######## fib_sched ########
[config.mk]
export PLATFORM = sky130hd
export DESIGN_NAME = fib_sched
export DESIGN_NICKNAME = d
export VERILOG_FILES = /design/src/rtl/fib_sched.sv
export SDC_FILE = /design/constraint.sdc
export NUM_CORES = 1
export LEC_CHECK = 0
export CAP_MARGIN = 20
export CORE_MARGIN = 1.5
export CORE_UTILIZATION = 41
export DETAILED_ROUTE_END_ITERATION = 7
export GPL_TIMING_DRIVEN = 0
export PLACE_DENSITY = 0.77
export SLEW_MARGIN = 5
export SYNTH_ARGS = -nofsm -noshare
export SYNTH_HDL_FRONTEND = slang
export SYNTH_SLANG_ARGS = --single-unit
[constraint.sdc]
create_clock -name clk -period 2.7 [get_ports clk]
set_clock_uncertainty 0.15 [all_clocks]
set_input_delay 0.54 -clock clk [delete_from_list [all_inputs] [get_ports clk]]
set_output_delay 0.54 -clock clk [all_outputs]
set_load 0.05 [all_outputs]
[src/rtl/fib_sched.sv]
// -----------------------------------------------------------------------------
// fib_sched -- round-robin scheduler that shares one Fibonacci engine among
// NREQ requesters.
//
// One job at a time walks IDLE -> ISSUE -> WAIT -> RESP -> IDLE. Rejected
// indices skip WAIT: IDLE -> ISSUE -> RESP -> IDLE. Every output is driven
// straight from a flop.
//
// Handshake semantics (documented once, here):
//   * A requester raises req_valid[k] with req_idx[k] and holds both until it
//     sees req_ack[k]. req_ack[k] is a one-cycle acceptance pulse. A request
//     dropped before it wins arbitration is simply never served.
//   * rsp_valid[k] is a one-cycle pulse. rsp_f/rsp_err qualify it and hold
//     until the next capture. The response cannot be back-pressured.
//   * Arbitration waits for fib_ready=1. fib_start is a one-cycle pulse with
//     fib_i. fib_done_tick/fib_f are only honoured while in WAIT.
//
// Ports
//   clk           in   single clock, rising edge
//   reset_n       in   synchronous active-low reset
//   req_valid     in   [NREQ]     per-requester request level
//   req_idx       in   [NREQ*IW]  packed indices, requester k at [k*IW +: IW]
//   req_ack       out  [NREQ]     acceptance pulse
//   rsp_valid     out  [NREQ]     response pulse
//   rsp_f         out  [FW]       result
//   rsp_err       out             error flag (bad index or timeout)
//   busy          out             state != IDLE
//   fib_start     out             engine start pulse
//   fib_i         out  [IW]       engine index
//   fib_ready     in              engine idle
//   fib_done_tick in              engine completion pulse
//   fib_f         in   [FW]       engine result
//   dbg_state     out  [2]        current FSM state (0 IDLE, 1 ISSUE, 2 WAIT, 3 RESP)
// -----------------------------------------------------------------------------
module fib_sched #(
  parameter int NREQ = 4,
  parameter int IW   = 5,
  parameter int FW   = 20,
  parameter int MAXI = 30,
  parameter int TMO  = 64
) (
  input  logic               clk,
  input  logic               reset_n,
  input  logic [NREQ-1:0]    req_valid,
  input  logic [NREQ*IW-1:0] req_idx,
  output logic [NREQ-1:0]    req_ack,
  output logic [NREQ-1:0]    rsp_valid,
  output logic [FW-1:0]      rsp_f,
  output logic               rsp_err,
  output logic               busy,
  output logic               fib_start,
  output logic [IW-1:0]      fib_i,
  input  logic               fib_ready,
  input  logic               fib_done_tick,
  input  logic [FW-1:0]      fib_f,
  output logic [1:0]         dbg_state
);

  localparam int GW = (NREQ > 1) ? $clog2(NREQ) : 1;
  localparam int CW = $clog2(TMO + 1);
  localparam logic [IW:0] MAXI_X = (IW + 1)'(MAXI);

  typedef enum logic [1:0] {
    S_IDLE  = 2'd0,
    S_ISSUE = 2'd1,
    S_WAIT  = 2'd2,
    S_RESP  = 2'd3
  } state_t;

  state_t            state_q;
  logic [GW-1:0]     last_grant_q;
  logic [GW-1:0]     win_q;
  logic              rej_q;
  logic [CW-1:0]     cnt_q;
  logic [NREQ-1:0]   req_ack_q;
  logic [NREQ-1:0]   rsp_valid_q;
  logic [FW-1:0]     rsp_f_q;
  logic              rsp_err_q;
  logic              busy_q;
  logic              fib_start_q;
  logic [IW-1:0]     fib_i_q;

  logic              grant_vld_d;
  logic [GW-1:0]     grant_id_d;
  logic [GW-1:0]     cand;
  logic [IW-1:0]     idx_d;
  logic              idx_ok_d;

  // Successor of a requester id, wrapping at NREQ-1 (works for any NREQ).
  function automatic logic [GW-1:0] rr_next(input logic [GW-1:0] c);
    rr_next = (c == GW'(NREQ - 1)) ? '0 : c + GW'(1);
  endfunction

  function automatic logic [NREQ-1:0] onehot(input logic [GW-1:0] id);
    onehot     = '0;
    onehot[id] = 1'b1;
  endfunction

  // Round-robin search starting just after the last served requester.
  always_comb begin
    grant_vld_d = 1'b0;
    grant_id_d  = '0;
    cand        = rr_next(last_grant_q);
    for (int i = 0; i < NREQ; i++) begin
      if (!grant_vld_d && req_valid[cand]) begin
        grant_vld_d = 1'b1;
        grant_id_d  = cand;
      end
      cand = rr_next(cand);
    end
    idx_d    = req_idx[grant_id_d*IW +: IW];
    idx_ok_d = ({1'b0, idx_d} <= MAXI_X);
  end

  always_ff @(posedge clk) begin
    if (!reset_n) begin
      state_q      <= S_IDLE;
      last_grant_q <= GW'(NREQ - 1);
      win_q        <= '0;
      rej_q        <= 1'b0;
      cnt_q        <= '0;
      req_ack_q    <= '0;
      rsp_valid_q  <= '0;
      rsp_f_q      <= '0;
      rsp_err_q    <= 1'b0;
      busy_q       <= 1'b0;
      fib_start_q  <= 1'b0;
      fib_i_q      <= '0;
    end else begin
      case (state_q)
        S_IDLE: begin
          if (grant_vld_d && fib_ready) begin
            win_q       <= grant_id_d;
            rej_q       <= !idx_ok_d;
            req_ack_q   <= onehot(grant_id_d);
            fib_start_q <= idx_ok_d;
            fib_i_q     <= idx_ok_d ? idx_d : '0;
            busy_q      <= 1'b1;
            state_q     <= S_ISSUE;
          end
        end
        S_ISSUE: begin
          req_ack_q   <= '0;
          fib_start_q <= 1'b0;
          fib_i_q     <= '0;
          if (rej_q) begin
            // Out-of-range index never reaches the engine.
            rsp_valid_q <= onehot(win_q);
            rsp_f_q     <= '0;
            rsp_err_q   <= 1'b1;
            state_q     <= S_RESP;
          end else begin
            cnt_q   <= '0;
            state_q <= S_WAIT;
          end
        end
        S_WAIT: begin
          // Completion is checked before the timeout so done wins a tie.
          if (fib_done_tick) begin
            rsp_valid_q <= onehot(win_q);
            rsp_f_q     <= fib_f;
            rsp_err_q   <= 1'b0;
            cnt_q       <= '0;
            state_q     <= S_RESP;
          end else if (cnt_q == CW'(TMO - 1)) begin
            // This edge is the TMO-th one spent in WAIT.
            rsp_valid_q <= onehot(win_q);
            rsp_f_q     <= '0;
            rsp_err_q   <= 1'b1;
            cnt_q       <= '0;
            state_q     <= S_RESP;
          end else begin
            cnt_q <= cnt_q + CW'(1);
          end
        end
        S_RESP: begin
          rsp_valid_q  <= '0;
          last_grant_q <= win_q;
          busy_q       <= 1'b0;
          state_q      <= S_IDLE;
        end
        default: begin
          state_q <= S_IDLE;
        end
      endcase
    end
  end

  assign req_ack   = req_ack_q;
  assign rsp_valid = rsp_valid_q;
  assign rsp_f     = rsp_f_q;
  assign rsp_err   = rsp_err_q;
  assign busy      = busy_q;
  assign fib_start = fib_start_q;
  assign fib_i     = fib_i_q;
  assign dbg_state = state_q;

endmodule

Fig. 1: fib_sched, ports around the boundary
Pins as bars across the die edge, other pins in grey.
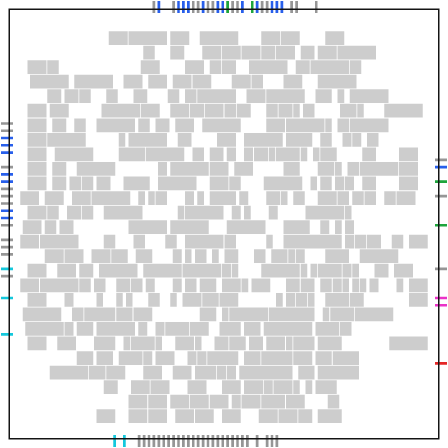
[cyan] `fib_i` | pins: 5 | direction: output | edge: 3 west, 2 south
[red] `clk` | pins: 1 | direction: input | edge: east
[blue] `fib_f` | pins: 20 | direction: input | edge: 12 north, 7 west, 1 east
[magenta] `dbg_state` | pins: 2 | direction: output | edge: east
[green] `rsp_valid` | pins: 4 | direction: output | edge: 2 north, 2 east
all pins by edge: 29 south, 27 north, 21 west, 9 east

Fig. 2: fib_sched, sequential cells grouped by signal name
Other sequential cells in the stronger grey, the rest of the logic in the fainter grey.
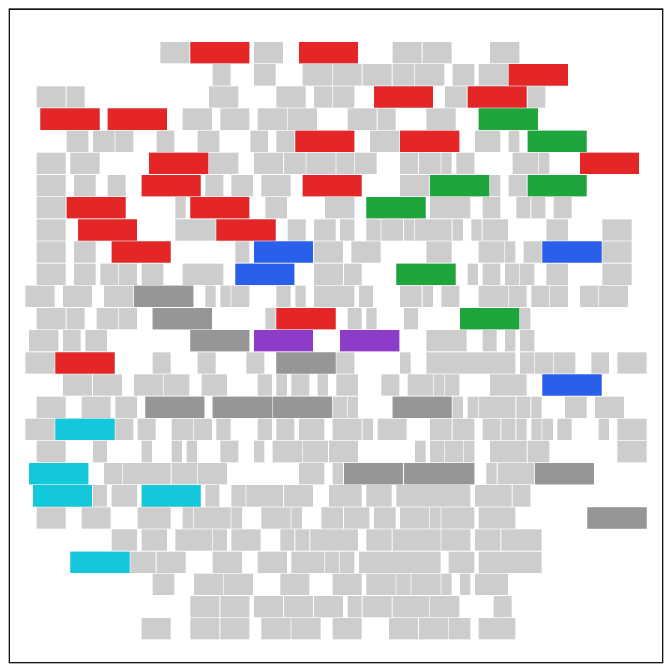
[green] `cnt_q` | placed flops: 7 | where: north-east
[blue] `rsp_valid` | placed flops: 4
[cyan] `fib_i` | placed flops: 5 | where: south-west
[red] `rsp_f` | placed flops: 20
[purple] `win_q` | placed flops: 2
fraction of area in registers: 28.0%
Seq power: 918 uW
Seq. cell area: 1000 um^2

Fig. 3: fib_sched, wiring by layer
The bar under the picture is 20 um long.
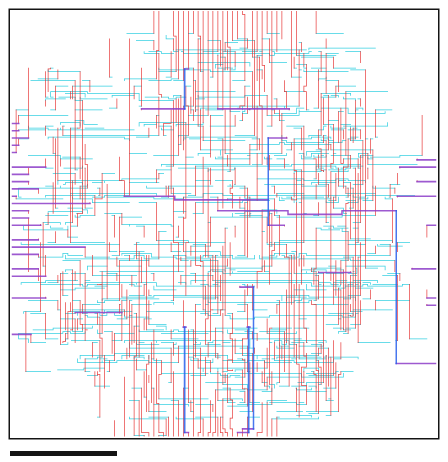
[red] metal 2 | wire length: 3000 um
[cyan] metal 1 | wire length: 2980 um
[blue] metal 4 | wire length: 118 um
[purple] metal 3 | wire length: 245 um
Total Wirelength: 6350 um
Tot GR Track Use: 20.3%
DR WL/cell: 14.7 um
vias post-DR: 2259

[routing by layer]
layer	part of all wire, %	vias up	track usage, %
li1	-	1155	-
met1	47	1042	26.2
met2	47	49	33.3
met3	3.9	13	4.34
met4	1.9	0	6.90
met5	0	-	0
[repair_timing]
action,4_1_cts,5_1_grt
setup endpoints to repair,6,31
pin swaps,3,6
buffers inserted,1,2
resized,4,23
[worst max-delay path, stage by stage, from the launching register on]
cell      delay (ps)
dfxtp_4          390
ha_4             320
or4b_1           470
a21boi_2         230
a311oi_1          90
a32oi_2          260
and2_4           180
buf_6            110
a41oi_2          130
a22o_1           230
==> impl_metrics.py <==
# Generated from Yosys and OpenROAD reports
metrics = {
    "placed_design": {
        "place_ws_ps": -390,
        "port_buffers": 85,
    },
    "synth": {
        "synth_cell_types": 54,
        "synth_area_um2": 2430,
        "top_area_share_pct": 41.1,
        "async_flop_share_pct": 0,
        "synth-seq-cells": 50,
        "syn-num-nets": 319,
        "ys_sh_xor_pct": 0.720,
        "yosys_area_um2": 2430,
        "yosys-top-cells-count": "50 x dfxtp_1, 28 x nor2b_1, 20 x a22oi_1, 20 x nand2_1, 11 x nor2_1",
        "synth.avg_cell_area_um2": 9.22,
        "ys_sh_adder_pct": 3.60,
        "synthAoiAreaFrac_pct": 24.9,
        "synthCells": 264,
        "area_leaders": "dfxtp_1 41%, nor2b_1 7.2%, a22oi_1 6.2%, ha_1 3.6%, nand2_1 3.1%",
    },
    "power": {
        "power_uw": 2950,
        "pwr-share-clk_pct": 17.5,
        "p_sw_uw": 1260,
        "powerDensity_nw_per_um2": 823,
        "combPwrFrac_pct": 51.4,
        "powerClk_uw": 516,
        "p_comb_uw": 1510,
        "power_leakage_uw": 0.00126,
    },
    "outcome": {
        "status": "finished, final reports clean",
    },
    "critical_path": {
        "end_kind": "register",
        "r2r_cells": 9,
        "reg2reg_to": "fib_i[4]",
        "start_kind": "register",
        "r2r_start": "last_grant_q[0]",
    },
    "die": {
        "die_w_um": 80.0,
        "chip_area_um2": 6410,
        "fp-utilization_pct": 43.4,
        "std_cell_rows": 27,
    },
    "final_layout": {
        "insertedDiodeCount": 0,
        "dominant_cells": "multi-input combinational cells",
        "mostFrequentLayoutCell": "clkdlybuf4s50_1",
        "fin_area_um2": 3580,
        "mostFrequentLayoutCells": "83 x clkdlybuf4s50_1, 49 x dfxtp_1, 28 x nor2b_1, 20 x nand2_1, 20 x a22oi_1",
        "bufAreaShareNonClock_pct": 26.4,
        "drive_gt1_share_pct": 11.1,
        "inverters_excl_clock": 8,
        "final_nets": 414,
    },
    "global_route": {
        "grt_pass1_wl_um": 10200,
        "grt_antenna_before_repair": 0,
        "grt_max_degree": 15,
    },
    "worst_hold_path": {
        "min_to": "cnt_q[6]",
        "hp-start": "cnt_q[6]",
    },
    "sta": {
        "finalMaxSlewViolations": 0,
        "tns_ps": 0,
        "worstMarginPinSlew_ps": 525,
        "finalCriticalPeriod_ps": 2640,
        "hold_viol": 0,
        "setup_slack_ps": 56.4,
    },
    "drt": {
        "dr.pass1.iters": 4,
        "detail-route-antenna-nets": 0,
        "drc": 0,
    },
    "clocking": {
        "clockBufferDepth": 2,
        "cts_tree": "done",
        "insertion_delay_ps": 300,
        "htree_levels": 2,
        "cts_hold_buf": 0,
        "clk_pin_slew_worst_paths_ps": 90,
        "cts.sinks": 50,
    },
}

######## rx_ctrl_phy ########
### src/rtl/rx_ctrl_phy.sv
// ============================================================================
// Module  : rx_ctrl_phy
// Brief   : Serial receive PHY for the 485 control line (8N1, LSB first).
// Rev     : 1.0
// ============================================================================
`default_nettype none

module rx_ctrl_phy #(
    parameter int SYNC_STAGES = 2,
    parameter int MIN_PERIOD  = 4
) (
    input  logic        clk_sys,
    input  logic        rst,
    input  logic        rx_ctrl,
    input  logic [19:0] tbit_period,
    output logic [7:0]  data_rx,
    output logic        vld_rx,
    output logic        err_frame,
    output logic        busy_rx
);

    localparam logic [2:0] S_IDLE  = 3'd0;
    localparam logic [2:0] S_START = 3'd1;
    localparam logic [2:0] S_DATA  = 3'd2;
    localparam logic [2:0] S_STOP  = 3'd3;
    localparam logic [2:0] S_BRK   = 3'd4;

    localparam logic [19:0] C_MIN_PER = 20'(MIN_PERIOD);

    logic [SYNC_STAGES-1:0] sync_q;
    logic                   rx_p_q;
    logic                   rx_s;

    logic [2:0]  state_q, state_d;
    logic [19:0] cnt_q,   cnt_d;
    logic [19:0] per_q,   per_d;
    logic [2:0]  idx_q,   idx_d;
    logic [7:0]  sr_q,    sr_d;
    logic [7:0]  data_q,  data_d;
    logic        vld_q,   vld_d;
    logic        err_q,   err_d;

    logic [19:0] per_in;
    logic [19:0] half_m1;
    logic [19:0] per_m1;

    assign rx_s    = sync_q[SYNC_STAGES-1];
    assign per_in  = (tbit_period < C_MIN_PER) ? C_MIN_PER : tbit_period;
    assign half_m1 = (per_q >> 1) - 20'd1;
    assign per_m1  = per_q - 20'd1;

    always_comb begin
        state_d = state_q;
        cnt_d   = cnt_q + 20'd1;
        per_d   = per_q;
        idx_d   = idx_q;
        sr_d    = sr_q;
        data_d  = data_q;
        vld_d   = 1'b0;
        err_d   = 1'b0;
        case (state_q)
            S_IDLE: begin
                cnt_d = '0;
                if (rx_p_q && !rx_s) begin
                    state_d = S_START;
                    per_d   = per_in;
                end
            end
            S_START: begin
                if (cnt_q == half_m1) begin
                    cnt_d   = '0;
                    idx_d   = '0;
                    state_d = rx_s ? S_IDLE : S_DATA;
                end
            end
            S_DATA: begin
                if (cnt_q == per_m1) begin
                    cnt_d       = '0;
                    sr_d[idx_q] = rx_s;
                    if (idx_q == 3'd7) begin
                        state_d = S_STOP;
                    end else begin
                        idx_d = idx_q + 3'd1;
                    end
                end
            end
            S_STOP: begin
                if (cnt_q == per_m1) begin
                    cnt_d = '0;
                    if (rx_s) begin
                        data_d  = sr_q;
                        vld_d   = 1'b1;
                        state_d = S_IDLE;
                    end else begin
                        err_d   = 1'b1;
                        state_d = S_BRK;
                    end
                end
            end
            S_BRK: begin
                // A held-low line must see a high level before another frame can start.
                cnt_d = '0;
                if (rx_s) begin
                    state_d = S_IDLE;
                end
            end
            default: begin
                cnt_d   = '0;
                state_d = S_IDLE;
            end
        endcase
    end

    always_ff @(posedge clk_sys) begin
        if (rst) begin
            sync_q  <= '1;
            rx_p_q  <= 1'b1;
            state_q <= S_IDLE;
            cnt_q   <= '0;
            per_q   <= '0;
            idx_q   <= '0;
            sr_q    <= '0;
            data_q  <= '0;
            vld_q   <= 1'b0;
            err_q   <= 1'b0;
        end else begin
            sync_q  <= {sync_q[SYNC_STAGES-2:0], rx_ctrl};
            rx_p_q  <= rx_s;
            state_q <= state_d;
            cnt_q   <= cnt_d;
            per_q   <= per_d;
            idx_q   <= idx_d;
            sr_q    <= sr_d;
            data_q  <= data_d;
            vld_q   <= vld_d;
            err_q   <= err_d;
        end
    end

    assign data_rx   = data_q;
    assign vld_rx    = vld_q;
    assign err_frame = err_q;
    assign busy_rx   = (state_q != S_IDLE);

endmodule

`default_nettype wire

### config.mk
export PLATFORM = sky130hd
export DESIGN_NAME = rx_ctrl_phy
export DESIGN_NICKNAME = d
export VERILOG_FILES = /design/src/rtl/rx_ctrl_phy.sv
export SDC_FILE = /design/constraint.sdc
export NUM_CORES = 1
export LEC_CHECK = 0
export ABC_AREA = 1
export CAP_MARGIN = 20
export CORE_AREA = 2 2 122 88
export DETAILED_ROUTE_END_ITERATION = 12
export DIE_AREA = 0 0 124 90
export GPL_TIMING_DRIVEN = 0
export PLACE_DENSITY = 0.73
export SYNTH_ARGS = -nofsm -noshare
export SYNTH_HDL_FRONTEND = slang
export SYNTH_SLANG_ARGS = --single-unit
### constraint.sdc
create_clock -name clk_sys -period 3.4 [get_ports clk_sys]
set_input_delay 0.68 -clock clk_sys [delete_from_list [all_inputs] [get_ports clk_sys]]
set_output_delay 0.68 -clock clk_sys [all_outputs]
set_load 0.05 [all_outputs]
Fig. 4: rx_ctrl_phy, clock network drawn from the DEF
The bar under the picture is 20 um long.
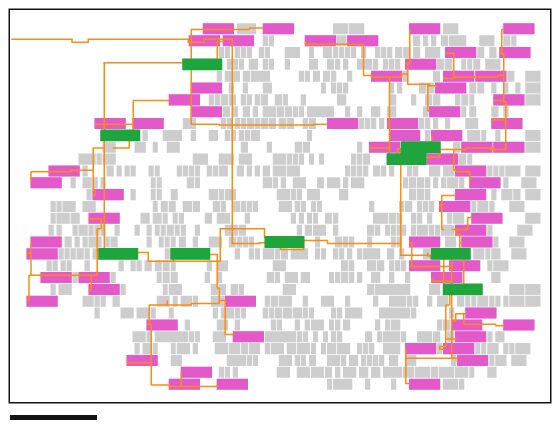
[magenta] flip-flops | count: 67
[green] clock drivers | count: 9
[orange] clock wires | length: 936 um
routed clock nets: 10

Fig. 5: rx_ctrl_phy, sequential cells grouped by signal name
Other sequential cells in the stronger grey, the rest of the logic in the fainter grey.
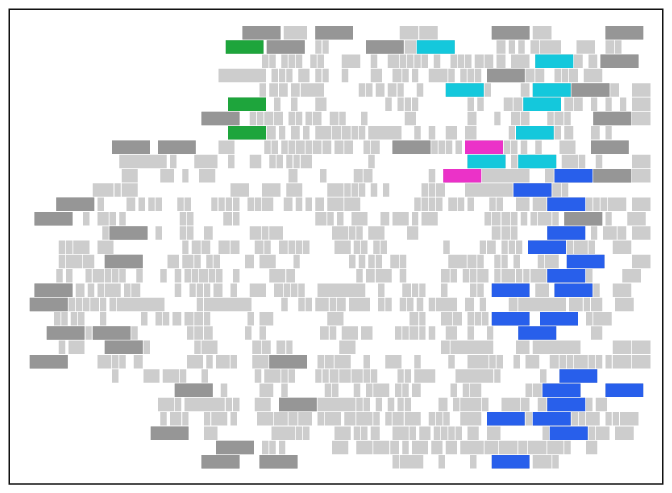
[green] `state_q` | placed flops: 3
[blue] `per_q` | placed flops: 20
[cyan] `sr_q` | placed flops: 8 | where: north-east
[magenta] `sync_q` | placed flops: 2

==> impl_metrics.py <==
# Generated from Yosys and OpenROAD reports
metrics = {
    "drt": {
        "wl_met3_um": 1190,
    },
    "power": {
        "p_comb_uw": 1370,
        "p_int_uw": 1800,
    },
    "clocking": {
        "numCtsBuffers": 9,
        "clk_pin_slew_worst_paths_ps": 60,
        "post_cts_buffers": 0,
    },
    "synth": {
        "yosys-top-cells-count": "160 x nand2_1, 111 x nor2_1, 80 x inv_1",
        "area_leaders": "dfxtp_1 30%, nand2_1 14%, nor2_1 9.5%, inv_1 6.8%, xor2_1 6.4%",
        "mux_area_share_pct": 0,
        "ys_sh_simple_pct": 41.1,
        "synth-seq-cells": 67,
        "synth_cell_types": 42,
    },
    "die": {
        "die_w_um": 124,
        "chip_area_um2": 11200,
        "core_area_um2": 10100,
        "fp-utilization_pct": 43.7,
    },
    "critical_path": {
        "critPathMaxFanout": 10,
        "r2r_cells": 16,
    },
    "final_layout": {
        "syn_to_final_growth_pct": 17.6,
        "logic_gate_count": 508,
        "drive_gt1_share_pct": 8.70,
        "seq_share_pct": 25.9,
        "reg.largest.list": "cnt_q: 20 flops, per_q: 20 flops",
        "dominant_cells": "multi-input combinational cells",
    },
    "outcome": {
        "status": "finished, final reports clean",
    },
    "global_route": {
        "grt_pass1_vias": 4071,
    },
    "sta": {
        "finalMaxSlewViolations": 0,
    },
    "job": {
        "tool_warnings": 26,
    },
}
==> per-stage QoR <==
stage                     instance area, um^2  setup WS (ps)  cells  total power [uW]
after floorplan                          4400           1220    675              1940
after global placement                   4900            711    840              2250
after detailed placement                 4900            692    840              2270
after CTS                                5180            664    856              3130
after global routing                     5180            395    856              3380
final                                    5180            647    856              3140
==> metal layers <==
metal  vias to the layer above  GRT usage, %
li1                       2238             -
met5                         -             0
met1                      1993          36.9
met2                       137          32.1
met3                        12          7.04
met4                         0          6.37

######## match_controller_flat ########
--- config.mk ---
export PLATFORM = sky130hd
export DESIGN_NAME = match_controller_flat
export DESIGN_NICKNAME = d
export VERILOG_FILES = /design/src/rtl/pong_pkg.sv /design/src/rtl/match_controller_if.sv /design/src/rtl/btn_frame_sampler.sv /design/src/rtl/match_controller.sv /design/src/flat_wrapper.sv
export SDC_FILE = /design/constraint.sdc
export NUM_CORES = 1
export LEC_CHECK = 0
export ABC_AREA = 1
export CAP_MARGIN = 20
export CORE_MARGIN = 2
export CORE_UTILIZATION = 52
export DETAILED_ROUTE_END_ITERATION = 8
export GPL_TIMING_DRIVEN = 0
export PLACE_DENSITY_LB_ADDON = 0.15
export SKIP_LAST_GASP = 1
export SYNTH_ARGS = -nofsm -noshare
export SYNTH_HDL_FRONTEND = slang
export SYNTH_SLANG_ARGS = --single-unit
--- constraint.sdc ---
create_clock -name clk -period 2.5 [get_ports clk]
set_input_delay 0.75 -clock clk [delete_from_list [all_inputs] [get_ports clk]]
set_output_delay 0.75 -clock clk [all_outputs]
set_load 0.02 [all_outputs]
--- src/rtl/pong_pkg.sv ---
// Shared types and constants for the pong match controller.
//   match_state_t : match-level sequencer states (3-bit encoding)
//   UPD_*         : game-state updater state encodings seen on upd_state
//   WIN_*         : winner output codes
//   winner_code() : threshold-based winner evaluation of two 8-bit scores
package pong_pkg;

  typedef enum logic [2:0] {
    IDLE      = 3'd0,
    COUNTDOWN = 3'd1,
    SERVE     = 3'd2,
    RALLY     = 3'd3,
    PAUSED    = 3'd4,
    GAME_OVER = 3'd5
  } match_state_t;

  localparam logic [1:0] UPD_RESET     = 2'd0;
  localparam logic [1:0] UPD_PLAY_NEXT = 2'd1;
  localparam logic [1:0] UPD_PLAY      = 2'd2;

  localparam logic [1:0] WIN_NONE = 2'b00;
  localparam logic [1:0] WIN_P1   = 2'b01;
  localparam logic [1:0] WIN_P2   = 2'b10;

  // Each player who has reached the threshold sets its own bit, so a
  // simultaneous finish reports 2'b11 rather than silently picking one.
  function automatic logic [1:0] winner_code(input logic [7:0] p1,
                                             input logic [7:0] p2,
                                             input logic [7:0] win);
    return ((p1 >= win) ? WIN_P1 : WIN_NONE) |
           ((p2 >= win) ? WIN_P2 : WIN_NONE);
  endfunction

endpackage

--- src/rtl/match_controller_if.sv ---
// Bus between the match controller and the game-state updater.
//   upd_state      : updater state (UPD_RESET / UPD_PLAY_NEXT / UPD_PLAY)
//   player1_score  : updater score, player 1
//   player2_score  : updater score, player 2
//   upd_rst        : active-high reset to the updater
//   upd_start      : start request to the updater
//   game_vsync     : gated frame strobe, used as the updater clock
// master = controller side, slave = updater side.
interface match_controller_if;

  logic [1:0] upd_state;
  logic [7:0] player1_score;
  logic [7:0] player2_score;
  logic       upd_rst;
  logic       upd_start;
  logic       game_vsync;

  modport master (
    input  upd_state, player1_score, player2_score,
    output upd_rst, upd_start, game_vsync
  );

  modport slave (
    output upd_state, player1_score, player2_score,
    input  upd_rst, upd_start, game_vsync
  );

endinterface

--- src/rtl/btn_frame_sampler.sv ---
// Per-frame button sampler with rising-edge press detection.
//   clk, rst_n   : clock, synchronous active-low reset
//   frame_tick   : one-clk pulse at the start of each frame
//   z1, c1       : player 1 buttons
//   z2, c2       : player 2 buttons
//   start_press  : a Z button went 0->1 between consecutive frame samples
//   pause_press  : a C button went 0->1 between consecutive frame samples
// Both press outputs are only ever high in the frame_tick cycle.
module btn_frame_sampler (
  input  logic clk,
  input  logic rst_n,
  input  logic frame_tick,
  input  logic z1,
  input  logic c1,
  input  logic z2,
  input  logic c2,
  output logic start_press,
  output logic pause_press
);

  logic [3:0] btn_now;
  logic [3:0] sample_q;
  logic [3:0] press;

  assign btn_now = {z1, c1, z2, c2};

  // NOTE: sequential state is updated with non-blocking assignments so every
  // flop samples the pre-edge values regardless of statement order.
  always_ff @(posedge clk) begin
    if (!rst_n) begin
      sample_q <= '0;
    end else if (frame_tick) begin
      sample_q <= btn_now;
    end
  end

  // The previous sample only advances on frame_tick, so a press is judged
  // frame-to-frame and bounces between frames are invisible.
  assign press       = btn_now & ~sample_q;
  assign start_press = frame_tick & (press[3] | press[1]);
  assign pause_press = frame_tick & (press[2] | press[0]);

endmodule

--- src/rtl/match_controller.sv ---
// Match-level sequencer for the pong datapath.
//   clk, rst_n  : pixel clock, synchronous active-low reset
//   vsync       : frame sync from the VGA timing generator
//   z1/c1/z2/c2 : Nunchuk buttons (Z = start, C = pause/resume)
//   upd_bus     : updater bus (state and scores in; rst, start, gated vsync out)
//   match_state : current controller state
//   winner      : 01 P1, 10 P2, 11 both, 00 none
//   serve_cnt   : frames remaining in the serve countdown, else 0
// Every decision is taken in the single frame_tick cycle at the vsync rise.
module match_controller
  import pong_pkg::*;
#(
  parameter int WIN_SCORE     = 7,
  parameter int SERVE_FRAMES  = 120,
  parameter int SERVE_TIMEOUT = 4,
  parameter int OVER_FRAMES   = 300,
  parameter int CNT_W         = 9
) (
  input  logic               clk,
  input  logic               rst_n,
  input  logic               vsync,
  input  logic               z1,
  input  logic               c1,
  input  logic               z2,
  input  logic               c2,
  match_controller_if.master upd_bus,
  output logic [2:0]         match_state,
  output logic [1:0]         winner,
  output logic [CNT_W-1:0]   serve_cnt
);

  localparam logic [CNT_W-1:0] SERVE_FRAMES_C  = CNT_W'(SERVE_FRAMES);
  localparam logic [CNT_W-1:0] SERVE_TIMEOUT_C = CNT_W'(SERVE_TIMEOUT);
  localparam logic [CNT_W-1:0] OVER_FRAMES_C   = CNT_W'(OVER_FRAMES);
  localparam logic [CNT_W-1:0] CD_LAST_C       = CNT_W'(2);
  localparam logic [7:0]       WIN_SCORE_C     = 8'(WIN_SCORE);

  match_state_t     state_q;
  match_state_t     saved_q;
  logic [CNT_W-1:0] frame_cnt;
  logic [CNT_W-1:0] frame_cnt_inc;
  logic             vsync_q;
  logic             frame_tick;
  logic             start_press;
  logic             pause_press;
  logic             score_reached;

  assign frame_tick    = vsync & ~vsync_q;
  assign match_state   = state_q;
  // Saturating increment: the counter sticks at all-ones instead of wrapping.
  assign frame_cnt_inc = (frame_cnt == '1) ? frame_cnt : frame_cnt + 1'b1;
  assign score_reached = (upd_bus.player1_score >= WIN_SCORE_C) ||
                         (upd_bus.player2_score >= WIN_SCORE_C);

  btn_frame_sampler u_btn (
    .clk         (clk),
    .rst_n       (rst_n),
    .frame_tick  (frame_tick),
    .z1          (z1),
    .c1          (c1),
    .z2          (z2),
    .c2          (c2),
    .start_press (start_press),
    .pause_press (pause_press)
  );

  always_ff @(posedge clk) begin
    if (!rst_n) begin
      state_q            <= IDLE;
      saved_q            <= IDLE;
      frame_cnt          <= '0;
      serve_cnt          <= '0;
      winner             <= WIN_NONE;
      vsync_q            <= 1'b0;
      upd_bus.upd_rst    <= 1'b1;
      upd_bus.upd_start  <= 1'b0;
      upd_bus.game_vsync <= 1'b0;
    end else begin
      vsync_q <= vsync;

      // NOTE: this default is overridden below on pause/resume ticks; with
      // non-blocking assignments the last one executed in the block wins, so
      // game_vsync always follows the state being entered this cycle.
      upd_bus.game_vsync <= (state_q == PAUSED) ? 1'b0 : vsync;

      if (frame_tick) begin
        case (state_q)
          IDLE: begin
            upd_bus.upd_rst   <= 1'b1;
            upd_bus.upd_start <= 1'b0;
            if (start_press) begin
              winner          <= WIN_NONE;
              serve_cnt       <= SERVE_FRAMES_C;
              frame_cnt       <= '0;
              upd_bus.upd_rst <= 1'b0;
              state_q         <= COUNTDOWN;
            end
          end

          COUNTDOWN: begin
            if (pause_press) begin
              saved_q            <= COUNTDOWN;
              state_q            <= PAUSED;
              upd_bus.game_vsync <= 1'b0;
            end else if (serve_cnt <= CD_LAST_C) begin
              // This decrement would land on 1: serve instead.
              serve_cnt         <= '0;
              frame_cnt         <= '0;
              upd_bus.upd_start <= 1'b1;
              state_q           <= SERVE;
            end else begin
              serve_cnt <= serve_cnt - 1'b1;
            end
          end

          SERVE: begin
            // upd_start stays high over several updater clocks so the
            // updater sees it whichever game_vsync edge it samples on.
            if (upd_bus.upd_state == UPD_PLAY) begin
              upd_bus.upd_start <= 1'b0;
              state_q           <= RALLY;
            end else begin
              frame_cnt <= frame_cnt_inc;
              if (frame_cnt_inc >= SERVE_TIMEOUT_C) begin
                upd_bus.upd_start <= 1'b0;
                upd_bus.upd_rst   <= 1'b1;
                state_q           <= IDLE;
              end
            end
          end

          RALLY: begin
            upd_bus.upd_start <= 1'b0;
            if (pause_press) begin
              saved_q            <= RALLY;
              state_q            <= PAUSED;
              upd_bus.game_vsync <= 1'b0;
            end else if (upd_bus.upd_state == UPD_PLAY_NEXT) begin
              if (score_reached) begin
                winner    <= winner_code(upd_bus.player1_score,
                                         upd_bus.player2_score, WIN_SCORE_C);
                frame_cnt <= '0;
                state_q   <= GAME_OVER;
              end else begin
                serve_cnt <= SERVE_FRAMES_C;
                state_q   <= COUNTDOWN;
              end
            end
          end

          PAUSED: begin
            // serve_cnt and frame_cnt are simply not touched here.
            if (pause_press) begin
              state_q            <= saved_q;
              upd_bus.game_vsync <= vsync;
            end
          end

          GAME_OVER: begin
            upd_bus.upd_start <= 1'b0;
            frame_cnt         <= frame_cnt_inc;
            if (start_press || (frame_cnt_inc >= OVER_FRAMES_C)) begin
              upd_bus.upd_rst <= 1'b1;
              state_q         <= IDLE;
            end
          end

          default: begin
            upd_bus.upd_rst   <= 1'b1;
            upd_bus.upd_start <= 1'b0;
            serve_cnt         <= '0;
            frame_cnt         <= '0;
            state_q           <= IDLE;
          end
        endcase
      end
    end
  end

endmodule
--- src/flat_wrapper.sv ---
// flat-port wrapper written by rule: the top's interface ports become plain ports
module match_controller_flat import pong_pkg::*;
#(
  parameter int WIN_SCORE     = 7,
  parameter int SERVE_FRAMES  = 120,
  parameter int SERVE_TIMEOUT = 4,
  parameter int OVER_FRAMES   = 300,
  parameter int CNT_W         = 9
)
  (clk, rst_n, vsync, z1, c1, z2, c2, match_state, winner, serve_cnt, upd_bus_upd_state, upd_bus_player1_score, upd_bus_player2_score, upd_bus_upd_rst, upd_bus_upd_start, upd_bus_game_vsync);
  match_controller_if upd_bus_i ();
  input  logic clk;
  input  logic rst_n;
  input  logic vsync;
  input  logic z1;
  input  logic c1;
  input  logic z2;
  input  logic c2;
  output logic [2:0] match_state;
  output logic [1:0] winner;
  output logic [CNT_W-1:0] serve_cnt;
  input wire logic [$bits(upd_bus_i.upd_state)-1:0] upd_bus_upd_state;
  input wire logic [$bits(upd_bus_i.player1_score)-1:0] upd_bus_player1_score;
  input wire logic [$bits(upd_bus_i.player2_score)-1:0] upd_bus_player2_score;
  output wire logic [$bits(upd_bus_i.upd_rst)-1:0] upd_bus_upd_rst;
  output wire logic [$bits(upd_bus_i.upd_start)-1:0] upd_bus_upd_start;
  output wire logic [$bits(upd_bus_i.game_vsync)-1:0] upd_bus_game_vsync;
  assign upd_bus_i.upd_state = upd_bus_upd_state;
  assign upd_bus_i.player1_score = upd_bus_player1_score;
  assign upd_bus_i.player2_score = upd_bus_player2_score;
  assign upd_bus_upd_rst = upd_bus_i.upd_rst;
  assign upd_bus_upd_start = upd_bus_i.upd_start;
  assign upd_bus_game_vsync = upd_bus_i.game_vsync;
  match_controller #(.WIN_SCORE(WIN_SCORE), .SERVE_FRAMES(SERVE_FRAMES), .SERVE_TIMEOUT(SERVE_TIMEOUT), .OVER_FRAMES(OVER_FRAMES), .CNT_W(CNT_W)) u_core (.clk(clk), .rst_n(rst_n), .vsync(vsync), .z1(z1), .c1(c1), .z2(z2), .c2(c2), .upd_bus(upd_bus_i), .match_state(match_state), .winner(winner), .serve_cnt(serve_cnt));
endmodule
Fig. 6: match_controller_flat, ports around the boundary
Pins as bars across the die edge, other pins in grey.
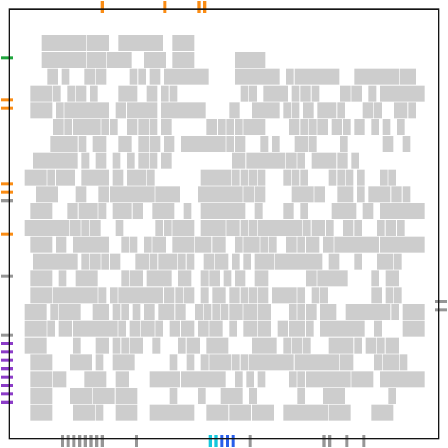
[orange] `serve_cnt` | pins: 9 | direction: output | edge: 5 west, 4 north
[blue] `match_state` | pins: 3 | direction: output | edge: south
[cyan] `upd_bus_upd_state` | pins: 2 | direction: input | edge: south
[purple] `upd_bus_player1_score` | pins: 8 | direction: input | edge: west
[green] `clk` | pins: 1 | direction: input | edge: west
all pins by edge: 19 south, 17 west, 4 north, 2 east
Die Ht: 69.3 um
die width: 69.3 um

Fig. 7: match_controller_flat, sequential cells grouped by signal name
Other sequential cells in the stronger grey, the rest of the logic in the fainter grey.
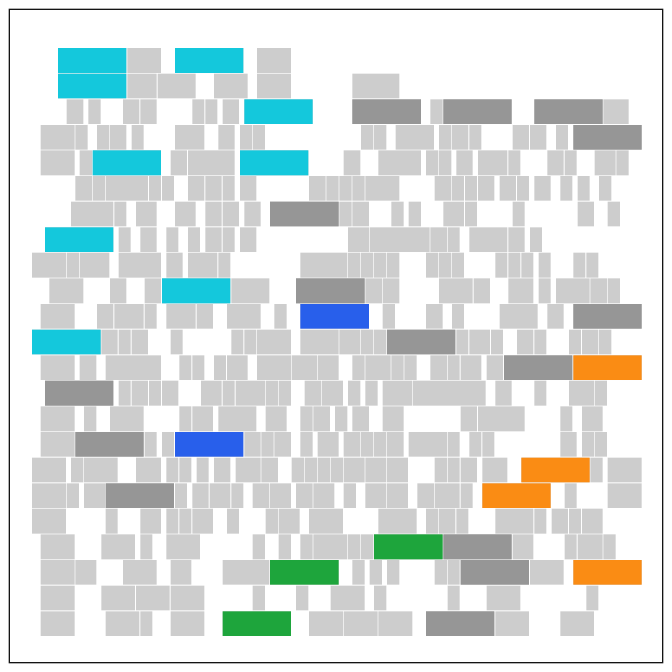
[green] `u_core.match_state` | placed flops: 3
[blue] `u_core.saved_q` | placed flops: 2
[orange] `u_core.u_btn.sample_q` | placed flops: 4 | where: south-east
[cyan] `u_core.serve_cnt` | placed flops: 9
Final Util: 68.5%
fraction of area in registers: 23.8%
Seq. cell area: 661 um^2
Seq power: 663 uW

==> metal layers <==
metal,track usage (%),share of wire [%],up-vias
met1,27.2,47,1023
met4,8.71,1.8,0
met3,5.38,4.8,12
met5,0,0,-
met2,38.7,47,62
li1,-,-,1181
==> power by group through the flow <==
stage               Combinational [uW]  Clock (uW)  Sequential [uW]
detailed placement                 881           0              673
floorplan                          567           0              728
CTS                                890         407              662
global route                      1000         420              672
finish                             898         394              663
global placement                   869           0              672
==> what timing repair did <==
action                     4_1_cts  5_1_grt
setup buffers                    0        0
hold endpoints to repair         0        0
gates resized                    0        2
setup endpoints to repair        0        4
==> impl_metrics.py <==
# Generated from Yosys and OpenROAD reports
metrics = {
    "outcome": {
        "status": "finished, final reports clean",
    },
    "critical_path": {
        "cp_common_cell": "nand2_1",
        "critPathMaxFanout": 10,
        "worst-path-buf-inv": 4,
        "start_kind": "input port",
        "worstSetupPathDepth": 12,
    },
    "synth": {
        "area_leaders": "dfxtp_1 30%, nand2_1 12%, inv_1 6.6%, nor2_1 6.4%, nand3_1 5.4%",
        "synthCells": 331,
        "synth_area_um2": 2220,
        "yosys_area_um2": 2220,
        "ys_top_logic_family": "simple AND/OR/NAND/NOR gates",
        "ys_sh_xor_pct": 2.77,
        "synth_cell_types": 42,
        "yosysTopAreaCell": "dfxtp_1",
        "syn-num-nets": 359,
        "yosys_cells": 331,
    },
    "final_layout": {
        "reg.largest.list": "u_core.frame_cnt: 9 flops, u_core.serve_cnt: 9 flops, u_core.u_btn.sample_q: 4 flops",
        "inverters_excl_clock": 47,
        "bufAreaShareNonClock_pct": 16.1,
    },
    "sta": {
        "rsz0062_at_grt": "true",
        "holdWs_ps": 465,
        "fmax_mhz": 434,
        "relSlewSlack_pct": 65.5,
        "final-setup-viol-count": 0,
        "tns_ps": 0,
    },
    "drt": {
        "drt_iter0_drc": 160,
    },
    "global_route": {
        "grt_util_all_layers_pct": 22.6,
    },
    "clocking": {
        "numCtsBuffers": 5,
    },
    "die": {
        "chip_area_um2": 4800,
    },
}

######## fetch_queue_flat ########
<file path="src/rtl/fetch_queue_if.sv">
// Fetch/decode handshake bundle for fetch_queue: Imem address/data, redirect,
// stall and the queue-head outputs. master = fetch_queue, slave = decode/Imem side.
interface fetch_queue_if;
  logic [31:0] PCF;
  logic [31:0] PCPlus4F;
  logic [31:0] InstrF;
  logic        PCSrcD;
  logic [31:0] PCBranchD;
  logic        StallD;
  logic        ValidD;
  logic [31:0] InstrD;
  logic [31:0] PCPlus4D;
  logic        Halted;

  modport master (
    output PCF, PCPlus4F, ValidD, InstrD, PCPlus4D, Halted,
    input  InstrF, PCSrcD, PCBranchD, StallD
  );

  modport slave (
    input  PCF, PCPlus4F, ValidD, InstrD, PCPlus4D, Halted,
    output InstrF, PCSrcD, PCBranchD, StallD
  );
endinterface

</file>
<file path="src/rtl/fetch_queue.sv">
// Instruction fetch stage: PC register plus a DEPTH-entry {instr, pc+4} FIFO to decode.
// Define FETCH_HALT_EN to stop fetching after the instruction at END_PC is enqueued.
module fetch_queue #(
  parameter logic [31:0] RESET_PC = 32'h0000_0000,
  parameter int          DEPTH    = 4,
  parameter logic [31:0] END_PC   = 32'h0000_007C
) (
  input  logic          clk,
  input  logic          reset,
  fetch_queue_if.master fq
);
  localparam int AW = $clog2(DEPTH);
  localparam logic [AW-1:0] PTR_ONE   = AW'(1);
  localparam logic [AW:0]   CNT_ONE   = (AW+1)'(1);
  localparam logic [AW:0]   CNT_DEPTH = (AW+1)'(DEPTH);

`ifdef FETCH_HALT_EN
  localparam logic HALT_EN = 1'b1;
`else
  localparam logic HALT_EN = 1'b0;
`endif

  logic [31:0]   pc_q;
  logic [31:0]   mem_instr [DEPTH];
  logic [31:0]   mem_pc4   [DEPTH];
  logic [AW-1:0] rd_ptr;
  logic [AW-1:0] wr_ptr;
  logic [AW:0]   count;
  logic          halted_q;
  logic          valid;
  logic          enq;
  logic          deq;

  assign valid = (count != '0);
  assign enq   = reset && !fq.PCSrcD && !halted_q && (count < CNT_DEPTH);
  assign deq   = valid && !fq.StallD && !fq.PCSrcD;

  assign fq.PCF      = pc_q;
  assign fq.PCPlus4F = pc_q + 32'd4;
  assign fq.ValidD   = valid;
  assign fq.InstrD   = valid ? mem_instr[rd_ptr] : 32'd0;
  assign fq.PCPlus4D = valid ? mem_pc4[rd_ptr]   : 32'd0;
  assign fq.Halted   = halted_q;

  always_ff @(posedge clk) begin
    if (!reset) begin
      pc_q     <= RESET_PC;
      rd_ptr   <= '0;
      wr_ptr   <= '0;
      count    <= '0;
      halted_q <= 1'b0;
    end else if (fq.PCSrcD) begin
      pc_q     <= fq.PCBranchD;
      rd_ptr   <= '0;
      wr_ptr   <= '0;
      count    <= '0;
      halted_q <= 1'b0;
    end else begin
      if (enq) begin
        pc_q   <= pc_q + 32'd4;
        wr_ptr <= wr_ptr + PTR_ONE;
        // The END_PC entry is still queued; only later fetches are blocked.
        if (HALT_EN && (pc_q == END_PC))
          halted_q <= 1'b1;
      end
      if (deq)
        rd_ptr <= rd_ptr + PTR_ONE;
      if (enq && !deq)
        count <= count + CNT_ONE;
      else if (!enq && deq)
        count <= count - CNT_ONE;
    end
  end

  // Storage needs no reset: entries are only visible through a nonzero count.
  always_ff @(posedge clk) begin
    if (enq) begin
      mem_instr[wr_ptr] <= fq.InstrF;
      mem_pc4[wr_ptr]   <= fq.PCPlus4F;
    end
  end
endmodule

</file>
<file path="src/flat_wrapper.sv">
// flat-port wrapper written by rule: the top's interface ports become plain ports
module fetch_queue_flat 
#(
  parameter logic [31:0] RESET_PC = 32'h0000_0000,
  parameter int          DEPTH    = 4,
  parameter logic [31:0] END_PC   = 32'h0000_007C
)
  (clk, reset, fq_PCF, fq_PCPlus4F, fq_ValidD, fq_InstrD, fq_PCPlus4D, fq_Halted, fq_InstrF, fq_PCSrcD, fq_PCBranchD, fq_StallD);
  fetch_queue_if fq_i ();
  input  logic clk;
  input  logic reset;
  output wire logic [$bits(fq_i.PCF)-1:0] fq_PCF;
  output wire logic [$bits(fq_i.PCPlus4F)-1:0] fq_PCPlus4F;
  output wire logic [$bits(fq_i.ValidD)-1:0] fq_ValidD;
  output wire logic [$bits(fq_i.InstrD)-1:0] fq_InstrD;
  output wire logic [$bits(fq_i.PCPlus4D)-1:0] fq_PCPlus4D;
  output wire logic [$bits(fq_i.Halted)-1:0] fq_Halted;
  input wire logic [$bits(fq_i.InstrF)-1:0] fq_InstrF;
  input wire logic [$bits(fq_i.PCSrcD)-1:0] fq_PCSrcD;
  input wire logic [$bits(fq_i.PCBranchD)-1:0] fq_PCBranchD;
  input wire logic [$bits(fq_i.StallD)-1:0] fq_StallD;
  assign fq_PCF = fq_i.PCF;
  assign fq_PCPlus4F = fq_i.PCPlus4F;
  assign fq_ValidD = fq_i.ValidD;
  assign fq_InstrD = fq_i.InstrD;
  assign fq_PCPlus4D = fq_i.PCPlus4D;
  assign fq_Halted = fq_i.Halted;
  assign fq_i.InstrF = fq_InstrF;
  assign fq_i.PCSrcD = fq_PCSrcD;
  assign fq_i.PCBranchD = fq_PCBranchD;
  assign fq_i.StallD = fq_StallD;
  fetch_queue #(.RESET_PC(RESET_PC), .DEPTH(DEPTH), .END_PC(END_PC)) u_core (.clk(clk), .reset(reset), .fq(fq_i));
endmodule
</file>
<file path="config.mk">
export PLATFORM = sky130hd
export DESIGN_NAME = fetch_queue_flat
export DESIGN_NICKNAME = d
export VERILOG_FILES = /design/src/rtl/fetch_queue_if.sv /design/src/rtl/fetch_queue.sv /design/src/flat_wrapper.sv
export SDC_FILE = /design/constraint.sdc
export NUM_CORES = 1
export LEC_CHECK = 0
export CAP_MARGIN = 20
export CELL_PAD_IN_SITES_DETAIL_PLACEMENT = 0
export CELL_PAD_IN_SITES_GLOBAL_PLACEMENT = 2
export CORE_MARGIN = 8
export CORE_UTILIZATION = 28
export DETAILED_ROUTE_END_ITERATION = 7
export PLACE_DENSITY_LB_ADDON = 0.12
export REMOVE_ABC_BUFFERS = 1
export SLEW_MARGIN = 10
export SYNTH_ARGS = -nofsm -noshare
export SYNTH_HDL_FRONTEND = slang
export SYNTH_SLANG_ARGS = --single-unit
</file>
<file path="constraint.sdc">
create_clock -name clk -period 5 [get_ports clk]
set_input_delay 1.5 -clock clk [delete_from_list [all_inputs] [get_ports clk]]
set_output_delay 1.5 -clock clk [all_outputs]
set_load 0.02 [all_outputs]
</file>
==> impl_metrics.py <==
# Generated from Yosys and OpenROAD reports
metrics = {
    "synth": {
        "yosys-top-cells-count": "256 x edfxtp_1, 66 x and2_1, 64 x mux4_2",
        "synth-seq-cells": 297,
        "synthAoiAreaFrac_pct": 3.26,
        "ys.flop_type": "edfxtp_1",
    },
    "power": {
        "pwr-share-clk_pct": 43.6,
        "p_seq_uw": 2820,
        "power_uw": 6060,
    },
    "clocking": {
        "clk_pin_slew_worst_paths_ps": 50,
    },
    "global_route": {
        "grt_pass1_vias": 7923,
        "grt_max_degree": 65,
    },
    "drt": {
        "top_layer_used": "met4",
        "m1WireLength_um": 15800,
    },
    "final_layout": {
        "mostFrequentLayoutCell": "edfxtp_1",
    },
    "placed_design": {
        "finalWeightedCongestion": 0.729,
    },
    "critical_path": {
        "cp_slowest_cell": "clkdlybuf4s50_1",
        "start_kind": "register",
        "path_class": "register to primary output",
        "r2r_start": "u_core.count[0]",
        "reg2reg_to": "u_core.count[2]",
        "worst-path-buf-inv": 1,
    },
    "die": {
        "fp.dieH_um": 227,
        "std_cell_rows": 77,
        "die_w_um": 227,
    },
    "worst_hold_path": {
        "min_to": "u_core.rd_ptr[1]",
    },
    "sta": {
        "final-setup-viol-count": 0,
        "fmax_mhz": 211,
    },
    "job": {
        "tool_warnings": 28,
    },
    "outcome": {
        "status": "finished, final reports clean",
    },
}
-- state kept, by name, indices dropped and copies added, names as in the netlist, named ones only --
register          flops
u_core.mem_instr    128
u_core.fq.PCF        32
u_core.mem_pc4      128
u_core.count          3
u_core.rd_ptr         2
u_core.wr_ptr         2
-- layout make-up --
| class | count | share of cell area, % |
|---|---|---|
| tap | 592 | 4.49 |
| sequential | 297 | 51.6 |
| multi-input combinational | 408 | 22.5 |
| inverter | 7 | 0.159 |
| clock buffer | 50 | 6.35 |
| clock inverter | 17 | 0.979 |
| timing repair buffer | 225 | 13.9 |
Fig. 8: fetch_queue_flat, sequential cells grouped by signal name
Other sequential cells in the stronger grey, the rest of the logic in the fainter grey.
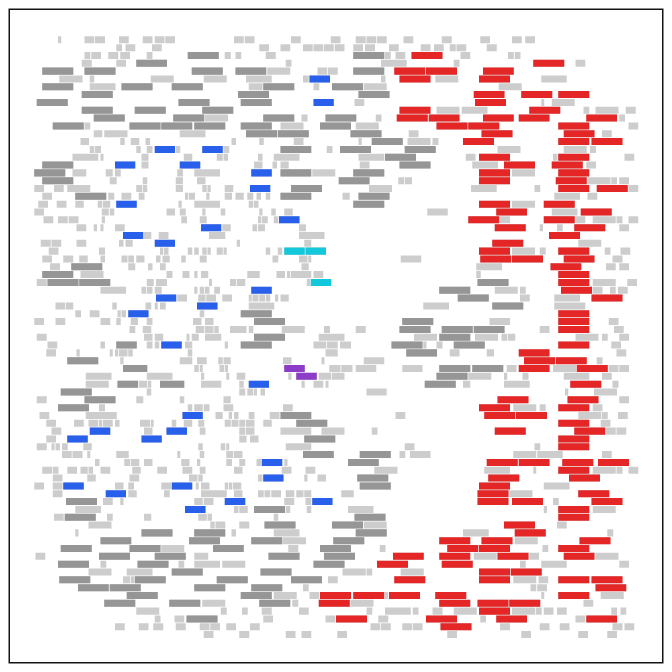
[blue] `u_core.fq.PCF` | placed flops: 32
[purple] `u_core.wr_ptr` | placed flops: 2
[red] `u_core.mem_instr` | placed flops: 128 | where: a vertical strip on the right
[cyan] `u_core.count` | placed flops: 3


######## pattern_sequencer ########
Fig. 9: pattern_sequencer, ports around the boundary
Pins as bars across the die edge, other pins in grey.
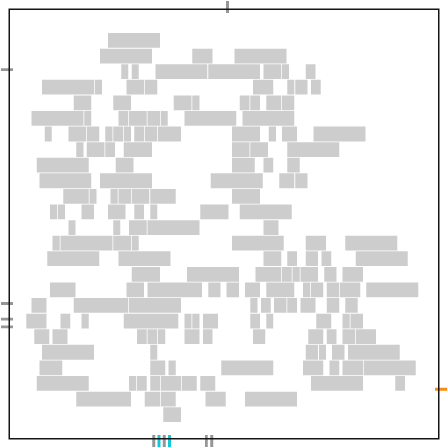
Fig. 10: pattern_sequencer, clock network drawn from the DEF
The bar under the picture is 20 um long.
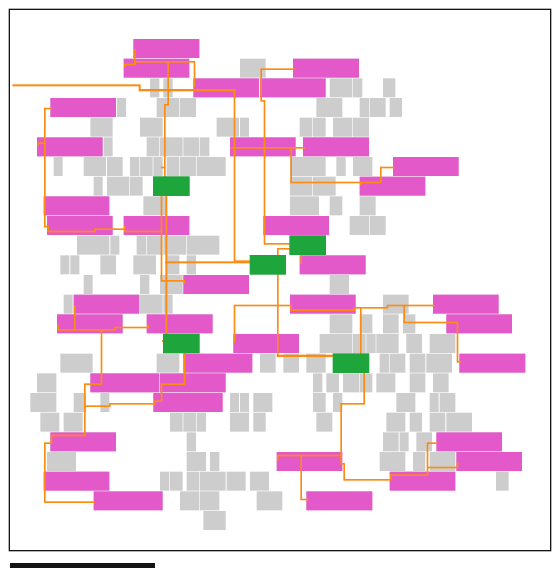
--- config.mk ---
export PLATFORM = sky130hd
export DESIGN_NAME = pattern_sequencer
export DESIGN_NICKNAME = d
export VERILOG_FILES = /design/src/rtl/pattern_sequencer.sv
export SDC_FILE = /design/constraint.sdc
export NUM_CORES = 1
export LEC_CHECK = 0
export CAP_MARGIN = 20
export CORE_MARGIN = 2
export CORE_UTILIZATION = 35
export CTS_CLUSTER_SIZE = 12
export DETAILED_ROUTE_END_ITERATION = 12
export PLACE_DENSITY_LB_ADDON = 0.1
export SYNTH_ARGS = -nofsm -noshare
export SYNTH_HDL_FRONTEND = slang
export SYNTH_SLANG_ARGS = --single-unit
--- constraint.sdc ---
create_clock -name i_pixclk -period 3.7 [get_ports i_pixclk]
set_clock_uncertainty 0.2 [all_clocks]
set_input_delay 0.74 -clock i_pixclk [delete_from_list [all_inputs] [get_ports i_pixclk]]
set_output_delay 0.74 -clock i_pixclk [all_outputs]
set_load 0.1 [all_outputs]
--- src/rtl/pattern_sequencer.sv ---
// pattern_sequencer
//   Chooses which test-pattern source drives the pixel mux ahead of the HDMI
//   serialiser. A debounced push-button or an auto-cycle frame timer requests
//   the next pattern. Switches happen only on frame boundaries. After a switch
//   the new source gets a one-clock reset and one whole frame is shown black.
//
// Ports
//   i_pixclk     in   pixel clock, sole clock domain
//   i_reset_n    in   asynchronous active-low reset (synchronous release upstream)
//   i_btn_next   in   raw asynchronous push-button, active high
//   i_auto_en    in   auto-cycle enable, quasi-static
//   i_newframe   in   one-clock pulse at the start of each frame
//   o_sel        out  index of the pattern source feeding the pixel mux
//   o_blank      out  1 = pixel mux outputs black
//   o_src_reset  out  one-clock active-high reset to the pattern sources
//   o_busy       out  1 = switch pending or blank frame in progress
//   o_dbg_state  out  current FSM state (0 SHOW, 1 PEND, 2 BLANK)
//
// Handshake: there is no valid/ready pair here; i_newframe is a single-clock
// strobe, and a request (button or auto) is a single-clock strobe that is
// consumed in SHOW and dropped in PEND/BLANK.

module pattern_sequencer #(
  parameter int NUM_PATTERNS  = 4,
  parameter int SEL_BITS      = 2,
  parameter int DEBOUNCE_BITS = 16,
  parameter int AUTO_FRAMES   = 120
) (
  input  logic                i_pixclk,
  input  logic                i_reset_n,
  input  logic                i_btn_next,
  input  logic                i_auto_en,
  input  logic                i_newframe,
  output logic [SEL_BITS-1:0] o_sel,
  output logic                o_blank,
  output logic                o_src_reset,
  output logic                o_busy,
  output logic [1:0]          o_dbg_state
);

  typedef enum logic [1:0] {
    ST_SHOW  = 2'd0,
    ST_PEND  = 2'd1,
    ST_BLANK = 2'd2
  } state_t;

  localparam logic [SEL_BITS-1:0] SEL_LAST   = SEL_BITS'(NUM_PATTERNS - 1);
  localparam logic [7:0]          FRAME_LAST = 8'(AUTO_FRAMES - 1);

  state_t state;

  logic btn_meta, btn_sync;
  logic auto_meta, auto_sync;
  logic [DEBOUNCE_BITS-1:0] db_cnt;
  logic btn_db, btn_db_q;
  logic [7:0] frame_cnt;
  logic btn_req, auto_req, next_req;

  assign o_dbg_state = state;

  // Two-flop synchronisers for both asynchronous inputs.
  always_ff @(posedge i_pixclk or negedge i_reset_n) begin
    if (!i_reset_n) begin
      btn_meta  <= 1'b0;
      btn_sync  <= 1'b0;
      auto_meta <= 1'b0;
      auto_sync <= 1'b0;
    end else begin
      btn_meta  <= i_btn_next;
      btn_sync  <= btn_meta;
      auto_meta <= i_auto_en;
      auto_sync <= auto_meta;
    end
  end

  // Debounce: count only while the synced input disagrees with the debounced
  // level; any agreement (a glitch ending) restarts the count. The level flips
  // once the disagreement has lasted 2**DEBOUNCE_BITS clocks.
  always_ff @(posedge i_pixclk or negedge i_reset_n) begin
    if (!i_reset_n) begin
      db_cnt   <= '0;
      btn_db   <= 1'b0;
      btn_db_q <= 1'b0;
    end else begin
      btn_db_q <= btn_db;
      if (btn_sync == btn_db) begin
        db_cnt <= '0;
      end else if (&db_cnt) begin
        btn_db <= btn_sync;
        db_cnt <= '0;
      end else begin
        db_cnt <= db_cnt + DEBOUNCE_BITS'(1);
      end
    end
  end

  // Only presses request a switch; releases are ignored.
  assign btn_req  = btn_db & ~btn_db_q;
  assign auto_req = (state == ST_SHOW) && auto_sync && i_newframe &&
                    (frame_cnt == FRAME_LAST);
  assign next_req = btn_req | auto_req;

  // Frames shown so far in the current SHOW period (auto mode only).
  always_ff @(posedge i_pixclk or negedge i_reset_n) begin
    if (!i_reset_n) begin
      frame_cnt <= '0;
    end else if (!auto_sync) begin
      frame_cnt <= '0;
    end else if (state == ST_SHOW) begin
      if (next_req) begin
        frame_cnt <= '0;
      end else if (i_newframe) begin
        frame_cnt <= frame_cnt + 8'd1;
      end
    end
  end

  // Sequencing FSM with registered outputs. A request that coincides with
  // i_newframe in SHOW only arms PEND; the switch waits for the next frame.
  always_ff @(posedge i_pixclk or negedge i_reset_n) begin
    if (!i_reset_n) begin
      state       <= ST_BLANK;
      o_sel       <= '0;
      o_blank     <= 1'b1;
      o_src_reset <= 1'b1;
      o_busy      <= 1'b1;
    end else begin
      o_src_reset <= 1'b0;
      case (state)
        ST_SHOW: begin
          if (next_req) begin
            state  <= ST_PEND;
            o_busy <= 1'b1;
          end
        end
        ST_PEND: begin
          if (i_newframe) begin
            state       <= ST_BLANK;
            o_sel       <= (o_sel == SEL_LAST) ? '0 : o_sel + SEL_BITS'(1);
            o_src_reset <= 1'b1;
            o_blank     <= 1'b1;
          end
        end
        ST_BLANK: begin
          if (i_newframe) begin
            state   <= ST_SHOW;
            o_blank <= 1'b0;
            o_busy  <= 1'b0;
          end
        end
        default: begin
          state   <= ST_BLANK;
          o_blank <= 1'b1;
          o_busy  <= 1'b1;
        end
      endcase
    end
  end

endmodule

==> impl_metrics.py <==
# Generated from Yosys and OpenROAD reports
metrics = {
    "power": {
        "p_seq_uw": 420,
        "p_int_uw": 577,
        "seqPwrFrac_pct": 56.5,
    },
    "worst_hold_path": {
        "whs_path_depth": 0,
        "hp-start": "btn_meta",
    },
    "outcome": {
        "status": "finished, final reports clean",
    },
    "sta": {
        "setup_slack_ps": 967,
        "fmax_mhz": 366,
        "final-setup-viol-count": 0,
    },
    "placed_design": {
        "finalWeightedCongestion": 0.755,
    },
    "synth": {
        "synth-seq-cells": 37,
        "synthAoiAreaFrac_pct": 10.7,
        "ys_warn_count": 0,
        "synth.avg_cell_area_um2": 10.5,
        "ys_seq_share_pct": 53.3,
        "synthCells": 166,
        "synth_cell_types": 39,
    },
    "critical_path": {
        "path_class": "register to primary output",
        "rrSetupSlack_ps": 1190,
        "worst-path-buf-inv": 1,
    },
    "job": {
        "tool_warnings": 26,
    },
    "global_route": {
        "met2_usage_pct": 19.0,
    },
    "die": {
        "pin_count": 12,
    },
}
## Picture notes: Fig. 9
[cyan] `o_dbg_state` | pins: 2 | direction: output | edge: south
[orange] `i_reset_n` | pins: 1 | direction: input | edge: east
Port Buffers: 11
die width: 74.7 um

## Picture notes: Fig. 10
[orange] clock wires | length: 481 um
[green] clock drivers | count: 5
[magenta] flip-flops | count: 37
routed clock nets: 6
Clk pwr share: 38.6%
clock network power: 287 uW
Late-Pin Clk Latency: 290 ps

-- metrics by stage --
stage	total power [uW]	cells	cell area [um^2]	utilization, %	hold slack, ps
after floorplan	447	166	1750	-	131
after global placement	464	241	1910	40.2	137
after detailed placement	465	241	1910	40.2	135
after CTS	753	249	2000	42.1	154
after global routing	776	249	2000	42.1	173
final	743	249	2000	42.1	153
-- layout make-up --
type / instances / area share [%]
sequential: 37 / 46.6
multi-input combinational: 121 / 39.3
clock buffer: 8 / 4.51
timing repair buffer: 11 / 4.51
tap: 67 / 4.19
inverter: 5 / 0.939

######## current_steering_ctrl ########
Fig. 11: current_steering_ctrl, M4 wires
Cells faint in the background.
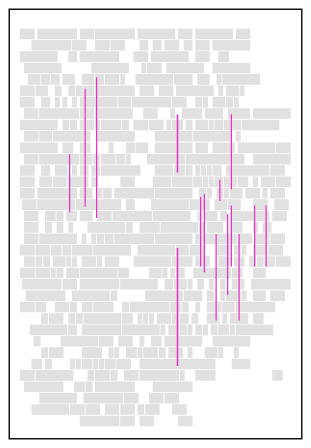
Fig. 12: current_steering_ctrl, routing congestion map
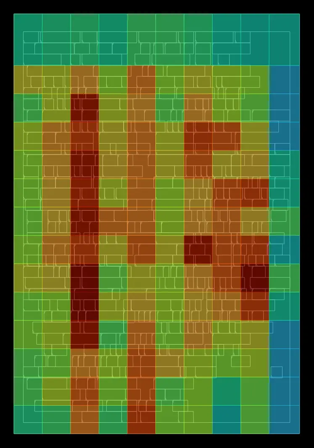
Fig. 13: current_steering_ctrl, clock network drawn from the DEF
The bar under the picture is 20 um long.
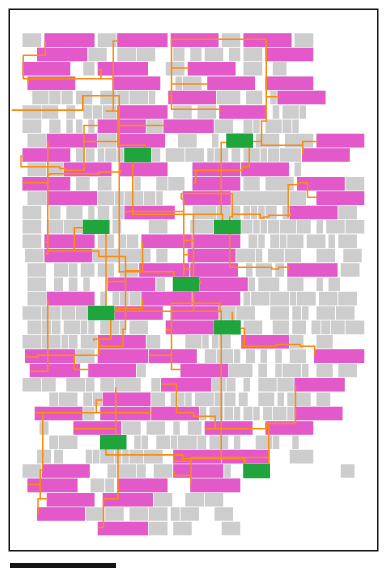
<file path="config.mk">
export PLATFORM = sky130hd
export DESIGN_NAME = current_steering_ctrl
export DESIGN_NICKNAME = d
export VERILOG_FILES = /design/src/rtl/current_steering_ctrl_pkg.sv /design/src/rtl/current_steering_ctrl_cs_sar_cal.sv /design/src/rtl/current_steering_ctrl.sv
export SDC_FILE = /design/constraint.sdc
export NUM_CORES = 1
export LEC_CHECK = 0
export CORE_ASPECT_RATIO = 1.5
export CORE_MARGIN = 2
export CORE_UTILIZATION = 56
export CTS_BUF_LIST = sky130_fd_sc_hd__clkbuf_4 sky130_fd_sc_hd__clkbuf_8
export CTS_CLUSTER_SIZE = 12
export DETAILED_ROUTE_END_ITERATION = 6
export MAX_ROUTING_LAYER = met4
export PLACE_DENSITY = 0.94
export SETUP_SLACK_MARGIN = 0.4
export SYNTH_ARGS = -nofsm -noshare
export SYNTH_HDL_FRONTEND = slang
export SYNTH_SLANG_ARGS = --single-unit
</file>
<file path="constraint.sdc">
create_clock -name clk -period 7 [get_ports clk]
set_clock_uncertainty 0.2 [all_clocks]
set_input_delay 1.4 -clock clk [delete_from_list [all_inputs] [get_ports clk]]
set_output_delay 1.4 -clock clk [all_outputs]
set_load 0.01 [all_outputs]
</file>
<file path="src/rtl/current_steering_ctrl_pkg.sv">
// Shared state type, array sizes and thermometer decode helper for the
// current-steering DAC controller.
package current_steering_pkg;

  typedef enum logic [1:0] {
    ST_IDLE  = 2'd0,
    ST_PWRUP = 2'd1,
    ST_CAL   = 2'd2,
    ST_RUN   = 2'd3
  } cs_state_e;

  localparam int         N_THERM    = 17;
  localparam int         N_BIN      = 6;
  localparam int         CODE_W     = 11;
  localparam logic [10:0] CODE_MAX  = 11'd1151;
  localparam logic [4:0] ICAL_RESET = 5'd16;

  // Thermometer fill: the n lowest cells on, LSB first (n = 0..17).
  function automatic logic [N_THERM-1:0] therm_decode(input logic [4:0] n);
    logic [N_THERM-1:0] t;
    for (int i = 0; i < N_THERM; i++) begin
      t[i] = (5'(i) < n);
    end
    return t;
  endfunction

endpackage

</file>
<file path="src/rtl/current_steering_ctrl_cs_sar_cal.sv">
// 5-bit successive-approximation search of the Ical trim against an external
// comparator. Each trial code is held SETTLE_CYC cycles and the comparator is
// sampled on the last one. An abort restores the last completed result.
module cs_sar_cal
  import current_steering_pkg::*;
#(
  parameter int SETTLE_CYC = 16
) (
  input  logic       clk,
  input  logic       rst_n,
  input  logic       start,
  input  logic       abort,
  input  logic       cmp_in,
  output logic [4:0] dataical,
  output logic       done
);

  localparam int              CNT_W    = $clog2(SETTLE_CYC) + 1;
  localparam logic [CNT_W-1:0] CNT_LAST = CNT_W'(SETTLE_CYC - 1);

  logic [4:0]       sar_q, sar_d;
  logic [4:0]       saved_q, saved_d;
  logic [4:0]       trial_s;
  logic [CNT_W-1:0] cnt_q, cnt_d;
  logic [2:0]       bit_q, bit_d;
  logic             active_q, active_d;
  logic             done_q, done_d;

  // SAR step: abort has priority, then start, then settle/decide per bit.
  always_comb begin
    sar_d    = sar_q;
    saved_d  = saved_q;
    cnt_d    = cnt_q;
    bit_d    = bit_q;
    active_d = active_q;
    done_d   = 1'b0;
    trial_s  = sar_q;
    if (abort) begin
      sar_d    = saved_q;
      cnt_d    = {CNT_W{1'b0}};
      bit_d    = 3'd4;
      active_d = 1'b0;
    end else if (start) begin
      sar_d    = 5'b10000;
      cnt_d    = {CNT_W{1'b0}};
      bit_d    = 3'd4;
      active_d = 1'b1;
    end else if (active_q) begin
      if (cnt_q == CNT_LAST) begin
        // Comparator high means the trial overshoots: drop the bit.
        if (cmp_in) begin
          trial_s[bit_q] = 1'b0;
        end else begin
          trial_s[bit_q] = 1'b1;
        end
        cnt_d = {CNT_W{1'b0}};
        if (bit_q == 3'd0) begin
          sar_d    = trial_s;
          saved_d  = trial_s;
          active_d = 1'b0;
          done_d   = 1'b1;
        end else begin
          trial_s[bit_q - 3'd1] = 1'b1;
          sar_d = trial_s;
          bit_d = bit_q - 3'd1;
        end
      end else begin
        cnt_d = cnt_q + CNT_W'(1);
      end
    end else begin
      sar_d = sar_q;
    end
  end

  // SAR state registers.
  always_ff @(posedge clk or negedge rst_n) begin
    if (!rst_n) begin
      sar_q    <= ICAL_RESET;
      saved_q  <= ICAL_RESET;
      cnt_q    <= {CNT_W{1'b0}};
      bit_q    <= 3'd4;
      active_q <= 1'b0;
      done_q   <= 1'b0;
    end else begin
      sar_q    <= sar_d;
      saved_q  <= saved_d;
      cnt_q    <= cnt_d;
      bit_q    <= bit_d;
      active_q <= active_d;
      done_q   <= done_d;
    end
  end

  assign dataical = sar_q;
  assign done     = done_q;

endmodule

</file>
<file path="src/rtl/current_steering_ctrl.sv">
// Controller for the 17-thermometer + 6-binary current-steering DAC: power-up
// sequencing, SAR trim calibration and registered complementary code drive.
module current_steering_ctrl
  import current_steering_pkg::*;
#(
  parameter int PWRUP_CYC  = 64,
  parameter int SETTLE_CYC = 16
) (
  input  logic               clk,
  input  logic               rst_n,
  input  logic               enable,
  input  logic               cal_req,
  input  logic               cmp_in,
  input  logic               code_valid,
  input  logic [CODE_W-1:0]  code,
  output logic               code_ready,
  input  logic               redund_en,
  input  logic [1:0]         atb_sel,
  input  logic               atest_req,
  output logic               pdb,
  output logic [N_BIN:0]     datain,
  output logic [N_BIN:0]     datainb,
  output logic [N_THERM-1:0] datatherm,
  output logic [N_THERM-1:0] datathermb,
  output logic [4:0]         dataical,
  output logic [1:0]         atb_ena,
  output logic               atest_ena,
  output logic               busy,
  output logic               cal_done
);

  localparam int              PWR_W    = $clog2(PWRUP_CYC) + 1;
  localparam logic [PWR_W-1:0] PWR_LAST = PWR_W'(PWRUP_CYC - 1);

  cs_state_e          state_q, state_d;
  logic [PWR_W-1:0]   pwr_cnt_q, pwr_cnt_d;
  logic               start_cal_s;
  logic               accept_s;
  logic               sar_done_s;
  logic [CODE_W-1:0]  code_clip_s;
  logic [N_BIN:0]     datain_q, datain_d;
  logic [N_BIN:0]     datainb_q, datainb_d;
  logic [N_THERM-1:0] datatherm_q, datatherm_d;
  logic [N_THERM-1:0] datathermb_q, datathermb_d;
  logic               pdb_q, pdb_d;
  logic               busy_q, busy_d;
  logic [1:0]         atb_q, atb_d;
  logic               atest_q, atest_d;

  assign code_ready = (state_q == ST_RUN) & enable;
  assign accept_s   = code_valid & code_ready;

  cs_sar_cal #(
    .SETTLE_CYC (SETTLE_CYC)
  ) u_sar (
    .clk      (clk),
    .rst_n    (rst_n),
    .start    (start_cal_s),
    .abort    (~enable),
    .cmp_in   (cmp_in),
    .dataical (dataical),
    .done     (sar_done_s)
  );

  // Mode sequencing; dropping enable returns to IDLE from anywhere.
  always_comb begin
    state_d     = state_q;
    pwr_cnt_d   = {PWR_W{1'b0}};
    start_cal_s = 1'b0;
    if (!enable) begin
      state_d = ST_IDLE;
    end else begin
      case (state_q)
        ST_IDLE: begin
          state_d = ST_PWRUP;
        end
        ST_PWRUP: begin
          if (pwr_cnt_q == PWR_LAST) begin
            state_d     = ST_CAL;
            start_cal_s = 1'b1;
          end else begin
            pwr_cnt_d = pwr_cnt_q + PWR_W'(1);
          end
        end
        ST_CAL: begin
          if (sar_done_s) begin
            state_d = ST_RUN;
          end else begin
            state_d = ST_CAL;
          end
        end
        ST_RUN: begin
          if (cal_req) begin
            state_d     = ST_CAL;
            start_cal_s = 1'b1;
          end else begin
            state_d = ST_RUN;
          end
        end
        default: begin
          state_d = ST_IDLE;
        end
      endcase
    end
  end

  // Code decode, zero code outside RUN, and pdb-gated test-bus controls.
  always_comb begin
    code_clip_s = (code > CODE_MAX) ? CODE_MAX : code;
    if (accept_s) begin
      datatherm_d = therm_decode(code_clip_s[CODE_W-1:N_BIN]);
      datain_d    = {redund_en, code_clip_s[N_BIN-1:0]};
    end else if (state_d == ST_RUN) begin
      datatherm_d = datatherm_q;
      datain_d    = datain_q;
    end else begin
      datatherm_d = {N_THERM{1'b0}};
      datain_d    = {(N_BIN + 1){1'b0}};
    end
    datathermb_d = ~datatherm_d;
    datainb_d    = ~datain_d;
    pdb_d        = (state_d != ST_IDLE);
    busy_d       = (state_d == ST_PWRUP) || (state_d == ST_CAL);
    if (pdb_d) begin
      atb_d   = atb_sel;
      atest_d = atest_req;
    end else begin
      atb_d   = 2'b00;
      atest_d = 1'b0;
    end
  end

  // Controller registers; every macro control comes straight from a flop.
  always_ff @(posedge clk or negedge rst_n) begin
    if (!rst_n) begin
      state_q      <= ST_IDLE;
      pwr_cnt_q    <= {PWR_W{1'b0}};
      datain_q     <= {(N_BIN + 1){1'b0}};
      datainb_q    <= {(N_BIN + 1){1'b1}};
      datatherm_q  <= {N_THERM{1'b0}};
      datathermb_q <= {N_THERM{1'b1}};
      pdb_q        <= 1'b0;
      busy_q       <= 1'b0;
      atb_q        <= 2'b00;
      atest_q      <= 1'b0;
    end else begin
      state_q      <= state_d;
      pwr_cnt_q    <= pwr_cnt_d;
      datain_q     <= datain_d;
      datainb_q    <= datainb_d;
      datatherm_q  <= datatherm_d;
      datathermb_q <= datathermb_d;
      pdb_q        <= pdb_d;
      busy_q       <= busy_d;
      atb_q        <= atb_d;
      atest_q      <= atest_d;
    end
  end

  assign pdb        = pdb_q;
  assign datain     = datain_q;
  assign datainb    = datainb_q;
  assign datatherm  = datatherm_q;
  assign datathermb = datathermb_q;
  assign atb_ena    = atb_q;
  assign atest_ena  = atest_q;
  assign busy       = busy_q;
  assign cal_done   = sar_done_s;

endmodule

</file>
==> impl_metrics.py <==
# Generated from Yosys and OpenROAD reports
metrics = {
    "outcome": {
        "status": "finished, final reports clean",
    },
    "global_route": {
        "grt_pass1_wl_um": 14000,
        "grt_antenna_before_repair": 0,
    },
    "sta": {
        "finalMaxSlewViolations": 0,
        "rsz0062_at_grt": "false",
        "final-setup-viol-count": 0,
        "finalCritPeriodShare_pct": 64.9,
    },
    "synth": {
        "synthCells": 333,
        "ys_sh_xor_pct": 1.46,
        "ys_top_logic_family": "AND-OR/OR-AND gates",
        "async_flop_share_pct": 100,
        "synthAoiAreaFrac_pct": 17.6,
        "mux_area_share_pct": 2.78,
        "syn-num-nets": 360,
    },
    "critical_path": {
        "reg2reg_to": "datathermb[15]",
        "cp_slowest_cell": "clkdlybuf4s50_1",
        "r2r_cells": 8,
        "max_stage_delay_ps": 680,
        "critPathMaxFanout": 12,
        "start_kind": "input port",
    },
    "placed_design": {
        "port_buffers": 80,
        "place_hpwl_um": 5670,
    },
    "die": {
        "die_w_um": 69.5,
        "fp.dieH_um": 102,
    },
    "final_layout": {
        "inverters_excl_clock": 16,
        "insertedDiodeCount": 0,
        "mostFrequentLayoutCell": "clkdlybuf4s50_1",
        "ff_count": 82,
    },
    "clocking": {
        "cts.sinks": 82,
        "root_buffer": "clkbuf_8",
    },
    "worst_hold_path": {
        "hp-start": "datatherm[2]",
        "whs_path_depth": 1,
        "min_to": "datathermb[2]",
    },
    "power": {
        "ir_drop_mv": 0.138,
    },
}
About Fig. 11:
nets with wire on the layer: 14
main direction: vertical
wire length on this layer: 276 um
share of all routed wire: 3.2%
longest straight run: 33.3 um
Total Wirelength: 8630 um
vias post-DR: 2895

About Fig. 12:
GR met2 Demand/Resource: 43.5%
GRT met3 Usage: 5.42%
Final Util: 75.3%
DR WL/cell: 17.8 um
most crowded layer after global routing: met2

About Fig. 13:
[magenta] flip-flops | count: 82
[green] clock drivers | count: 9
[orange] clock wires | length: 943 um
flops lie: all over the die
routed clock nets: 10
Late-Pin Clk Latency: 350 ps
clock network power: 392 uW

## sequential cells by signal (all words and copies together), names as in the netlist, 2 cells and up
signal and cells:
state_q 2, u_sar.dataical 5, datatherm 17, datain 7, datathermb 17, u_sar.bit_q 3, u_sar.saved_q 5, atb_ena 2
pwr_cnt_q 7, u_sar.cnt_q 5, datainb 7
## metal layers
metal  wire (um)  vias to the layer above
met2        4550                      125
met1        3220                     1401
met3         582                       32
li1            -                     1337
met4         276                        0
met5           0                        -
## where the power goes
part           total, uW  switching [uW]  leakage (uW)  internal, uW
logic               53.9            30.6      0.000845          23.3
clock network        392             174      0.000114           217
registers            482            3.15       0.00102           479

######## tug_input_cond ########
Fig. 14: tug_input_cond, metal 3
The bar under the picture is 10 um long.
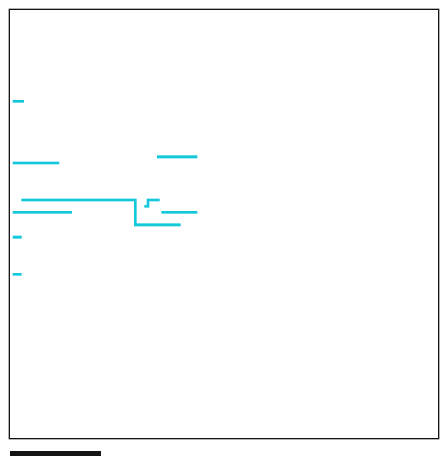
Fig. 15: tug_input_cond, clock network drawn from the DEF
The bar under the picture is 10 um long.
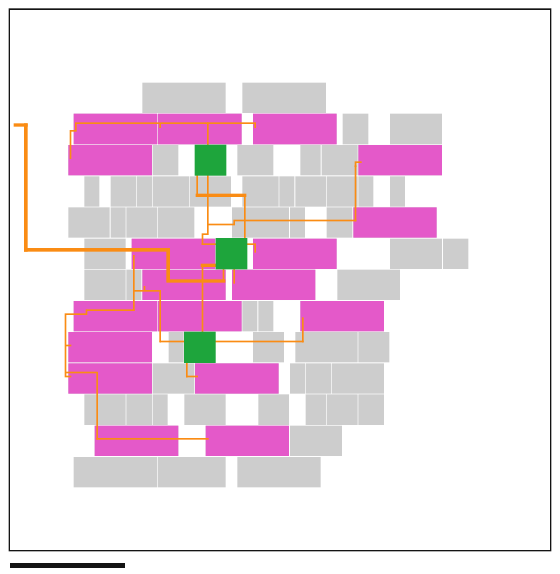
Fig. 16: tug_input_cond, sequential cells grouped by signal name
Other sequential cells in the stronger grey, the rest of the logic in the fainter grey.
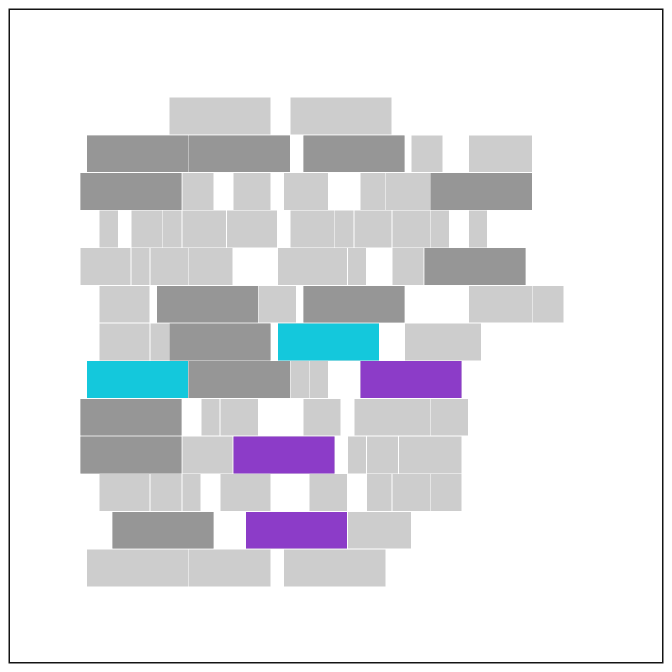
## config.mk

```make
export PLATFORM = sky130hd
export DESIGN_NAME = tug_input_cond
export DESIGN_NICKNAME = d
export VERILOG_FILES = /design/src/rtl/tug_pkg.sv /design/src/rtl/tug_btn_debounce.sv /design/src/rtl/tug_input_cond.sv
export SDC_FILE = /design/constraint.sdc
export NUM_CORES = 1
export LEC_CHECK = 0
export ABC_CLOCK_PERIOD_IN_PS = 1600
export CAP_MARGIN = 0
export CORE_MARGIN = 5
export CORE_UTILIZATION = 50
export DETAILED_ROUTE_END_ITERATION = 6
export PLACE_DENSITY = 0.76
export SYNTH_ARGS = -nofsm -noshare
export SYNTH_HDL_FRONTEND = slang
export SYNTH_SLANG_ARGS = --single-unit
export TNS_END_PERCENT = 50
```

## constraint.sdc

```tcl
create_clock -name clk -period 1.6 [get_ports clk]
set_input_delay 0.16 -clock clk [delete_from_list [all_inputs] [get_ports clk]]
set_output_delay 0.16 -clock clk [all_outputs]
set_load 0.1 [all_outputs]
```

## src/rtl/tug_pkg.sv

```systemverilog
// Shared types and constants for the tug-of-war button front end.
package tug_pkg;

  typedef enum logic [1:0] {
    IDLE,
    PRESS_WAIT,
    HELD,
    RELEASE_WAIT
  } btn_state_e;

  localparam int unsigned DEFAULT_DEBOUNCE_CYCLES = 4;

  // Saturating 8-bit increment used by the optional press counters.
  function automatic logic [7:0] sat_inc8(input logic [7:0] v, input logic inc);
    return (inc && (v != 8'hFF)) ? v + 8'd1 : v;
  endfunction

endpackage

```

## src/rtl/tug_btn_debounce.sv

```systemverilog
// One button channel: 2-flop synchronizer, debounce FSM with counter,
// registered one-cycle press pulse (qualified by pulse_en) and held level.
module tug_btn_debounce
  import tug_pkg::*;
#(
  parameter int unsigned DEBOUNCE_CYCLES = DEFAULT_DEBOUNCE_CYCLES
) (
  input  logic clk,
  input  logic reset,
  input  logic key_n,
  input  logic pulse_en,
  output logic pulse,
  output logic held
);

  localparam int unsigned     DB_W     = $clog2(DEBOUNCE_CYCLES + 1);
  localparam logic [DB_W-1:0] CNT_LAST = DB_W'(DEBOUNCE_CYCLES - 1);
  localparam logic [DB_W-1:0] CNT_ONE  = DB_W'(1);

  logic            sync1_q, sync1_d;
  logic            sync2_q, sync2_d;
  btn_state_e      state_q, state_d;
  logic [DB_W-1:0] cnt_q, cnt_d;
  logic            pulse_q, pulse_d;
  logic            held_q, held_d;
  logic            fire;

  assign sync1_d = ~key_n;
  assign sync2_d = sync1_q;

  always_comb begin
    // NOTE: every always_comb output gets a default first so no path leaves it unassigned (no latch).
    state_d = state_q;
    cnt_d   = cnt_q;
    fire    = 1'b0;
    unique case (state_q)
      IDLE: begin
        if (sync2_q) begin
          if (DEBOUNCE_CYCLES == 1) begin
            state_d = HELD;
            cnt_d   = '0;
            fire    = 1'b1;
          end else begin
            state_d = PRESS_WAIT;
            cnt_d   = CNT_ONE;
          end
        end
      end
      PRESS_WAIT: begin
        if (!sync2_q) begin
          state_d = IDLE;
          cnt_d   = '0;
        end else if (cnt_q == CNT_LAST) begin
          state_d = HELD;
          cnt_d   = '0;
          fire    = 1'b1;
        end else begin
          cnt_d = cnt_q + CNT_ONE;
        end
      end
      HELD: begin
        if (!sync2_q) begin
          if (DEBOUNCE_CYCLES == 1) begin
            state_d = IDLE;
            cnt_d   = '0;
          end else begin
            state_d = RELEASE_WAIT;
            cnt_d   = CNT_ONE;
          end
        end
      end
      RELEASE_WAIT: begin
        // A bounce back to pressed returns to HELD without a new pulse.
        if (sync2_q) begin
          state_d = HELD;
          cnt_d   = '0;
        end else if (cnt_q == CNT_LAST) begin
          state_d = IDLE;
          cnt_d   = '0;
        end else begin
          cnt_d = cnt_q + CNT_ONE;
        end
      end
      default: begin
        state_d = IDLE;
        cnt_d   = '0;
      end
    endcase
  end

  assign pulse_d = fire & pulse_en;
  assign held_d  = (state_d == HELD) || (state_d == RELEASE_WAIT);

  always_ff @(posedge clk) begin
    // NOTE: state is updated with non-blocking assignments so all flops sample pre-edge values.
    if (reset) begin
      sync1_q <= 1'b0;
      sync2_q <= 1'b0;
      state_q <= IDLE;
      cnt_q   <= '0;
      pulse_q <= 1'b0;
      held_q  <= 1'b0;
    end else begin
      sync1_q <= sync1_d;
      sync2_q <= sync2_d;
      state_q <= state_d;
      cnt_q   <= cnt_d;
      pulse_q <= pulse_d;
      held_q  <= held_d;
    end
  end

  assign pulse = pulse_q;
  assign held  = held_q;

endmodule

```

## src/rtl/tug_input_cond.sv

```systemverilog
// Two-button conditioner for the tug-of-war playfield: enable-gated L/R pulses.
// Optional TUG_PRESS_COUNT_EN adds saturating 8-bit per-player press counters.
module tug_input_cond
  import tug_pkg::*;
#(
  parameter int unsigned DEBOUNCE_CYCLES = DEFAULT_DEBOUNCE_CYCLES
) (
  input  logic       clk,
  input  logic       reset,
  input  logic       key_l_n,
  input  logic       key_r_n,
  input  logic       enable,
  output logic       L,
  output logic       R,
  output logic       l_held,
  output logic       r_held
`ifdef TUG_PRESS_COUNT_EN
  ,
  output logic [7:0] press_cnt_l,
  output logic [7:0] press_cnt_r
`endif
);

  // enable is applied at the firing edge inside each channel, so a press
  // seen while disabled is dropped rather than queued.
  tug_btn_debounce #(.DEBOUNCE_CYCLES(DEBOUNCE_CYCLES)) u_btn_l (
    .clk      (clk),
    .reset    (reset),
    .key_n    (key_l_n),
    .pulse_en (enable),
    .pulse    (L),
    .held     (l_held)
  );

  tug_btn_debounce #(.DEBOUNCE_CYCLES(DEBOUNCE_CYCLES)) u_btn_r (
    .clk      (clk),
    .reset    (reset),
    .key_n    (key_r_n),
    .pulse_en (enable),
    .pulse    (R),
    .held     (r_held)
  );

`ifdef TUG_PRESS_COUNT_EN
  logic [7:0] cnt_l_q, cnt_l_d;
  logic [7:0] cnt_r_q, cnt_r_d;

  assign cnt_l_d = sat_inc8(cnt_l_q, L);
  assign cnt_r_d = sat_inc8(cnt_r_q, R);

  always_ff @(posedge clk) begin
    if (reset) begin
      cnt_l_q <= '0;
      cnt_r_q <= '0;
    end else begin
      cnt_l_q <= cnt_l_d;
      cnt_r_q <= cnt_r_d;
    end
  end

  assign press_cnt_l = cnt_l_q;
  assign press_cnt_r = cnt_r_q;
`endif

endmodule

```

==> impl_metrics.py <==
# Generated from Yosys and OpenROAD reports
metrics = {
    "critical_path": {
        "required_ps": 1820,
        "reg2reg_to": "u_btn_l.cnt_q[2]",
        "worst-path-buf-inv": 0,
        "cp_slowest_cell": "dfxtp_1",
    },
    "power": {
        "power_leakage_uw": 0.000362,
        "p_int_uw": 619,
        "powerDensity_nw_per_um2": 887,
    },
    "outcome": {
        "status": "finished, final reports clean",
    },
    "sta": {
        "finalCriticalPeriod_ps": 1250,
        "fin_skew_ps": 1.10,
        "hold_viol": 0,
        "worstMarginPinSlew_ps": 308,
    },
    "final_layout": {
        "inverters_excl_clock": 1,
        "fillers": 99,
        "fin_cells": 90,
        "bufAreaShareNonClock_pct": 14.7,
        "buffers_excl_clock": 9,
    },
    "clocking": {
        "cts_tree": "done",
        "cts_hold_buf": 0,
        "clk_pin_slew_worst_paths_ps": 90,
    },
    "synth": {
        "area_leaders": "dfxtp_1 52%, nor2_1 4.9%, mux2_4 4.4%, ha_1 3.6%, nand2b_1 3.6%",
        "synth_cell_types": 24,
    },
    "die": {
        "chip_area_um2": 2220,
        "fp.dieH_um": 47.1,
    },
    "drt": {
        "routed_via_density": 5.18,
    },
}
## Picture notes: Fig. 14
wire length on this layer: 43.2 um
nets with wire on the layer: 7
longest straight run: 12.4 um
main direction: horizontal
share of all routed wire: 4.1%

## Picture notes: Fig. 15
[green] clock drivers | count: 3
[magenta] flip-flops | count: 18
[orange] clock wires | length: 179 um
routed clock nets: 4

## Picture notes: Fig. 16
[purple] `u_btn_r.cnt_q` | placed flops: 3
[cyan] `u_btn_r.state_q` | placed flops: 2
not coloured: 13
Seq. cell area: 360 um^2
fraction of area in registers: 41.6%

## per-stage QoR
step / hold WS (ps) / power [uW] / cell area (um^2) / setup slack [ps]
after floorplan: 229 / 496 / 688 / 457
after global placement: 436 / 513 / 831 / 385
after detailed placement: 444 / 515 / 831 / 365
after CTS: 403 / 774 / 867 / 344
after global routing: 407 / 801 / 867 / 261
final: 402 / 769 / 867 / 354
## power groups by stage
stage                     clock (uW)  sequential, uW  combinational, uW
after floorplan                    0             472               24.0
after global placement             0             473               39.9
after detailed placement           0             474               41.2
after CTS                        270             463               41.1
after global routing             292             465               44.9
final                            265             463               40.6

######## uart_line_loader_flat ########
--- src/rtl/uart_line_loader_if.sv ---
// Byte-in / line-write-out bundle between the UART receiver side and the line loader.
// The byte source (master) drives rx_*; the loader (slave) drives the bram write port and status.
interface uart_line_loader_if #(
  parameter int LINE_PIXELS = 300,
  parameter int ADDR_W      = 10
) ();
  logic [7:0]             rx_data;
  logic                   rx_ready;
  logic                   wr_en;
  logic [ADDR_W-1:0]      wr_addr;
  logic [LINE_PIXELS-1:0] wr_data;
  logic [ADDR_W-1:0]      line_index;
  logic                   frame_done;
  logic                   overflow;
  logic [7:0]             bad_count;

  modport master (
    output rx_data, rx_ready,
    input  wr_en, wr_addr, wr_data, line_index, frame_done, overflow, bad_count
  );

  modport slave (
    input  rx_data, rx_ready,
    output wr_en, wr_addr, wr_data, line_index, frame_done, overflow, bad_count
  );
endinterface

--- src/rtl/uart_line_loader.sv ---
// Parses the '#' / '+' / hex text stream from uart_rx into packed line words
// and issues one bram write per committed line.
module uart_line_loader #(
  parameter int LINE_PIXELS = 300,
  parameter int LINES       = 608,
  parameter int ADDR_W      = 10
) (
  input logic               clk,
  input logic               rst,
  uart_line_loader_if.slave bus
);
  localparam int NIB   = (LINE_PIXELS + 3) / 4;
  localparam int PTR_W = $clog2(NIB + 1);

  typedef enum logic [1:0] {S_WAIT, S_DECODE, S_COMMIT} state_t;

  state_t                 state_q, state_d;
  logic                   rdy_sync_q, rdy_sync_d;
  logic                   rdy_prev_q, rdy_prev_d;
  logic                   held_q, held_d;
  logic [7:0]             byte_q, byte_d;
  logic [PTR_W-1:0]       ptr_q, ptr_d;
  logic [LINE_PIXELS-1:0] pending_q, pending_d;
  logic [ADDR_W-1:0]      line_index_q, line_index_d;
  logic                   wr_en_q, wr_en_d;
  logic [ADDR_W-1:0]      wr_addr_q, wr_addr_d;
  logic [LINE_PIXELS-1:0] wr_data_q, wr_data_d;
  logic                   frame_done_q, frame_done_d;
  logic                   overflow_q, overflow_d;
  logic [7:0]             bad_count_q, bad_count_d;

  logic                   rdy_edge;
  logic [4:0]             hex;
  logic [4*NIB-1:0]       wide;

  // Returns {valid, nibble} for ASCII hex digits of either case.
  function automatic logic [4:0] hex_decode(input logic [7:0] b);
    logic [7:0] t;
    t = 8'h00;
    if (b >= 8'h30 && b <= 8'h39)      t = b - 8'h30;
    else if (b >= 8'h41 && b <= 8'h46) t = b - 8'h37;
    else if (b >= 8'h61 && b <= 8'h66) t = b - 8'h57;
    else                               return 5'b0_0000;
    return {1'b1, t[3:0]};
  endfunction

  assign rdy_edge = rdy_sync_q & ~rdy_prev_q;
  assign hex      = hex_decode(byte_q);

  always_comb begin
    state_d      = state_q;
    rdy_sync_d   = bus.rx_ready;
    rdy_prev_d   = rdy_sync_q;
    held_d       = held_q;
    byte_d       = byte_q;
    ptr_d        = ptr_q;
    pending_d    = pending_q;
    line_index_d = line_index_q;
    wr_en_d      = 1'b0;
    wr_addr_d    = wr_addr_q;
    wr_data_d    = wr_data_q;
    frame_done_d = 1'b0;
    overflow_d   = overflow_q;
    bad_count_d  = bad_count_q;
    wide         = '0;

    if (rdy_edge) byte_d = bus.rx_data;

    unique case (state_q)
      S_WAIT: begin
        if (rdy_edge || held_q) begin
          state_d = S_DECODE;
          held_d  = 1'b0;
        end
      end
      S_DECODE: begin
        // An edge arriving while busy is remembered and served from WAIT.
        if (rdy_edge) held_d = 1'b1;
        state_d = S_WAIT;
        if (hex[4]) begin
          if (ptr_q < PTR_W'(NIB)) begin
            wide[LINE_PIXELS-1:0]  = pending_q;
            wide[{ptr_q, 2'b00} +: 4] = hex[3:0];
            pending_d = wide[LINE_PIXELS-1:0];
            ptr_d     = ptr_q + PTR_W'(1);
          end else begin
            overflow_d = 1'b1;
          end
        end else if (byte_q == 8'h2B) begin
          state_d   = S_COMMIT;
          wr_en_d   = 1'b1;
          wr_addr_d = line_index_q;
          wr_data_d = pending_q;
          pending_d = '0;
          ptr_d     = '0;
          if (line_index_q == ADDR_W'(LINES - 1)) begin
            line_index_d = '0;
            frame_done_d = 1'b1;
          end else begin
            line_index_d = line_index_q + ADDR_W'(1);
          end
        end else if (byte_q == 8'h23) begin
          line_index_d = '0;
          ptr_d        = '0;
          pending_d    = '0;
          overflow_d   = 1'b0;
        end else if (bad_count_q != 8'hFF) begin
          bad_count_d = bad_count_q + 8'd1;
        end
      end
      S_COMMIT: begin
        if (rdy_edge) held_d = 1'b1;
        state_d = S_WAIT;
      end
      default: state_d = S_WAIT;
    endcase
  end

  always_ff @(posedge clk or posedge rst) begin
    if (rst) begin
      state_q      <= S_WAIT;
      rdy_sync_q   <= 1'b0;
      rdy_prev_q   <= 1'b0;
      held_q       <= 1'b0;
      byte_q       <= '0;
      ptr_q        <= '0;
      pending_q    <= '0;
      line_index_q <= '0;
      wr_en_q      <= 1'b0;
      wr_addr_q    <= '0;
      wr_data_q    <= '0;
      frame_done_q <= 1'b0;
      overflow_q   <= 1'b0;
      bad_count_q  <= '0;
    end else begin
      state_q      <= state_d;
      rdy_sync_q   <= rdy_sync_d;
      rdy_prev_q   <= rdy_prev_d;
      held_q       <= held_d;
      byte_q       <= byte_d;
      ptr_q        <= ptr_d;
      pending_q    <= pending_d;
      line_index_q <= line_index_d;
      wr_en_q      <= wr_en_d;
      wr_addr_q    <= wr_addr_d;
      wr_data_q    <= wr_data_d;
      frame_done_q <= frame_done_d;
      overflow_q   <= overflow_d;
      bad_count_q  <= bad_count_d;
    end
  end

  assign bus.wr_en      = wr_en_q;
  assign bus.wr_addr    = wr_addr_q;
  assign bus.wr_data    = wr_data_q;
  assign bus.line_index = line_index_q;
  assign bus.frame_done = frame_done_q;
  assign bus.overflow   = overflow_q;
  assign bus.bad_count  = bad_count_q;
endmodule
--- src/flat_wrapper.sv ---
// flat-port wrapper written by rule: the top's interface ports become plain ports
module uart_line_loader_flat 
#(
  parameter int LINE_PIXELS = 300,
  parameter int LINES       = 608,
  parameter int ADDR_W      = 10
)
  (clk, rst, bus_rx_data, bus_rx_ready, bus_wr_en, bus_wr_addr, bus_wr_data, bus_line_index, bus_frame_done, bus_overflow, bus_bad_count);
  uart_line_loader_if #(.LINE_PIXELS(LINE_PIXELS), .ADDR_W(ADDR_W)) bus_i ();
  input logic clk;
  input logic rst;
  input wire logic [$bits(bus_i.rx_data)-1:0] bus_rx_data;
  input wire logic [$bits(bus_i.rx_ready)-1:0] bus_rx_ready;
  output wire logic [$bits(bus_i.wr_en)-1:0] bus_wr_en;
  output wire logic [$bits(bus_i.wr_addr)-1:0] bus_wr_addr;
  output wire logic [$bits(bus_i.wr_data)-1:0] bus_wr_data;
  output wire logic [$bits(bus_i.line_index)-1:0] bus_line_index;
  output wire logic [$bits(bus_i.frame_done)-1:0] bus_frame_done;
  output wire logic [$bits(bus_i.overflow)-1:0] bus_overflow;
  output wire logic [$bits(bus_i.bad_count)-1:0] bus_bad_count;
  assign bus_i.rx_data = bus_rx_data;
  assign bus_i.rx_ready = bus_rx_ready;
  assign bus_wr_en = bus_i.wr_en;
  assign bus_wr_addr = bus_i.wr_addr;
  assign bus_wr_data = bus_i.wr_data;
  assign bus_line_index = bus_i.line_index;
  assign bus_frame_done = bus_i.frame_done;
  assign bus_overflow = bus_i.overflow;
  assign bus_bad_count = bus_i.bad_count;
  uart_line_loader #(.LINE_PIXELS(LINE_PIXELS), .LINES(LINES), .ADDR_W(ADDR_W)) u_core (.clk(clk), .rst(rst), .bus(bus_i));
endmodule
--- config.mk ---
export PLATFORM = sky130hd
export DESIGN_NAME = uart_line_loader_flat
export DESIGN_NICKNAME = d
export VERILOG_FILES = /design/src/rtl/uart_line_loader_if.sv /design/src/rtl/uart_line_loader.sv /design/src/flat_wrapper.sv
export SDC_FILE = /design/constraint.sdc
export NUM_CORES = 2
export LEC_CHECK = 0
export CAP_MARGIN = 20
export CORE_MARGIN = 2
export CORE_UTILIZATION = 50
export CTS_BUF_LIST = sky130_fd_sc_hd__clkbuf_4 sky130_fd_sc_hd__clkbuf_8 sky130_fd_sc_hd__clkbuf_16
export CTS_CLUSTER_DIAMETER = 60
export DETAILED_ROUTE_END_ITERATION = 6
export PLACE_DENSITY = 0.75
export SYNTH_ARGS = -nofsm -noshare
export SYNTH_HDL_FRONTEND = slang
export SYNTH_SLANG_ARGS = --single-unit
--- constraint.sdc ---
create_clock -name clk -period 33.2 [get_ports clk]
set_input_delay 6.64 -clock clk [delete_from_list [all_inputs] [get_ports clk]]
set_output_delay 6.64 -clock clk [all_outputs]
set_load 0.02 [all_outputs]
Fig. 17: uart_line_loader_flat, routing congestion map
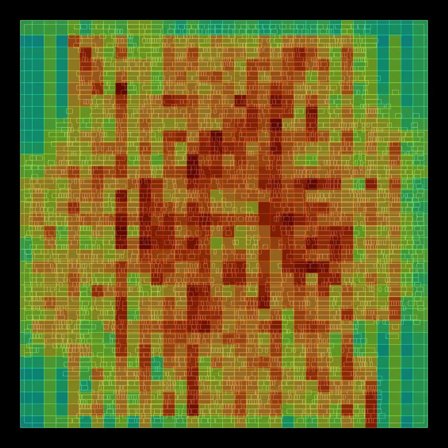
DR WL/cell: 22.7 um
most crowded layer after global routing: met2
grt met1 use: 41.2%
Tot GR Track Use: 30.8%
GR met2 Demand/Resource: 47.9%

Fig. 18: uart_line_loader_flat, ports around the boundary
Pins as bars across the die edge, other pins in grey.
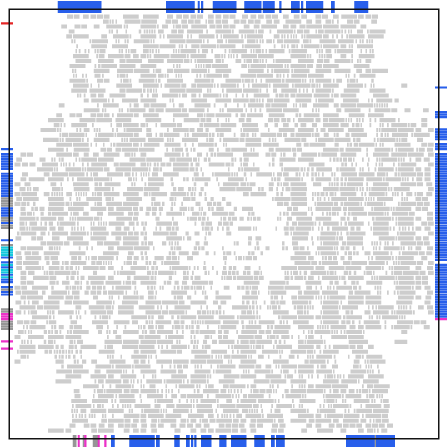
[magenta] `bus_wr_addr` | pins: 10 | direction: output | edge: 5 west, 4 south, 1 east
[blue] `bus_wr_data` | pins: 300 | direction: output | edge: 103 north, 86 south, 78 east, 33 west
[cyan] `bus_rx_data` | pins: 8 | direction: input | edge: west
[red] `clk` | pins: 1 | direction: input | edge: west
Port Buffers: 341
die width: 236 um

==> impl_metrics.py <==
# Generated from Yosys and OpenROAD reports
metrics = {
    "final_layout": {
        "seq_share_pct": 48.9,
        "final-clk-cell-share_pct": 6.85,
        "clkbuf_count": 100,
        "inverters_excl_clock": 11,
        "regArea_um2": 16300,
        "fillers": 4362,
        "insertedDiodeCount": 0,
        "multiInputGateArea_um2": 10100,
        "fin_cells": 3788,
    },
    "die": {
        "fp-utilization_pct": 50.3,
        "taps": 696,
    },
    "clocking": {
        "root_buffer": "clkbuf_16",
        "cts_hold_buf": 0,
        "clk_pin_slew_worst_paths_ps": 60,
        "post_cts_buffers": 0,
        "clockBufferDepth": 3,
    },
    "drt": {
        "dr_total_vias": 22400,
        "wl_met3_um": 7970,
        "drc": 0,
        "routed_via_density": 5.91,
        "top_layer_used": "met4",
    },
    "sta": {
        "setup_slack_ps": 23590,
        "finalCritPeriodShare_pct": 28.9,
        "final-setup-viol-count": 0,
        "rsz0062_at_grt": "false",
        "hold_viol": 0,
    },
    "outcome": {
        "status": "finished, final reports clean",
    },
    "worst_hold_path": {
        "hp-class": "register to register",
    },
    "synth": {
        "yosys-top-cells-count": "1158 x nand2_1, 651 x dfrtp_1, 156 x clkbuf_1",
        "yosysMostFrequentCell": "nand2_1",
        "top_area_share_pct": 60.4,
    },
    "placed_design": {
        "dp_cells": 3668,
    },
    "critical_path": {
        "crit_chain": "clkdlybuf4s50_1 -> inv_8 -> buf_12 -> buf_4 -> buf_4",
        "worst-path-buf-inv": 5,
        "critical_path.startpoint": "rst",
    },
    "global_route": {
        "grt_pass1_wl_um": 132000,
        "grt_pass1_vias": 22300,
    },
}
[worst register-to-register path: stages, from the launching register on]
cell and delay (ps):
dfrtp_1 670, inv_1 270, ha_1 460, or3b_2 590
o32a_1 380, o22ai_1 310, and3_1 940, nand3_1 520
mux2i_1 290
[power by group through the flow]
stage,Sequential (uW),Combinational [uW],Clock (uW)
floorplan,830,166,0
global placement,834,258,0
detailed placement,835,264,0
CTS,820,264,781
global route,822,287,815
finish,821,275,773

######## i2c_target ########
Fig. 19: i2c_target, sequential cells grouped by signal name
Other sequential cells in the stronger grey, the rest of the logic in the fainter grey.
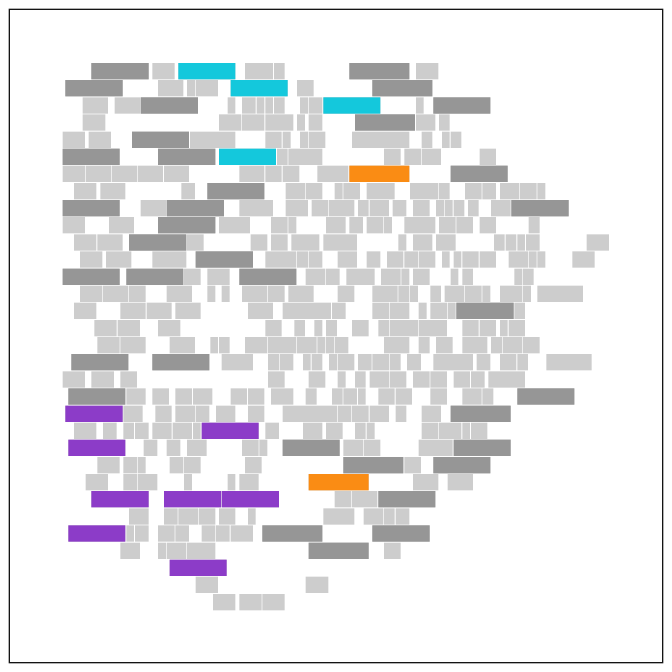
Fig. 20: i2c_target, routing congestion map
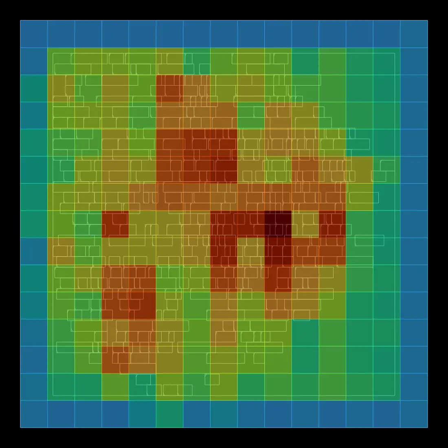
### config.mk
export PLATFORM = sky130hd
export DESIGN_NAME = i2c_target
export DESIGN_NICKNAME = d
export VERILOG_FILES = /design/src/rtl/i2c_target.sv
export SDC_FILE = /design/constraint.sdc
export NUM_CORES = 1
export LEC_CHECK = 0
export CORE_MARGIN = 8
export CORE_UTILIZATION = 40
export CTS_CLUSTER_DIAMETER = 50
export DETAILED_ROUTE_END_ITERATION = 12
export GPL_ROUTABILITY_DRIVEN = 0
export PLACE_DENSITY = 0.65
export SLEW_MARGIN = 10
export SYNTH_ARGS = -nofsm -noshare
export SYNTH_HDL_FRONTEND = slang
export SYNTH_SLANG_ARGS = --single-unit
### constraint.sdc
create_clock -name clk_i -period 2.05 [get_ports clk_i]
set_input_delay 0.41 -clock clk_i [delete_from_list [all_inputs] [get_ports clk_i]]
set_output_delay 0.41 -clock clk_i [all_outputs]
set_load 0.03 [all_outputs]
### src/rtl/i2c_target.sv
// I2C target with glitch-filtered SCL/SDA, 7-bit address match and an 8-bit register port.
// A write sends a pointer byte and then data bytes; a read returns data starting at the pointer.
module i2c_target #(
    parameter logic [6:0] TARGET_ADDR = 7'h40,
    parameter int         FILTER_LEN  = 3,
    parameter bit         AUTO_INC    = 1'b1
) (
    input  logic       clk_i,
    input  logic       rst_i,
    input  logic       scl_i,
    input  logic       sda_i,
    output logic       sda_oe_o,
    output logic [7:0] reg_addr_o,
    output logic [7:0] reg_wdata_o,
    output logic       reg_we_o,
    input  logic [7:0] reg_rdata_i,
    output logic       busy_o
);
    localparam int CNT_W = (FILTER_LEN > 1) ? $clog2(FILTER_LEN) : 1;

    typedef enum logic [3:0] {
        IDLE, ADDR, ADDR_ACK, REG_ID, WR_DATA, WR_ACK, RD_DATA, RD_ACK, IGNORE
    } state_t;

    // Input path: bit 0 carries SCL, bit 1 carries SDA
    logic [1:0]       sync_p0, sync_p1, filt_p2, filt_p3;
    logic [CNT_W-1:0] stab_cnt [2];

    always_ff @(posedge clk_i or posedge rst_i) begin
        if (rst_i) begin
            sync_p0     <= 2'b11;
            sync_p1     <= 2'b11;
            filt_p2     <= 2'b11;
            filt_p3     <= 2'b11;
            stab_cnt[0] <= '0;
            stab_cnt[1] <= '0;
        end else begin
            sync_p0 <= {sda_i, scl_i};
            sync_p1 <= sync_p0;
            filt_p3 <= filt_p2;
            for (int i = 0; i < 2; i++) begin
                if (sync_p1[i] == filt_p2[i]) begin
                    stab_cnt[i] <= '0;
                end else if (stab_cnt[i] == CNT_W'(FILTER_LEN - 1)) begin
                    filt_p2[i]  <= sync_p1[i];
                    stab_cnt[i] <= '0;
                end else begin
                    stab_cnt[i] <= stab_cnt[i] + 1'b1;
                end
            end
        end
    end

    // Bus event decode on the filtered levels
    logic scl_f, sda_f, scl_q, sda_q;
    logic ev_start, ev_stop, ev_rise, ev_fall;

    assign {sda_f, scl_f} = filt_p2;
    assign {sda_q, scl_q} = filt_p3;
    assign ev_start = scl_f & scl_q & sda_q & ~sda_f;
    assign ev_stop  = scl_f & scl_q & ~sda_q & sda_f;
    assign ev_rise  = scl_f & ~scl_q;
    assign ev_fall  = ~scl_f & scl_q;

    state_t     state;
    logic [7:0] shreg;
    logic [7:0] rx_byte;
    logic [3:0] bit_cnt;
    logic       rw;
    logic       ack_on;

    assign rx_byte = {shreg[6:0], sda_f};

    // Protocol FSM
    always_ff @(posedge clk_i or posedge rst_i) begin
        if (rst_i) begin
            state       <= IDLE;
            shreg       <= '0;
            bit_cnt     <= '0;
            rw          <= 1'b0;
            ack_on      <= 1'b0;
            sda_oe_o    <= 1'b0;
            reg_addr_o  <= '0;
            reg_wdata_o <= '0;
            reg_we_o    <= 1'b0;
            busy_o      <= 1'b0;
        end else begin
            reg_we_o <= 1'b0;
            if (reg_we_o && AUTO_INC)
                reg_addr_o <= reg_addr_o + 8'd1;

            if (ev_start) begin
                bit_cnt  <= '0;
                ack_on   <= 1'b0;
                sda_oe_o <= 1'b0;
                state    <= ADDR;
            end else if (ev_stop) begin
                sda_oe_o <= 1'b0;
                busy_o   <= 1'b0;
                state    <= IDLE;
            end else begin
                case (state)
                    IDLE: ;
                    ADDR: if (ev_rise) begin
                        shreg   <= rx_byte;
                        bit_cnt <= bit_cnt + 4'd1;
                        if (bit_cnt == 4'd7) begin
                            if (rx_byte[7:1] == TARGET_ADDR) begin
                                rw     <= rx_byte[0];
                                ack_on <= 1'b0;
                                state  <= ADDR_ACK;
                            end else begin
                                busy_o <= 1'b0;
                                state  <= IGNORE;
                            end
                        end
                    end
                    // First fall drives the ACK, second fall ends the ACK clock
                    ADDR_ACK: if (ev_fall) begin
                        if (!ack_on) begin
                            sda_oe_o <= 1'b1;
                            busy_o   <= 1'b1;
                            ack_on   <= 1'b1;
                        end else begin
                            ack_on  <= 1'b0;
                            bit_cnt <= '0;
                            if (rw) begin
                                shreg    <= {reg_rdata_i[6:0], 1'b0};
                                sda_oe_o <= ~reg_rdata_i[7];
                                state    <= RD_DATA;
                            end else begin
                                sda_oe_o <= 1'b0;
                                state    <= REG_ID;
                            end
                        end
                    end
                    REG_ID, WR_DATA: if (ev_rise) begin
                        shreg   <= rx_byte;
                        bit_cnt <= bit_cnt + 4'd1;
                        if (bit_cnt == 4'd7) begin
                            if (state == REG_ID) begin
                                reg_addr_o <= rx_byte;
                            end else begin
                                reg_wdata_o <= rx_byte;
                                reg_we_o    <= 1'b1;
                            end
                            ack_on <= 1'b0;
                            state  <= WR_ACK;
                        end
                    end
                    WR_ACK: if (ev_fall) begin
                        if (!ack_on) begin
                            sda_oe_o <= 1'b1;
                            ack_on   <= 1'b1;
                        end else begin
                            sda_oe_o <= 1'b0;
                            ack_on   <= 1'b0;
                            bit_cnt  <= '0;
                            state    <= WR_DATA;
                        end
                    end
                    // bit_cnt counts bits the controller has sampled; the MSB went out at load
                    RD_DATA: if (ev_rise) begin
                        bit_cnt <= bit_cnt + 4'd1;
                    end else if (ev_fall) begin
                        if (bit_cnt == 4'd8) begin
                            sda_oe_o <= 1'b0;
                            state    <= RD_ACK;
                        end else begin
                            sda_oe_o <= ~shreg[7];
                            shreg    <= {shreg[6:0], 1'b0};
                        end
                    end
                    // A fall here can only follow an ACK; a NACK has already left
                    RD_ACK: if (ev_rise) begin
                        if (AUTO_INC)
                            reg_addr_o <= reg_addr_o + 8'd1;
                        if (sda_f)
                            state <= IGNORE;
                    end else if (ev_fall) begin
                        shreg    <= {reg_rdata_i[6:0], 1'b0};
                        sda_oe_o <= ~reg_rdata_i[7];
                        bit_cnt  <= '0;
                        state    <= RD_DATA;
                    end
                    IGNORE: sda_oe_o <= 1'b0;
                    default: state <= IDLE;
                endcase
            end
        end
    end
endmodule

==> impl_metrics.py <==
# Generated from Yosys and OpenROAD reports
metrics = {
    "power": {
        "ir_drop_mv": 0.387,
        "powerDensity_nw_per_um2": 692,
        "p_comb_uw": 951,
        "powerClk_uw": 623,
    },
    "final_layout": {
        "ff_count": 49,
        "fillers": 663,
        "drive_gt1_share_pct": 31.2,
        "logic_gate_count": 227,
        "final_nets": 399,
        "bufAreaShareNonClock_pct": 18.0,
        "syn_to_final_growth_pct": 31.1,
        "multiInputGateArea_um2": 1770,
        "mostFrequentLayoutCells": "47 x buf_4, 40 x dfrtp_1, 30 x clkdlybuf4s50_1, 20 x nand2_1, 19 x mux2_2",
        "final_util_pct": 53.1,
        "fin_cells": 484,
        "seq_share_pct": 30.8,
        "inverters_excl_clock": 17,
    },
    "worst_hold_path": {
        "min_to": "sync_p1[0]",
        "hp-start": "sync_p0[0]",
        "hp-class": "register to register",
    },
    "drt": {
        "met2_length_um": 3990,
        "drc": 0,
        "drt-total-wl_um": 8240,
        "drt_iter0_drc": 233,
        "top_layer_used": "met4",
        "wl_met3_um": 588,
        "detail-route-antenna-nets": 0,
    },
    "synth": {
        "synthAoiAreaFrac_pct": 17.7,
        "async_flop_share_pct": 100,
        "synth_cell_types": 70,
        "synth_area_um2": 3070,
        "ys_sh_simple_pct": 19.3,
        "yosys_cells": 308,
        "yosysTopAreaCell": "dfrtp_1",
        "yosysMostFrequentCell": "dfrtp_1",
        "ys_top_logic_family": "simple AND/OR/NAND/NOR gates",
        "synthCells": 308,
    },
    "clocking": {
        "cts.sinks": 49,
        "post_cts_buffers": 1,
        "cts_resized": 1,
        "root_buffer": "clkbuf_8",
        "numCtsBuffers": 5,
        "cts_hold_buf": 0,
    },
    "job": {
        "cap_violations": 0,
    },
    "sta": {
        "fin_skew_ps": 7.75,
        "rsz0062_at_grt": "true",
        "hold_viol": 0,
        "fmax_mhz": 487,
        "setup_slack_ps": -3.11,
        "final-setup-viol-count": 1,
    },
    "critical_path": {
        "critPathMaxFanout": 8,
        "worst-path-buf-inv": 1,
        "crit_chain": "inv_2 -> ha_4 -> and4b_2 -> or3_4 -> a31o_4 -> mux2_4",
        "r2r_start": "filt_p3[0]",
        "arrival_ps": 2260,
        "cp_slowest_cell": "dfstp_2",
        "path_class": "register to register",
    },
    "die": {
        "pin_count": 31,
        "fp.dieH_um": 104,
        "taps": 102,
    },
    "outcome": {
        "status": "finished with violations",
        "failed_checks": "negative setup slack",
    },
    "global_route": {
        "grt_overflow": 0,
    },
    "placed_design": {
        "dp_cells": 472,
    },
}
## Picture notes: Fig. 19
[orange] `filt_p3` | placed flops: 2
[cyan] `bit_cnt` | placed flops: 4
[purple] `reg_addr_o` | placed flops: 8 | where: south-west

## Picture notes: Fig. 20
GRT met3 Usage: 3.84%
DR WL/cell: 17.0 um

[registers in the layout, indices dropped and copies added, names as in the netlist]
name         cells
reg_addr_o       8
reg_wdata_o      8
shreg            8
bit_cnt          4
stab_cnt         4
state            4
filt_p2          2
filt_p3          2
sync_p0          2
sync_p1          2
ack_on           1
busy_o           1
reg_we_o         1
rw               1
sda_oe_o         1
[layer usage]
layer | global-route usage (%) | up-vias
li1 | - | 1281
met1 | 19.8 | 1295
met2 | 24.0 | 98
met3 | 3.84 | 12
met4 | 5.88 | 0
met5 | 0 | -

######## key_event_decoder_flat ########
File: src/rtl/key_event_if.sv
// Key event bus: the debounced key level in, classified gesture events out.
interface key_event_if;
  logic       flag;
  logic       short_press;
  logic       long_press;
  logic       double_press;
  logic       held;
  logic [7:0] event_cnt;

  modport master (
    output flag,
    input  short_press, long_press, double_press, held, event_cnt
  );

  modport slave (
    input  flag,
    output short_press, long_press, double_press, held, event_cnt
  );
endinterface

File: src/rtl/key_event_decoder.sv
// Classifies debounced key gestures into short/long/double press pulses with a wrapping count.
// Double-press detection is built only when KEY_DOUBLE_CLICK_EN is defined.
module key_event_decoder #(
  parameter int unsigned LONG_MS    = 1000,
  parameter int unsigned DBL_GAP_MS = 250
) (
  input logic         clk_1KHz,
  input logic         rst,
  key_event_if.slave  bus
);

  if (LONG_MS < 2 || LONG_MS > 2047) begin : g_bad_long_ms
    $error("LONG_MS out of range 2..2047");
  end
  if (DBL_GAP_MS < 2 || DBL_GAP_MS > 2047) begin : g_bad_dbl_gap_ms
    $error("DBL_GAP_MS out of range 2..2047");
  end

  localparam logic [10:0] LongLast = 11'(LONG_MS - 1);
`ifdef KEY_DOUBLE_CLICK_EN
  localparam logic [10:0] GapLast  = 11'(DBL_GAP_MS - 1);
`endif

  typedef enum logic [2:0] {
    StIdle,
    StPressed,
    StLongHeld
`ifdef KEY_DOUBLE_CLICK_EN
    ,
    StWaitSecond,
    StSecondPressed
`endif
  } state_e;

  state_e      state_q, state_d;
  logic [10:0] cnt_q, cnt_d;
  logic        prev_flag_q;
  logic        short_q, short_d;
  logic        long_q, long_d;
  logic        held_q, held_d;
  logic [7:0]  event_cnt_q, event_cnt_d;
  logic        rise;
  logic        count_en;
`ifdef KEY_DOUBLE_CLICK_EN
  logic        dbl_q, dbl_d;
`endif

  assign rise = bus.flag & ~prev_flag_q;

  always_comb begin
    state_d  = state_q;
    short_d  = 1'b0;
    long_d   = 1'b0;
    count_en = 1'b0;
`ifdef KEY_DOUBLE_CLICK_EN
    dbl_d    = 1'b0;
`endif
    unique case (state_q)
      StIdle: begin
        if (rise) state_d = StPressed;
      end
      StPressed: begin
        count_en = bus.flag;
        // Release is tested first so it beats a coincident long threshold.
        if (!bus.flag) begin
`ifdef KEY_DOUBLE_CLICK_EN
          state_d = StWaitSecond;
`else
          short_d = 1'b1;
          state_d = StIdle;
`endif
        end else if (cnt_q == LongLast) begin
          long_d  = 1'b1;
          state_d = StLongHeld;
        end
      end
      StLongHeld: begin
        if (!bus.flag) state_d = StIdle;
      end
`ifdef KEY_DOUBLE_CLICK_EN
      StWaitSecond: begin
        count_en = ~bus.flag;
        if (rise) begin
          state_d = StSecondPressed;
        end else if (cnt_q == GapLast) begin
          short_d = 1'b1;
          state_d = StIdle;
        end
      end
      StSecondPressed: begin
        if (!bus.flag) begin
          dbl_d   = 1'b1;
          state_d = StIdle;
        end
      end
`endif
      default: state_d = StIdle;
    endcase
  end

  always_comb begin
    cnt_d = cnt_q;
    if (state_d != state_q) begin
      cnt_d = '0;
    end else if (count_en && (cnt_q != 11'h7FF)) begin
      cnt_d = cnt_q + 11'd1;
    end
  end

  always_comb begin
    held_d      = (state_d == StLongHeld);
    event_cnt_d = event_cnt_q;
`ifdef KEY_DOUBLE_CLICK_EN
    if (short_d || long_d || dbl_d) event_cnt_d = event_cnt_q + 8'd1;
`else
    if (short_d || long_d) event_cnt_d = event_cnt_q + 8'd1;
`endif
  end

  always_ff @(posedge clk_1KHz) begin
    if (rst) begin
      state_q     <= StIdle;
      cnt_q       <= '0;
      // Starting high hides a key already held when reset is released.
      prev_flag_q <= 1'b1;
      short_q     <= 1'b0;
      long_q      <= 1'b0;
      held_q      <= 1'b0;
      event_cnt_q <= '0;
`ifdef KEY_DOUBLE_CLICK_EN
      dbl_q       <= 1'b0;
`endif
    end else begin
      state_q     <= state_d;
      cnt_q       <= cnt_d;
      prev_flag_q <= bus.flag;
      short_q     <= short_d;
      long_q      <= long_d;
      held_q      <= held_d;
      event_cnt_q <= event_cnt_d;
`ifdef KEY_DOUBLE_CLICK_EN
      dbl_q       <= dbl_d;
`endif
    end
  end

  assign bus.short_press  = short_q;
  assign bus.long_press   = long_q;
  assign bus.held         = held_q;
  assign bus.event_cnt    = event_cnt_q;
`ifdef KEY_DOUBLE_CLICK_EN
  assign bus.double_press = dbl_q;
`else
  assign bus.double_press = 1'b0;
`endif

endmodule

File: src/flat_wrapper.sv
// flat-port wrapper written by rule: the top's interface ports become plain ports
module key_event_decoder_flat 
#(
  parameter int unsigned LONG_MS    = 1000,
  parameter int unsigned DBL_GAP_MS = 250
)
  (clk_1KHz, rst, bus_flag, bus_short_press, bus_long_press, bus_double_press, bus_held, bus_event_cnt);
  key_event_if bus_i ();
  input logic clk_1KHz;
  input logic rst;
  input wire logic [$bits(bus_i.flag)-1:0] bus_flag;
  output wire logic [$bits(bus_i.short_press)-1:0] bus_short_press;
  output wire logic [$bits(bus_i.long_press)-1:0] bus_long_press;
  output wire logic [$bits(bus_i.double_press)-1:0] bus_double_press;
  output wire logic [$bits(bus_i.held)-1:0] bus_held;
  output wire logic [$bits(bus_i.event_cnt)-1:0] bus_event_cnt;
  assign bus_i.flag = bus_flag;
  assign bus_short_press = bus_i.short_press;
  assign bus_long_press = bus_i.long_press;
  assign bus_double_press = bus_i.double_press;
  assign bus_held = bus_i.held;
  assign bus_event_cnt = bus_i.event_cnt;
  key_event_decoder #(.LONG_MS(LONG_MS), .DBL_GAP_MS(DBL_GAP_MS)) u_core (.clk_1KHz(clk_1KHz), .rst(rst), .bus(bus_i));
endmodule
File: config.mk
export PLATFORM = sky130hd
export DESIGN_NAME = key_event_decoder_flat
export DESIGN_NICKNAME = d
export VERILOG_FILES = /design/src/rtl/key_event_if.sv /design/src/rtl/key_event_decoder.sv /design/src/flat_wrapper.sv
export SDC_FILE = /design/constraint.sdc
export NUM_CORES = 1
export LEC_CHECK = 0
export ABC_AREA = 0
export ABC_CLOCK_PERIOD_IN_PS = 3300
export CAP_MARGIN = 20
export CORE_MARGIN = 3
export CORE_UTILIZATION = 25
export DETAILED_ROUTE_END_ITERATION = 10
export DONT_BUFFER_PORTS = 1
export SETUP_SLACK_MARGIN = 0.3
export SYNTH_ARGS = -nofsm -noshare
export SYNTH_HDL_FRONTEND = slang
export SYNTH_SLANG_ARGS = --single-unit
File: constraint.sdc
create_clock -name clk_1KHz -period 3.3 [get_ports clk_1KHz]
set_input_delay 0.495 -clock clk_1KHz [delete_from_list [all_inputs] [get_ports clk_1KHz]]
set_output_delay 0.495 -clock clk_1KHz [all_outputs]
set_load 0.005 [all_outputs]
Fig. 21: key_event_decoder_flat, routing congestion map
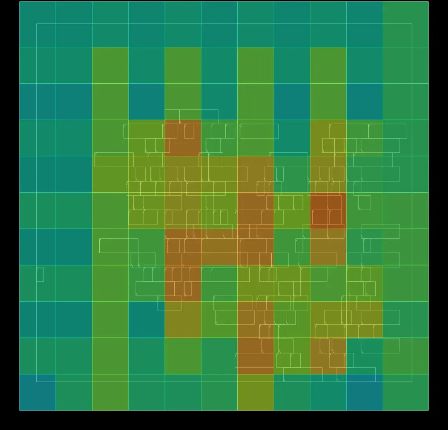
GR met2 Demand/Resource: 14.0%
DR WL/cell: 11.8 um

Fig. 22: key_event_decoder_flat, clock network drawn from the DEF
The bar under the picture is 20 um long.
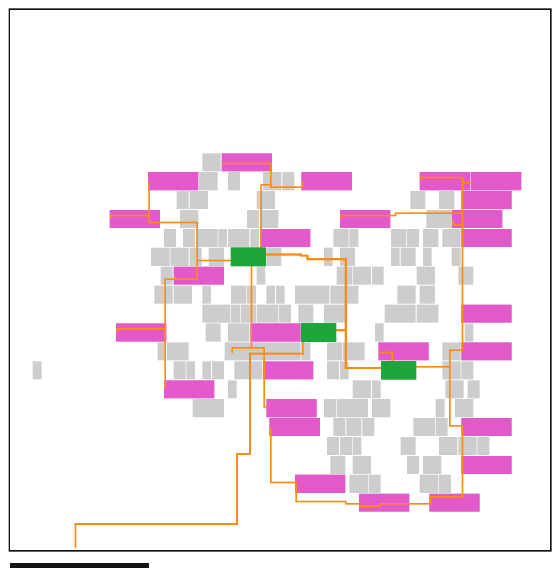
[magenta] flip-flops | count: 26
[orange] clock wires | length: 352 um
[green] clock drivers | count: 3
routed clock nets: 4
Late-Pin Clk Latency: 270 ps
clock skew: 2.57 ps
Clk pwr share: 44.9%

==> impl_metrics.py <==
# Generated from Yosys and OpenROAD reports
metrics = {
    "clocking": {
        "cts_hold_buf": 0,
        "numCtsBuffers": 3,
    },
    "synth": {
        "async_flop_share_pct": 0,
        "ys_top_logic_family": "simple AND/OR/NAND/NOR gates",
        "yosysTopAreaCell": "dfxtp_1",
        "ys_warn_count": 0,
        "ys_sh_adder_pct": 1.95,
    },
    "worst_hold_path": {
        "hp-start": "rst",
    },
    "final_layout": {
        "largest_register": "u_core.cnt_q",
        "fin_area_um2": 1400,
        "dominant_cells": "multi-input combinational cells",
        "final_nets": 153,
    },
    "outcome": {
        "status": "finished, final reports clean",
    },
    "die": {
        "pin_count": 15,
        "fp.dieH_um": 77.7,
    },
    "drt": {
        "dr_total_vias": 1087,
    },
    "job": {
        "tool_warnings": 26,
    },
    "placed_design": {
        "finalWeightedCongestion": 0.794,
    },
    "sta": {
        "rsz0062_at_grt": "false",
    },
}
==> placed cells by master, fill, tap and decap left out, types with 4 or more instances in the layout <==
cell,instances
dfxtp_1,26
nand4_1,4
a21oi_1,15
nand3_1,5
inv_1,4
nand2_1,9
or4_1,11
nor2_1,10
o31ai_1,11
o21ai_0,6
==> worst paths after layout <==
check                                 end  slack [ps]  cells after the start
setup / recovery  u_core.bus.event_cnt[6]        1230                      4
hold / removal    u_core.bus.event_cnt[3]         270                      1
setup reg to reg  u_core.bus.event_cnt[6]        1230                      4
hold reg to reg           u_core.cnt_q[1]         490                      2

######## mudi_issue_ctrl ########
Fig. 23: mudi_issue_ctrl, metal 3
The bar under the picture is 10 um long.
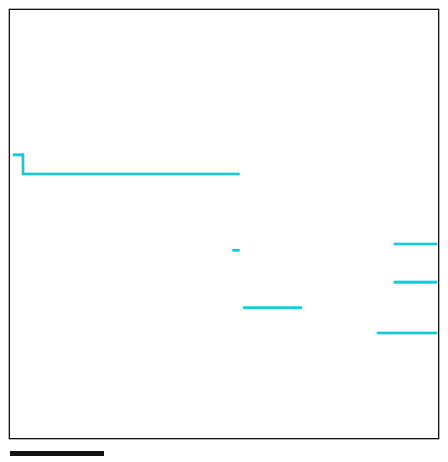
Fig. 24: mudi_issue_ctrl, wiring by layer
The bar under the picture is 10 um long.
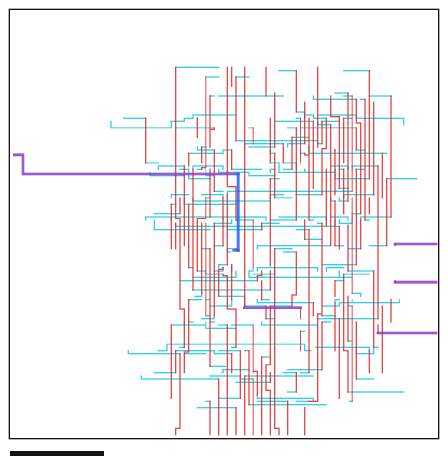
Fig. 25: mudi_issue_ctrl, routing congestion map
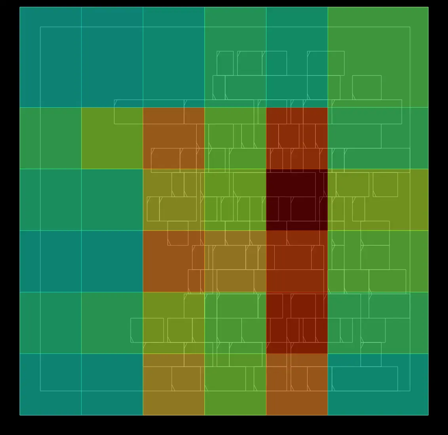
**src/rtl/mudi_issue_ctrl.sv**
```systemverilog
// Issue/hazard controller for the HI/LO multiply-divide unit: fires the start strobe, tracks the busy window, raises the D stall.
// Optional build macro MUDI_DIVZERO_SKIP_EN: a zero-divisor div/divu/fdiv is dropped and flagged on divzero.
module mudi_issue_ctrl #(
  parameter int MULT_LAT = 5,
  parameter int DIV_LAT  = 10,
  parameter int FDIV_LAT = 3,
  parameter int CNT_W    = 4
) (
  input  logic        clk,
  input  logic        reset,
  input  logic        E_req,
  input  logic [2:0]  E_mudiOp,
  input  logic [31:0] E_src2,
  input  logic        D_isMudi,
  input  logic        E_flush,
  output logic        MUDI_start,
  output logic [2:0]  MUDI_mudiOp,
  output logic        isBusy,
  output logic        D_stall,
  output logic        done,
`ifdef MUDI_DIVZERO_SKIP_EN
  output logic        divzero,
`endif
  output logic        err_overlap
);

  typedef enum logic {IDLE = 1'b0, RUN = 1'b1} state_e;

  state_e             state_q, state_d;
  logic [CNT_W-1:0]   cnt_q, cnt_d;
  logic               done_q, done_d;
  logic               err_q, err_d;
  logic               req_ok;
  logic               fire;
  logic [CNT_W-1:0]   op_lat;

  always_comb begin
    op_lat = '0;
    case (E_mudiOp)
      3'd0, 3'd1: op_lat = CNT_W'(MULT_LAT);
      3'd2, 3'd3: op_lat = CNT_W'(DIV_LAT);
      3'd6:       op_lat = CNT_W'(FDIV_LAT);
      default:    op_lat = '0;
    endcase
  end

  // A request may only issue from IDLE; op 7 is ignored entirely.
  assign req_ok = E_req && !E_flush && (E_mudiOp != 3'd7) && (state_q == IDLE) && !reset;

`ifdef MUDI_DIVZERO_SKIP_EN
  logic is_div;
  logic dz;
  assign is_div  = (E_mudiOp == 3'd2) || (E_mudiOp == 3'd3) || (E_mudiOp == 3'd6);
  assign dz      = req_ok && is_div && (E_src2 == 32'd0);
  assign fire    = req_ok && !dz;
  assign divzero = dz;
`else
  logic unused_src2;
  assign unused_src2 = ^E_src2;
  assign fire        = req_ok;
`endif

  always_ff @(posedge clk) begin
    if (reset) begin
      state_q <= IDLE;
      cnt_q   <= '0;
      done_q  <= 1'b0;
      err_q   <= 1'b0;
    end else begin
      state_q <= state_d;
      cnt_q   <= cnt_d;
      done_q  <= done_d;
      err_q   <= err_d;
    end
  end

  always_comb begin
    state_d = state_q;
    cnt_d   = cnt_q;
    done_d  = 1'b0;
    err_d   = err_q | (E_req && (E_mudiOp != 3'd7) && (state_q == RUN));
    case (state_q)
      IDLE: begin
        // mthi/mtlo have zero latency and leave the controller idle.
        if (fire && (op_lat != '0)) begin
          cnt_d   = op_lat;
          state_d = RUN;
        end
      end
      RUN: begin
        cnt_d = cnt_q - 1'b1;
        if (cnt_q == CNT_W'(1)) begin
          state_d = IDLE;
          done_d  = 1'b1;
        end
      end
      default: begin
        state_d = IDLE;
        cnt_d   = '0;
      end
    endcase
  end

  always_comb begin
    MUDI_start  = fire;
    MUDI_mudiOp = E_mudiOp;
    isBusy      = (cnt_q != '0);
    D_stall     = D_isMudi && (fire || isBusy);
    done        = done_q;
    err_overlap = err_q;
  end

endmodule

```
**config.mk**
```make
export PLATFORM = sky130hd
export DESIGN_NAME = mudi_issue_ctrl
export DESIGN_NICKNAME = d
export VERILOG_FILES = /design/src/rtl/mudi_issue_ctrl.sv
export SDC_FILE = /design/constraint.sdc
export NUM_CORES = 1
export LEC_CHECK = 0
export ABC_AREA = 1
export CAP_MARGIN = 10
export CORE_MARGIN = 2
export CORE_UTILIZATION = 28
export DETAILED_ROUTE_END_ITERATION = 10
export PLACE_DENSITY = 0.75
export SYNTH_ARGS = -nofsm -noshare
export SYNTH_HDL_FRONTEND = slang
export SYNTH_SLANG_ARGS = --single-unit
```
**constraint.sdc**
```tcl
create_clock -name clk -period 1.2 [get_ports clk]
set_input_delay 0.12 -clock clk [delete_from_list [all_inputs] [get_ports clk]]
set_output_delay 0.12 -clock clk [all_outputs]
set_load 0.02 [all_outputs]
```
==> impl_metrics.py <==
# Generated from Yosys and OpenROAD reports
metrics = {
    "synth": {
        "ys_top_logic_family": "simple AND/OR/NAND/NOR gates",
        "edf_count": 0,
        "mux_area_share_pct": 0,
        "top_area_share_pct": 28.7,
        "async_flop_share_pct": 0,
        "yosys_cells": 69,
        "ys_seq_share_pct": 28.7,
        "ys_warn_count": 0,
        "synth_area_um2": 488,
    },
    "outcome": {
        "failed_checks": "negative setup slack",
        "status": "finished with violations",
    },
    "final_layout": {
        "final-clk-cell-share_pct": 3.16,
        "multiInputGateArea_um2": 348,
        "bufAreaShareNonClock_pct": 32.2,
        "mostFrequentLayoutCells": "15 x nand2_1, 14 x buf_4, 8 x nor2_1, 5 x dlygate4sd2_1",
        "seq_share_pct": 17.5,
        "regArea_um2": 145,
        "logic_gate_count": 52,
        "drive_gt1_share_pct": 45.5,
        "largest_reg_flops": 4,
        "ff_count": 7,
        "fin_area_um2": 831,
        "largest_register": "cnt_q",
        "syn_to_final_growth_pct": 70.3,
        "fin_cells": 116,
        "fillers": 168,
        "mostFrequentLayoutCell": "nand2_1",
        "insertedDiodeCount": 0,
    },
    "drt": {
        "detail-route-antenna-nets": 0,
        "drt_iter0_drc": 11,
        "top_layer_used": "met4",
        "m1WireLength_um": 567,
    },
    "critical_path": {
        "cp_slowest_cell": "dfxtp_2",
        "required_ps": 1080,
        "rrSetupSlack_ps": 10,
        "end_kind": "primary output",
        "r2r_cells": 8,
        "critPathMaxFanout": 2,
    },
    "power": {
        "seqPwrFrac_pct": 33.2,
        "ir_drop_mv": 0.349,
        "powerDensity_nw_per_um2": 923,
        "p_sw_uw": 250,
    },
    "global_route": {
        "grt_overflow": 0,
        "grt_antenna_before_repair": 0,
        "grt_max_degree": 8,
    },
    "clocking": {
        "clockBufferDepth": 2,
        "numCtsBuffers": 3,
        "htree_levels": 1,
        "cts_hold_buf": 0,
        "cts_tree": "done",
        "post_cts_buffers": 0,
    },
    "placed_design": {
        "place_hpwl_um": 1010,
        "finalWeightedCongestion": 0.803,
    },
    "sta": {
        "relSlewSlack_pct": 85.8,
        "finalCriticalPeriod_ps": 1270,
        "setup_slack_ps": -66.1,
        "finalCritPeriodShare_pct": 106,
        "rsz0062_at_grt": "true",
        "final-setup-viol-count": 2,
        "worstMarginPinSlew_ps": 212,
    },
    "die": {
        "core_area_um2": 1690,
        "fp-utilization_pct": 28.9,
        "fp.dieH_um": 45.7,
        "die_w_um": 45.7,
    },
    "worst_hold_path": {
        "hp-class": "input port to register",
    },
}
Notes on Fig. 23 above:
main direction: horizontal
share of all routed wire: 3.3%
nets with wire on the layer: 5
GRT met3 Usage: 6.35%
vias post-DR: 536
Total Wirelength: 1420 um

Notes on Fig. 24 above:
[blue] metal 4 | wire length: 8.20 um
[cyan] metal 1 | wire length: 567 um
[red] metal 2 | wire length: 800 um
[purple] metal 3 | wire length: 47.1 um
DR WL/cell: 12.3 um
Tot GR Track Use: 16.3%

Notes on Fig. 25 above:
grt met1 use: 17.2%
most crowded layer after global routing: met2

## tightest hold or removal path, stage by stage
cell	delay, ps
dlymetal6s2s_1	120
buf_4	150
a21oi_2	50
nor2_1	70
## how the worst min path moves through the flow
stage,from,end,slack (ps),cells past startpoint
4_1_cts,err_overlap,err_overlap,500,2
6_report,E_mudiOp[1],cnt_q[1],280,4
2_1_floorplan,reset,cnt_q[0],180,1
5_1_grt,E_mudiOp[1],cnt_q[1],300,4
3_3_place_gp,err_overlap,err_overlap,440,2
3_5_place_dp,err_overlap,err_overlap,490,2

######## trace_capture_ctrl ########
Fig. 26: trace_capture_ctrl, clock network drawn from the DEF
The bar under the picture is 20 um long.
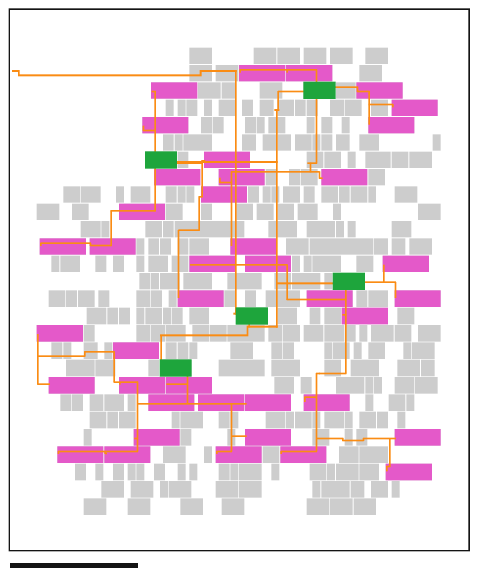
Fig. 27: trace_capture_ctrl, ports around the boundary
Pins as bars across the die edge, other pins in grey.
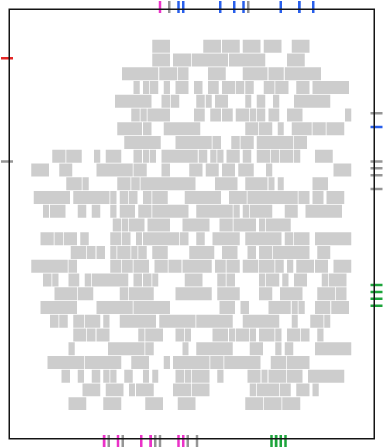
Fig. 28: trace_capture_ctrl, sequential cells grouped by signal name
Other sequential cells in the stronger grey, the rest of the logic in the fainter grey.
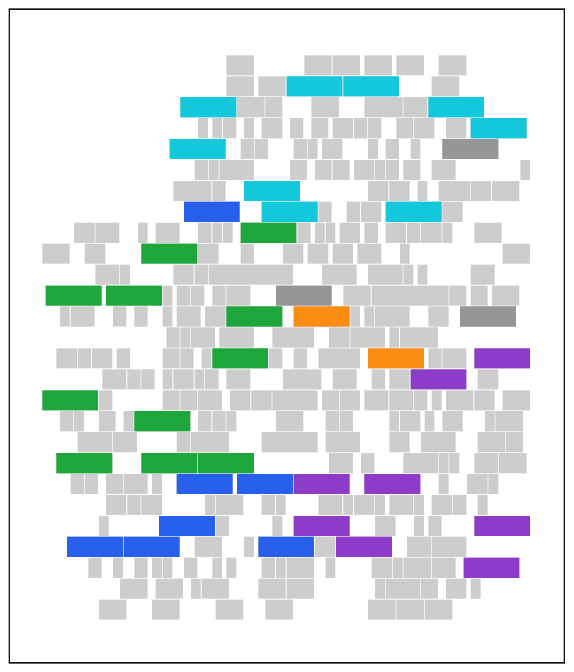
[src/rtl/trace_capture_ctrl.sv]
// Trace capture sequencer: arm, wait for trigger rising edge, delay, then burst samples into trace BRAM.
// Optional macro TRACE_DECIM_EN: each BRAM word is the sum of two consecutive samples.
module trace_capture_ctrl #(
    parameter int SAMPLE_W    = 7,
    parameter int ADDR_W      = 9,
    parameter int NUM_SAMPLES = 56,
    parameter int DELAY_W     = 8
) (
    input  logic                clk,
    input  logic                rst,
    input  logic                arm,
    input  logic                trigger,
    input  logic [DELAY_W-1:0]  delay,
    input  logic [SAMPLE_W-1:0] sample_in,
    output logic                mem_we,
    output logic [ADDR_W-1:0]   mem_waddr,
    output logic [7:0]          mem_wdata,
    output logic                busy,
    output logic                done
);

`ifdef TRACE_DECIM_EN
    localparam int SPAN = 2;
`else
    localparam int SPAN = 1;
`endif
    localparam int CNT_W = ADDR_W + 2;
    localparam logic [CNT_W-1:0]  TOTAL     = CNT_W'(SPAN * NUM_SAMPLES);
    localparam logic [ADDR_W-1:0] LAST_ADDR = ADDR_W'(NUM_SAMPLES - 1);

    if (NUM_SAMPLES < 1 || NUM_SAMPLES > (1 << ADDR_W)) begin : g_chk_num
        $error("trace_capture_ctrl: NUM_SAMPLES must be in 1..2**ADDR_W");
    end
    if (SAMPLE_W > 8) begin : g_chk_width
        $error("trace_capture_ctrl: SAMPLE_W must not exceed 8");
    end
`ifdef TRACE_DECIM_EN
    if (SAMPLE_W > 7) begin : g_chk_sum
        $error("trace_capture_ctrl: pair sum needs SAMPLE_W <= 7 to fit 8 bits");
    end
`endif

    // S_IDLE wait arm | S_ARMED wait trigger edge | S_DELAY count down | S_CAPTURE sample and write
    typedef enum logic [1:0] {
        S_IDLE    = 2'd0,
        S_ARMED   = 2'd1,
        S_DELAY   = 2'd2,
        S_CAPTURE = 2'd3
    } state_t;

    state_t             state;
    state_t             state_next;
    logic               trig_d;
    logic               trig_edge;
    logic [DELAY_W-1:0] dly_cnt;
    logic [CNT_W-1:0]   smp_cnt;
    logic               take;
    logic               last_write;
`ifdef TRACE_DECIM_EN
    logic [SAMPLE_W-1:0] acc;
`endif

    assign trig_edge  = trigger & ~trig_d;
    assign last_write = mem_we && (mem_waddr == LAST_ADDR);
    assign busy       = (state != S_IDLE);

    always_ff @(posedge clk) begin
        if (rst) begin
            state <= S_IDLE;
        end else begin
            state <= state_next;
        end
    end

    // take: sample_in is consumed this cycle; the entry cycle into CAPTURE already samples
    always_comb begin
        state_next = state;
        take       = 1'b0;
        case (state)
            S_IDLE: begin
                if (arm) begin
                    state_next = S_ARMED;
                end
            end
            S_ARMED: begin
                if (trig_edge) begin
                    if (delay == '0) begin
                        state_next = S_CAPTURE;
                        take       = 1'b1;
                    end else begin
                        state_next = S_DELAY;
                    end
                end
            end
            S_DELAY: begin
                if (dly_cnt == DELAY_W'(1)) begin
                    state_next = S_CAPTURE;
                    take       = 1'b1;
                end
            end
            S_CAPTURE: begin
                take = (smp_cnt < TOTAL);
                if (last_write) begin
                    state_next = S_IDLE;
                end
            end
            default: state_next = S_IDLE;
        endcase
    end

    always_ff @(posedge clk) begin
        if (rst) begin
            trig_d    <= 1'b0;
            dly_cnt   <= '0;
            smp_cnt   <= '0;
            mem_we    <= 1'b0;
            mem_waddr <= '0;
            mem_wdata <= '0;
            done      <= 1'b0;
`ifdef TRACE_DECIM_EN
            acc       <= '0;
`endif
        end else begin
            trig_d <= trigger;
            mem_we <= 1'b0;

            if (state == S_IDLE && arm) begin
                done      <= 1'b0;
                mem_waddr <= '0;
                smp_cnt   <= '0;
            end

            if (state == S_ARMED && trig_edge) begin
                dly_cnt <= delay;
            end else if (state == S_DELAY) begin
                dly_cnt <= dly_cnt - DELAY_W'(1);
            end

            if (take) begin
                smp_cnt <= smp_cnt + CNT_W'(1);
`ifdef TRACE_DECIM_EN
                // even take holds the first sample of the pair, odd take writes the sum
                if (!smp_cnt[0]) begin
                    acc <= sample_in;
                end else begin
                    mem_we    <= 1'b1;
                    mem_wdata <= 8'(acc) + 8'(sample_in);
                end
`else
                mem_we    <= 1'b1;
                mem_wdata <= 8'(sample_in);
`endif
            end

            if (mem_we && mem_waddr != LAST_ADDR) begin
                mem_waddr <= mem_waddr + ADDR_W'(1);
            end

            if (state == S_CAPTURE && last_write) begin
                done <= 1'b1;
            end
        end
    end

endmodule

[config.mk]
export PLATFORM = sky130hd
export DESIGN_NAME = trace_capture_ctrl
export DESIGN_NICKNAME = d
export VERILOG_FILES = /design/src/rtl/trace_capture_ctrl.sv
export SDC_FILE = /design/constraint.sdc
export NUM_CORES = 1
export LEC_CHECK = 0
export CAP_MARGIN = 20
export CORE_ASPECT_RATIO = 1.2
export CORE_MARGIN = 4
export CORE_UTILIZATION = 43
export CTS_CLUSTER_SIZE = 12
export DETAILED_ROUTE_END_ITERATION = 7
export PLACE_DENSITY_LB_ADDON = 0.25
export SYNTH_ARGS = -nofsm -noshare
export SYNTH_HDL_FRONTEND = slang
export SYNTH_SLANG_ARGS = --single-unit
[constraint.sdc]
create_clock -name clk -period 2.1 [get_ports clk]
set_input_delay 0.42 -clock clk [delete_from_list [all_inputs] [get_ports clk]]
set_output_delay 0.42 -clock clk [all_outputs]
set_load 0.02 [all_outputs]
==> impl_metrics.py <==
# Generated from Yosys and OpenROAD reports
metrics = {
    "final_layout": {
        "fillers": 417,
        "comb_share_pct": 45.3,
        "multiInputGateArea_um2": 1270,
    },
    "critical_path": {
        "worst-path-buf-inv": 3,
        "critical_path.startpoint": "delay[0]",
        "critPathMaxFanout": 8,
        "arrival_ps": 2150,
    },
    "drt": {
        "drt-total-wl_um": 4780,
        "dr_total_vias": 2009,
    },
    "outcome": {
        "status": "finished, final reports clean",
    },
    "synth": {
        "yosysMostFrequentCell": "dfxtp_1",
        "synth.avg_cell_area_um2": 8.17,
        "yosysTopAreaCell": "dfxtp_1",
        "synthCells": 258,
        "area_leaders": "dfxtp_1 38%, nand2_1 5.7%, ha_1 5.3%, a21oi_1 5.0%, nor2_1 4.3%",
    },
    "clocking": {
        "post_cts_buffers": 0,
        "clk_pin_slew_worst_paths_ps": 80,
    },
    "global_route": {
        "grt_util_all_layers_pct": 17.4,
        "met1_usage_pct": 22.5,
    },
    "power": {
        "power_leakage_uw": 0.00104,
    },
    "placed_design": {
        "placed_cell_area_um2": 2650,
    },
}
Notes on Fig. 26 above:
[green] clock drivers | count: 5
[magenta] flip-flops | count: 40
[orange] clock wires | length: 527 um
flops lie: all over the die
routed clock nets: 6

Notes on Fig. 27 above:
[green] `delay` | pins: 8 | direction: input | edge: 4 east, 4 south
[magenta] `sample_in` | pins: 7 | direction: input | edge: 6 south, 1 north
[red] `clk` | pins: 1 | direction: input | edge: west
[blue] `mem_waddr` | pins: 9 | direction: output | edge: 8 north, 1 east
all pins by edge: 16 south, 11 north, 10 east, 2 west
die width: 71.9 um
Die Ht: 84.7 um
Port Buffers: 37

Notes on Fig. 28 above:
[cyan] `mem_waddr` | placed flops: 9
[green] `smp_cnt` | placed flops: 11
[blue] `mem_wdata` | placed flops: 7
[orange] `state` | placed flops: 2
[purple] `dly_cnt` | placed flops: 8
not coloured: 3
Final Util: 60.1%
Seq power: 965 uW
Seq. cell area: 801 um^2
fraction of area in registers: 28.6%

==> cells in the final DEF (no fill, tap or decap), types with 3 or more instances in the layout <==
cell and n:
nor3b_1 8, ha_1 8, clkbuf_8 5, nand3_1 10, nand2_1 32, xnor2_1 5, nor3_1 8, a21oi_1 21
o21ai_0 13, dfxtp_1 40, a211oi_1 9, nor2_1 24, inv_1 6, buf_4 18, and3_1 5, xor2_1 3
clkdlybuf4s50_1 36, and3b_1 3, nand4b_1 8, nand2b_1 3, nand3b_1 6

######## encoder32to5_stream_flat ########
Fig. 29: encoder32to5_stream_flat, sequential cells grouped by signal name
Other sequential cells in the stronger grey, the rest of the logic in the fainter grey.
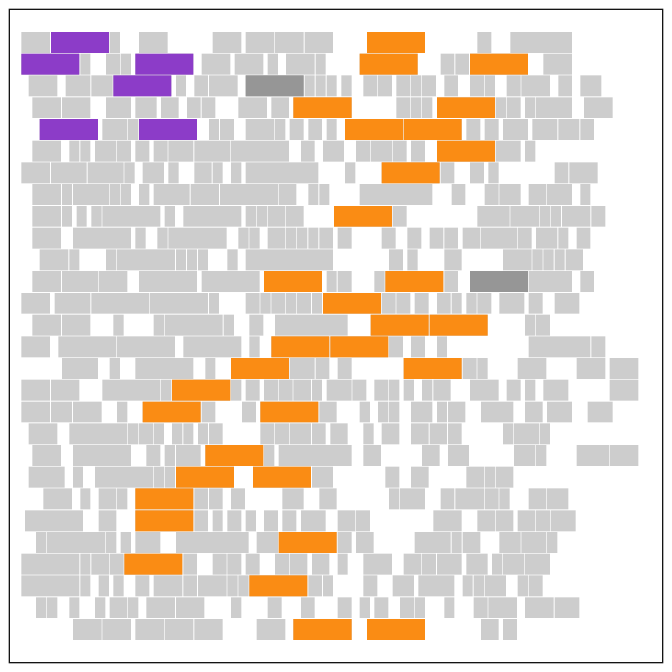
Fig. 30: encoder32to5_stream_flat, routing congestion map
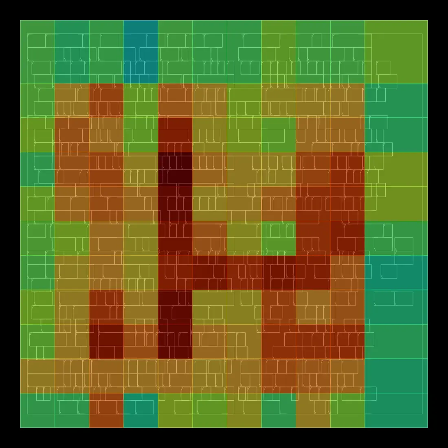
Fig. 31: encoder32to5_stream_flat, M4 wires
Cells faint in the background.
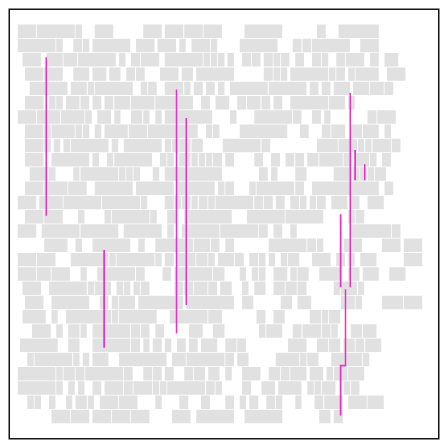
--- config.mk ---
export PLATFORM = sky130hd
export DESIGN_NAME = encoder32to5_stream_flat
export DESIGN_NICKNAME = d
export VERILOG_FILES = /design/src/rtl/encoder32to5_stream_if.sv /design/src/rtl/encoder32to5_stream.sv /design/src/flat_wrapper.sv
export SDC_FILE = /design/constraint.sdc
export NUM_CORES = 1
export LEC_CHECK = 0
export CAP_MARGIN = 15
export CORE_MARGIN = 1
export CORE_UTILIZATION = 55
export CTS_BUF_LIST = sky130_fd_sc_hd__clkbuf_16
export DETAILED_ROUTE_END_ITERATION = 10
export PLACE_DENSITY = 0.81
export RECOVER_POWER = 50
export SLEW_MARGIN = 40
export SYNTH_ARGS = -nofsm -noshare
export SYNTH_HDL_FRONTEND = slang
export SYNTH_SLANG_ARGS = --single-unit
--- constraint.sdc ---
create_clock -name clk -period 8.4 [get_ports clk]
set_input_delay 1.68 -clock clk [delete_from_list [all_inputs] [get_ports clk]]
set_output_delay 1.68 -clock clk [all_outputs]
set_load 0.02 [all_outputs]
--- src/rtl/encoder32to5_stream_if.sv ---
// Handshake bundle for the 32-to-5 streaming encoder: vector input side and index output side.
interface encoder32to5_stream_if;
  logic        in_valid;
  logic        in_ready;
  logic [31:0] in_vec;
  logic        out_valid;
  logic        out_ready;
  logic [4:0]  out_idx;
  logic        out_last;
  logic [5:0]  out_count;
  logic        zero_pulse;

  modport slave (
    input  in_valid, in_vec, out_ready,
    output in_ready, out_valid, out_idx, out_last, out_count, zero_pulse
  );

  modport master (
    output in_valid, in_vec, out_ready,
    input  in_ready, out_valid, out_idx, out_last, out_count, zero_pulse
  );
endinterface

--- src/rtl/encoder32to5_stream.sv ---
// Sequential 32-to-5 encoder: captures a multi-hot vector, then streams the index of
// every set bit in ascending order, one per output handshake.
module encoder32to5_stream (
  input logic                          clk,
  input logic                          rst,
  encoder32to5_stream_if.slave         bus_io
);
  typedef enum logic {
    IDLE = 1'b0,
    EMIT = 1'b1
  } state_t;

  state_t      state_q, state_d;
  logic [31:0] pending_q, pending_d;
  logic [5:0]  count_q, count_d;
  logic        zero_q, zero_d;

  logic [31:0] lsb_onehot;
  logic [4:0]  idx_terms [32];
  logic [4:0]  low_idx;
  logic        single_bit;
  logic [5:0]  vec_popcount;
  logic        emit_active;

  // Isolate the lowest set bit, then OR together the positions of the one-hot terms.
  assign lsb_onehot = pending_q & (~pending_q + 32'd1);

  genvar gi;
  generate
    for (gi = 0; gi < 32; gi++) begin : g_idx_term
      assign idx_terms[gi] = lsb_onehot[gi] ? 5'(gi) : 5'd0;
    end
  endgenerate

  always_comb begin
    low_idx = 5'd0;
    for (int i = 0; i < 32; i++) begin
      low_idx = low_idx | idx_terms[i];
    end
  end

  always_comb begin
    vec_popcount = 6'd0;
    for (int i = 0; i < 32; i++) begin
      vec_popcount = vec_popcount + 6'(bus_io.in_vec[i]);
    end
  end

  assign single_bit  = (pending_q != 32'd0) && ((pending_q & (pending_q - 32'd1)) == 32'd0);
  assign emit_active = (state_q == EMIT);

  always_comb begin
    state_d   = state_q;
    pending_d = pending_q;
    count_d   = count_q;
    zero_d    = 1'b0;
    case (state_q)
      IDLE: begin
        if (bus_io.in_valid) begin
          if (bus_io.in_vec != 32'd0) begin
            pending_d = bus_io.in_vec;
            count_d   = vec_popcount;
            state_d   = EMIT;
          end else begin
            count_d = 6'd0;
            zero_d  = 1'b1;
          end
        end
      end
      EMIT: begin
        if (bus_io.out_ready) begin
          pending_d = pending_q & (pending_q - 32'd1);
          if (single_bit) begin
            state_d = IDLE;
          end
        end
      end
      default: state_d = IDLE;
    endcase
  end

  always_ff @(posedge clk) begin
    if (rst) begin
      state_q   <= IDLE;
      pending_q <= 32'd0;
      count_q   <= 6'd0;
      zero_q    <= 1'b0;
    end else begin
      state_q   <= state_d;
      pending_q <= pending_d;
      count_q   <= count_d;
      zero_q    <= zero_d;
    end
  end

  assign bus_io.in_ready   = (state_q == IDLE);
  assign bus_io.out_valid  = emit_active;
  assign bus_io.out_idx    = emit_active ? low_idx : 5'd0;
  assign bus_io.out_last   = emit_active & single_bit;
  assign bus_io.out_count  = count_q;
  assign bus_io.zero_pulse = zero_q;
endmodule

--- src/flat_wrapper.sv ---
// flat-port wrapper written by rule: the top's interface ports become plain ports
module encoder32to5_stream_flat 
  (clk, rst, bus_io_in_valid, bus_io_in_vec, bus_io_out_ready, bus_io_in_ready, bus_io_out_valid, bus_io_out_idx, bus_io_out_last, bus_io_out_count, bus_io_zero_pulse);
  encoder32to5_stream_if bus_io_i ();
  input logic clk;
  input logic rst;
  input wire logic [$bits(bus_io_i.in_valid)-1:0] bus_io_in_valid;
  input wire logic [$bits(bus_io_i.in_vec)-1:0] bus_io_in_vec;
  input wire logic [$bits(bus_io_i.out_ready)-1:0] bus_io_out_ready;
  output wire logic [$bits(bus_io_i.in_ready)-1:0] bus_io_in_ready;
  output wire logic [$bits(bus_io_i.out_valid)-1:0] bus_io_out_valid;
  output wire logic [$bits(bus_io_i.out_idx)-1:0] bus_io_out_idx;
  output wire logic [$bits(bus_io_i.out_last)-1:0] bus_io_out_last;
  output wire logic [$bits(bus_io_i.out_count)-1:0] bus_io_out_count;
  output wire logic [$bits(bus_io_i.zero_pulse)-1:0] bus_io_zero_pulse;
  assign bus_io_i.in_valid = bus_io_in_valid;
  assign bus_io_i.in_vec = bus_io_in_vec;
  assign bus_io_i.out_ready = bus_io_out_ready;
  assign bus_io_in_ready = bus_io_i.in_ready;
  assign bus_io_out_valid = bus_io_i.out_valid;
  assign bus_io_out_idx = bus_io_i.out_idx;
  assign bus_io_out_last = bus_io_i.out_last;
  assign bus_io_out_count = bus_io_i.out_count;
  assign bus_io_zero_pulse = bus_io_i.zero_pulse;
  encoder32to5_stream u_core (.clk(clk), .rst(rst), .bus_io(bus_io_i));
endmodule
==> impl_metrics.py <==
# Generated from Yosys and OpenROAD reports
metrics = {
    "drt": {
        "dr.pass1.iters": 5,
        "met2_length_um": 4620,
        "drt_iter0_drc": 424,
        "routed_via_density": 6.23,
    },
    "critical_path": {
        "r2r_cells": 8,
        "cp_common_cell": "fa_1",
        "arrival_ps": 6980,
    },
    "synth": {
        "synth_cell_types": 61,
        "synthCells": 459,
        "yosys-top-cells-count": "56 x inv_1, 52 x a21oi_1, 45 x nor2_1",
    },
    "outcome": {
        "status": "finished, final reports clean",
    },
    "clocking": {
        "clockBufferDepth": 2,
        "post_cts_buffers": 0,
        "htree_levels": 2,
    },
    "sta": {
        "hold_viol": 0,
    },
    "worst_hold_path": {
        "whs_path_depth": 2,
        "hp-start": "u_core.bus_io.out_count[0]",
    },
    "placed_design": {
        "placed_cell_area_um2": 3980,
    },
    "die": {
        "core_area_um2": 6030,
        "fp.dieH_um": 81.6,
    },
    "final_layout": {
        "clkbuf_count": 5,
        "ff_count": 40,
        "comb_share_pct": 56.7,
        "bufAreaShareNonClock_pct": 12.5,
    },
    "power": {
        "power_leakage_uw": 0.00169,
    },
}
Notes on Fig. 29 above:
[purple] `u_core.bus_io.out_count` | placed flops: 6 | where: north-west
[orange] `u_core.pending_q` | placed flops: 32
not coloured: 2
fraction of area in registers: 19.3%
Seq. cell area: 801 um^2
Final Util: 68.9%
Seq power: 235 uW

Notes on Fig. 30 above:
grt met1 use: 46.1%
Tot GR Track Use: 32.6%

Notes on Fig. 31 above:
nets with wire on the layer: 9
wire length on this layer: 213 um
share of all routed wire: 2.1%
Total Wirelength: 10100 um
vias post-DR: 3538

## logic make-up (layout without fill, tap and decap cells)
logic type               count (synthesis)  after routing  synth area share (%)
flip-flops                              40             40                  23.0
AND-OR/OR-AND                          140            140                  24.6
XOR/XNOR                                 3              3                 0.754
AND/OR/NAND/NOR                        157            157                  24.2
adder cells (fa/ha/maj)                 36             36                  17.9
buffers and inverters                   83            117                  9.59
## power by group
group / internal, uW / switching (uW)
sequential: 209 / 26.1
combinational: 301 / 369
clock: 141 / 79.8
total: 652 / 475

######## conv_output_postproc ########
<file path="src/rtl/conv_output_postproc_pkg.sv">
// Shared fixed-point constants for the conv output post-processing stage.
package conv_output_postproc_pkg;
  localparam int FRAC_IN              = 16;
  localparam int FRAC_OUT             = 8;
  localparam int PIXEL_W              = 16;
  localparam logic signed [PIXEL_W-1:0] PIXEL_MAX = 16'sh7FFF;
  localparam logic signed [PIXEL_W-1:0] PIXEL_MIN = 16'sh8000;
  localparam int LEAKY_SH_A           = 3;
  localparam int LEAKY_SH_B           = 4;
  localparam int FRAME_PIXELS_DEFAULT = 16384;
endpackage

</file>
<file path="src/rtl/conv_output_postproc_sat_round_shift.sv">
// Combinational round-half-up, arithmetic right shift by SH, saturate to OUT_W.
module sat_round_shift #(
  parameter int IN_W  = 48,
  parameter int OUT_W = 16,
  parameter int SH    = 8
) (
  input  logic signed [IN_W-1:0]  din_i,
  output logic signed [OUT_W-1:0] dout_o
);
  localparam logic signed [IN_W:0] HALF  = (IN_W+1)'(1) << (SH-1);
  localparam logic signed [IN_W:0] MAX_V = {{(IN_W-OUT_W+2){1'b0}}, {(OUT_W-1){1'b1}}};
  localparam logic signed [IN_W:0] MIN_V = ~MAX_V;

  logic signed [IN_W:0] t;

  // One extra bit of headroom so adding HALF to the most positive input cannot wrap.
  always_comb begin
    t = ($signed({din_i[IN_W-1], din_i}) + HALF) >>> SH;
    if (t > MAX_V)      dout_o = MAX_V[OUT_W-1:0];
    else if (t < MIN_V) dout_o = MIN_V[OUT_W-1:0];
    else                dout_o = t[OUT_W-1:0];
  end
endmodule

</file>
<file path="src/rtl/conv_output_postproc.sv">
// Three-stage AXI-Stream post-processor: noise injection, leaky ReLU, requantise to pixel.
module conv_output_postproc
  import conv_output_postproc_pkg::*;
#(
  parameter int RESULT_WIDTH = 48,
  parameter int PIXEL_WIDTH  = 16,
  parameter int NOISE_WIDTH  = 16,
  parameter int FRAC_IN      = conv_output_postproc_pkg::FRAC_IN,
  parameter int FRAC_OUT     = conv_output_postproc_pkg::FRAC_OUT,
  parameter int FRAME_PIXELS = FRAME_PIXELS_DEFAULT
) (
  input  logic                    clk,
  input  logic                    Reset,
  input  logic [RESULT_WIDTH-1:0] s_axis_tdata,
  input  logic                    s_axis_tvalid,
  input  logic                    s_axis_tlast,
  output logic                    s_axis_tready,
  input  logic [NOISE_WIDTH-1:0]  noise_in,
  input  logic [NOISE_WIDTH-1:0]  noise_strength,
  input  logic                    noise_enable,
  output logic [PIXEL_WIDTH-1:0]  m_axis_tdata,
  output logic                    m_axis_tvalid,
  output logic                    m_axis_tlast,
  input  logic                    m_axis_tready,
  output logic                    frame_error,
  output logic                    postproc_idle
);
  localparam int SH       = FRAC_IN - FRAC_OUT;
  localparam int PROD_W   = 2 * NOISE_WIDTH;
  localparam int CNT_W    = (FRAME_PIXELS > 1) ? $clog2(FRAME_PIXELS) : 1;
  localparam logic [CNT_W-1:0] LAST_CNT = CNT_W'(FRAME_PIXELS - 1);

  logic                           advance, accept, last_pos;
  logic                           s1_valid_q, s2_valid_q, s3_valid_q;
  logic                           s1_last_q, s2_last_q, s3_last_q;
  logic signed [RESULT_WIDTH-1:0] s1_data_d, s1_data_q, s2_data_d, s2_data_q;
  logic signed [PIXEL_WIDTH-1:0]  s3_data_d, s3_data_q;
  logic signed [PROD_W-1:0]       prod;
  logic signed [RESULT_WIDTH-1:0] noise_term;
  logic [CNT_W-1:0]               cnt_q;
  logic                           frame_err_q;

  assign advance       = !s3_valid_q || m_axis_tready;
  assign accept        = s_axis_tvalid && advance;
  assign last_pos      = (cnt_q == LAST_CNT);
  assign s_axis_tready = advance;

  always_comb begin
    prod       = $signed(noise_in) * $signed(noise_strength);
    noise_term = {{(RESULT_WIDTH-PROD_W){prod[PROD_W-1]}}, prod};
    s1_data_d  = $signed(s_axis_tdata) + (noise_enable ? noise_term : '0);
    // Leaky slope 3/16 as two floor shifts, matching the software reference.
    s2_data_d  = s1_data_q[RESULT_WIDTH-1]
               ? (s1_data_q >>> LEAKY_SH_A) + (s1_data_q >>> LEAKY_SH_B)
               : s1_data_q;
  end

  sat_round_shift #(
    .IN_W (RESULT_WIDTH),
    .OUT_W(PIXEL_WIDTH),
    .SH   (SH)
  ) u_sat_round_shift (
    .din_i (s2_data_q),
    .dout_o(s3_data_d)
  );

  always_ff @(posedge clk) begin
    if (Reset) begin
      s1_valid_q  <= 1'b0;
      s2_valid_q  <= 1'b0;
      s3_valid_q  <= 1'b0;
      s1_last_q   <= 1'b0;
      s2_last_q   <= 1'b0;
      s3_last_q   <= 1'b0;
      s1_data_q   <= '0;
      s2_data_q   <= '0;
      s3_data_q   <= '0;
      cnt_q       <= '0;
      frame_err_q <= 1'b0;
    end else begin
      if (advance) begin
        s1_valid_q <= s_axis_tvalid;
        s1_last_q  <= s_axis_tlast;
        s1_data_q  <= s1_data_d;
        s2_valid_q <= s1_valid_q;
        s2_last_q  <= s1_last_q;
        s2_data_q  <= s2_data_d;
        s3_valid_q <= s2_valid_q;
        s3_last_q  <= s2_last_q;
        s3_data_q  <= s3_data_d;
      end
      // Frame length is checked on the input side; output tlast is purely delayed.
      if (accept) begin
        if (s_axis_tlast != last_pos) frame_err_q <= 1'b1;
        cnt_q <= (s_axis_tlast || last_pos) ? '0 : cnt_q + 1'b1;
      end
    end
  end

  assign m_axis_tdata  = s3_data_q;
  assign m_axis_tvalid = s3_valid_q;
  assign m_axis_tlast  = s3_last_q;
  assign frame_error   = frame_err_q;
  assign postproc_idle = !(s1_valid_q || s2_valid_q || s3_valid_q);
endmodule

</file>
<file path="config.mk">
export PLATFORM = sky130hd
export DESIGN_NAME = conv_output_postproc
export DESIGN_NICKNAME = d
export VERILOG_FILES = /design/src/rtl/conv_output_postproc_pkg.sv /design/src/rtl/conv_output_postproc_sat_round_shift.sv /design/src/rtl/conv_output_postproc.sv
export SDC_FILE = /design/constraint.sdc
export NUM_CORES = 1
export LEC_CHECK = 0
export ABC_AREA = 1
export CORE_UTILIZATION = 66
export DETAILED_ROUTE_END_ITERATION = 7
export PLACE_DENSITY = 0.95
export SLEW_MARGIN = 20
export SYNTH_ARGS = -nofsm -noshare
export SYNTH_HDL_FRONTEND = slang
export SYNTH_SLANG_ARGS = --single-unit
</file>
<file path="constraint.sdc">
create_clock -name clk -period 18.78 [get_ports clk]
set_clock_uncertainty 0.05 [all_clocks]
set_input_delay 4.695 -clock clk [delete_from_list [all_inputs] [get_ports clk]]
set_output_delay 4.695 -clock clk [all_outputs]
set_load 0.005 [all_outputs]
</file>
Fig. 32: conv_output_postproc, routing congestion map
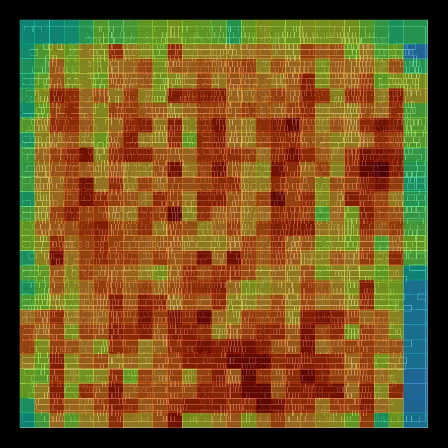
Tot GR Track Use: 40.6%
grt met1 use: 55.6%
Final Util: 72.7%
most crowded layer after global routing: met2
GRT met3 Usage: 6.68%

==> impl_metrics.py <==
# Generated from Yosys and OpenROAD reports
metrics = {
    "synth": {
        "yosys_area_um2": 23500,
        "async_flop_share_pct": 0,
        "yosys_cells": 3619,
        "synth.avg_cell_area_um2": 6.49,
        "ys_top_logic_family": "adder cells",
    },
    "sta": {
        "finalCritPeriodShare_pct": 71.1,
        "relSlewSlack_pct": 34.9,
    },
    "outcome": {
        "status": "finished, final reports clean",
    },
    "final_layout": {
        "fin_area_um2": 25300,
        "largest_register": "s1_data_q",
        "insertedDiodeCount": 0,
    },
    "drt": {
        "drc": 0,
    },
    "job": {
        "cap_violations": 0,
    },
    "critical_path": {
        "required_ps": 19040,
        "cp_slowest_cell": "fa_1",
        "critical_path.startpoint": "noise_strength[5]",
        "critPathMaxFanout": 16,
    },
    "die": {
        "pin_count": 107,
        "fp-utilization_pct": 67.5,
    },
    "global_route": {
        "grt_pass1_wl_um": 116000,
    },
}
Fig. 33: conv_output_postproc, sequential cells grouped by signal name
Other sequential cells in the stronger grey, the rest of the logic in the fainter grey.
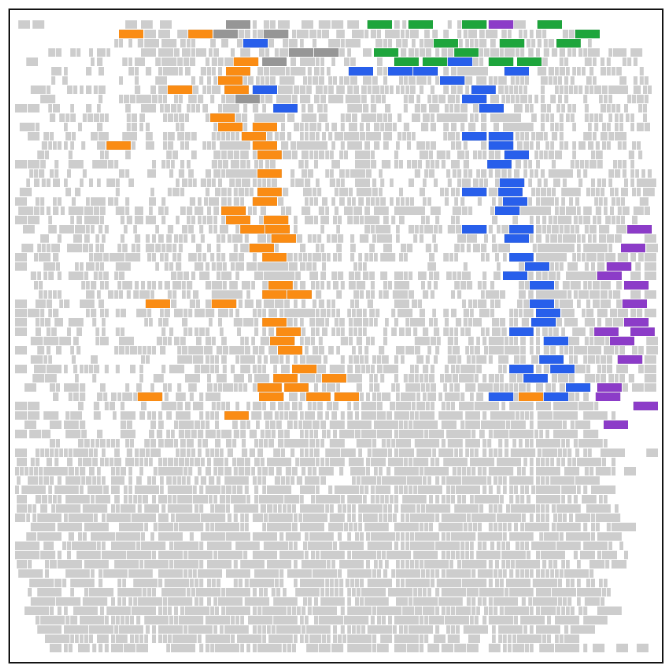
[blue] `s2_data_q` | placed flops: 41
[purple] `m_axis_tdata` | placed flops: 16 | where: east
[green] `cnt_q` | placed flops: 14
[orange] `s1_data_q` | placed flops: 45
not coloured: 7

==> layer usage <==
layer / part of all wire [%] / global-route usage, % / wire [um] / vias to the layer above
met5: 0 / 0 / 0 / -
met2: 44 / 64.3 / 31500 / 1451
li1: - / - / - / 11300
met3: 11 / 6.68 / 8130 / 241
met4: 4.0 / 15.6 / 2880 / 0
met1: 41 / 55.6 / 29100 / 11000

######## uc_result_tx ########
`config.mk`:
```
export PLATFORM = sky130hd
export DESIGN_NAME = uc_result_tx
export DESIGN_NICKNAME = d
export VERILOG_FILES = /design/src/rtl/uc_result_tx.sv
export SDC_FILE = /design/constraint.sdc
export NUM_CORES = 1
export LEC_CHECK = 0
export CAP_MARGIN = 20
export CELL_PAD_IN_SITES_DETAIL_PLACEMENT = 1
export CELL_PAD_IN_SITES_GLOBAL_PLACEMENT = 1
export CORE_ASPECT_RATIO = 0.8
export CORE_MARGIN = 5
export CORE_UTILIZATION = 40
export CTS_BUF_LIST = sky130_fd_sc_hd__clkbuf_16
export CTS_CLUSTER_SIZE = 12
export DETAILED_ROUTE_END_ITERATION = 7
export PLACE_DENSITY = 0.82
export SYNTH_ARGS = -nofsm -noshare
export SYNTH_HDL_FRONTEND = slang
export SYNTH_SLANG_ARGS = --single-unit
```
`constraint.sdc`:
```
create_clock -name clk -period 3.5 [get_ports clk]
set_clock_uncertainty 0.05 [all_clocks]
set_input_delay 0.7 -clock clk [delete_from_list [all_inputs] [get_ports clk]]
set_output_delay 0.7 -clock clk [all_outputs]
set_load 0.005 [all_outputs]
```
`src/rtl/uc_result_tx.sv`:
```
// Serialises two result words as {1010, max730, max850, even parity}, MSB first, with cs_n/sclk framing.
// Latency: cs_n falls one cycle after load is accepted; done pulses (FRAME_BITS+2)*BIT_CLKS+1 cycles after acceptance.
// Backpressure: load is dropped while busy, and overrun pulses in the following cycle; the frame in flight is unaffected.
module uc_result_tx #(
    parameter int DATLEN   = 12,
    parameter int BIT_CLKS = 4
) (
    input  logic              clk,
    input  logic              rst,
    input  logic              load,
    input  logic [DATLEN-1:0] max730,
    input  logic [DATLEN-1:0] max850,
    output logic              cs_n,
    output logic              sclk,
    output logic              sdo,
    output logic              busy,
    output logic              done,
    output logic              overrun
);
    localparam int FRAME_BITS = 2*DATLEN + 5;
    localparam int PW = (BIT_CLKS > 1) ? $clog2(BIT_CLKS) : 1;
    localparam int CW = $clog2(FRAME_BITS);

    typedef enum logic [1:0] {S_IDLE, S_LEAD, S_SHIFT, S_TRAIL} state_t;

    state_t                r_state, w_nstate;
    logic [PW-1:0]         r_phase, w_nphase;
    logic [CW-1:0]         r_cnt, w_ncnt;
    logic [FRAME_BITS-1:0] r_shift, w_nshift;
    logic                  w_done;
    logic                  w_last_phase;

    assign w_last_phase = (r_phase == PW'(BIT_CLKS-1));

    always_comb begin
        w_nstate = r_state;
        w_nphase = r_phase;
        w_ncnt   = r_cnt;
        w_nshift = r_shift;
        w_done   = 1'b0;
        case (r_state)
            S_IDLE: begin
                if (load) begin
                    w_nstate = S_LEAD;
                    w_nphase = '0;
                    w_ncnt   = '0;
                    w_nshift = {4'b1010, max730, max850, ^{max730, max850}};
                end
            end
            S_LEAD: begin
                if (w_last_phase) begin
                    w_nstate = S_SHIFT;
                    w_nphase = '0;
                    w_ncnt   = CW'(FRAME_BITS-1);
                end else begin
                    w_nphase = r_phase + 1'b1;
                end
            end
            S_SHIFT: begin
                if (w_last_phase) begin
                    w_nphase = '0;
                    if (r_cnt == '0) begin
                        w_nstate = S_TRAIL;
                    end else begin
                        // Advance to the next bit only at a period boundary so sdo moves at phase 0.
                        w_ncnt   = r_cnt - 1'b1;
                        w_nshift = {r_shift[FRAME_BITS-2:0], 1'b0};
                    end
                end else begin
                    w_nphase = r_phase + 1'b1;
                end
            end
            S_TRAIL: begin
                if (w_last_phase) begin
                    w_nstate = S_IDLE;
                    w_nphase = '0;
                    w_done   = 1'b1;
                end else begin
                    w_nphase = r_phase + 1'b1;
                end
            end
            default: begin
                w_nstate = S_IDLE;
                w_nphase = '0;
            end
        endcase
    end

    always_ff @(posedge clk or posedge rst) begin
        if (rst) begin
            r_state <= S_IDLE;
            r_phase <= '0;
            r_cnt   <= '0;
            r_shift <= '0;
        end else begin
            r_state <= w_nstate;
            r_phase <= w_nphase;
            r_cnt   <= w_ncnt;
            r_shift <= w_nshift;
        end
    end

    // Outputs are registered from the next-state values so they line up with the state they describe.
    always_ff @(posedge clk or posedge rst) begin
        if (rst) begin
            cs_n    <= 1'b1;
            sclk    <= 1'b0;
            sdo     <= 1'b0;
            busy    <= 1'b0;
            done    <= 1'b0;
            overrun <= 1'b0;
        end else begin
            cs_n    <= (w_nstate == S_IDLE);
            sclk    <= (w_nstate == S_SHIFT) && (w_nphase >= PW'(BIT_CLKS/2));
            sdo     <= ((w_nstate == S_LEAD) || (w_nstate == S_SHIFT)) ? w_nshift[FRAME_BITS-1] : 1'b0;
            busy    <= (w_nstate != S_IDLE);
            done    <= w_done;
            overrun <= load && (r_state != S_IDLE);
        end
    end
endmodule
```
==> impl_metrics.py <==
# Generated from Yosys and OpenROAD reports
metrics = {
    "outcome": {
        "status": "finished, final reports clean",
    },
    "synth": {
        "area_leaders": "dfrtp_1 45%, xnor2_1 6.9%, ha_1 5.7%, a221o_1 5.0%, a221oi_2 5.0%",
        "yosys-top-cells-count": "43 x dfrtp_1, 30 x nor2_1, 19 x xnor2_1",
        "top_area_share_pct": 44.8,
        "synth_cell_types": 43,
        "yosys_area_um2": 2400,
        "ys_warn_count": 0,
        "synthCells": 226,
    },
    "critical_path": {
        "cp_common_cell": "ha_1",
        "r2r_start": "r_state[0]",
        "arrival_ps": 2570,
        "r2r_cells": 7,
    },
    "power": {
        "power_leakage_uw": 0.00132,
        "ir_drop_mv": 0.377,
        "seqPwrFrac_pct": 33.4,
        "p_seq_uw": 854,
    },
    "die": {
        "chip_area_um2": 7670,
        "die_w_um": 96.6,
        "taps": 81,
    },
    "final_layout": {
        "insertedDiodeCount": 0,
        "final-clk-cell-share_pct": 4.51,
        "clkbuf_count": 5,
        "ff_count": 44,
        "bufAreaShareNonClock_pct": 12.9,
    },
    "clocking": {
        "cts_resized": 0,
        "clk_pin_slew_worst_paths_ps": 60,
        "clockBufferDepth": 2,
    },
    "sta": {
        "relSlewSlack_pct": 58.4,
        "finalCritPeriodShare_pct": 70.5,
        "holdWs_ps": 441,
        "hold_viol": 0,
    },
    "global_route": {
        "grt_util_all_layers_pct": 16.3,
        "grt_pass1_vias": 1913,
        "grt_max_degree": 29,
    },
    "placed_design": {
        "placed_cell_area_um2": 2810,
    },
    "drt": {
        "drt_iter0_drc": 121,
        "wl_met3_um": 231,
    },
}
[cells by family after synthesis]
logic type               synth area share, %
flip-flops                              45.9
AND/OR/NAND/NOR                         13.7
buffers and inverters                   4.84
multiplexers                           0.417
AND-OR/OR-AND                           20.8
XOR/XNOR                                8.59
adder cells (fa/ha/maj)                 5.73
[sequential cells by signal, indices dropped and copies added, names as in the netlist]
register / cells
r_shift: 29
overrun: 1
r_phase: 2
cs_n: 1
r_cnt: 5
busy: 1
sclk: 1
done: 1
sdo: 1
r_state: 2
Fig. 34: uc_result_tx, routing congestion map
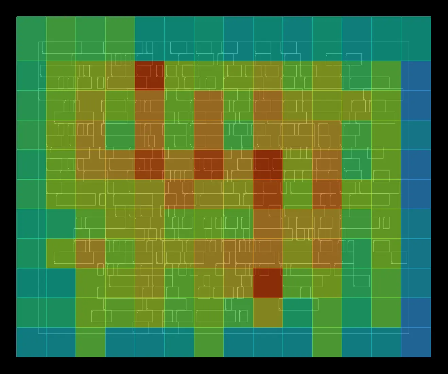
GRT met3 Usage: 4.04%
GR met2 Demand/Resource: 23.1%
Final Util: 50.0%

Fig. 35: uc_result_tx, sequential cells grouped by signal name
Other sequential cells in the stronger grey, the rest of the logic in the fainter grey.
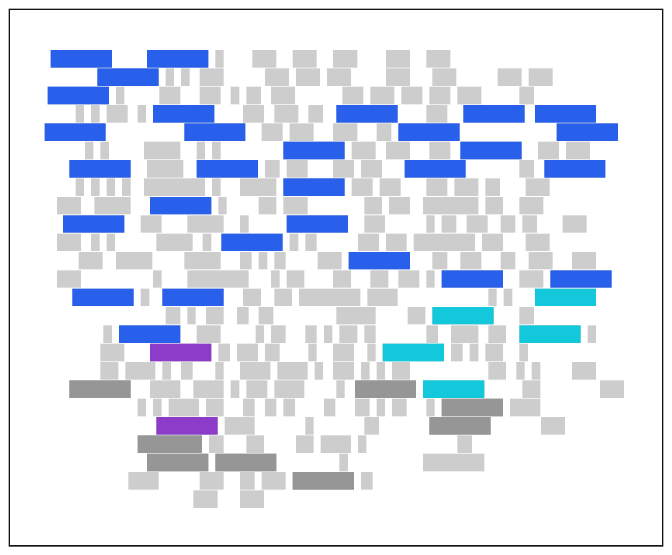
[blue] `r_shift` | placed flops: 29
[cyan] `r_cnt` | placed flops: 5
[purple] `r_state` | placed flops: 2
not coloured: 8


######## xadc_drp_emulator_flat ########
Fig. 36: xadc_drp_emulator_flat, routing congestion map
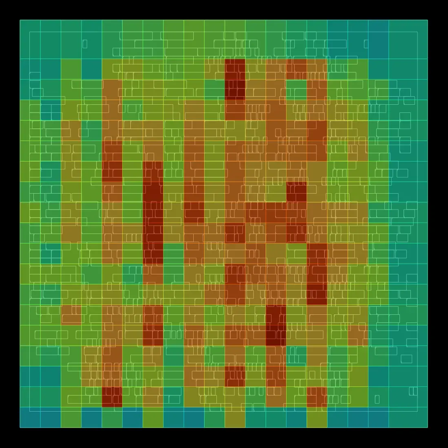
Fig. 37: xadc_drp_emulator_flat, clock network drawn from the DEF
The bar under the picture is 50 um long.
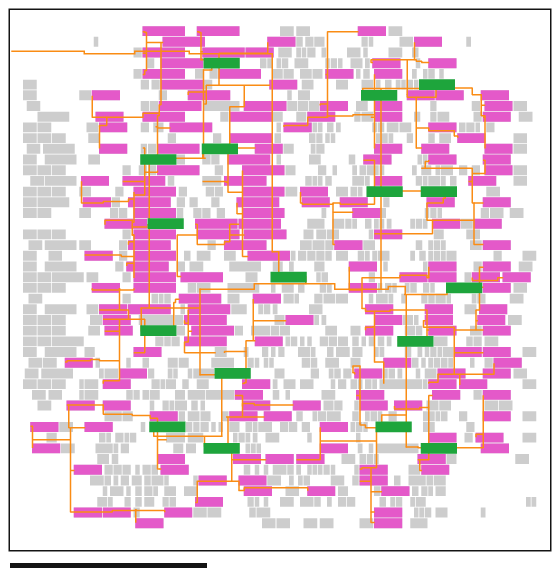
Fig. 38: xadc_drp_emulator_flat, ports around the boundary
Pins as bars across the die edge, other pins in grey.
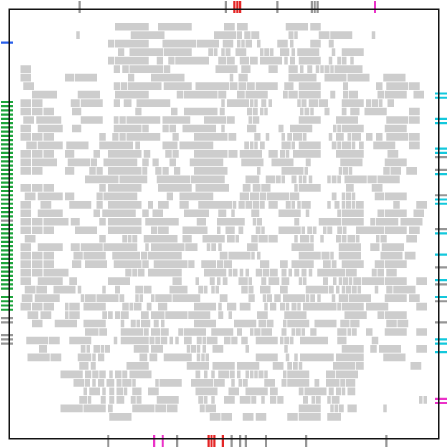
**src/rtl/xadc_emu_pkg.sv**
```systemverilog
// Shared definitions for the XADC DRP emulator: register map, sequencer states
// and channel-ordering helpers used by the sequencer.
package xadc_emu_pkg;

    localparam logic [6:0] ADDR_AUX0     = 7'h10;
    localparam logic [6:0] ADDR_AUX1     = 7'h11;
    localparam logic [6:0] ADDR_AUX2     = 7'h12;
    localparam logic [6:0] ADDR_AUX3     = 7'h13;
    localparam logic [6:0] ADDR_CFG0     = 7'h40;
    localparam logic [6:0] ADDR_CFG1     = 7'h41;
    localparam logic [6:0] ADDR_CFG2     = 7'h42;
    localparam logic [6:0] ADDR_SEQCHSEL = 7'h49;

    localparam logic [3:0] MODE_CONTINUOUS = 4'h2;

    typedef enum logic [1:0] {
        IDLE     = 2'd0,
        CONV     = 2'd1,
        COMPLETE = 2'd2
    } seq_state_t;

    function automatic logic [1:0] first_channel(input logic [3:0] mask);
        logic [1:0] res;
        res = 2'd0;
        for (int i = 3; i >= 0; i--) begin
            if (mask[i]) res = 2'(i);
        end
        return res;
    endfunction

    // Lowest enabled channel above cur, wrapping to the lowest enabled one.
    function automatic logic [1:0] next_channel(input logic [3:0] mask, input logic [1:0] cur);
        logic [1:0] res;
        res = first_channel(mask);
        for (int i = 3; i >= 0; i--) begin
            if (i > int'(cur) && mask[i]) res = 2'(i);
        end
        return res;
    endfunction

    function automatic logic last_channel(input logic [3:0] mask, input logic [1:0] cur);
        logic last;
        last = 1'b1;
        for (int i = 0; i < 4; i++) begin
            if (i > int'(cur) && mask[i]) last = 1'b0;
        end
        return last;
    endfunction

endpackage

```
**src/rtl/xadc_drp_emulator_if.sv**
```systemverilog
// DRP bus between the xadc_interface initiator (master) and the emulator (slave).
interface xadc_drp_emulator_if;

    logic [6:0]  DADDR;
    logic        DEN;
    logic        DWE;
    logic [15:0] DI;
    logic [15:0] DO;
    logic        DRDY;

    modport master (
        output DADDR, DEN, DWE, DI,
        input  DO, DRDY
    );

    modport slave (
        input  DADDR, DEN, DWE, DI,
        output DO, DRDY
    );

endinterface

```
**src/rtl/xadc_emu_drp_port.sv**
```systemverilog
// DRP responder: accepts one transaction at a time, commits writes in the DEN
// cycle and returns DO/DRDY a fixed DRP_LATENCY clocks later.
module xadc_emu_drp_port
    import xadc_emu_pkg::*;
#(
    parameter int DRP_LATENCY = 4
) (
    input  logic                 clk,
    input  logic                 rst,
    xadc_drp_emulator_if.slave   drp,
    input  logic [15:0]          rd_data,
    output logic                 wr_en,
    output logic [6:0]           wr_addr,
    output logic [15:0]          wr_data
);

    logic        outstanding;
    logic [3:0]  lat_cnt;
    logic [15:0] data_q;
    logic        accept;

    assign accept  = drp.DEN && !outstanding;
    assign wr_en   = accept && drp.DWE;
    assign wr_addr = drp.DADDR;
    assign wr_data = drp.DI;

    // lat_cnt counts down to 1; DRDY is registered on that edge so it lands
    // exactly DRP_LATENCY cycles after the DEN cycle.
    always_ff @(posedge clk) begin
        if (rst) begin
            outstanding <= 1'b0;
            lat_cnt     <= 4'd0;
            data_q      <= 16'h0000;
            drp.DO      <= 16'h0000;
            drp.DRDY    <= 1'b0;
        end else begin
            drp.DRDY <= 1'b0;
            drp.DO   <= 16'h0000;
            if (accept) begin
                data_q <= drp.DWE ? 16'h0000 : rd_data;
                if (DRP_LATENCY == 1) begin
                    drp.DRDY <= 1'b1;
                    drp.DO   <= drp.DWE ? 16'h0000 : rd_data;
                end else begin
                    outstanding <= 1'b1;
                    lat_cnt     <= 4'(DRP_LATENCY - 1);
                end
            end else if (outstanding) begin
                if (lat_cnt == 4'd1) begin
                    outstanding <= 1'b0;
                    drp.DRDY    <= 1'b1;
                    drp.DO      <= data_q;
                end else begin
                    lat_cnt <= lat_cnt - 4'd1;
                end
            end
        end
    end

endmodule

```
**src/rtl/xadc_drp_emulator.sv**
```systemverilog
// XADC DRP responder stand-in with a continuous aux-channel sequencer.
// Optional result dither is enabled by defining XADC_EMU_DITHER_EN.
//
// state    | meaning
// IDLE     | sequencer stopped or waiting for the enable condition
// CONV     | converting cur_ch, BUSY high, CONV_CYCLES clocks
// COMPLETE | one cycle: EOC/EOS pulse, result register written
module xadc_drp_emulator
    import xadc_emu_pkg::*;
#(
    parameter int          CONV_CYCLES = 26,
    parameter int          DRP_LATENCY = 4,
    parameter logic [15:0] INIT_41     = 16'h20F0,
    parameter logic [15:0] INIT_49     = 16'h000F
) (
    input  logic                 clk,
    input  logic                 rst,
    xadc_drp_emulator_if.slave   drp,
    input  logic [47:0]          aux_value,
    output logic                 BUSY,
    output logic                 EOC,
    output logic                 EOS,
    output logic [4:0]           CHANNEL,
    output logic [4:0]           MUXADDR
);

    localparam logic [7:0] CONV_LOAD = 8'(CONV_CYCLES - 1);

    logic [15:0] cfg40, cfg41, cfg42, cfg49;
    logic [11:0] results [4];
    seq_state_t  state;
    logic [1:0]  cur_ch;
    logic [1:0]  start_ch;
    logic [7:0]  conv_cnt;
    logic [11:0] sample_q;
    logic [11:0] aux_slice;
    logic [11:0] store_val;
    logic [15:0] rd_data;
    logic        wr_en;
    logic [6:0]  wr_addr;
    logic [15:0] wr_data;
    logic        seq_enabled;
    logic        restart;
    logic [3:0]  mask;

    xadc_emu_drp_port #(.DRP_LATENCY(DRP_LATENCY)) u_drp_port (
        .clk     (clk),
        .rst     (rst),
        .drp     (drp),
        .rd_data (rd_data),
        .wr_en   (wr_en),
        .wr_addr (wr_addr),
        .wr_data (wr_data)
    );

    assign mask        = cfg49[3:0];
    assign seq_enabled = (cfg41[15:12] == MODE_CONTINUOUS) && (mask != 4'h0);
    assign restart     = wr_en && (wr_addr == ADDR_CFG1 || wr_addr == ADDR_SEQCHSEL);
    assign start_ch    = (state == COMPLETE) ? next_channel(mask, cur_ch) : first_channel(mask);

    // Read data comes from the registers as they stand in the DEN cycle.
    always_comb begin
        rd_data = 16'h0000;
        case (drp.DADDR)
            ADDR_AUX0:     rd_data = {results[0], 4'h0};
            ADDR_AUX1:     rd_data = {results[1], 4'h0};
            ADDR_AUX2:     rd_data = {results[2], 4'h0};
            ADDR_AUX3:     rd_data = {results[3], 4'h0};
            ADDR_CFG0:     rd_data = cfg40;
            ADDR_CFG1:     rd_data = cfg41;
            ADDR_CFG2:     rd_data = cfg42;
            ADDR_SEQCHSEL: rd_data = cfg49;
            default:       rd_data = 16'h0000;
        endcase
    end

    always_comb begin
        aux_slice = aux_value[11:0];
        case (cur_ch)
            2'd0: aux_slice = aux_value[11:0];
            2'd1: aux_slice = aux_value[23:12];
            2'd2: aux_slice = aux_value[35:24];
            2'd3: aux_slice = aux_value[47:36];
            default: aux_slice = aux_value[11:0];
        endcase
    end

    always_ff @(posedge clk) begin
        if (rst) begin
            cfg40 <= 16'h0000;
            cfg41 <= INIT_41;
            cfg42 <= 16'h0000;
            cfg49 <= INIT_49;
        end else if (wr_en) begin
            case (wr_addr)
                ADDR_CFG0:     cfg40 <= wr_data;
                ADDR_CFG1:     cfg41 <= wr_data;
                ADDR_CFG2:     cfg42 <= wr_data;
                ADDR_SEQCHSEL: cfg49 <= wr_data;
                default:       ;
            endcase
        end
    end

`ifdef XADC_EMU_DITHER_EN
    logic [15:0] lfsr;
    logic [12:0] dither_sum;

    assign dither_sum = {1'b0, sample_q} + {12'h000, lfsr[0]};
    assign store_val  = dither_sum[12] ? 12'hFFF : dither_sum[11:0];

    always_ff @(posedge clk) begin
        if (rst) begin
            lfsr <= 16'hACE1;
        end else if (state == COMPLETE) begin
            lfsr <= {lfsr[14:0], lfsr[15] ^ lfsr[13] ^ lfsr[12] ^ lfsr[10]};
        end
    end
`else
    assign store_val = sample_q;
`endif

    // The result register is written at the end of COMPLETE so a read issued
    // in the COMPLETE cycle still returns the previous sample.
    always_ff @(posedge clk) begin
        if (rst) begin
            state    <= IDLE;
            cur_ch   <= 2'd0;
            conv_cnt <= 8'd0;
            sample_q <= 12'h000;
            BUSY     <= 1'b0;
            EOC      <= 1'b0;
            EOS      <= 1'b0;
            CHANNEL  <= 5'h00;
            MUXADDR  <= 5'h00;
            for (int i = 0; i < 4; i++) results[i] <= 12'h000;
        end else begin
            EOC <= 1'b0;
            EOS <= 1'b0;
            if (restart) begin
                state <= IDLE;
                BUSY  <= 1'b0;
            end else begin
                case (state)
                    IDLE: begin
                        if (seq_enabled) begin
                            state    <= CONV;
                            cur_ch   <= start_ch;
                            MUXADDR  <= {3'b000, start_ch};
                            conv_cnt <= CONV_LOAD;
                            BUSY     <= 1'b1;
                        end
                    end
                    CONV: begin
                        if (conv_cnt == 8'd0) begin
                            state    <= COMPLETE;
                            BUSY     <= 1'b0;
                            EOC      <= 1'b1;
                            EOS      <= last_channel(mask, cur_ch);
                            CHANNEL  <= {3'b100, cur_ch};
                            sample_q <= aux_slice;
                        end else begin
                            conv_cnt <= conv_cnt - 8'd1;
                        end
                    end
                    COMPLETE: begin
                        results[cur_ch] <= store_val;
                        if (seq_enabled) begin
                            state    <= CONV;
                            cur_ch   <= start_ch;
                            MUXADDR  <= {3'b000, start_ch};
                            conv_cnt <= CONV_LOAD;
                            BUSY     <= 1'b1;
                        end else begin
                            state <= IDLE;
                        end
                    end
                    default: state <= IDLE;
                endcase
            end
        end
    end

endmodule

```
**src/flat_wrapper.sv**
```systemverilog
// flat-port wrapper written by rule: the top's interface ports become plain ports
module xadc_drp_emulator_flat import xadc_emu_pkg::*;
#(
    parameter int          CONV_CYCLES = 26,
    parameter int          DRP_LATENCY = 4,
    parameter logic [15:0] INIT_41     = 16'h20F0,
    parameter logic [15:0] INIT_49     = 16'h000F
)
  (clk, rst, aux_value, BUSY, EOC, EOS, CHANNEL, MUXADDR, drp_DADDR, drp_DEN, drp_DWE, drp_DI, drp_DO, drp_DRDY);
  xadc_drp_emulator_if drp_i ();
  input  logic clk;
  input  logic rst;
  input  logic [47:0] aux_value;
  output logic BUSY;
  output logic EOC;
  output logic EOS;
  output logic [4:0] CHANNEL;
  output logic [4:0] MUXADDR;
  input wire logic [$bits(drp_i.DADDR)-1:0] drp_DADDR;
  input wire logic [$bits(drp_i.DEN)-1:0] drp_DEN;
  input wire logic [$bits(drp_i.DWE)-1:0] drp_DWE;
  input wire logic [$bits(drp_i.DI)-1:0] drp_DI;
  output wire logic [$bits(drp_i.DO)-1:0] drp_DO;
  output wire logic [$bits(drp_i.DRDY)-1:0] drp_DRDY;
  assign drp_i.DADDR = drp_DADDR;
  assign drp_i.DEN = drp_DEN;
  assign drp_i.DWE = drp_DWE;
  assign drp_i.DI = drp_DI;
  assign drp_DO = drp_i.DO;
  assign drp_DRDY = drp_i.DRDY;
  xadc_drp_emulator #(.CONV_CYCLES(CONV_CYCLES), .DRP_LATENCY(DRP_LATENCY), .INIT_41(INIT_41), .INIT_49(INIT_49)) u_core (.clk(clk), .rst(rst), .drp(drp_i), .aux_value(aux_value), .BUSY(BUSY), .EOC(EOC), .EOS(EOS), .CHANNEL(CHANNEL), .MUXADDR(MUXADDR));
endmodule
```
**config.mk**
```make
export PLATFORM = sky130hd
export DESIGN_NAME = xadc_drp_emulator_flat
export DESIGN_NICKNAME = d
export VERILOG_FILES = /design/src/rtl/xadc_emu_pkg.sv /design/src/rtl/xadc_drp_emulator_if.sv /design/src/rtl/xadc_emu_drp_port.sv /design/src/rtl/xadc_drp_emulator.sv /design/src/flat_wrapper.sv
export SDC_FILE = /design/constraint.sdc
export NUM_CORES = 1
export LEC_CHECK = 0
export CAP_MARGIN = 10
export CORE_MARGIN = 3
export CORE_UTILIZATION = 45
export DETAILED_ROUTE_END_ITERATION = 16
export PLACE_DENSITY_LB_ADDON = 0.12
export SETUP_SLACK_MARGIN = 0.2
export SLEW_MARGIN = 20
export SYNTH_ARGS = -nofsm -noshare
export SYNTH_HDL_FRONTEND = slang
export SYNTH_SLANG_ARGS = --single-unit
```
**constraint.sdc**
```tcl
create_clock -name clk -period 8 [get_ports clk]
set_clock_uncertainty 0.1 [all_clocks]
set_input_delay 2 -clock clk [delete_from_list [all_inputs] [get_ports clk]]
set_output_delay 2 -clock clk [all_outputs]
set_load 0.02 [all_outputs]
```
==> impl_metrics.py <==
# Generated from Yosys and OpenROAD reports
metrics = {
    "critical_path": {
        "rrSetupSlack_ps": 5220,
        "crit_end": "u_core.results[0][5]",
        "r2r_cells": 3,
        "critPathMaxFanout": 23,
        "start_kind": "input port",
        "worstSetupPathDepth": 6,
        "path_delay_family": "simple AND/OR/NAND/NOR gates",
        "path_class": "input port to register",
        "cp_slowest_cell": "clkdlybuf4s50_1",
        "crit_chain": "clkdlybuf4s50_1 -> or3b_2 -> nor3_4 -> or3_1 -> nor3_1 -> or2_2",
    },
    "power": {
        "p_int_uw": 1560,
        "powerDensity_nw_per_um2": 213,
        "power_leakage_uw": 0.00337,
        "maxPowerGroup": "sequential cells",
        "p_seq_uw": 979,
    },
    "worst_hold_path": {
        "hp-start": "u_core.u_drp_port.data_q[8]",
    },
    "outcome": {
        "status": "finished, final reports clean",
    },
    "clocking": {
        "cts_resized": 0,
    },
    "final_layout": {
        "fin_cells": 1099,
        "drive_gt1_share_pct": 8.65,
        "fin_area_um2": 9520,
    },
    "sta": {
        "finalCriticalPeriod_ps": 5030,
        "tns_ps": 0,
        "setup_slack_ps": 2970,
        "final-setup-viol-count": 0,
        "finalMaxSlewViolations": 0,
    },
    "synth": {
        "synthAoiAreaFrac_pct": 16.2,
        "yosys_cells": 785,
        "yosys_area_um2": 7760,
        "synthCells": 785,
        "yosysMostFrequentCell": "nand2_1",
        "ys.flop_type": "dfxtp_1",
        "synth-seq-cells": 180,
        "mux_area_share_pct": 6.15,
        "async_flop_share_pct": 0,
        "ys_seq_share_pct": 52.7,
    },
    "global_route": {
        "grt_busiest_layer": "met2",
    },
    "placed_design": {
        "finalWeightedCongestion": 0.898,
        "place_ws_ps": 2460,
    },
    "die": {
        "pin_count": 105,
    },
    "drt": {
        "drt_iter0_drc": 559,
        "detail-route-antenna-nets": 0,
    },
}
About Fig. 36:
DR WL/cell: 18.8 um
grt met1 use: 30.1%
Tot GR Track Use: 22.7%

About Fig. 37:
[orange] clock wires | length: 1930 um
[green] clock drivers | count: 17
[magenta] flip-flops | count: 180
routed clock nets: 18
Clk pwr share: 42.7%
Late-Pin Clk Latency: 430 ps
clock network power: 864 uW

About Fig. 38:
[red] `drp_DADDR` | pins: 7 | direction: input | edge: 4 south, 3 north
[magenta] `MUXADDR` | pins: 5 | direction: output | edge: 2 south, 2 east, 1 north
[cyan] `drp_DO` | pins: 16 | direction: output | edge: east
[blue] `clk` | pins: 1 | direction: input | edge: west
[green] `aux_value` | pins: 48 | direction: input | edge: west
Die Ht: 137 um
die width: 137 um
Port Buffers: 99

==> final cells by class <==
type                            count  area [um^2]
Inverter                           10         37.5
Tap cell                          220          275
Fill cell                        1477         7180
Multi-Input combinational cell    547         3420
Clock buffer                       23          515
Sequential cell                   180         4080
Clock inverter                      9          113
Timing Repair Buffer              110         1070
==> worst register-to-register path, stage by stage (launching register included) <==
cell and delay [ps]:
dfxtp_1 910, inv_1 310, nor3_1 720, or2_2 410

######## event_monitor_flat ########
Fig. 39: event_monitor_flat, routing congestion map
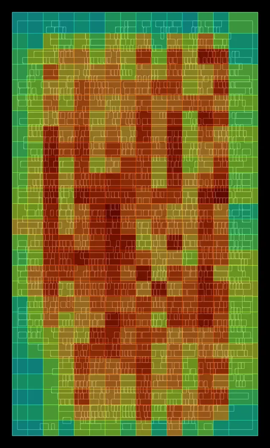
Fig. 40: event_monitor_flat, clock network drawn from the DEF
The bar under the picture is 20 um long.
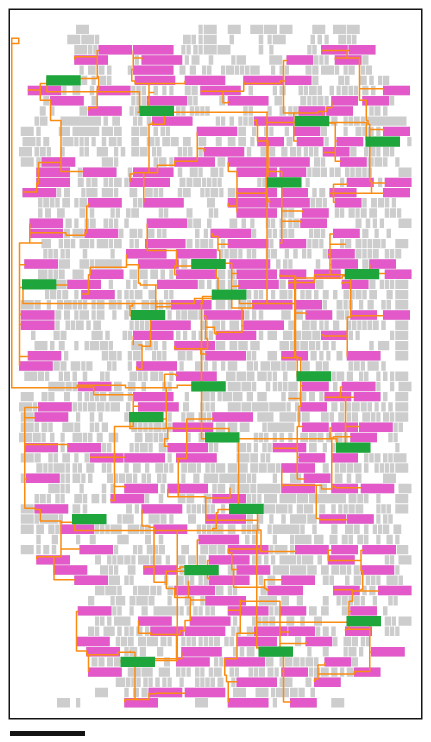
Fig. 41: event_monitor_flat, M4 wires
Cells faint in the background.
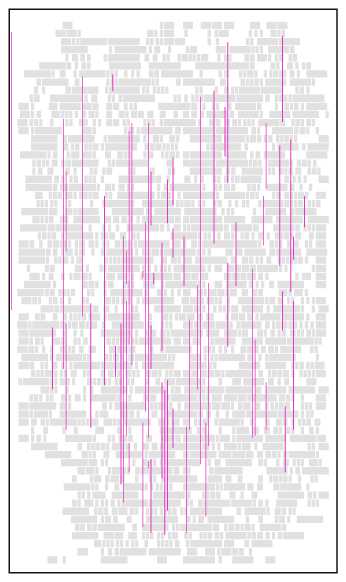
**src/rtl/event_monitor_pkg.sv**
```systemverilog
// Shared types for the event monitor: record tones, topics, the default
// record layout and the two FSM state sets.
package monitor_pkg;

   localparam int unsigned DEF_WIDTH = 8;
   localparam int unsigned DEF_CNT_W = 16;

   typedef enum logic [2:0] {
      TRACE = 3'd0,
      DEBUG = 3'd1,
      INFO  = 3'd2,
      WARN  = 3'd3,
      ERROR = 3'd4,
      FATAL = 3'd5
   } tone_t;

   typedef enum logic {
      STBL    = 1'b0,
      OBSERVE = 1'b1
   } topic_t;

   typedef struct packed {
      tone_t                level;
      topic_t               topic;
      logic [DEF_CNT_W-1:0] count;
      logic [DEF_WIDTH-1:0] data_a;
      logic [DEF_WIDTH-1:0] data_b;
   } event_t;

   typedef enum logic [1:0] {
      S_IDLE,
      S_TRACK,
      S_LOST
   } stbl_state_t;

   typedef enum logic {
      O_IDLE,
      O_WAIT
   } obs_state_t;

endpackage

```
**src/rtl/event_monitor_if.sv**
```systemverilog
// Ready/valid event record stream leaving the monitor.
interface event_monitor_if #(
   parameter int unsigned WIDTH = 8,
   parameter int unsigned CNT_W = 16
);
   logic             evt_valid;
   logic             evt_ready;
   logic [2:0]       evt_level;
   logic             evt_topic;
   logic [CNT_W-1:0] evt_count;
   logic [WIDTH-1:0] evt_data_a;
   logic [WIDTH-1:0] evt_data_b;

   modport master (
      output evt_valid, evt_level, evt_topic, evt_count, evt_data_a, evt_data_b,
      input  evt_ready
   );

   modport slave (
      input  evt_valid, evt_level, evt_topic, evt_count, evt_data_a, evt_data_b,
      output evt_ready
   );
endinterface

```
**src/rtl/event_monitor_fifo.sv**
```systemverilog
// Record FIFO with two write slots per cycle (slot a lands first) and one read.
module event_fifo
   import monitor_pkg::*;
#(
   parameter int unsigned DEPTH = 4,
   parameter type rec_t = event_t
) (
   input  logic                   clk,
   input  logic                   rst,
   input  logic                   push_a,
   input  rec_t                   rec_a,
   input  logic                   push_b,
   input  rec_t                   rec_b,
   input  logic                   pop,
   output rec_t                   head,
   output logic                   valid,
   output logic [$clog2(DEPTH):0] free
);
   localparam int unsigned AW = $clog2(DEPTH);

   rec_t          mem [DEPTH];
   logic [AW:0]   wr_ptr;
   logic [AW:0]   rd_ptr;
   logic [AW:0]   occ;
   logic [AW-1:0] slot_a;
   logic [AW-1:0] slot_b;

   // Free space counts the slot vacated by a same-cycle pop.
   always_comb begin
      occ    = wr_ptr - rd_ptr;
      free   = (AW+1)'(DEPTH) - occ + (AW+1)'(pop);
      slot_a = wr_ptr[AW-1:0];
      slot_b = push_a ? slot_a + AW'(1) : slot_a;
   end

   assign valid = (wr_ptr != rd_ptr);
   assign head  = mem[rd_ptr[AW-1:0]];

   always_ff @(posedge clk) begin
      if (push_a) mem[slot_a] <= rec_a;
      if (push_b) mem[slot_b] <= rec_b;
   end

   always_ff @(posedge clk or posedge rst) begin
      if (rst) begin
         wr_ptr <= '0;
         rd_ptr <= '0;
      end else begin
         wr_ptr <= wr_ptr + (AW+1)'(push_a) + (AW+1)'(push_b);
         rd_ptr <= rd_ptr + (AW+1)'(pop);
      end
   end
endmodule

```
**src/rtl/event_monitor.sv**
```systemverilog
// In-fabric checker: flag/data stability and target-arrival windows, reported
// as event records through a small FIFO on a ready/valid stream.
module event_monitor
   import monitor_pkg::*;
#(
   parameter int unsigned WIDTH = 8,
   parameter int unsigned CNT_W = 16,
   parameter int unsigned DEPTH = 4
) (
   input  logic             clk,
   input  logic             rst,
   input  logic             flag,
   input  logic [WIDTH-1:0] data,
   input  logic             watch,
   input  logic             target,
   input  logic [CNT_W-1:0] limit,
   event_monitor_if.master  evt,
   output logic             overflow,
   output logic             busy
);
   localparam int unsigned AW = $clog2(DEPTH);

   typedef struct packed {
      tone_t            level;
      topic_t           topic;
      logic [CNT_W-1:0] count;
      logic [WIDTH-1:0] data_a;
      logic [WIDTH-1:0] data_b;
   } rec_t;

   stbl_state_t      s_state, s_next;
   logic [WIDTH-1:0] held, held_next;
   logic [CNT_W-1:0] scnt, scnt_next;
   logic             s_fire;
   rec_t             s_rec;

   obs_state_t       o_state, o_next;
   logic [CNT_W-1:0] lim, lim_next;
   logic [CNT_W-1:0] ocnt, ocnt_next;
   logic             o_fire;
   rec_t             o_rec;

   rec_t             head, shown;
   logic             f_valid, pop, push_a, push_b, drop;
   logic [AW:0]      free;

   always_comb begin
      s_next    = s_state;
      held_next = held;
      scnt_next = scnt;
      s_fire    = 1'b0;
      s_rec     = '{level: INFO, topic: STBL, count: scnt, data_a: held, data_b: '0};
      case (s_state)
         S_IDLE: begin
            if (flag) begin
               held_next = data;
               scnt_next = CNT_W'(1);
               s_next    = S_TRACK;
            end
         end
         S_TRACK: begin
            if (!flag) begin
               s_fire = 1'b1;
               s_next = S_IDLE;
            end else if (data != held) begin
               s_fire       = 1'b1;
               s_rec.level  = ERROR;
               s_rec.data_b = data;
               s_next       = S_LOST;
            end else if (scnt != '1) begin
               scnt_next = scnt + CNT_W'(1);
            end
         end
         S_LOST: begin
            if (!flag) s_next = S_IDLE;
         end
         default: s_next = S_IDLE;
      endcase
   end

   always_comb begin
      o_next    = o_state;
      lim_next  = lim;
      ocnt_next = ocnt;
      o_fire    = 1'b0;
      o_rec     = '{level: INFO, topic: OBSERVE, count: '0, data_a: '0, data_b: '0};
      case (o_state)
         O_IDLE: begin
            if (watch) begin
               if (limit == '0) begin
                  o_fire      = 1'b1;
                  o_rec.level = ERROR;
               end else if (target) begin
                  o_fire = 1'b1;
               end else begin
                  lim_next  = limit;
                  ocnt_next = CNT_W'(1);
                  o_next    = O_WAIT;
               end
            end
         end
         O_WAIT: begin
            if (target) begin
               o_fire      = 1'b1;
               o_rec.count = ocnt;
               o_next      = O_IDLE;
            end else if (ocnt == lim) begin
               o_fire      = 1'b1;
               o_rec.level = ERROR;
               o_rec.count = lim;
               o_next      = O_IDLE;
            end else begin
               ocnt_next = ocnt + CNT_W'(1);
            end
         end
         default: o_next = O_IDLE;
      endcase
   end

   // STBL takes the first free slot; OBSERVE only gets one left over.
   always_comb begin
      pop    = f_valid & evt.evt_ready;
      push_a = s_fire & (free != '0);
      push_b = o_fire & (s_fire ? (free >= (AW+1)'(2)) : (free != '0));
      drop   = (s_fire & ~push_a) | (o_fire & ~push_b);
   end

   always_ff @(posedge clk or posedge rst) begin
      if (rst) begin
         s_state  <= S_IDLE;
         held     <= '0;
         scnt     <= '0;
         o_state  <= O_IDLE;
         lim      <= '0;
         ocnt     <= '0;
         overflow <= 1'b0;
      end else begin
         s_state  <= s_next;
         held     <= held_next;
         scnt     <= scnt_next;
         o_state  <= o_next;
         lim      <= lim_next;
         ocnt     <= ocnt_next;
         overflow <= overflow | drop;
      end
   end

   event_fifo #(
      .DEPTH (DEPTH),
      .rec_t (rec_t)
   ) u_fifo (
      .clk    (clk),
      .rst    (rst),
      .push_a (push_a),
      .rec_a  (s_rec),
      .push_b (push_b),
      .rec_b  (o_rec),
      .pop    (pop),
      .head   (head),
      .valid  (f_valid),
      .free   (free)
   );

   assign shown          = f_valid ? head : '0;
   assign evt.evt_valid  = f_valid;
   assign evt.evt_level  = shown.level;
   assign evt.evt_topic  = shown.topic;
   assign evt.evt_count  = shown.count;
   assign evt.evt_data_a = shown.data_a;
   assign evt.evt_data_b = shown.data_b;
   assign busy           = (s_state != S_IDLE) || (o_state != O_IDLE);
endmodule

```
**src/flat_wrapper.sv**
```systemverilog
// flat-port wrapper written by rule: the top's interface ports become plain ports
module event_monitor_flat import monitor_pkg::*;
#(
   parameter int unsigned WIDTH = 8,
   parameter int unsigned CNT_W = 16,
   parameter int unsigned DEPTH = 4
)
  (clk, rst, flag, data, watch, target, limit, overflow, busy, evt_evt_valid, evt_evt_level, evt_evt_topic, evt_evt_count, evt_evt_data_a, evt_evt_data_b, evt_evt_ready);
  event_monitor_if #(.WIDTH(WIDTH), .CNT_W(CNT_W)) evt_i ();
  input  logic clk;
  input  logic rst;
  input  logic flag;
  input  logic [WIDTH-1:0] data;
  input  logic watch;
  input  logic target;
  input  logic [CNT_W-1:0] limit;
  output logic overflow;
  output logic busy;
  output wire logic [$bits(evt_i.evt_valid)-1:0] evt_evt_valid;
  output wire logic [$bits(evt_i.evt_level)-1:0] evt_evt_level;
  output wire logic [$bits(evt_i.evt_topic)-1:0] evt_evt_topic;
  output wire logic [$bits(evt_i.evt_count)-1:0] evt_evt_count;
  output wire logic [$bits(evt_i.evt_data_a)-1:0] evt_evt_data_a;
  output wire logic [$bits(evt_i.evt_data_b)-1:0] evt_evt_data_b;
  input wire logic [$bits(evt_i.evt_ready)-1:0] evt_evt_ready;
  assign evt_evt_valid = evt_i.evt_valid;
  assign evt_evt_level = evt_i.evt_level;
  assign evt_evt_topic = evt_i.evt_topic;
  assign evt_evt_count = evt_i.evt_count;
  assign evt_evt_data_a = evt_i.evt_data_a;
  assign evt_evt_data_b = evt_i.evt_data_b;
  assign evt_i.evt_ready = evt_evt_ready;
  event_monitor #(.WIDTH(WIDTH), .CNT_W(CNT_W), .DEPTH(DEPTH)) u_core (.clk(clk), .rst(rst), .flag(flag), .data(data), .watch(watch), .target(target), .limit(limit), .evt(evt_i), .overflow(overflow), .busy(busy));
endmodule
```
**config.mk**
```make
export PLATFORM = sky130hd
export DESIGN_NAME = event_monitor_flat
export DESIGN_NICKNAME = d
export VERILOG_FILES = /design/src/rtl/event_monitor_pkg.sv /design/src/rtl/event_monitor_if.sv /design/src/rtl/event_monitor_fifo.sv /design/src/rtl/event_monitor.sv /design/src/flat_wrapper.sv
export SDC_FILE = /design/constraint.sdc
export NUM_CORES = 1
export LEC_CHECK = 0
export ABC_AREA = 1
export CAP_MARGIN = 20
export CORE_ASPECT_RATIO = 1.75
export CORE_MARGIN = 2
export CORE_UTILIZATION = 60
export DETAILED_ROUTE_END_ITERATION = 10
export MAX_ROUTING_LAYER = met4
export PLACE_DENSITY = 0.8
export SETUP_SLACK_MARGIN = 0.4
export SLEW_MARGIN = 15
export SYNTH_ARGS = -nofsm -noshare
export SYNTH_HDL_FRONTEND = slang
export SYNTH_SLANG_ARGS = --single-unit
```
**constraint.sdc**
```tcl
create_clock -name clk -period 5.1 [get_ports clk]
set_input_delay 1.02 -clock clk [delete_from_list [all_inputs] [get_ports clk]]
set_output_delay 1.02 -clock clk [all_outputs]
set_load 0.02 [all_outputs]
```
==> impl_metrics.py <==
# Generated from Yosys and OpenROAD reports
metrics = {
    "critical_path": {
        "r2r_cells": 19,
        "crit_chain": "inv_1 -> ha_1 -> o21ai_0 -> a211oi_1 -> inv_2 -> nand2_1 -> ha_1 -> inv_1 -> ha_1 -> fa_1 -> nor2_1 -> nand3_2 -> nand3_4 -> nand2_1 -> nand2_1 -> buf_4 -> nand3_2 -> nand2_1 -> buf_4",
        "start_kind": "register",
        "worst-path-buf-inv": 5,
        "end_kind": "register",
        "rrSetupSlack_ps": 810,
    },
    "worst_hold_path": {
        "whs_path_depth": 2,
        "min_to": "u_core.u_fifo.mem[3][32]",
    },
    "power": {
        "maxPowerGroup": "combinational cells",
        "p_sw_uw": 3810,
        "power_leakage_uw": 0.00589,
        "p_seq_uw": 2570,
    },
    "sta": {
        "finalCritPeriodShare_pct": 84.2,
        "holdWs_ps": 449,
        "tns_ps": 0,
        "final-setup-viol-count": 0,
        "finalMaxSlewViolations": 0,
        "worstMarginPinSlew_ps": 778,
        "hold_viol": 0,
    },
    "die": {
        "die_w_um": 110,
        "taps": 241,
        "chip_area_um2": 20700,
    },
    "final_layout": {
        "ff_count": 206,
        "final_util_pct": 69.1,
        "multiInputGateArea_um2": 5520,
        "bufAreaShareNonClock_pct": 7.79,
        "logic_gate_count": 1141,
        "final_nets": 1656,
        "regArea_um2": 5180,
        "mostFrequentLayoutCell": "nand2_1",
    },
    "synth": {
        "mux_area_share_pct": 0,
        "yosys-top-cells-count": "425 x nand2_1, 227 x nor2_1, 178 x o21ai_0",
        "syn-num-nets": 1620,
        "synth_cell_types": 42,
        "ys.flop_type": "edfxtp_1",
        "synth-seq-cells": 206,
        "yosys_cells": 1576,
        "synth.avg_cell_area_um2": 7.43,
    },
    "drt": {
        "dr.pass1.iters": 6,
        "top_layer_used": "met4",
        "drt_iter0_drc": 1211,
    },
    "clocking": {
        "cts.sinks": 206,
        "root_buffer": "clkbuf_16",
        "numCtsBuffers": 21,
        "htree_levels": 1,
        "cts_tree": "done",
        "cts_resized": 0,
        "clk_pin_slew_worst_paths_ps": 60,
    },
    "placed_design": {
        "place_hpwl_um": 22900,
        "dp_cells": 1830,
        "port_buffers": 67,
    },
    "global_route": {
        "grt_max_degree": 74,
    },
    "outcome": {
        "status": "finished, final reports clean",
    },
}
About Fig. 39:
most crowded layer after global routing: met2
DR WL/cell: 17.9 um
grt met1 use: 37.3%
GR met2 Demand/Resource: 59.4%
Tot GR Track Use: 34.5%

About Fig. 40:
[magenta] flip-flops | count: 206
[green] clock drivers | count: 21
[orange] clock wires | length: 2470 um
flops lie: all over the die
Clk pwr share: 18.1%
Late-Pin Clk Latency: 510 ps
clock network power: 1550 uW
clock skew: 15.4 ps

About Fig. 41:
share of all routed wire: 6.4%
nets with wire on the layer: 51
main direction: vertical
wire length on this layer: 2150 um
longest straight run: 123 um
Total Wirelength: 33500 um
vias post-DR: 11200

-- flip-flops by register name, indices dropped and copies added, names as in the netlist --
name and cells:
u_core.o_state 1, u_core.u_fifo.wr_ptr 3, u_core.s_state 2, u_core.overflow 1, u_core.u_fifo.rd_ptr 3, u_core.held 8
u_core.scnt 16, u_core.ocnt 16, u_core.lim 16, u_core.u_fifo.mem 140
-- logic make-up after synthesis --
group	after synthesis
AND-OR/OR-AND	240
XOR/XNOR	37
adder cells (fa/ha/maj)	14
buffers and inverters	229
flip-flops	206
other	1
AND/OR/NAND/NOR	849

######## vhexacc_ctrl ########
Fig. 42: vhexacc_ctrl, ports around the boundary
Pins as bars across the die edge, other pins in grey.
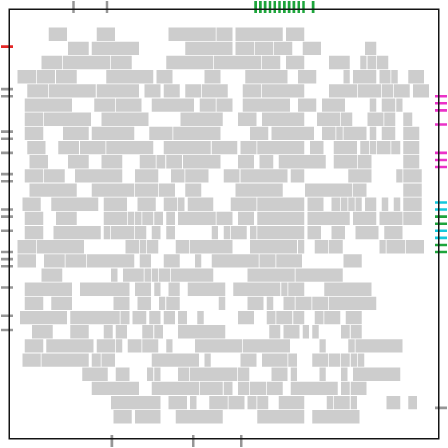
Fig. 43: vhexacc_ctrl, sequential cells grouped by signal name
Other sequential cells in the stronger grey, the rest of the logic in the fainter grey.
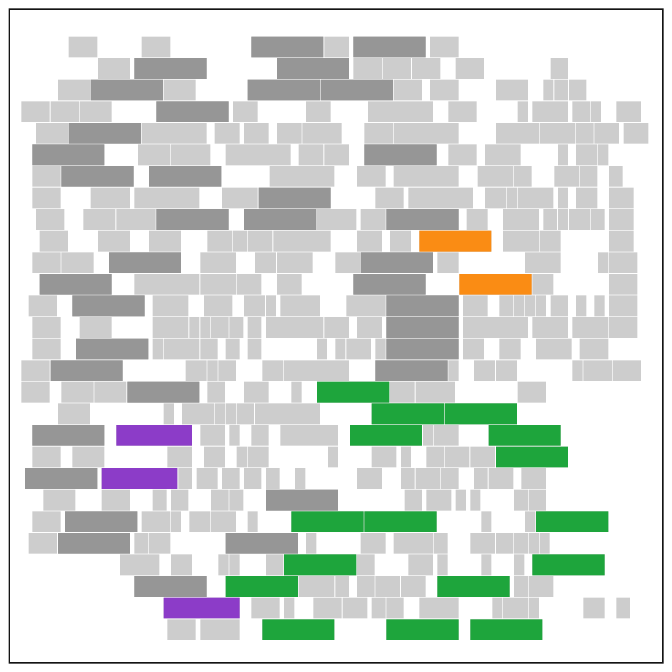
**config.mk**
```make
export PLATFORM = sky130hd
export DESIGN_NAME = vhexacc_ctrl
export DESIGN_NICKNAME = d
export VERILOG_FILES = /design/src/rtl/vhexacc_ctrl.sv
export SDC_FILE = /design/constraint.sdc
export NUM_CORES = 1
export LEC_CHECK = 0
export CORE_UTILIZATION = 49
export DETAILED_ROUTE_END_ITERATION = 6
export GPL_ROUTABILITY_DRIVEN = 0
export HOLD_SLACK_MARGIN = 0.15
export PLACE_DENSITY_LB_ADDON = 0.2
export SYNTH_ARGS = -nofsm -noshare
export SYNTH_HDL_FRONTEND = slang
export SYNTH_SLANG_ARGS = --single-unit
```
**constraint.sdc**
```tcl
create_clock -name clk -period 3.1 [get_ports clk]
set_clock_uncertainty 0.1 [all_clocks]
set_input_delay 0.62 -clock clk [delete_from_list [all_inputs] [get_ports clk]]
set_output_delay 0.62 -clock clk [all_outputs]
set_load 0.02 [all_outputs]
```
**src/rtl/vhexacc_ctrl.sv**
```systemverilog
// Serial 16-bit hex accumulator (one shared nibble adder) plus a multiplexed 4-digit seven-segment scan.
// Add latency 4 cycles after the accepting edge; start is accepted only in IDLE and is never queued.
module vhexacc_ctrl #(
  parameter int unsigned SCAN_DIV = 50000
) (
  input  logic        clk,
  input  logic        rst_L,
  input  logic        start,
  input  logic [15:0] operand,
  input  logic        clear,
  output logic        busy,
  output logic        done,
  output logic [15:0] sum,
  output logic        oflow,
  output logic [6:0]  seg_L,
  output logic [3:0]  an_L
);

  typedef enum logic [2:0] {IDLE, ADD0, ADD1, ADD2, ADD3} state_t;

  localparam logic [15:0] SCAN_LAST = 16'(SCAN_DIV - 1);

  state_t      state_q, state_d;
  logic [15:0] acc_q, acc_d;
  logic [15:0] opnd_q, opnd_d;
  logic        carry_q, carry_d;
  logic        oflow_q, oflow_d;
  logic        busy_q, busy_d;
  logic        done_q, done_d;
  logic [15:0] cnt_q, cnt_d;
  logic [1:0]  idx_q, idx_d;
  logic [1:0]  nib_sel;
  logic [4:0]  nib_sum;
  logic [3:0]  disp_nib;

  always_comb begin
    state_d = state_q;
    acc_d   = acc_q;
    opnd_d  = opnd_q;
    carry_d = carry_q;
    oflow_d = oflow_q;
    busy_d  = busy_q;
    done_d  = 1'b0;

    case (state_q)
      ADD1:    nib_sel = 2'd1;
      ADD2:    nib_sel = 2'd2;
      ADD3:    nib_sel = 2'd3;
      default: nib_sel = 2'd0;
    endcase
    nib_sum = {1'b0, acc_q[{nib_sel, 2'b00} +: 4]} + {1'b0, opnd_q[{nib_sel, 2'b00} +: 4]}
            + {4'b0000, carry_q};

    // Clear overrides everything, including a start in the same cycle and any add in flight.
    if (clear) begin
      acc_d   = 16'h0000;
      oflow_d = 1'b0;
      state_d = IDLE;
      busy_d  = 1'b0;
    end else begin
      case (state_q)
        IDLE: begin
          if (start) begin
            opnd_d  = operand;
            carry_d = 1'b0;
            busy_d  = 1'b1;
            state_d = ADD0;
          end
        end
        ADD0, ADD1, ADD2, ADD3: begin
          acc_d[{nib_sel, 2'b00} +: 4] = nib_sum[3:0];
          carry_d = nib_sum[4];
          case (state_q)
            ADD0:    state_d = ADD1;
            ADD1:    state_d = ADD2;
            ADD2:    state_d = ADD3;
            default: begin
              state_d = IDLE;
              oflow_d = oflow_q | nib_sum[4];
              busy_d  = 1'b0;
              done_d  = 1'b1;
            end
          endcase
        end
        default: state_d = IDLE;
      endcase
    end

    if (cnt_q == SCAN_LAST) begin
      cnt_d = 16'h0000;
      idx_d = idx_q + 2'd1;
    end else begin
      cnt_d = cnt_q + 16'd1;
      idx_d = idx_q;
    end
  end

  always_ff @(posedge clk or negedge rst_L) begin
    if (!rst_L) begin
      state_q <= IDLE;
      acc_q   <= 16'h0000;
      opnd_q  <= 16'h0000;
      carry_q <= 1'b0;
      oflow_q <= 1'b0;
      busy_q  <= 1'b0;
      done_q  <= 1'b0;
      cnt_q   <= 16'h0000;
      idx_q   <= 2'd0;
    end else begin
      state_q <= state_d;
      acc_q   <= acc_d;
      opnd_q  <= opnd_d;
      carry_q <= carry_d;
      oflow_q <= oflow_d;
      busy_q  <= busy_d;
      done_q  <= done_d;
      cnt_q   <= cnt_d;
      idx_q   <= idx_d;
    end
  end

  // Decoder sees acc directly so the display tracks nibble writes in the same cycle.
  always_comb begin
    disp_nib = acc_q[{idx_q, 2'b00} +: 4];
    case (disp_nib)
      4'h0:    seg_L = 7'b100_0000;
      4'h1:    seg_L = 7'b111_1001;
      4'h2:    seg_L = 7'b010_0100;
      4'h3:    seg_L = 7'b011_0000;
      4'h4:    seg_L = 7'b001_1001;
      4'h5:    seg_L = 7'b001_0010;
      4'h6:    seg_L = 7'b000_0010;
      4'h7:    seg_L = 7'b111_1000;
      4'h8:    seg_L = 7'b000_0000;
      4'h9:    seg_L = 7'b001_0000;
      4'hA:    seg_L = 7'b000_1000;
      4'hB:    seg_L = 7'b000_0011;
      4'hC:    seg_L = 7'b100_0110;
      4'hD:    seg_L = 7'b010_0001;
      4'hE:    seg_L = 7'b000_0110;
      default: seg_L = 7'b000_1110;
    endcase
  end

  assign an_L  = ~(4'b0001 << idx_q);
  assign busy  = busy_q;
  assign done  = done_q;
  assign sum   = acc_q;
  assign oflow = oflow_q;

endmodule

```
==> impl_metrics.py <==
# Generated from Yosys and OpenROAD reports
metrics = {
    "final_layout": {
        "comb_share_pct": 40.4,
        "dominant_cells": "multi-input combinational cells",
        "drive_gt1_share_pct": 19.5,
        "syn_to_final_growth_pct": 26.4,
        "inverters_excl_clock": 16,
        "multiInputGateArea_um2": 1610,
        "regArea_um2": 1430,
        "fillers": 496,
        "mostFrequentLayoutCells": "54 x dfrtp_1, 41 x clkdlybuf4s50_1, 22 x nor2_1, 18 x ha_1, 17 x buf_4",
        "ff_count": 57,
    },
    "placed_design": {
        "place_hpwl_um": 4680,
        "dp_cells": 399,
        "place_ws_ps": 103,
    },
    "synth": {
        "yosysTopAreaCell": "dfrtp_1",
        "yosys_cells": 267,
        "synth.avg_cell_area_um2": 11.8,
        "ys_seq_share_pct": 45.3,
        "synthAoiAreaFrac_pct": 9.42,
        "synthCells": 267,
        "edf_count": 0,
        "ys_sh_simple_pct": 12.3,
    },
    "drt": {
        "drt-total-wl_um": 6230,
        "avgRoutedWirePerCell_um": 15.1,
        "drt_iter0_drc": 116,
        "dr_total_vias": 2328,
        "m1WireLength_um": 2880,
        "met2_length_um": 3020,
        "drc": 0,
    },
    "power": {
        "powerDensity_nw_per_um2": 496,
    },
    "clocking": {
        "cts_tree": "done",
    },
    "global_route": {
        "met2_usage_pct": 33.7,
        "grt_busiest_layer": "met2",
        "grt_max_degree": 58,
        "grt_pass1_vias": 2250,
    },
    "outcome": {
        "status": "finished, final reports clean",
    },
    "sta": {
        "fmax_mhz": 335,
        "finalCriticalPeriod_ps": 2980,
        "rsz0062_at_grt": "false",
        "finalMaxSlewViolations": 0,
        "hold_viol": 0,
        "tns_ps": 0,
    },
    "critical_path": {
        "start_kind": "register",
        "path_delay_family": "multiplexers",
        "crit_end": "seg_L[4]",
        "r2r_cells": 13,
        "end_kind": "primary output",
    },
    "die": {
        "core_area_um2": 6060,
        "taps": 75,
        "fp-utilization_pct": 52.0,
    },
}
Notes on Fig. 42 above:
[cyan] `an_L` | pins: 4 | direction: output | edge: east
[red] `clk` | pins: 1 | direction: input | edge: west
[magenta] `seg_L` | pins: 7 | direction: output | edge: east
[green] `sum` | pins: 16 | direction: output | edge: 12 north, 4 east
all pins by edge: 17 west, 16 east, 14 north, 3 south
Die Ht: 82.2 um
die width: 82.2 um

Notes on Fig. 43 above:
[green] `cnt_q` | placed flops: 16
[purple] `state_q` | placed flops: 3
[orange] `idx_q` | placed flops: 2
not coloured: 36

-- registers in the layout (all words and copies together) (netlist names) --
name / flops
idx_q: 2
carry_q: 1
cnt_q: 16
busy: 1
done: 1
opnd_q: 16
oflow: 1
sum: 16
state_q: 3
-- where the power goes --
| part | internal, uW | switching, uW | leakage (uW) |
|---|---|---|---|
| sequential | 816 | 47.9 | 0.000739 |
| clock | 342 | 251 | 0.0000875 |
| combinational | 256 | 262 | 0.000967 |
-- timing repair --
action	CTS	global route
resized	7	9
buffers inserted	1	0
setup endpoints to repair	7	5

######## sfifo_param ########
Fig. 44: sfifo_param, ports around the boundary
Pins as bars across the die edge, other pins in grey.
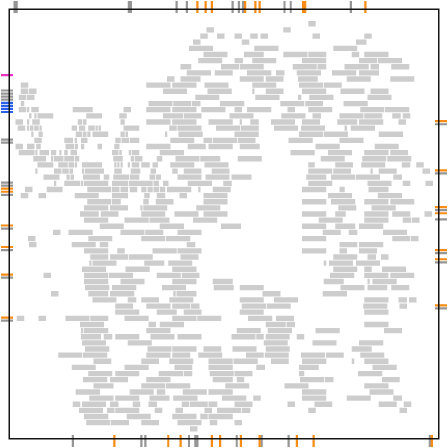
Fig. 45: sfifo_param, clock network drawn from the DEF
The bar under the picture is 50 um long.
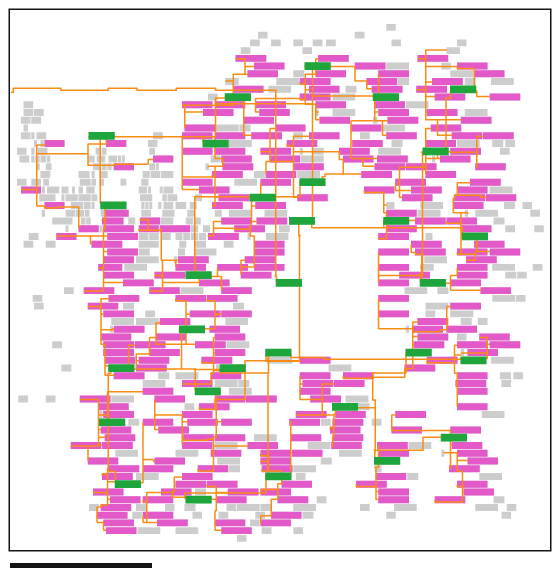
## src/rtl/sfifo_param.sv

```systemverilog
// sfifo_param: parametrised single-clock show-ahead FIFO.
//
// Depth is 2**SFIFOAW words of SFIFODW bits. Read and write pointers carry
// one extra wrap bit so that full (count == DEPTH) and empty (count == 0)
// remain distinguishable. Every status output is decoded from registered
// pointers and flags only, so nothing on the output side depends
// combinationally on wen, rnext or flush.
//
// Ports
//   clk          clock, all logic on posedge
//   rst          synchronous reset, active-high
//   flush        synchronous empty request (clears pointers and error flags)
//   wen / wdata  write request and data
//   wqfull       FIFO full; a write in this state is refused
//   rnext        pop request
//   rqempty      FIFO empty; rdata is not valid
//   rdata        head-of-queue word (combinational from storage)
//   count        occupancy 0..DEPTH
//   almost_full  count >= AFULL_TH
//   almost_empty count <= AEMPTY_TH
//   ovf_err      sticky: write attempted while full
//   udf_err      sticky: pop attempted while empty
//
// Handshake: wen and rnext are requests sampled at posedge clk. A write is
// accepted only if wqfull is low in that cycle; a pop is accepted only if
// rqempty is low in that cycle. A refused request is dropped (not retried)
// and sets the matching sticky error flag. flush overrides both requests.

module sfifo_param #(
   parameter int SFIFODW   = 32,
   parameter int SFIFOAW   = 3,
   parameter int AFULL_TH  = 6,
   parameter int AEMPTY_TH = 1
) (
   input  logic               clk,
   input  logic               rst,
   input  logic               flush,
   input  logic               wen,
   output logic               wqfull,
   input  logic [SFIFODW-1:0] wdata,
   input  logic               rnext,
   output logic               rqempty,
   output logic [SFIFODW-1:0] rdata,
   output logic [SFIFOAW:0]   count,
   output logic               almost_full,
   output logic               almost_empty,
   output logic               ovf_err,
   output logic               udf_err
);

   localparam int DEPTH = 2 ** SFIFOAW;

   localparam logic [SFIFOAW:0] DEPTH_C  = DEPTH[SFIFOAW:0];
   localparam logic [SFIFOAW:0] AFULL_C  = AFULL_TH[SFIFOAW:0];
   localparam logic [SFIFOAW:0] AEMPTY_C = AEMPTY_TH[SFIFOAW:0];
   localparam logic [SFIFOAW:0] ONE_C    = (SFIFOAW + 1)'(1);

   logic [SFIFODW-1:0] mem [DEPTH];
   logic [SFIFOAW:0]   wadr;
   logic [SFIFOAW:0]   radr;
   logic               wa;
   logic               ra;

   // Occupancy is the modular pointer difference; the wrap bit makes
   // DEPTH representable.
   assign count        = wadr - radr;
   assign wqfull       = (count == DEPTH_C);
   assign rqempty      = (count == '0);
   assign almost_full  = (count >= AFULL_C);
   assign almost_empty = (count <= AEMPTY_C);

   // Accepts are qualified by registered full/empty, so at full a
   // simultaneous pop is taken and the write refused, and at empty the
   // write is taken and the pop refused.
   assign wa = wen   & ~wqfull  & ~flush;
   assign ra = rnext & ~rqempty & ~flush;

   // Show-ahead: head word is read asynchronously from storage.
   assign rdata = mem[radr[SFIFOAW-1:0]];

   // Storage has no reset; contents are meaningless while empty.
   always_ff @(posedge clk) begin
      if (!rst && wa) begin
         mem[wadr[SFIFOAW-1:0]] <= wdata;
      end
   end

   always_ff @(posedge clk) begin
      if (rst || flush) begin
         wadr    <= '0;
         radr    <= '0;
         ovf_err <= 1'b0;
         udf_err <= 1'b0;
      end else begin
         if (wa) begin
            wadr <= wadr + ONE_C;
         end
         if (ra) begin
            radr <= radr + ONE_C;
         end
         if (wen && wqfull) begin
            ovf_err <= 1'b1;
         end
         if (rnext && rqempty) begin
            udf_err <= 1'b1;
         end
      end
   end

endmodule

```

## config.mk

```make
export PLATFORM = sky130hd
export DESIGN_NAME = sfifo_param
export DESIGN_NICKNAME = d
export VERILOG_FILES = /design/src/rtl/sfifo_param.sv
export SDC_FILE = /design/constraint.sdc
export NUM_CORES = 1
export LEC_CHECK = 0
export ABC_AREA = 0
export CAP_MARGIN = 20
export CORE_MARGIN = 2
export CORE_UTILIZATION = 30
export CTS_CLUSTER_DIAMETER = 120
export DETAILED_ROUTE_END_ITERATION = 12
export PLACE_DENSITY = 0.55
export SLEW_MARGIN = 30
export SYNTH_ARGS = -nofsm -noshare
export SYNTH_HDL_FRONTEND = slang
export SYNTH_SLANG_ARGS = --single-unit
```

## constraint.sdc

```tcl
create_clock -name clk -period 17.6 [get_ports clk]
set_clock_uncertainty 0.15 [all_clocks]
set_input_delay 5.28 -clock clk [delete_from_list [all_inputs] [get_ports clk]]
set_output_delay 5.28 -clock clk [all_outputs]
set_load 0.005 [all_outputs]
```

==> impl_metrics.py <==
# Generated from Yosys and OpenROAD reports
metrics = {
    "clocking": {
        "cts_tree": "done",
        "cts_resized": 0,
        "insertion_delay_ps": 540,
        "cts.sinks": 269,
        "clk_pin_slew_worst_paths_ps": 60,
    },
    "placed_design": {
        "placed_cell_area_um2": 11800,
        "dp_cells": 993,
        "place_ws_ps": 9530,
        "finalWeightedCongestion": 0.692,
    },
    "drt": {
        "drc": 0,
        "dr.pass1.iters": 4,
        "routed_via_density": 4.67,
    },
    "global_route": {
        "grt_max_degree": 65,
        "grt_antenna_before_repair": 1,
        "grt_util_all_layers_pct": 12.4,
        "grt_pass1_vias": 5400,
    },
    "sta": {
        "hold_viol": 0,
        "rsz0062_at_grt": "false",
        "final-setup-viol-count": 0,
    },
    "final_layout": {
        "dominant_cells": "sequential cells",
        "syn_to_final_growth_pct": 22.8,
        "insertedDiodeCount": 0,
        "fillers": 3126,
        "logic_gate_count": 166,
        "largest_reg_flops": 256,
        "buffers_excl_clock": 96,
        "comb_share_pct": 18.3,
    },
    "critical_path": {
        "end_kind": "primary output",
        "max_stage_delay_ps": 630,
        "worstSetupPathDepth": 4,
        "path_class": "register to primary output",
        "rrSetupSlack_ps": 14200,
    },
    "power": {
        "powerClk_uw": 562,
        "power_leakage_uw": 0.00390,
        "p_seq_uw": 708,
        "powerDensity_nw_per_um2": 105,
        "power_uw": 1340,
        "p_comb_uw": 67.4,
        "p_sw_uw": 264,
    },
    "synth": {
        "top_area_share_pct": 74.3,
        "synthCells": 464,
        "ys_seq_share_pct": 76.8,
    },
    "die": {
        "chip_area_um2": 36000,
        "core_area_um2": 34300,
    },
    "worst_hold_path": {
        "min_to": "udf_err",
    },
    "outcome": {
        "status": "finished, final reports clean",
    },
}
## Picture notes: Fig. 44
[magenta] `clk` | pins: 1 | direction: input | edge: west
[blue] `count` | pins: 4 | direction: output | edge: west
[orange] `rdata` | pins: 32 | direction: output | edge: 10 south, 9 north, 7 east, 6 west
Die Ht: 190 um
Port Buffers: 78
die width: 190 um

## Picture notes: Fig. 45
[green] clock drivers | count: 30
[magenta] flip-flops | count: 269
[orange] clock wires | length: 3130 um
flops lie: all over the die
routed clock nets: 31

[worst register-to-register path, delay by kind of cell, from the launching register on]
kind	cells	cell delay (ps)
and+or+nand+nor	2	670
adders and majority gates	2	660
buffers and inverters	2	600
DFF	1	460
AOI/OAI and AO/OA	1	270
xor gates and xnor gates	1	210
[per-layer routing]
metal | GRT usage, % | vias up | wire length (um)
li1 | - | 2153 | -
met1 | 16.5 | 2578 | 9400
met2 | 21.0 | 116 | 10800
met3 | 2.32 | 34 | 1160
met4 | 3.16 | 2 | 404
met5 | 0 | - | 13

######## truth_table_sweeper ########
### src/rtl/tt_pkg.sv
// Shared types and sizing helpers for the truth-table sweeper.
// Holds the state encoding, the truth-table width and the settle-timer width function.
package tt_pkg;

    localparam int TT_W = 16;

    typedef enum logic [1:0] {
        ST_IDLE = 2'd0,
        ST_RUN  = 2'd1,
        ST_DONE = 2'd2
    } tt_state_e;

    // Never returns zero, so SETTLE=0 still gets a legal 1-bit counter.
    function automatic int timer_w(input int settle);
        if (settle < 2) begin
            return 1;
        end
        return $clog2(settle + 1);
    endfunction

endpackage

### src/rtl/tt_settle_timer.sv
// Per-vector hold timer: counts 0..SETTLE, then wraps to 0.
// o_expired is high while the count equals SETTLE, so SETTLE=0 expires on every cycle.
module tt_settle_timer
    import tt_pkg::*;
#(
    parameter int SETTLE = 2
) (
    input  logic clk,
    input  logic rst,
    input  logic i_load,
    input  logic i_en,
    output logic o_expired
);

    localparam int TIMER_W = timer_w(SETTLE);

    logic [TIMER_W-1:0] r_timer;

    assign o_expired = (r_timer == TIMER_W'(SETTLE));

    always_ff @(posedge clk or posedge rst) begin
        if (rst) begin
            r_timer <= '0;
        end else if (i_load) begin
            r_timer <= '0;
        end else if (i_en) begin
            if (o_expired) begin
                r_timer <= '0;
            end else begin
                r_timer <= r_timer + TIMER_W'(1);
            end
        end
    end

endmodule

### src/rtl/truth_table_sweeper.sv
// Sweeps every input vector into a 4-input gate under test and packs the sampled outputs
// into a library-style truth-table code, then compares that code with an expected value.
module truth_table_sweeper
    import tt_pkg::*;
#(
    parameter int N_IN   = 4,
    parameter int SETTLE = 2
) (
    input  logic             clk,
    input  logic             rst,
    input  logic             start,
    input  logic [TT_W-1:0]  expected_tt,
    output logic [N_IN-1:0]  dut_in,
    input  logic             dut_out,
    output logic             busy,
    output logic             done,
    output logic [TT_W-1:0]  result,
    output logic             match,
    output logic [1:0]       dbg_state
);

    // Handshake: start is taken only in IDLE (no queuing). busy rises on the next edge and
    // stays high through RUN. done is a one-cycle pulse, coincident with busy falling, when
    // result/match update; both then hold until the next completed sweep.

    tt_state_e         r_state;
    logic [N_IN-1:0]   r_idx;
    logic [N_IN-1:0]   r_dut_in;
    logic [TT_W-1:0]   r_shreg;
    logic [TT_W-1:0]   r_exp;
    logic [TT_W-1:0]   r_result;
    logic              r_match;
    logic              r_done;
    logic              r_busy;

    logic              w_accept;
    logic              w_run;
    logic              w_expired;
    logic              w_last;

    assign w_accept = (r_state == ST_IDLE) && start;
    assign w_run    = (r_state == ST_RUN);
    assign w_last   = (r_idx == {N_IN{1'b1}});

    tt_settle_timer #(
        .SETTLE (SETTLE)
    ) u_timer (
        .clk       (clk),
        .rst       (rst),
        .i_load    (w_accept),
        .i_en      (w_run),
        .o_expired (w_expired)
    );

    always_ff @(posedge clk or posedge rst) begin
        if (rst) begin
            r_state  <= ST_IDLE;
            r_idx    <= '0;
            r_dut_in <= '0;
            r_shreg  <= '0;
            r_exp    <= '0;
            r_result <= '0;
            r_match  <= 1'b0;
            r_done   <= 1'b0;
            r_busy   <= 1'b0;
        end else begin
            r_done <= 1'b0;
            case (r_state)
                ST_IDLE: begin
                    if (start) begin
                        r_exp    <= expected_tt;
                        r_idx    <= '0;
                        r_dut_in <= '0;
                        r_shreg  <= '0;
                        r_busy   <= 1'b1;
                        r_state  <= ST_RUN;
                    end
                end
                ST_RUN: begin
                    if (w_expired) begin
                        // Vector i lands at result[15-i] once all 16 samples are in.
                        r_shreg <= {r_shreg[TT_W-2:0], dut_out};
                        if (w_last) begin
                            r_state <= ST_DONE;
                        end else begin
                            r_idx    <= r_idx + N_IN'(1);
                            r_dut_in <= r_idx + N_IN'(1);
                        end
                    end
                end
                ST_DONE: begin
                    r_result <= r_shreg;
                    r_match  <= (r_shreg == r_exp);
                    r_done   <= 1'b1;
                    r_busy   <= 1'b0;
                    r_dut_in <= '0;
                    r_state  <= ST_IDLE;
                end
                default: begin
                    r_state <= ST_IDLE;
                end
            endcase
        end
    end

    assign dut_in    = r_dut_in;
    assign busy      = r_busy;
    assign done      = r_done;
    assign result    = r_result;
    assign match     = r_match;
    assign dbg_state = r_state;

endmodule

### config.mk
export PLATFORM = sky130hd
export DESIGN_NAME = truth_table_sweeper
export DESIGN_NICKNAME = d
export VERILOG_FILES = /design/src/rtl/tt_pkg.sv /design/src/rtl/tt_settle_timer.sv /design/src/rtl/truth_table_sweeper.sv
export SDC_FILE = /design/constraint.sdc
export NUM_CORES = 1
export LEC_CHECK = 0
export CELL_PAD_IN_SITES_DETAIL_PLACEMENT = 0
export CELL_PAD_IN_SITES_GLOBAL_PLACEMENT = 1
export CORE_UTILIZATION = 45
export DETAILED_ROUTE_END_ITERATION = 8
export PLACE_DENSITY = 0.88
export SYNTH_ARGS = -nofsm -noshare
export SYNTH_HDL_FRONTEND = slang
export SYNTH_HIERARCHICAL = 1
export SYNTH_SLANG_ARGS = --single-unit
export TNS_END_PERCENT = 20
### constraint.sdc
create_clock -name clk -period 7 [get_ports clk]
set_clock_uncertainty 0.05 [all_clocks]
set_input_delay 2.1 -clock clk [delete_from_list [all_inputs] [get_ports clk]]
set_output_delay 2.1 -clock clk [all_outputs]
set_load 0.02 [all_outputs]
==> impl_metrics.py <==
# Generated from Yosys and OpenROAD reports
metrics = {
    "outcome": {
        "status": "finished, final reports clean",
    },
    "clocking": {
        "insertion_delay_ps": 330,
        "post_cts_buffers": 0,
        "cts_tree": "done",
    },
    "synth": {
        "ys_seq_share_pct": 58.7,
        "yosys_area_um2": 2690,
        "area_leaders": "dfrtp_1 59%, nand2_1 7.4%, a22o_1 6.5%, xor2_1 5.5%, mux2_2 3.8%",
        "yosys-top-cells-count": "63 x dfrtp_1, 53 x nand2_1, 20 x a22o_1",
        "yosysMostFrequentCell": "dfrtp_1",
        "synth.avg_cell_area_um2": 11.8,
        "yosys_cells": 227,
        "ys.flop_type": "dfrtp_1",
    },
    "final_layout": {
        "insertedDiodeCount": 0,
        "logic_gate_count": 151,
        "syn_to_final_growth_pct": 25.3,
        "ff_count": 63,
        "final_util_pct": 59.6,
        "mostFrequentLayoutCells": "63 x dfrtp_1, 53 x nand2_1, 44 x clkdlybuf4s50_1, 20 x a22o_1, 17 x xor2_1",
        "dominant_cells": "sequential cells",
    },
    "placed_design": {
        "place_ws_ps": 3170,
        "place_hpwl_um": 3430,
        "placed_cell_area_um2": 3160,
    },
    "critical_path": {
        "r2r_start": "dbg_state[0]",
        "reg2reg_to": "result[11]",
        "r2r_cells": 4,
        "end_kind": "primary output",
        "arrival_ps": 1730,
        "path_class": "register to primary output",
    },
    "sta": {
        "hold_viol": 0,
        "finalCritPeriodShare_pct": 55.4,
        "holdWs_ps": 421,
        "worstMarginPinSlew_ps": 851,
        "finalMaxSlewViolations": 0,
    },
    "die": {
        "fp-utilization_pct": 47.6,
        "std_cell_rows": 27,
        "pin_count": 45,
        "taps": 72,
    },
    "drt": {
        "detail-route-antenna-nets": 0,
        "dr_total_vias": 1844,
        "top_layer_used": "met4",
        "dr.pass1.iters": 4,
    },
    "job": {
        "cap_violations": 0,
    },
    "worst_hold_path": {
        "min_to": "result[9]",
    },
    "power": {
        "power_leakage_uw": 0.00160,
        "powerDensity_nw_per_um2": 337,
    },
    "global_route": {
        "grt_pass1_wl_um": 8840,
        "grt_busiest_layer": "met2",
        "grt_overflow": 0,
        "grt_util_all_layers_pct": 18.8,
    },
}
==> cell families (layout without fill, tap and decap cells) <==
logic type | after synthesis | count (layout) | synth area share (%)
flip-flops | 63 | 63 | 58.7
AND/OR/NAND/NOR | 79 | 79 | 14.3
AND-OR/OR-AND | 36 | 36 | 10.6
XOR/XNOR | 18 | 18 | 5.87
adder cells (fa/ha/maj) | 1 | 1 | 0.466
multiplexers | 17 | 17 | 7.13
buffers and inverters | 13 | 65 | 2.94
==> report_power, final <==
group / total [uW] / internal [uW] / switching [uW]
logic: 274 / 146 / 128
clock network: 329 / 200 / 130
registers: 531 / 448 / 82.6
total: 1130 / 794 / 340
Fig. 46: truth_table_sweeper, sequential cells grouped by signal name
Other sequential cells in the stronger grey, the rest of the logic in the fainter grey.
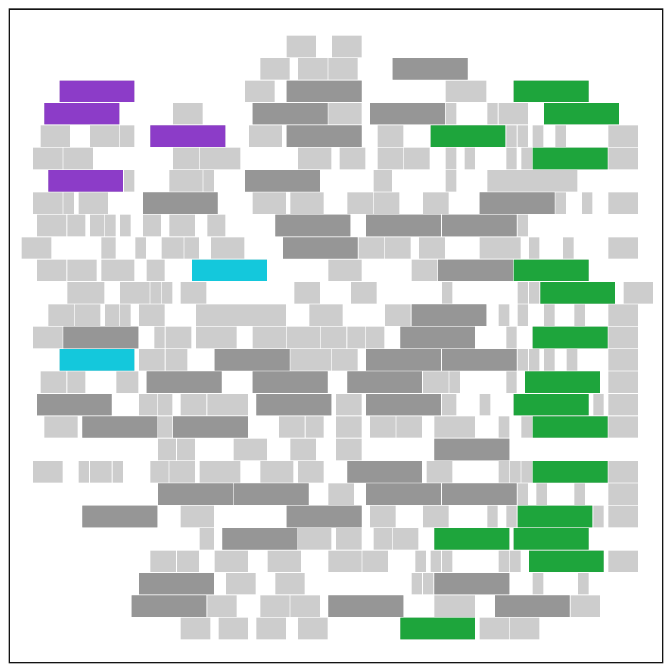
[purple] `dut_in` | placed flops: 4 | where: north-west
[cyan] `dbg_state` | placed flops: 2
[green] `result` | placed flops: 16
not coloured: 41
Seq power: 531 uW
Seq. cell area: 1580 um^2

Fig. 47: truth_table_sweeper, ports around the boundary
Pins as bars across the die edge, other pins in grey.
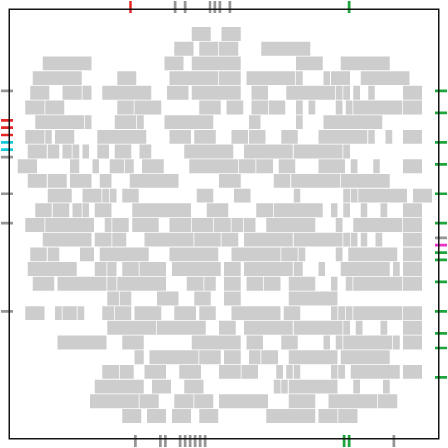
[cyan] `dbg_state` | pins: 2 | direction: output | edge: west
[green] `result` | pins: 16 | direction: output | edge: 13 east, 2 south, 1 north
[magenta] `dut_out` | pins: 1 | direction: input | edge: east
[red] `dut_in` | pins: 4 | direction: output | edge: 3 west, 1 north
all pins by edge: 15 east, 12 south, 10 west, 8 north
Port Buffers: 44
Die Ht: 79.2 um
die width: 79.2 um


######## branch_unit_bht ########
Fig. 48: branch_unit_bht, sequential cells grouped by signal name
Other sequential cells in the stronger grey, the rest of the logic in the fainter grey.
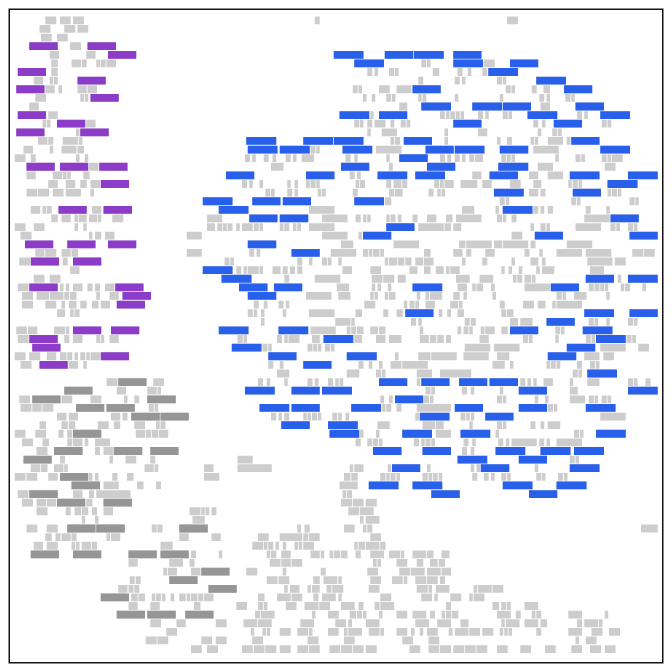
Fig. 49: branch_unit_bht, ports around the boundary
Pins as bars across the die edge, other pins in grey.
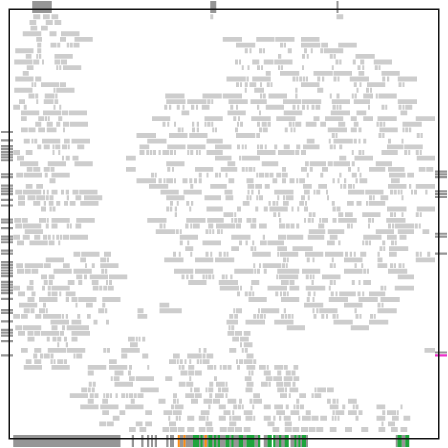
Fig. 50: branch_unit_bht, routing congestion map
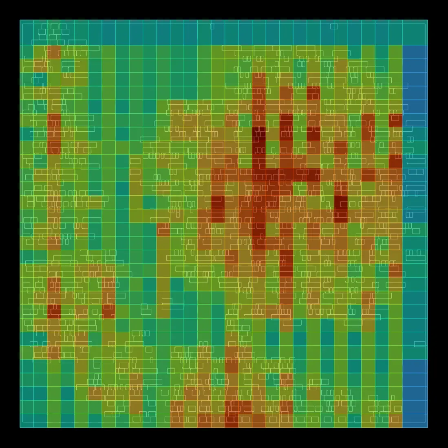
`config.mk`:
```
export PLATFORM = sky130hd
export DESIGN_NAME = branch_unit_bht
export DESIGN_NICKNAME = d
export VERILOG_FILES = /design/src/rtl/branch_pkg.sv /design/src/rtl/branch_cmp.sv /design/src/rtl/branch_unit_bht.sv
export SDC_FILE = /design/constraint.sdc
export NUM_CORES = 1
export LEC_CHECK = 0
export CORE_UTILIZATION = 25
export CTS_BUF_LIST = sky130_fd_sc_hd__clkbuf_8
export DETAILED_ROUTE_END_ITERATION = 6
export GPL_TIMING_DRIVEN = 0
export PLACE_DENSITY = 0.44
export SETUP_SLACK_MARGIN = 0.2
export SKIP_CTS_REPAIR_TIMING = 1
export SLEW_MARGIN = 10
export SYNTH_ARGS = -nofsm -noshare
export SYNTH_HDL_FRONTEND = slang
export SYNTH_SLANG_ARGS = --single-unit
```
`constraint.sdc`:
```
create_clock -name clk -period 11.4 [get_ports clk]
set_clock_uncertainty 0.2 [all_clocks]
set_input_delay 2.28 -clock clk [delete_from_list [all_inputs] [get_ports clk]]
set_output_delay 2.28 -clock clk [all_outputs]
set_load 0.02 [all_outputs]
```
`src/rtl/branch_pkg.sv`:
```
// Shared constants and helpers for the branch resolution / prediction unit.
// Funct3 encodings, counter reset value and table index width.
package branch_pkg;

  localparam logic [2:0] F3_BEQ  = 3'b000;
  localparam logic [2:0] F3_BNE  = 3'b001;
  localparam logic [2:0] F3_BLT  = 3'b100;
  localparam logic [2:0] F3_BGE  = 3'b101;
  localparam logic [2:0] F3_BLTU = 3'b110;
  localparam logic [2:0] F3_BGEU = 3'b111;

  // Weakly-not-taken: MSB clear, all lower bits set; a 1-bit counter starts at 1.
  function automatic int unsigned ctr_init(input int unsigned ctr_bits);
    if (ctr_bits <= 1) begin
      return 1;
    end
    return (32'd1 << (ctr_bits - 1)) - 32'd1;
  endfunction

  function automatic int unsigned idx_width(input int unsigned entries);
    if (entries <= 2) begin
      return 1;
    end
    return $clog2(entries);
  endfunction

endpackage

```
`src/rtl/branch_cmp.sv`:
```
// Branch comparator: evaluates the funct3 condition on rs1/rs2 and flags
// the reserved funct3 encodings as illegal.
module branch_cmp
  import branch_pkg::*;
#(
  parameter int unsigned XLEN = 32
) (
  input  logic [2:0]      funct3,
  input  logic [XLEN-1:0] rs1,
  input  logic [XLEN-1:0] rs2,
  output logic            taken,
  output logic            illegal
);

  logic eq;
  logic lt;
  logic ltu;

  assign eq  = (rs1 == rs2);
  assign lt  = ($signed(rs1) < $signed(rs2));
  assign ltu = (rs1 < rs2);

  always_comb begin
    taken   = 1'b0;
    illegal = 1'b0;
    case (funct3)
      F3_BEQ:  taken = eq;
      F3_BNE:  taken = ~eq;
      F3_BLT:  taken = lt;
      F3_BGE:  taken = ~lt;
      F3_BLTU: taken = ltu;
      F3_BGEU: taken = ~ltu;
      default: illegal = 1'b1;
    endcase
  end

endmodule

```
`src/rtl/branch_unit_bht.sv`:
```
// Branch resolution plus bimodal/gshare direction predictor with saturating
// counters, optional global history and saturating statistics counters.
module branch_unit_bht
  import branch_pkg::*;
#(
  parameter int unsigned XLEN        = 32,
  parameter int unsigned BHT_ENTRIES = 64,
  parameter int unsigned CTR_BITS    = 2,
  parameter int unsigned GHR_BITS    = 0,
  parameter int unsigned STAT_BITS   = 32
) (
  input  logic                 clk,
  input  logic                 rst_n,
  input  logic [XLEN-1:0]      if_pc,
  output logic                 if_pred_taken,
  input  logic                 ex_valid,
  input  logic                 ex_branch,
  input  logic [2:0]           ex_funct3,
  input  logic [XLEN-1:0]      ex_pc,
  input  logic [XLEN-1:0]      ex_rs1,
  input  logic [XLEN-1:0]      ex_rs2,
  input  logic                 ex_pred_taken,
  output logic                 ex_taken,
  output logic                 ex_mispredict,
  output logic                 ex_illegal,
  output logic [STAT_BITS-1:0] stat_branches,
  output logic [STAT_BITS-1:0] stat_mispred
);

  localparam int unsigned IW = idx_width(BHT_ENTRIES);
  localparam logic [CTR_BITS-1:0] CtrInit = CTR_BITS'(ctr_init(CTR_BITS));
  localparam logic [CTR_BITS-1:0] CtrMax  = {CTR_BITS{1'b1}};
  localparam logic [STAT_BITS-1:0] StatMax = {STAT_BITS{1'b1}};

  logic [CTR_BITS-1:0]  bht_q [BHT_ENTRIES];
  logic [IW-1:0]        ghr_idx;
  logic [IW-1:0]        if_idx;
  logic [IW-1:0]        ex_idx;
  logic                 cmp_taken;
  logic                 cmp_illegal;
  logic                 resolving;
  logic [CTR_BITS-1:0]  ctr_old;
  logic [CTR_BITS-1:0]  ctr_new;
  logic [STAT_BITS-1:0] stat_branches_q, stat_branches_d;
  logic [STAT_BITS-1:0] stat_mispred_q, stat_mispred_d;
  logic                 unused_pc_bits;

  branch_cmp #(
    .XLEN(XLEN)
  ) u_branch_cmp (
    .funct3  (ex_funct3),
    .rs1     (ex_rs1),
    .rs2     (ex_rs2),
    .taken   (cmp_taken),
    .illegal (cmp_illegal)
  );

  assign resolving     = ex_valid & ex_branch & ~cmp_illegal;
  assign ex_illegal    = ex_valid & ex_branch & cmp_illegal;
  assign ex_taken      = resolving & cmp_taken;
  assign ex_mispredict = resolving & (cmp_taken ^ ex_pred_taken);

  // Global history register only exists in gshare configurations.
  if (GHR_BITS == 0) begin : g_bimodal
    assign ghr_idx = '0;
  end else begin : g_gshare
    logic [GHR_BITS-1:0] ghr_q, ghr_d;

    if (GHR_BITS == 1) begin : g_one
      assign ghr_d = resolving ? ex_taken : ghr_q;
    end else begin : g_shift
      assign ghr_d = resolving ? {ghr_q[GHR_BITS-2:0], ex_taken} : ghr_q;
    end

    always_ff @(posedge clk or negedge rst_n) begin
      if (!rst_n) begin
        ghr_q <= '0;
      end else begin
        ghr_q <= ghr_d;
      end
    end

    assign ghr_idx = IW'(ghr_q);
  end

  assign if_idx = if_pc[IW+1:2] ^ ghr_idx;
  assign ex_idx = ex_pc[IW+1:2] ^ ghr_idx;

  // Lookup reads the registered table, so a same-cycle update is not visible.
  assign if_pred_taken = bht_q[if_idx][CTR_BITS-1];

  assign unused_pc_bits = ^{if_pc[XLEN-1:IW+2], if_pc[1:0], ex_pc[XLEN-1:IW+2], ex_pc[1:0]};

  always_comb begin
    ctr_old = bht_q[ex_idx];
    ctr_new = ctr_old;
    if (ex_taken) begin
      if (ctr_old != CtrMax) begin
        ctr_new = ctr_old + 1'b1;
      end
    end else if (ctr_old != '0) begin
      ctr_new = ctr_old - 1'b1;
    end
  end

  always_ff @(posedge clk or negedge rst_n) begin
    if (!rst_n) begin
      for (int unsigned i = 0; i < BHT_ENTRIES; i++) begin
        bht_q[i] <= CtrInit;
      end
    end else if (resolving) begin
      bht_q[ex_idx] <= ctr_new;
    end
  end

  always_comb begin
    stat_branches_d = stat_branches_q;
    stat_mispred_d  = stat_mispred_q;
    if (resolving && (stat_branches_q != StatMax)) begin
      stat_branches_d = stat_branches_q + 1'b1;
    end
    if (ex_mispredict && (stat_mispred_q != StatMax)) begin
      stat_mispred_d = stat_mispred_q + 1'b1;
    end
  end

  always_ff @(posedge clk or negedge rst_n) begin
    if (!rst_n) begin
      stat_branches_q <= '0;
      stat_mispred_q  <= '0;
    end else begin
      stat_branches_q <= stat_branches_d;
      stat_mispred_q  <= stat_mispred_d;
    end
  end

  assign stat_branches = stat_branches_q;
  assign stat_mispred  = stat_mispred_q;

endmodule

```
==> impl_metrics.py <==
# Generated from Yosys and OpenROAD reports
metrics = {
    "outcome": {
        "status": "finished, final reports clean",
    },
    "power": {
        "ir_drop_mv": 0.0851,
        "maxPowerGroup": "sequential cells",
        "p_sw_uw": 425,
        "p_int_uw": 1060,
    },
    "synth": {
        "mux_area_share_pct": 10.6,
        "ys_sh_xor_pct": 5.48,
        "area_leaders": "dfrtp_1 31%, dfstp_2 16%, nand2_1 8.5%, mux4_2 7.1%, o21ai_0 4.5%",
        "synth.avg_cell_area_um2": 9.77,
        "top_area_share_pct": 30.8,
        "ys_sh_simple_pct": 17.6,
        "edf_count": 0,
        "synthCells": 1064,
        "ys_seq_share_pct": 47.0,
    },
    "critical_path": {
        "reg2reg_to": "bht_q[35]",
        "path_class": "input port to primary output",
        "crit_end": "if_pred_taken",
        "worstSetupPathDepth": 6,
        "end_kind": "primary output",
        "rrSetupSlack_ps": 7640,
        "crit_chain": "clkbuf_1 -> buf_1 -> mux4_2 -> mux4_2 -> mux4_2 -> clkdlybuf4s50_1",
        "start_kind": "input port",
        "cp_slowest_cell": "buf_1",
    },
    "final_layout": {
        "drive_gt1_share_pct": 15.2,
        "dominant_cells": "multi-input combinational cells",
        "logic_gate_count": 780,
        "largest_register": "bht_q",
    },
    "sta": {
        "rsz0062_at_grt": "false",
        "finalMaxSlewViolations": 0,
        "relSlewSlack_pct": 17.7,
        "finalCritPeriodShare_pct": 72.4,
    },
    "die": {
        "core_area_um2": 40900,
        "chip_area_um2": 42400,
    },
    "clocking": {
        "root_buffer": "clkbuf_8",
        "insertion_delay_ps": 520,
    },
    "job": {
        "cap_violations": 0,
    },
    "drt": {
        "drt-total-wl_um": 32400,
        "drc": 0,
    },
    "global_route": {
        "grt_pass1_wl_um": 51400,
    },
}
## Picture notes: Fig. 48
[blue] `bht_q` | placed flops: 128
[purple] `stat_branches` | placed flops: 32
Final Util: 31.9%
Seq power: 744 uW
Seq. cell area: 4880 um^2
fraction of area in registers: 37.5%

## Picture notes: Fig. 49
[magenta] `clk` | pins: 1 | direction: input | edge: east
[green] `ex_rs1` | pins: 32 | direction: input | edge: south
[orange] `ex_funct3` | pins: 3 | direction: input | edge: south
all pins by edge: 135 south, 44 west, 14 north, 11 east
die width: 206 um
Die Ht: 206 um
Port Buffers: 144

## Picture notes: Fig. 50
grt met1 use: 21.2%
Tot GR Track Use: 16.1%
DR WL/cell: 18.2 um
most crowded layer after global routing: met2
GRT met3 Usage: 4.19%

-- through the flow --
step	area [um^2]	std cells	setup slack (ps)	TNS (ps)	power, uW
after floorplan	10400	1064	4160	0	875
after global placement	12500	1740	-884	-109070	999
after detailed placement	12600	1745	3080	0	1000
after CTS	13000	1777	3080	0	1510
after global routing	13000	1777	2880	0	1560
final	13000	1778	3150	0	1480
-- metal layers --
layer  up-vias  GRT usage [%]  share of wire, %
li1       4073              -                 -
met1      4064           21.2                46
met2       162           26.2                48
met3        24           4.19               5.2
met4         0           4.15               1.2
met5         -              0                 0

######## gaussian_blur_3x3 ########
Fig. 51: gaussian_blur_3x3, routing congestion map
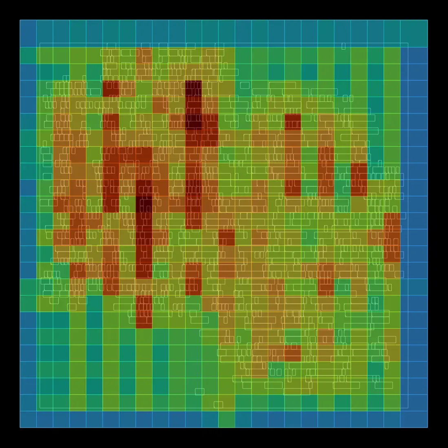
Fig. 52: gaussian_blur_3x3, clock network drawn from the DEF
The bar under the picture is 50 um long.
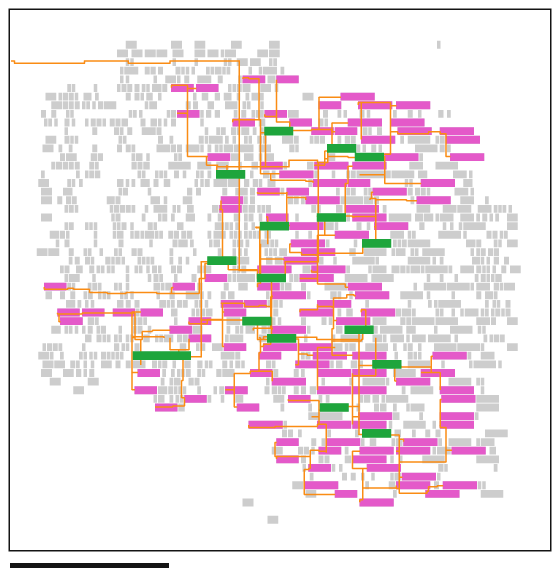
<file path="src/rtl/gaussian_blur_3x3.sv">
// 3x3 Gaussian blur (1 2 1 / 2 4 2 / 1 2 1, /16) between two SRAMs, edge
// replication at borders; Go/Done handshake, Done held until next Go.
// Ports: Clk, Rst (sync, active-high), Go; input SRAM I_Addr/I_Data/I_RW/I_En;
// output SRAM O_Addr/O_Data/O_RW/O_En; Done.
// Option: define GAUSS_ROUND_EN for round-half-up instead of truncation.
module gaussian_blur_3x3 #(
  parameter int WIDTH   = 320,
  parameter int HEIGHT  = 240,
  parameter int A_WIDTH = 17,
  parameter int D_WIDTH = 8
) (
  input  logic               Clk,
  input  logic               Rst,
  input  logic               Go,
  output logic [A_WIDTH-1:0] I_Addr,
  input  logic [D_WIDTH-1:0] I_Data,
  output logic               I_RW,
  output logic               I_En,
  output logic [A_WIDTH-1:0] O_Addr,
  output logic [D_WIDTH-1:0] O_Data,
  output logic               O_RW,
  output logic               O_En,
  output logic               Done
);

  localparam int XW = (WIDTH > 1) ? $clog2(WIDTH) : 1;
  localparam int YW = (HEIGHT > 1) ? $clog2(HEIGHT) : 1;
  localparam int SW = D_WIDTH + 4;
  localparam logic [XW-1:0] XMAX = XW'(WIDTH - 1);
  localparam logic [YW-1:0] YMAX = YW'(HEIGHT - 1);
  localparam logic [A_WIDTH-1:0] WSTEP = A_WIDTH'(WIDTH);

  typedef enum logic [3:0] {
    S_IDLE, S_P0, S_P1, S_P2, S_P3,
    S_F0, S_F1, S_F2, S_F3, S_WRITE, S_DONE
  } state_t;

  state_t state, state_nx;

  logic [XW-1:0]      x;
  logic [YW-1:0]      y;
  logic [A_WIDTH-1:0] rowbase;
  logic [D_WIDTH-1:0] top, mid;
  // index 0 = row above, 1 = current row, 2 = row below
  logic [D_WIDTH-1:0] wl [3];
  logic [D_WIDTH-1:0] wc [3];
  logic [D_WIDTH-1:0] wr [3];

  logic [XW-1:0]      xn;
  logic [A_WIDTH-1:0] rb_up, rb_dn, col;
  logic [SW-1:0]      sum;
  logic [D_WIDTH-1:0] pix;

  assign I_RW = 1'b0;

  always_ff @(posedge Clk) begin
    if (Rst) state <= S_IDLE;
    else     state <= state_nx;
  end

  always_comb begin
    state_nx = state;
    unique case (state)
      S_IDLE:  if (Go) state_nx = S_P0;
      S_P0:    state_nx = S_P1;
      S_P1:    state_nx = S_P2;
      S_P2:    state_nx = S_P3;
      S_P3:    state_nx = S_F0;
      S_F0:    state_nx = S_F1;
      S_F1:    state_nx = S_F2;
      S_F2:    state_nx = S_F3;
      S_F3:    state_nx = S_WRITE;
      S_WRITE: begin
        if (x != XMAX)      state_nx = S_F0;
        else if (y != YMAX) state_nx = S_P0;
        else                state_nx = S_DONE;
      end
      S_DONE:  state_nx = S_IDLE;
      default: state_nx = S_IDLE;
    endcase
  end

  // Clamped neighbour rows/column; row bases derived by +/- WIDTH
  always_comb begin
    xn    = (x == XMAX) ? x : x + XW'(1);
    col   = A_WIDTH'(xn);
    rb_up = (y == '0)   ? rowbase : rowbase - WSTEP;
    rb_dn = (y == YMAX) ? rowbase : rowbase + WSTEP;
  end

  always_comb begin
    sum = SW'(wl[0]) + SW'(wl[2]) + SW'(wr[0]) + SW'(wr[2])
        + ((SW'(wl[1]) + SW'(wc[0]) + SW'(wc[2]) + SW'(wr[1])) << 1)
        + (SW'(wc[1]) << 2);
`ifdef GAUSS_ROUND_EN
    // max 4080+8 still fits in SW bits, so no saturation needed
    pix = D_WIDTH'((sum + SW'(8)) >> 4);
`else
    pix = D_WIDTH'(sum >> 4);
`endif
  end

  always_comb begin
    I_En   = 1'b0;
    I_Addr = '0;
    O_En   = 1'b0;
    O_RW   = 1'b0;
    O_Addr = '0;
    O_Data = '0;
    unique case (state)
      S_P0: begin I_En = 1'b1; I_Addr = rb_up;   end
      S_P1: begin I_En = 1'b1; I_Addr = rowbase; end
      S_P2: begin I_En = 1'b1; I_Addr = rb_dn;   end
      S_F0: begin I_En = 1'b1; I_Addr = rb_up + col;   end
      S_F1: begin I_En = 1'b1; I_Addr = rowbase + col; end
      S_F2: begin I_En = 1'b1; I_Addr = rb_dn + col;   end
      S_WRITE: begin
        O_En   = 1'b1;
        O_RW   = 1'b1;
        O_Addr = rowbase + A_WIDTH'(x);
        O_Data = pix;
      end
      default: ;
    endcase
  end

  always_ff @(posedge Clk) begin
    if (Rst) begin
      x       <= '0;
      y       <= '0;
      rowbase <= '0;
      top     <= '0;
      mid     <= '0;
      Done    <= 1'b0;
      for (int i = 0; i < 3; i++) begin
        wl[i] <= '0;
        wc[i] <= '0;
        wr[i] <= '0;
      end
    end else begin
      unique case (state)
        S_IDLE: begin
          if (Go) begin
            x       <= '0;
            y       <= '0;
            rowbase <= '0;
            Done    <= 1'b0;
          end
        end
        S_P1, S_F1: top <= I_Data;
        S_P2, S_F2: mid <= I_Data;
        S_P3: begin
          // row start: replicate column 0 as the left neighbour
          wl[0] <= top; wl[1] <= mid; wl[2] <= I_Data;
          wc[0] <= top; wc[1] <= mid; wc[2] <= I_Data;
        end
        S_F3: begin
          wr[0] <= top; wr[1] <= mid; wr[2] <= I_Data;
        end
        S_WRITE: begin
          for (int i = 0; i < 3; i++) begin
            wl[i] <= wc[i];
            wc[i] <= wr[i];
          end
          if (x != XMAX) begin
            x <= x + XW'(1);
          end else if (y != YMAX) begin
            x       <= '0;
            y       <= y + YW'(1);
            rowbase <= rowbase + WSTEP;
          end else begin
            Done <= 1'b1;
          end
        end
        default: ;
      endcase
    end
  end

endmodule
</file>
<file path="config.mk">
export PLATFORM = sky130hd
export DESIGN_NAME = gaussian_blur_3x3
export DESIGN_NICKNAME = d
export VERILOG_FILES = /design/src/rtl/gaussian_blur_3x3.sv
export SDC_FILE = /design/constraint.sdc
export NUM_CORES = 1
export LEC_CHECK = 0
export ABC_AREA = 1
export CORE_MARGIN = 8
export CORE_UTILIZATION = 37
export CTS_CLUSTER_DIAMETER = 200
export DETAILED_ROUTE_END_ITERATION = 10
export SYNTH_ARGS = -nofsm -noshare
export SYNTH_HDL_FRONTEND = slang
export SYNTH_SLANG_ARGS = --single-unit
</file>
<file path="constraint.sdc">
create_clock -name Clk -period 18.5 [get_ports Clk]
set_clock_uncertainty 0.15 [all_clocks]
set_input_delay 5.55 -clock Clk [delete_from_list [all_inputs] [get_ports Clk]]
set_output_delay 5.55 -clock Clk [all_outputs]
set_load 0.02 [all_outputs]
</file>
==> impl_metrics.py <==
# Generated from Yosys and OpenROAD reports
metrics = {
    "outcome": {
        "status": "finished, final reports clean",
    },
    "drt": {
        "top_layer_used": "met4",
        "wl_met3_um": 905,
        "m1WireLength_um": 10100,
        "drc": 0,
        "drt_iter0_drc": 435,
        "dr_total_vias": 7520,
    },
    "final_layout": {
        "drive_gt1_share_pct": 6.76,
        "syn_to_final_growth_pct": 16.0,
        "seq_share_pct": 30.8,
        "mostFrequentLayoutCells": "204 x inv_1, 198 x nand2_1, 117 x nor2_1, 77 x o21ai_0, 72 x edfxtp_1",
        "mostFrequentLayoutCell": "inv_1",
        "final-clk-cell-share_pct": 5.93,
        "inverters_excl_clock": 211,
        "dominant_cells": "multi-input combinational cells",
        "fin_cells": 1503,
    },
    "die": {
        "std_cell_rows": 56,
        "pin_count": 58,
        "chip_area_um2": 28900,
    },
    "clocking": {
        "htree_levels": 4,
        "numCtsBuffers": 17,
        "clockBufferDepth": 2,
        "cts_hold_buf": 0,
        "root_buffer": "clkbuf_16",
        "cts_tree": "done",
        "post_cts_buffers": 0,
    },
    "critical_path": {
        "max_stage_delay_ps": 610,
        "critical_path.startpoint": "wc[0][1]",
        "cp_slowest_cell": "clkdlybuf4s50_1",
        "r2r_start": "state[3]",
        "path_class": "register to primary output",
        "r2r_cells": 10,
        "end_kind": "primary output",
        "rrSetupSlack_ps": 15610,
    },
    "placed_design": {
        "port_buffers": 56,
        "finalWeightedCongestion": 0.909,
        "place_ws_ps": 6690,
        "dp_cells": 1471,
    },
    "power": {
        "powerDensity_nw_per_um2": 102,
        "ir_drop_mv": 0.0640,
        "p_int_uw": 647,
        "switching_share_pct": 37.6,
        "combPwrFrac_pct": 37.1,
    },
    "global_route": {
        "grt_antenna_before_repair": 0,
        "grt_overflow": 0,
        "met1_usage_pct": 20.3,
        "grt_max_degree": 49,
    },
    "sta": {
        "worstMarginPinSlew_ps": 1100,
        "hold_viol": 0,
    },
    "synth": {
        "synthAoiAreaFrac_pct": 13.7,
        "ys_warn_count": 0,
        "mux_area_share_pct": 0,
        "ys_sh_adder_pct": 15.4,
        "ys_top_logic_family": "simple AND/OR/NAND/NOR gates",
    },
    "worst_hold_path": {
        "whs_path_depth": 1,
        "hp-start": "Done",
        "hp-class": "register to register",
    },
}
## Picture notes: Fig. 51
DR WL/cell: 15.0 um
GR met2 Demand/Resource: 27.3%
Tot GR Track Use: 16.1%
most crowded layer after global routing: met2

## Picture notes: Fig. 52
[orange] clock wires | length: 1760 um
[magenta] flip-flops | count: 121
[green] clock drivers | count: 17
routed clock nets: 18
Clk pwr share: 33.1%
clock network power: 343 uW
Late-Pin Clk Latency: 420 ps

## critical path, delay by kind of cell (launching register included)
kind            cells  cell delay [ps]
compound gates      4              810
xor+xnor            1              170
fa+ha+maj           8             3320
buf+inv             8             1020
flops               1              360
simple gates        5              390
## flip-flops by register name, indices dropped and copies added (netlist names)
name	cells
wl	24
rowbase	11
wr	24
wc	24
y	8
mid	8
Done	1
state	4
top	8
x	9
## power by group through the flow
stage | clock network (uW) | registers (uW) | logic (uW)
floorplan | 0 | 313 | 302
global placement | 0 | 315 | 384
detailed placement | 0 | 315 | 389
CTS | 347 | 309 | 392
global route | 361 | 311 | 455
finish | 343 | 309 | 384


==> notes/layouts.md <==
Pictures saved along the way, in no particular order.

Routing congestion map.
Plate I
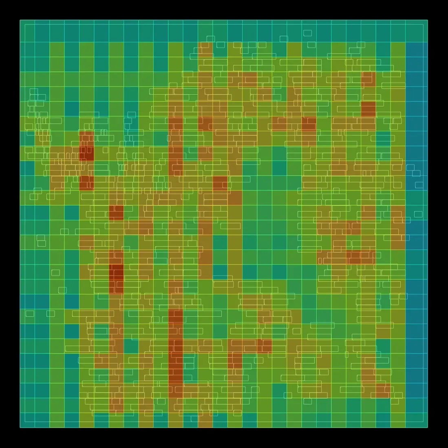
Plate II
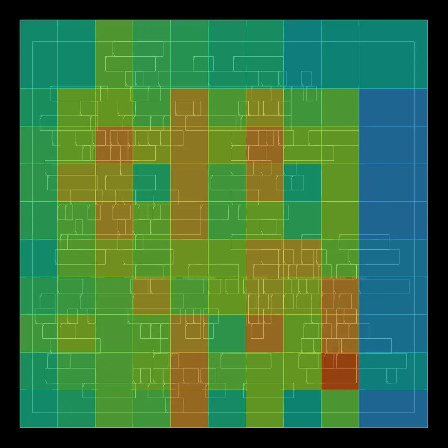
Plate III
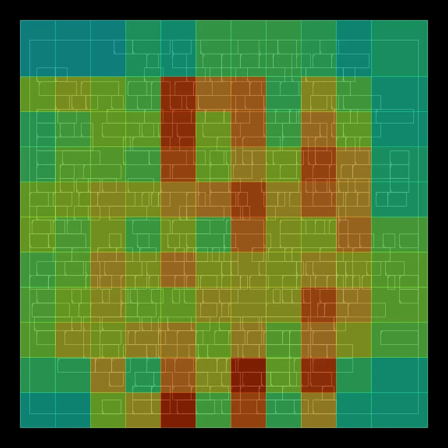
Plate IV
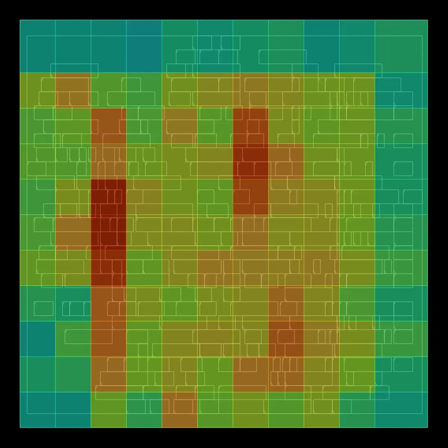
Plate V
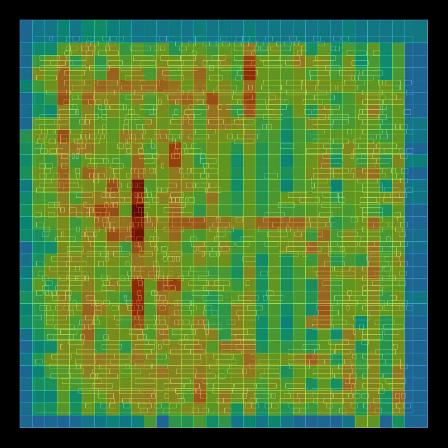
Plate VI
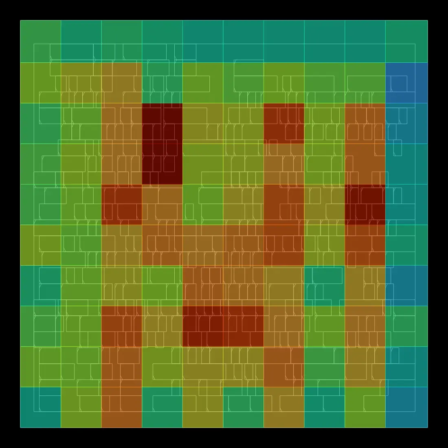
| picture | from |
|---|---|
| Plate V | fetch_queue_flat |
| Plate III | fib_sched |
| Plate VI | match_controller_flat |
| Plate I | sfifo_param |
| Plate IV | truth_table_sweeper |
| Plate II | pattern_sequencer |


==> screenshots <==
Clock network drawn from the DEF.
(a)
The bar under the picture is 10 um long.
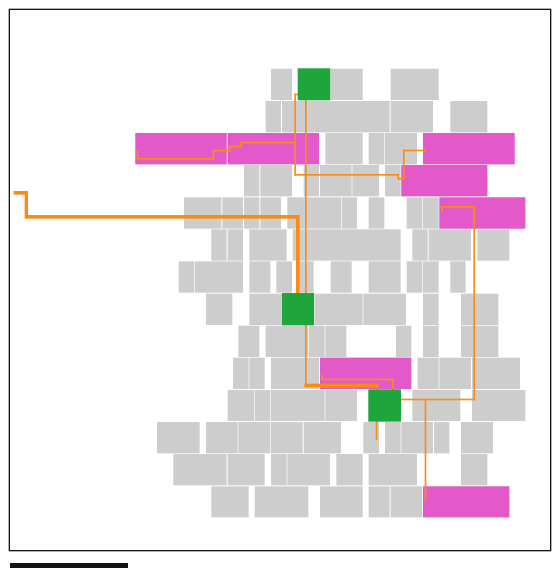
(b)
The bar under the picture is 20 um long.
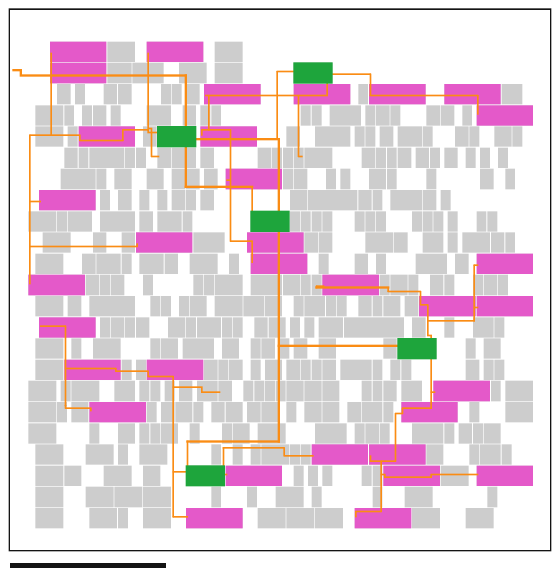
(c)
The bar under the picture is 20 um long.
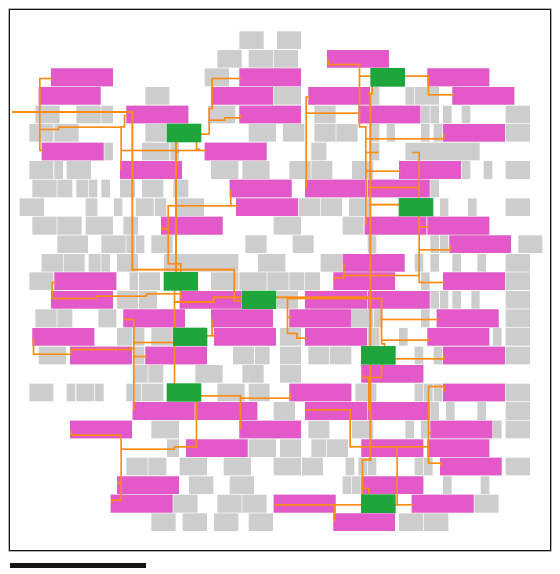
(d)
The bar under the picture is 20 um long.
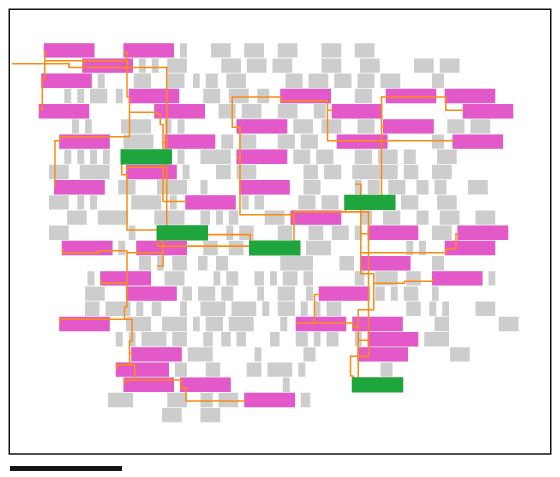
(a) is mudi_issue_ctrl.
(b) is match_controller_flat.
(d) is uc_result_tx.
(c) is truth_table_sweeper.

Key to (a):
[green] clock drivers | count: 3
[orange] clock wires | length: 151 um
[magenta] flip-flops | count: 7
routed clock nets: 4

Power is estimated from default activity; no workload was simulated.
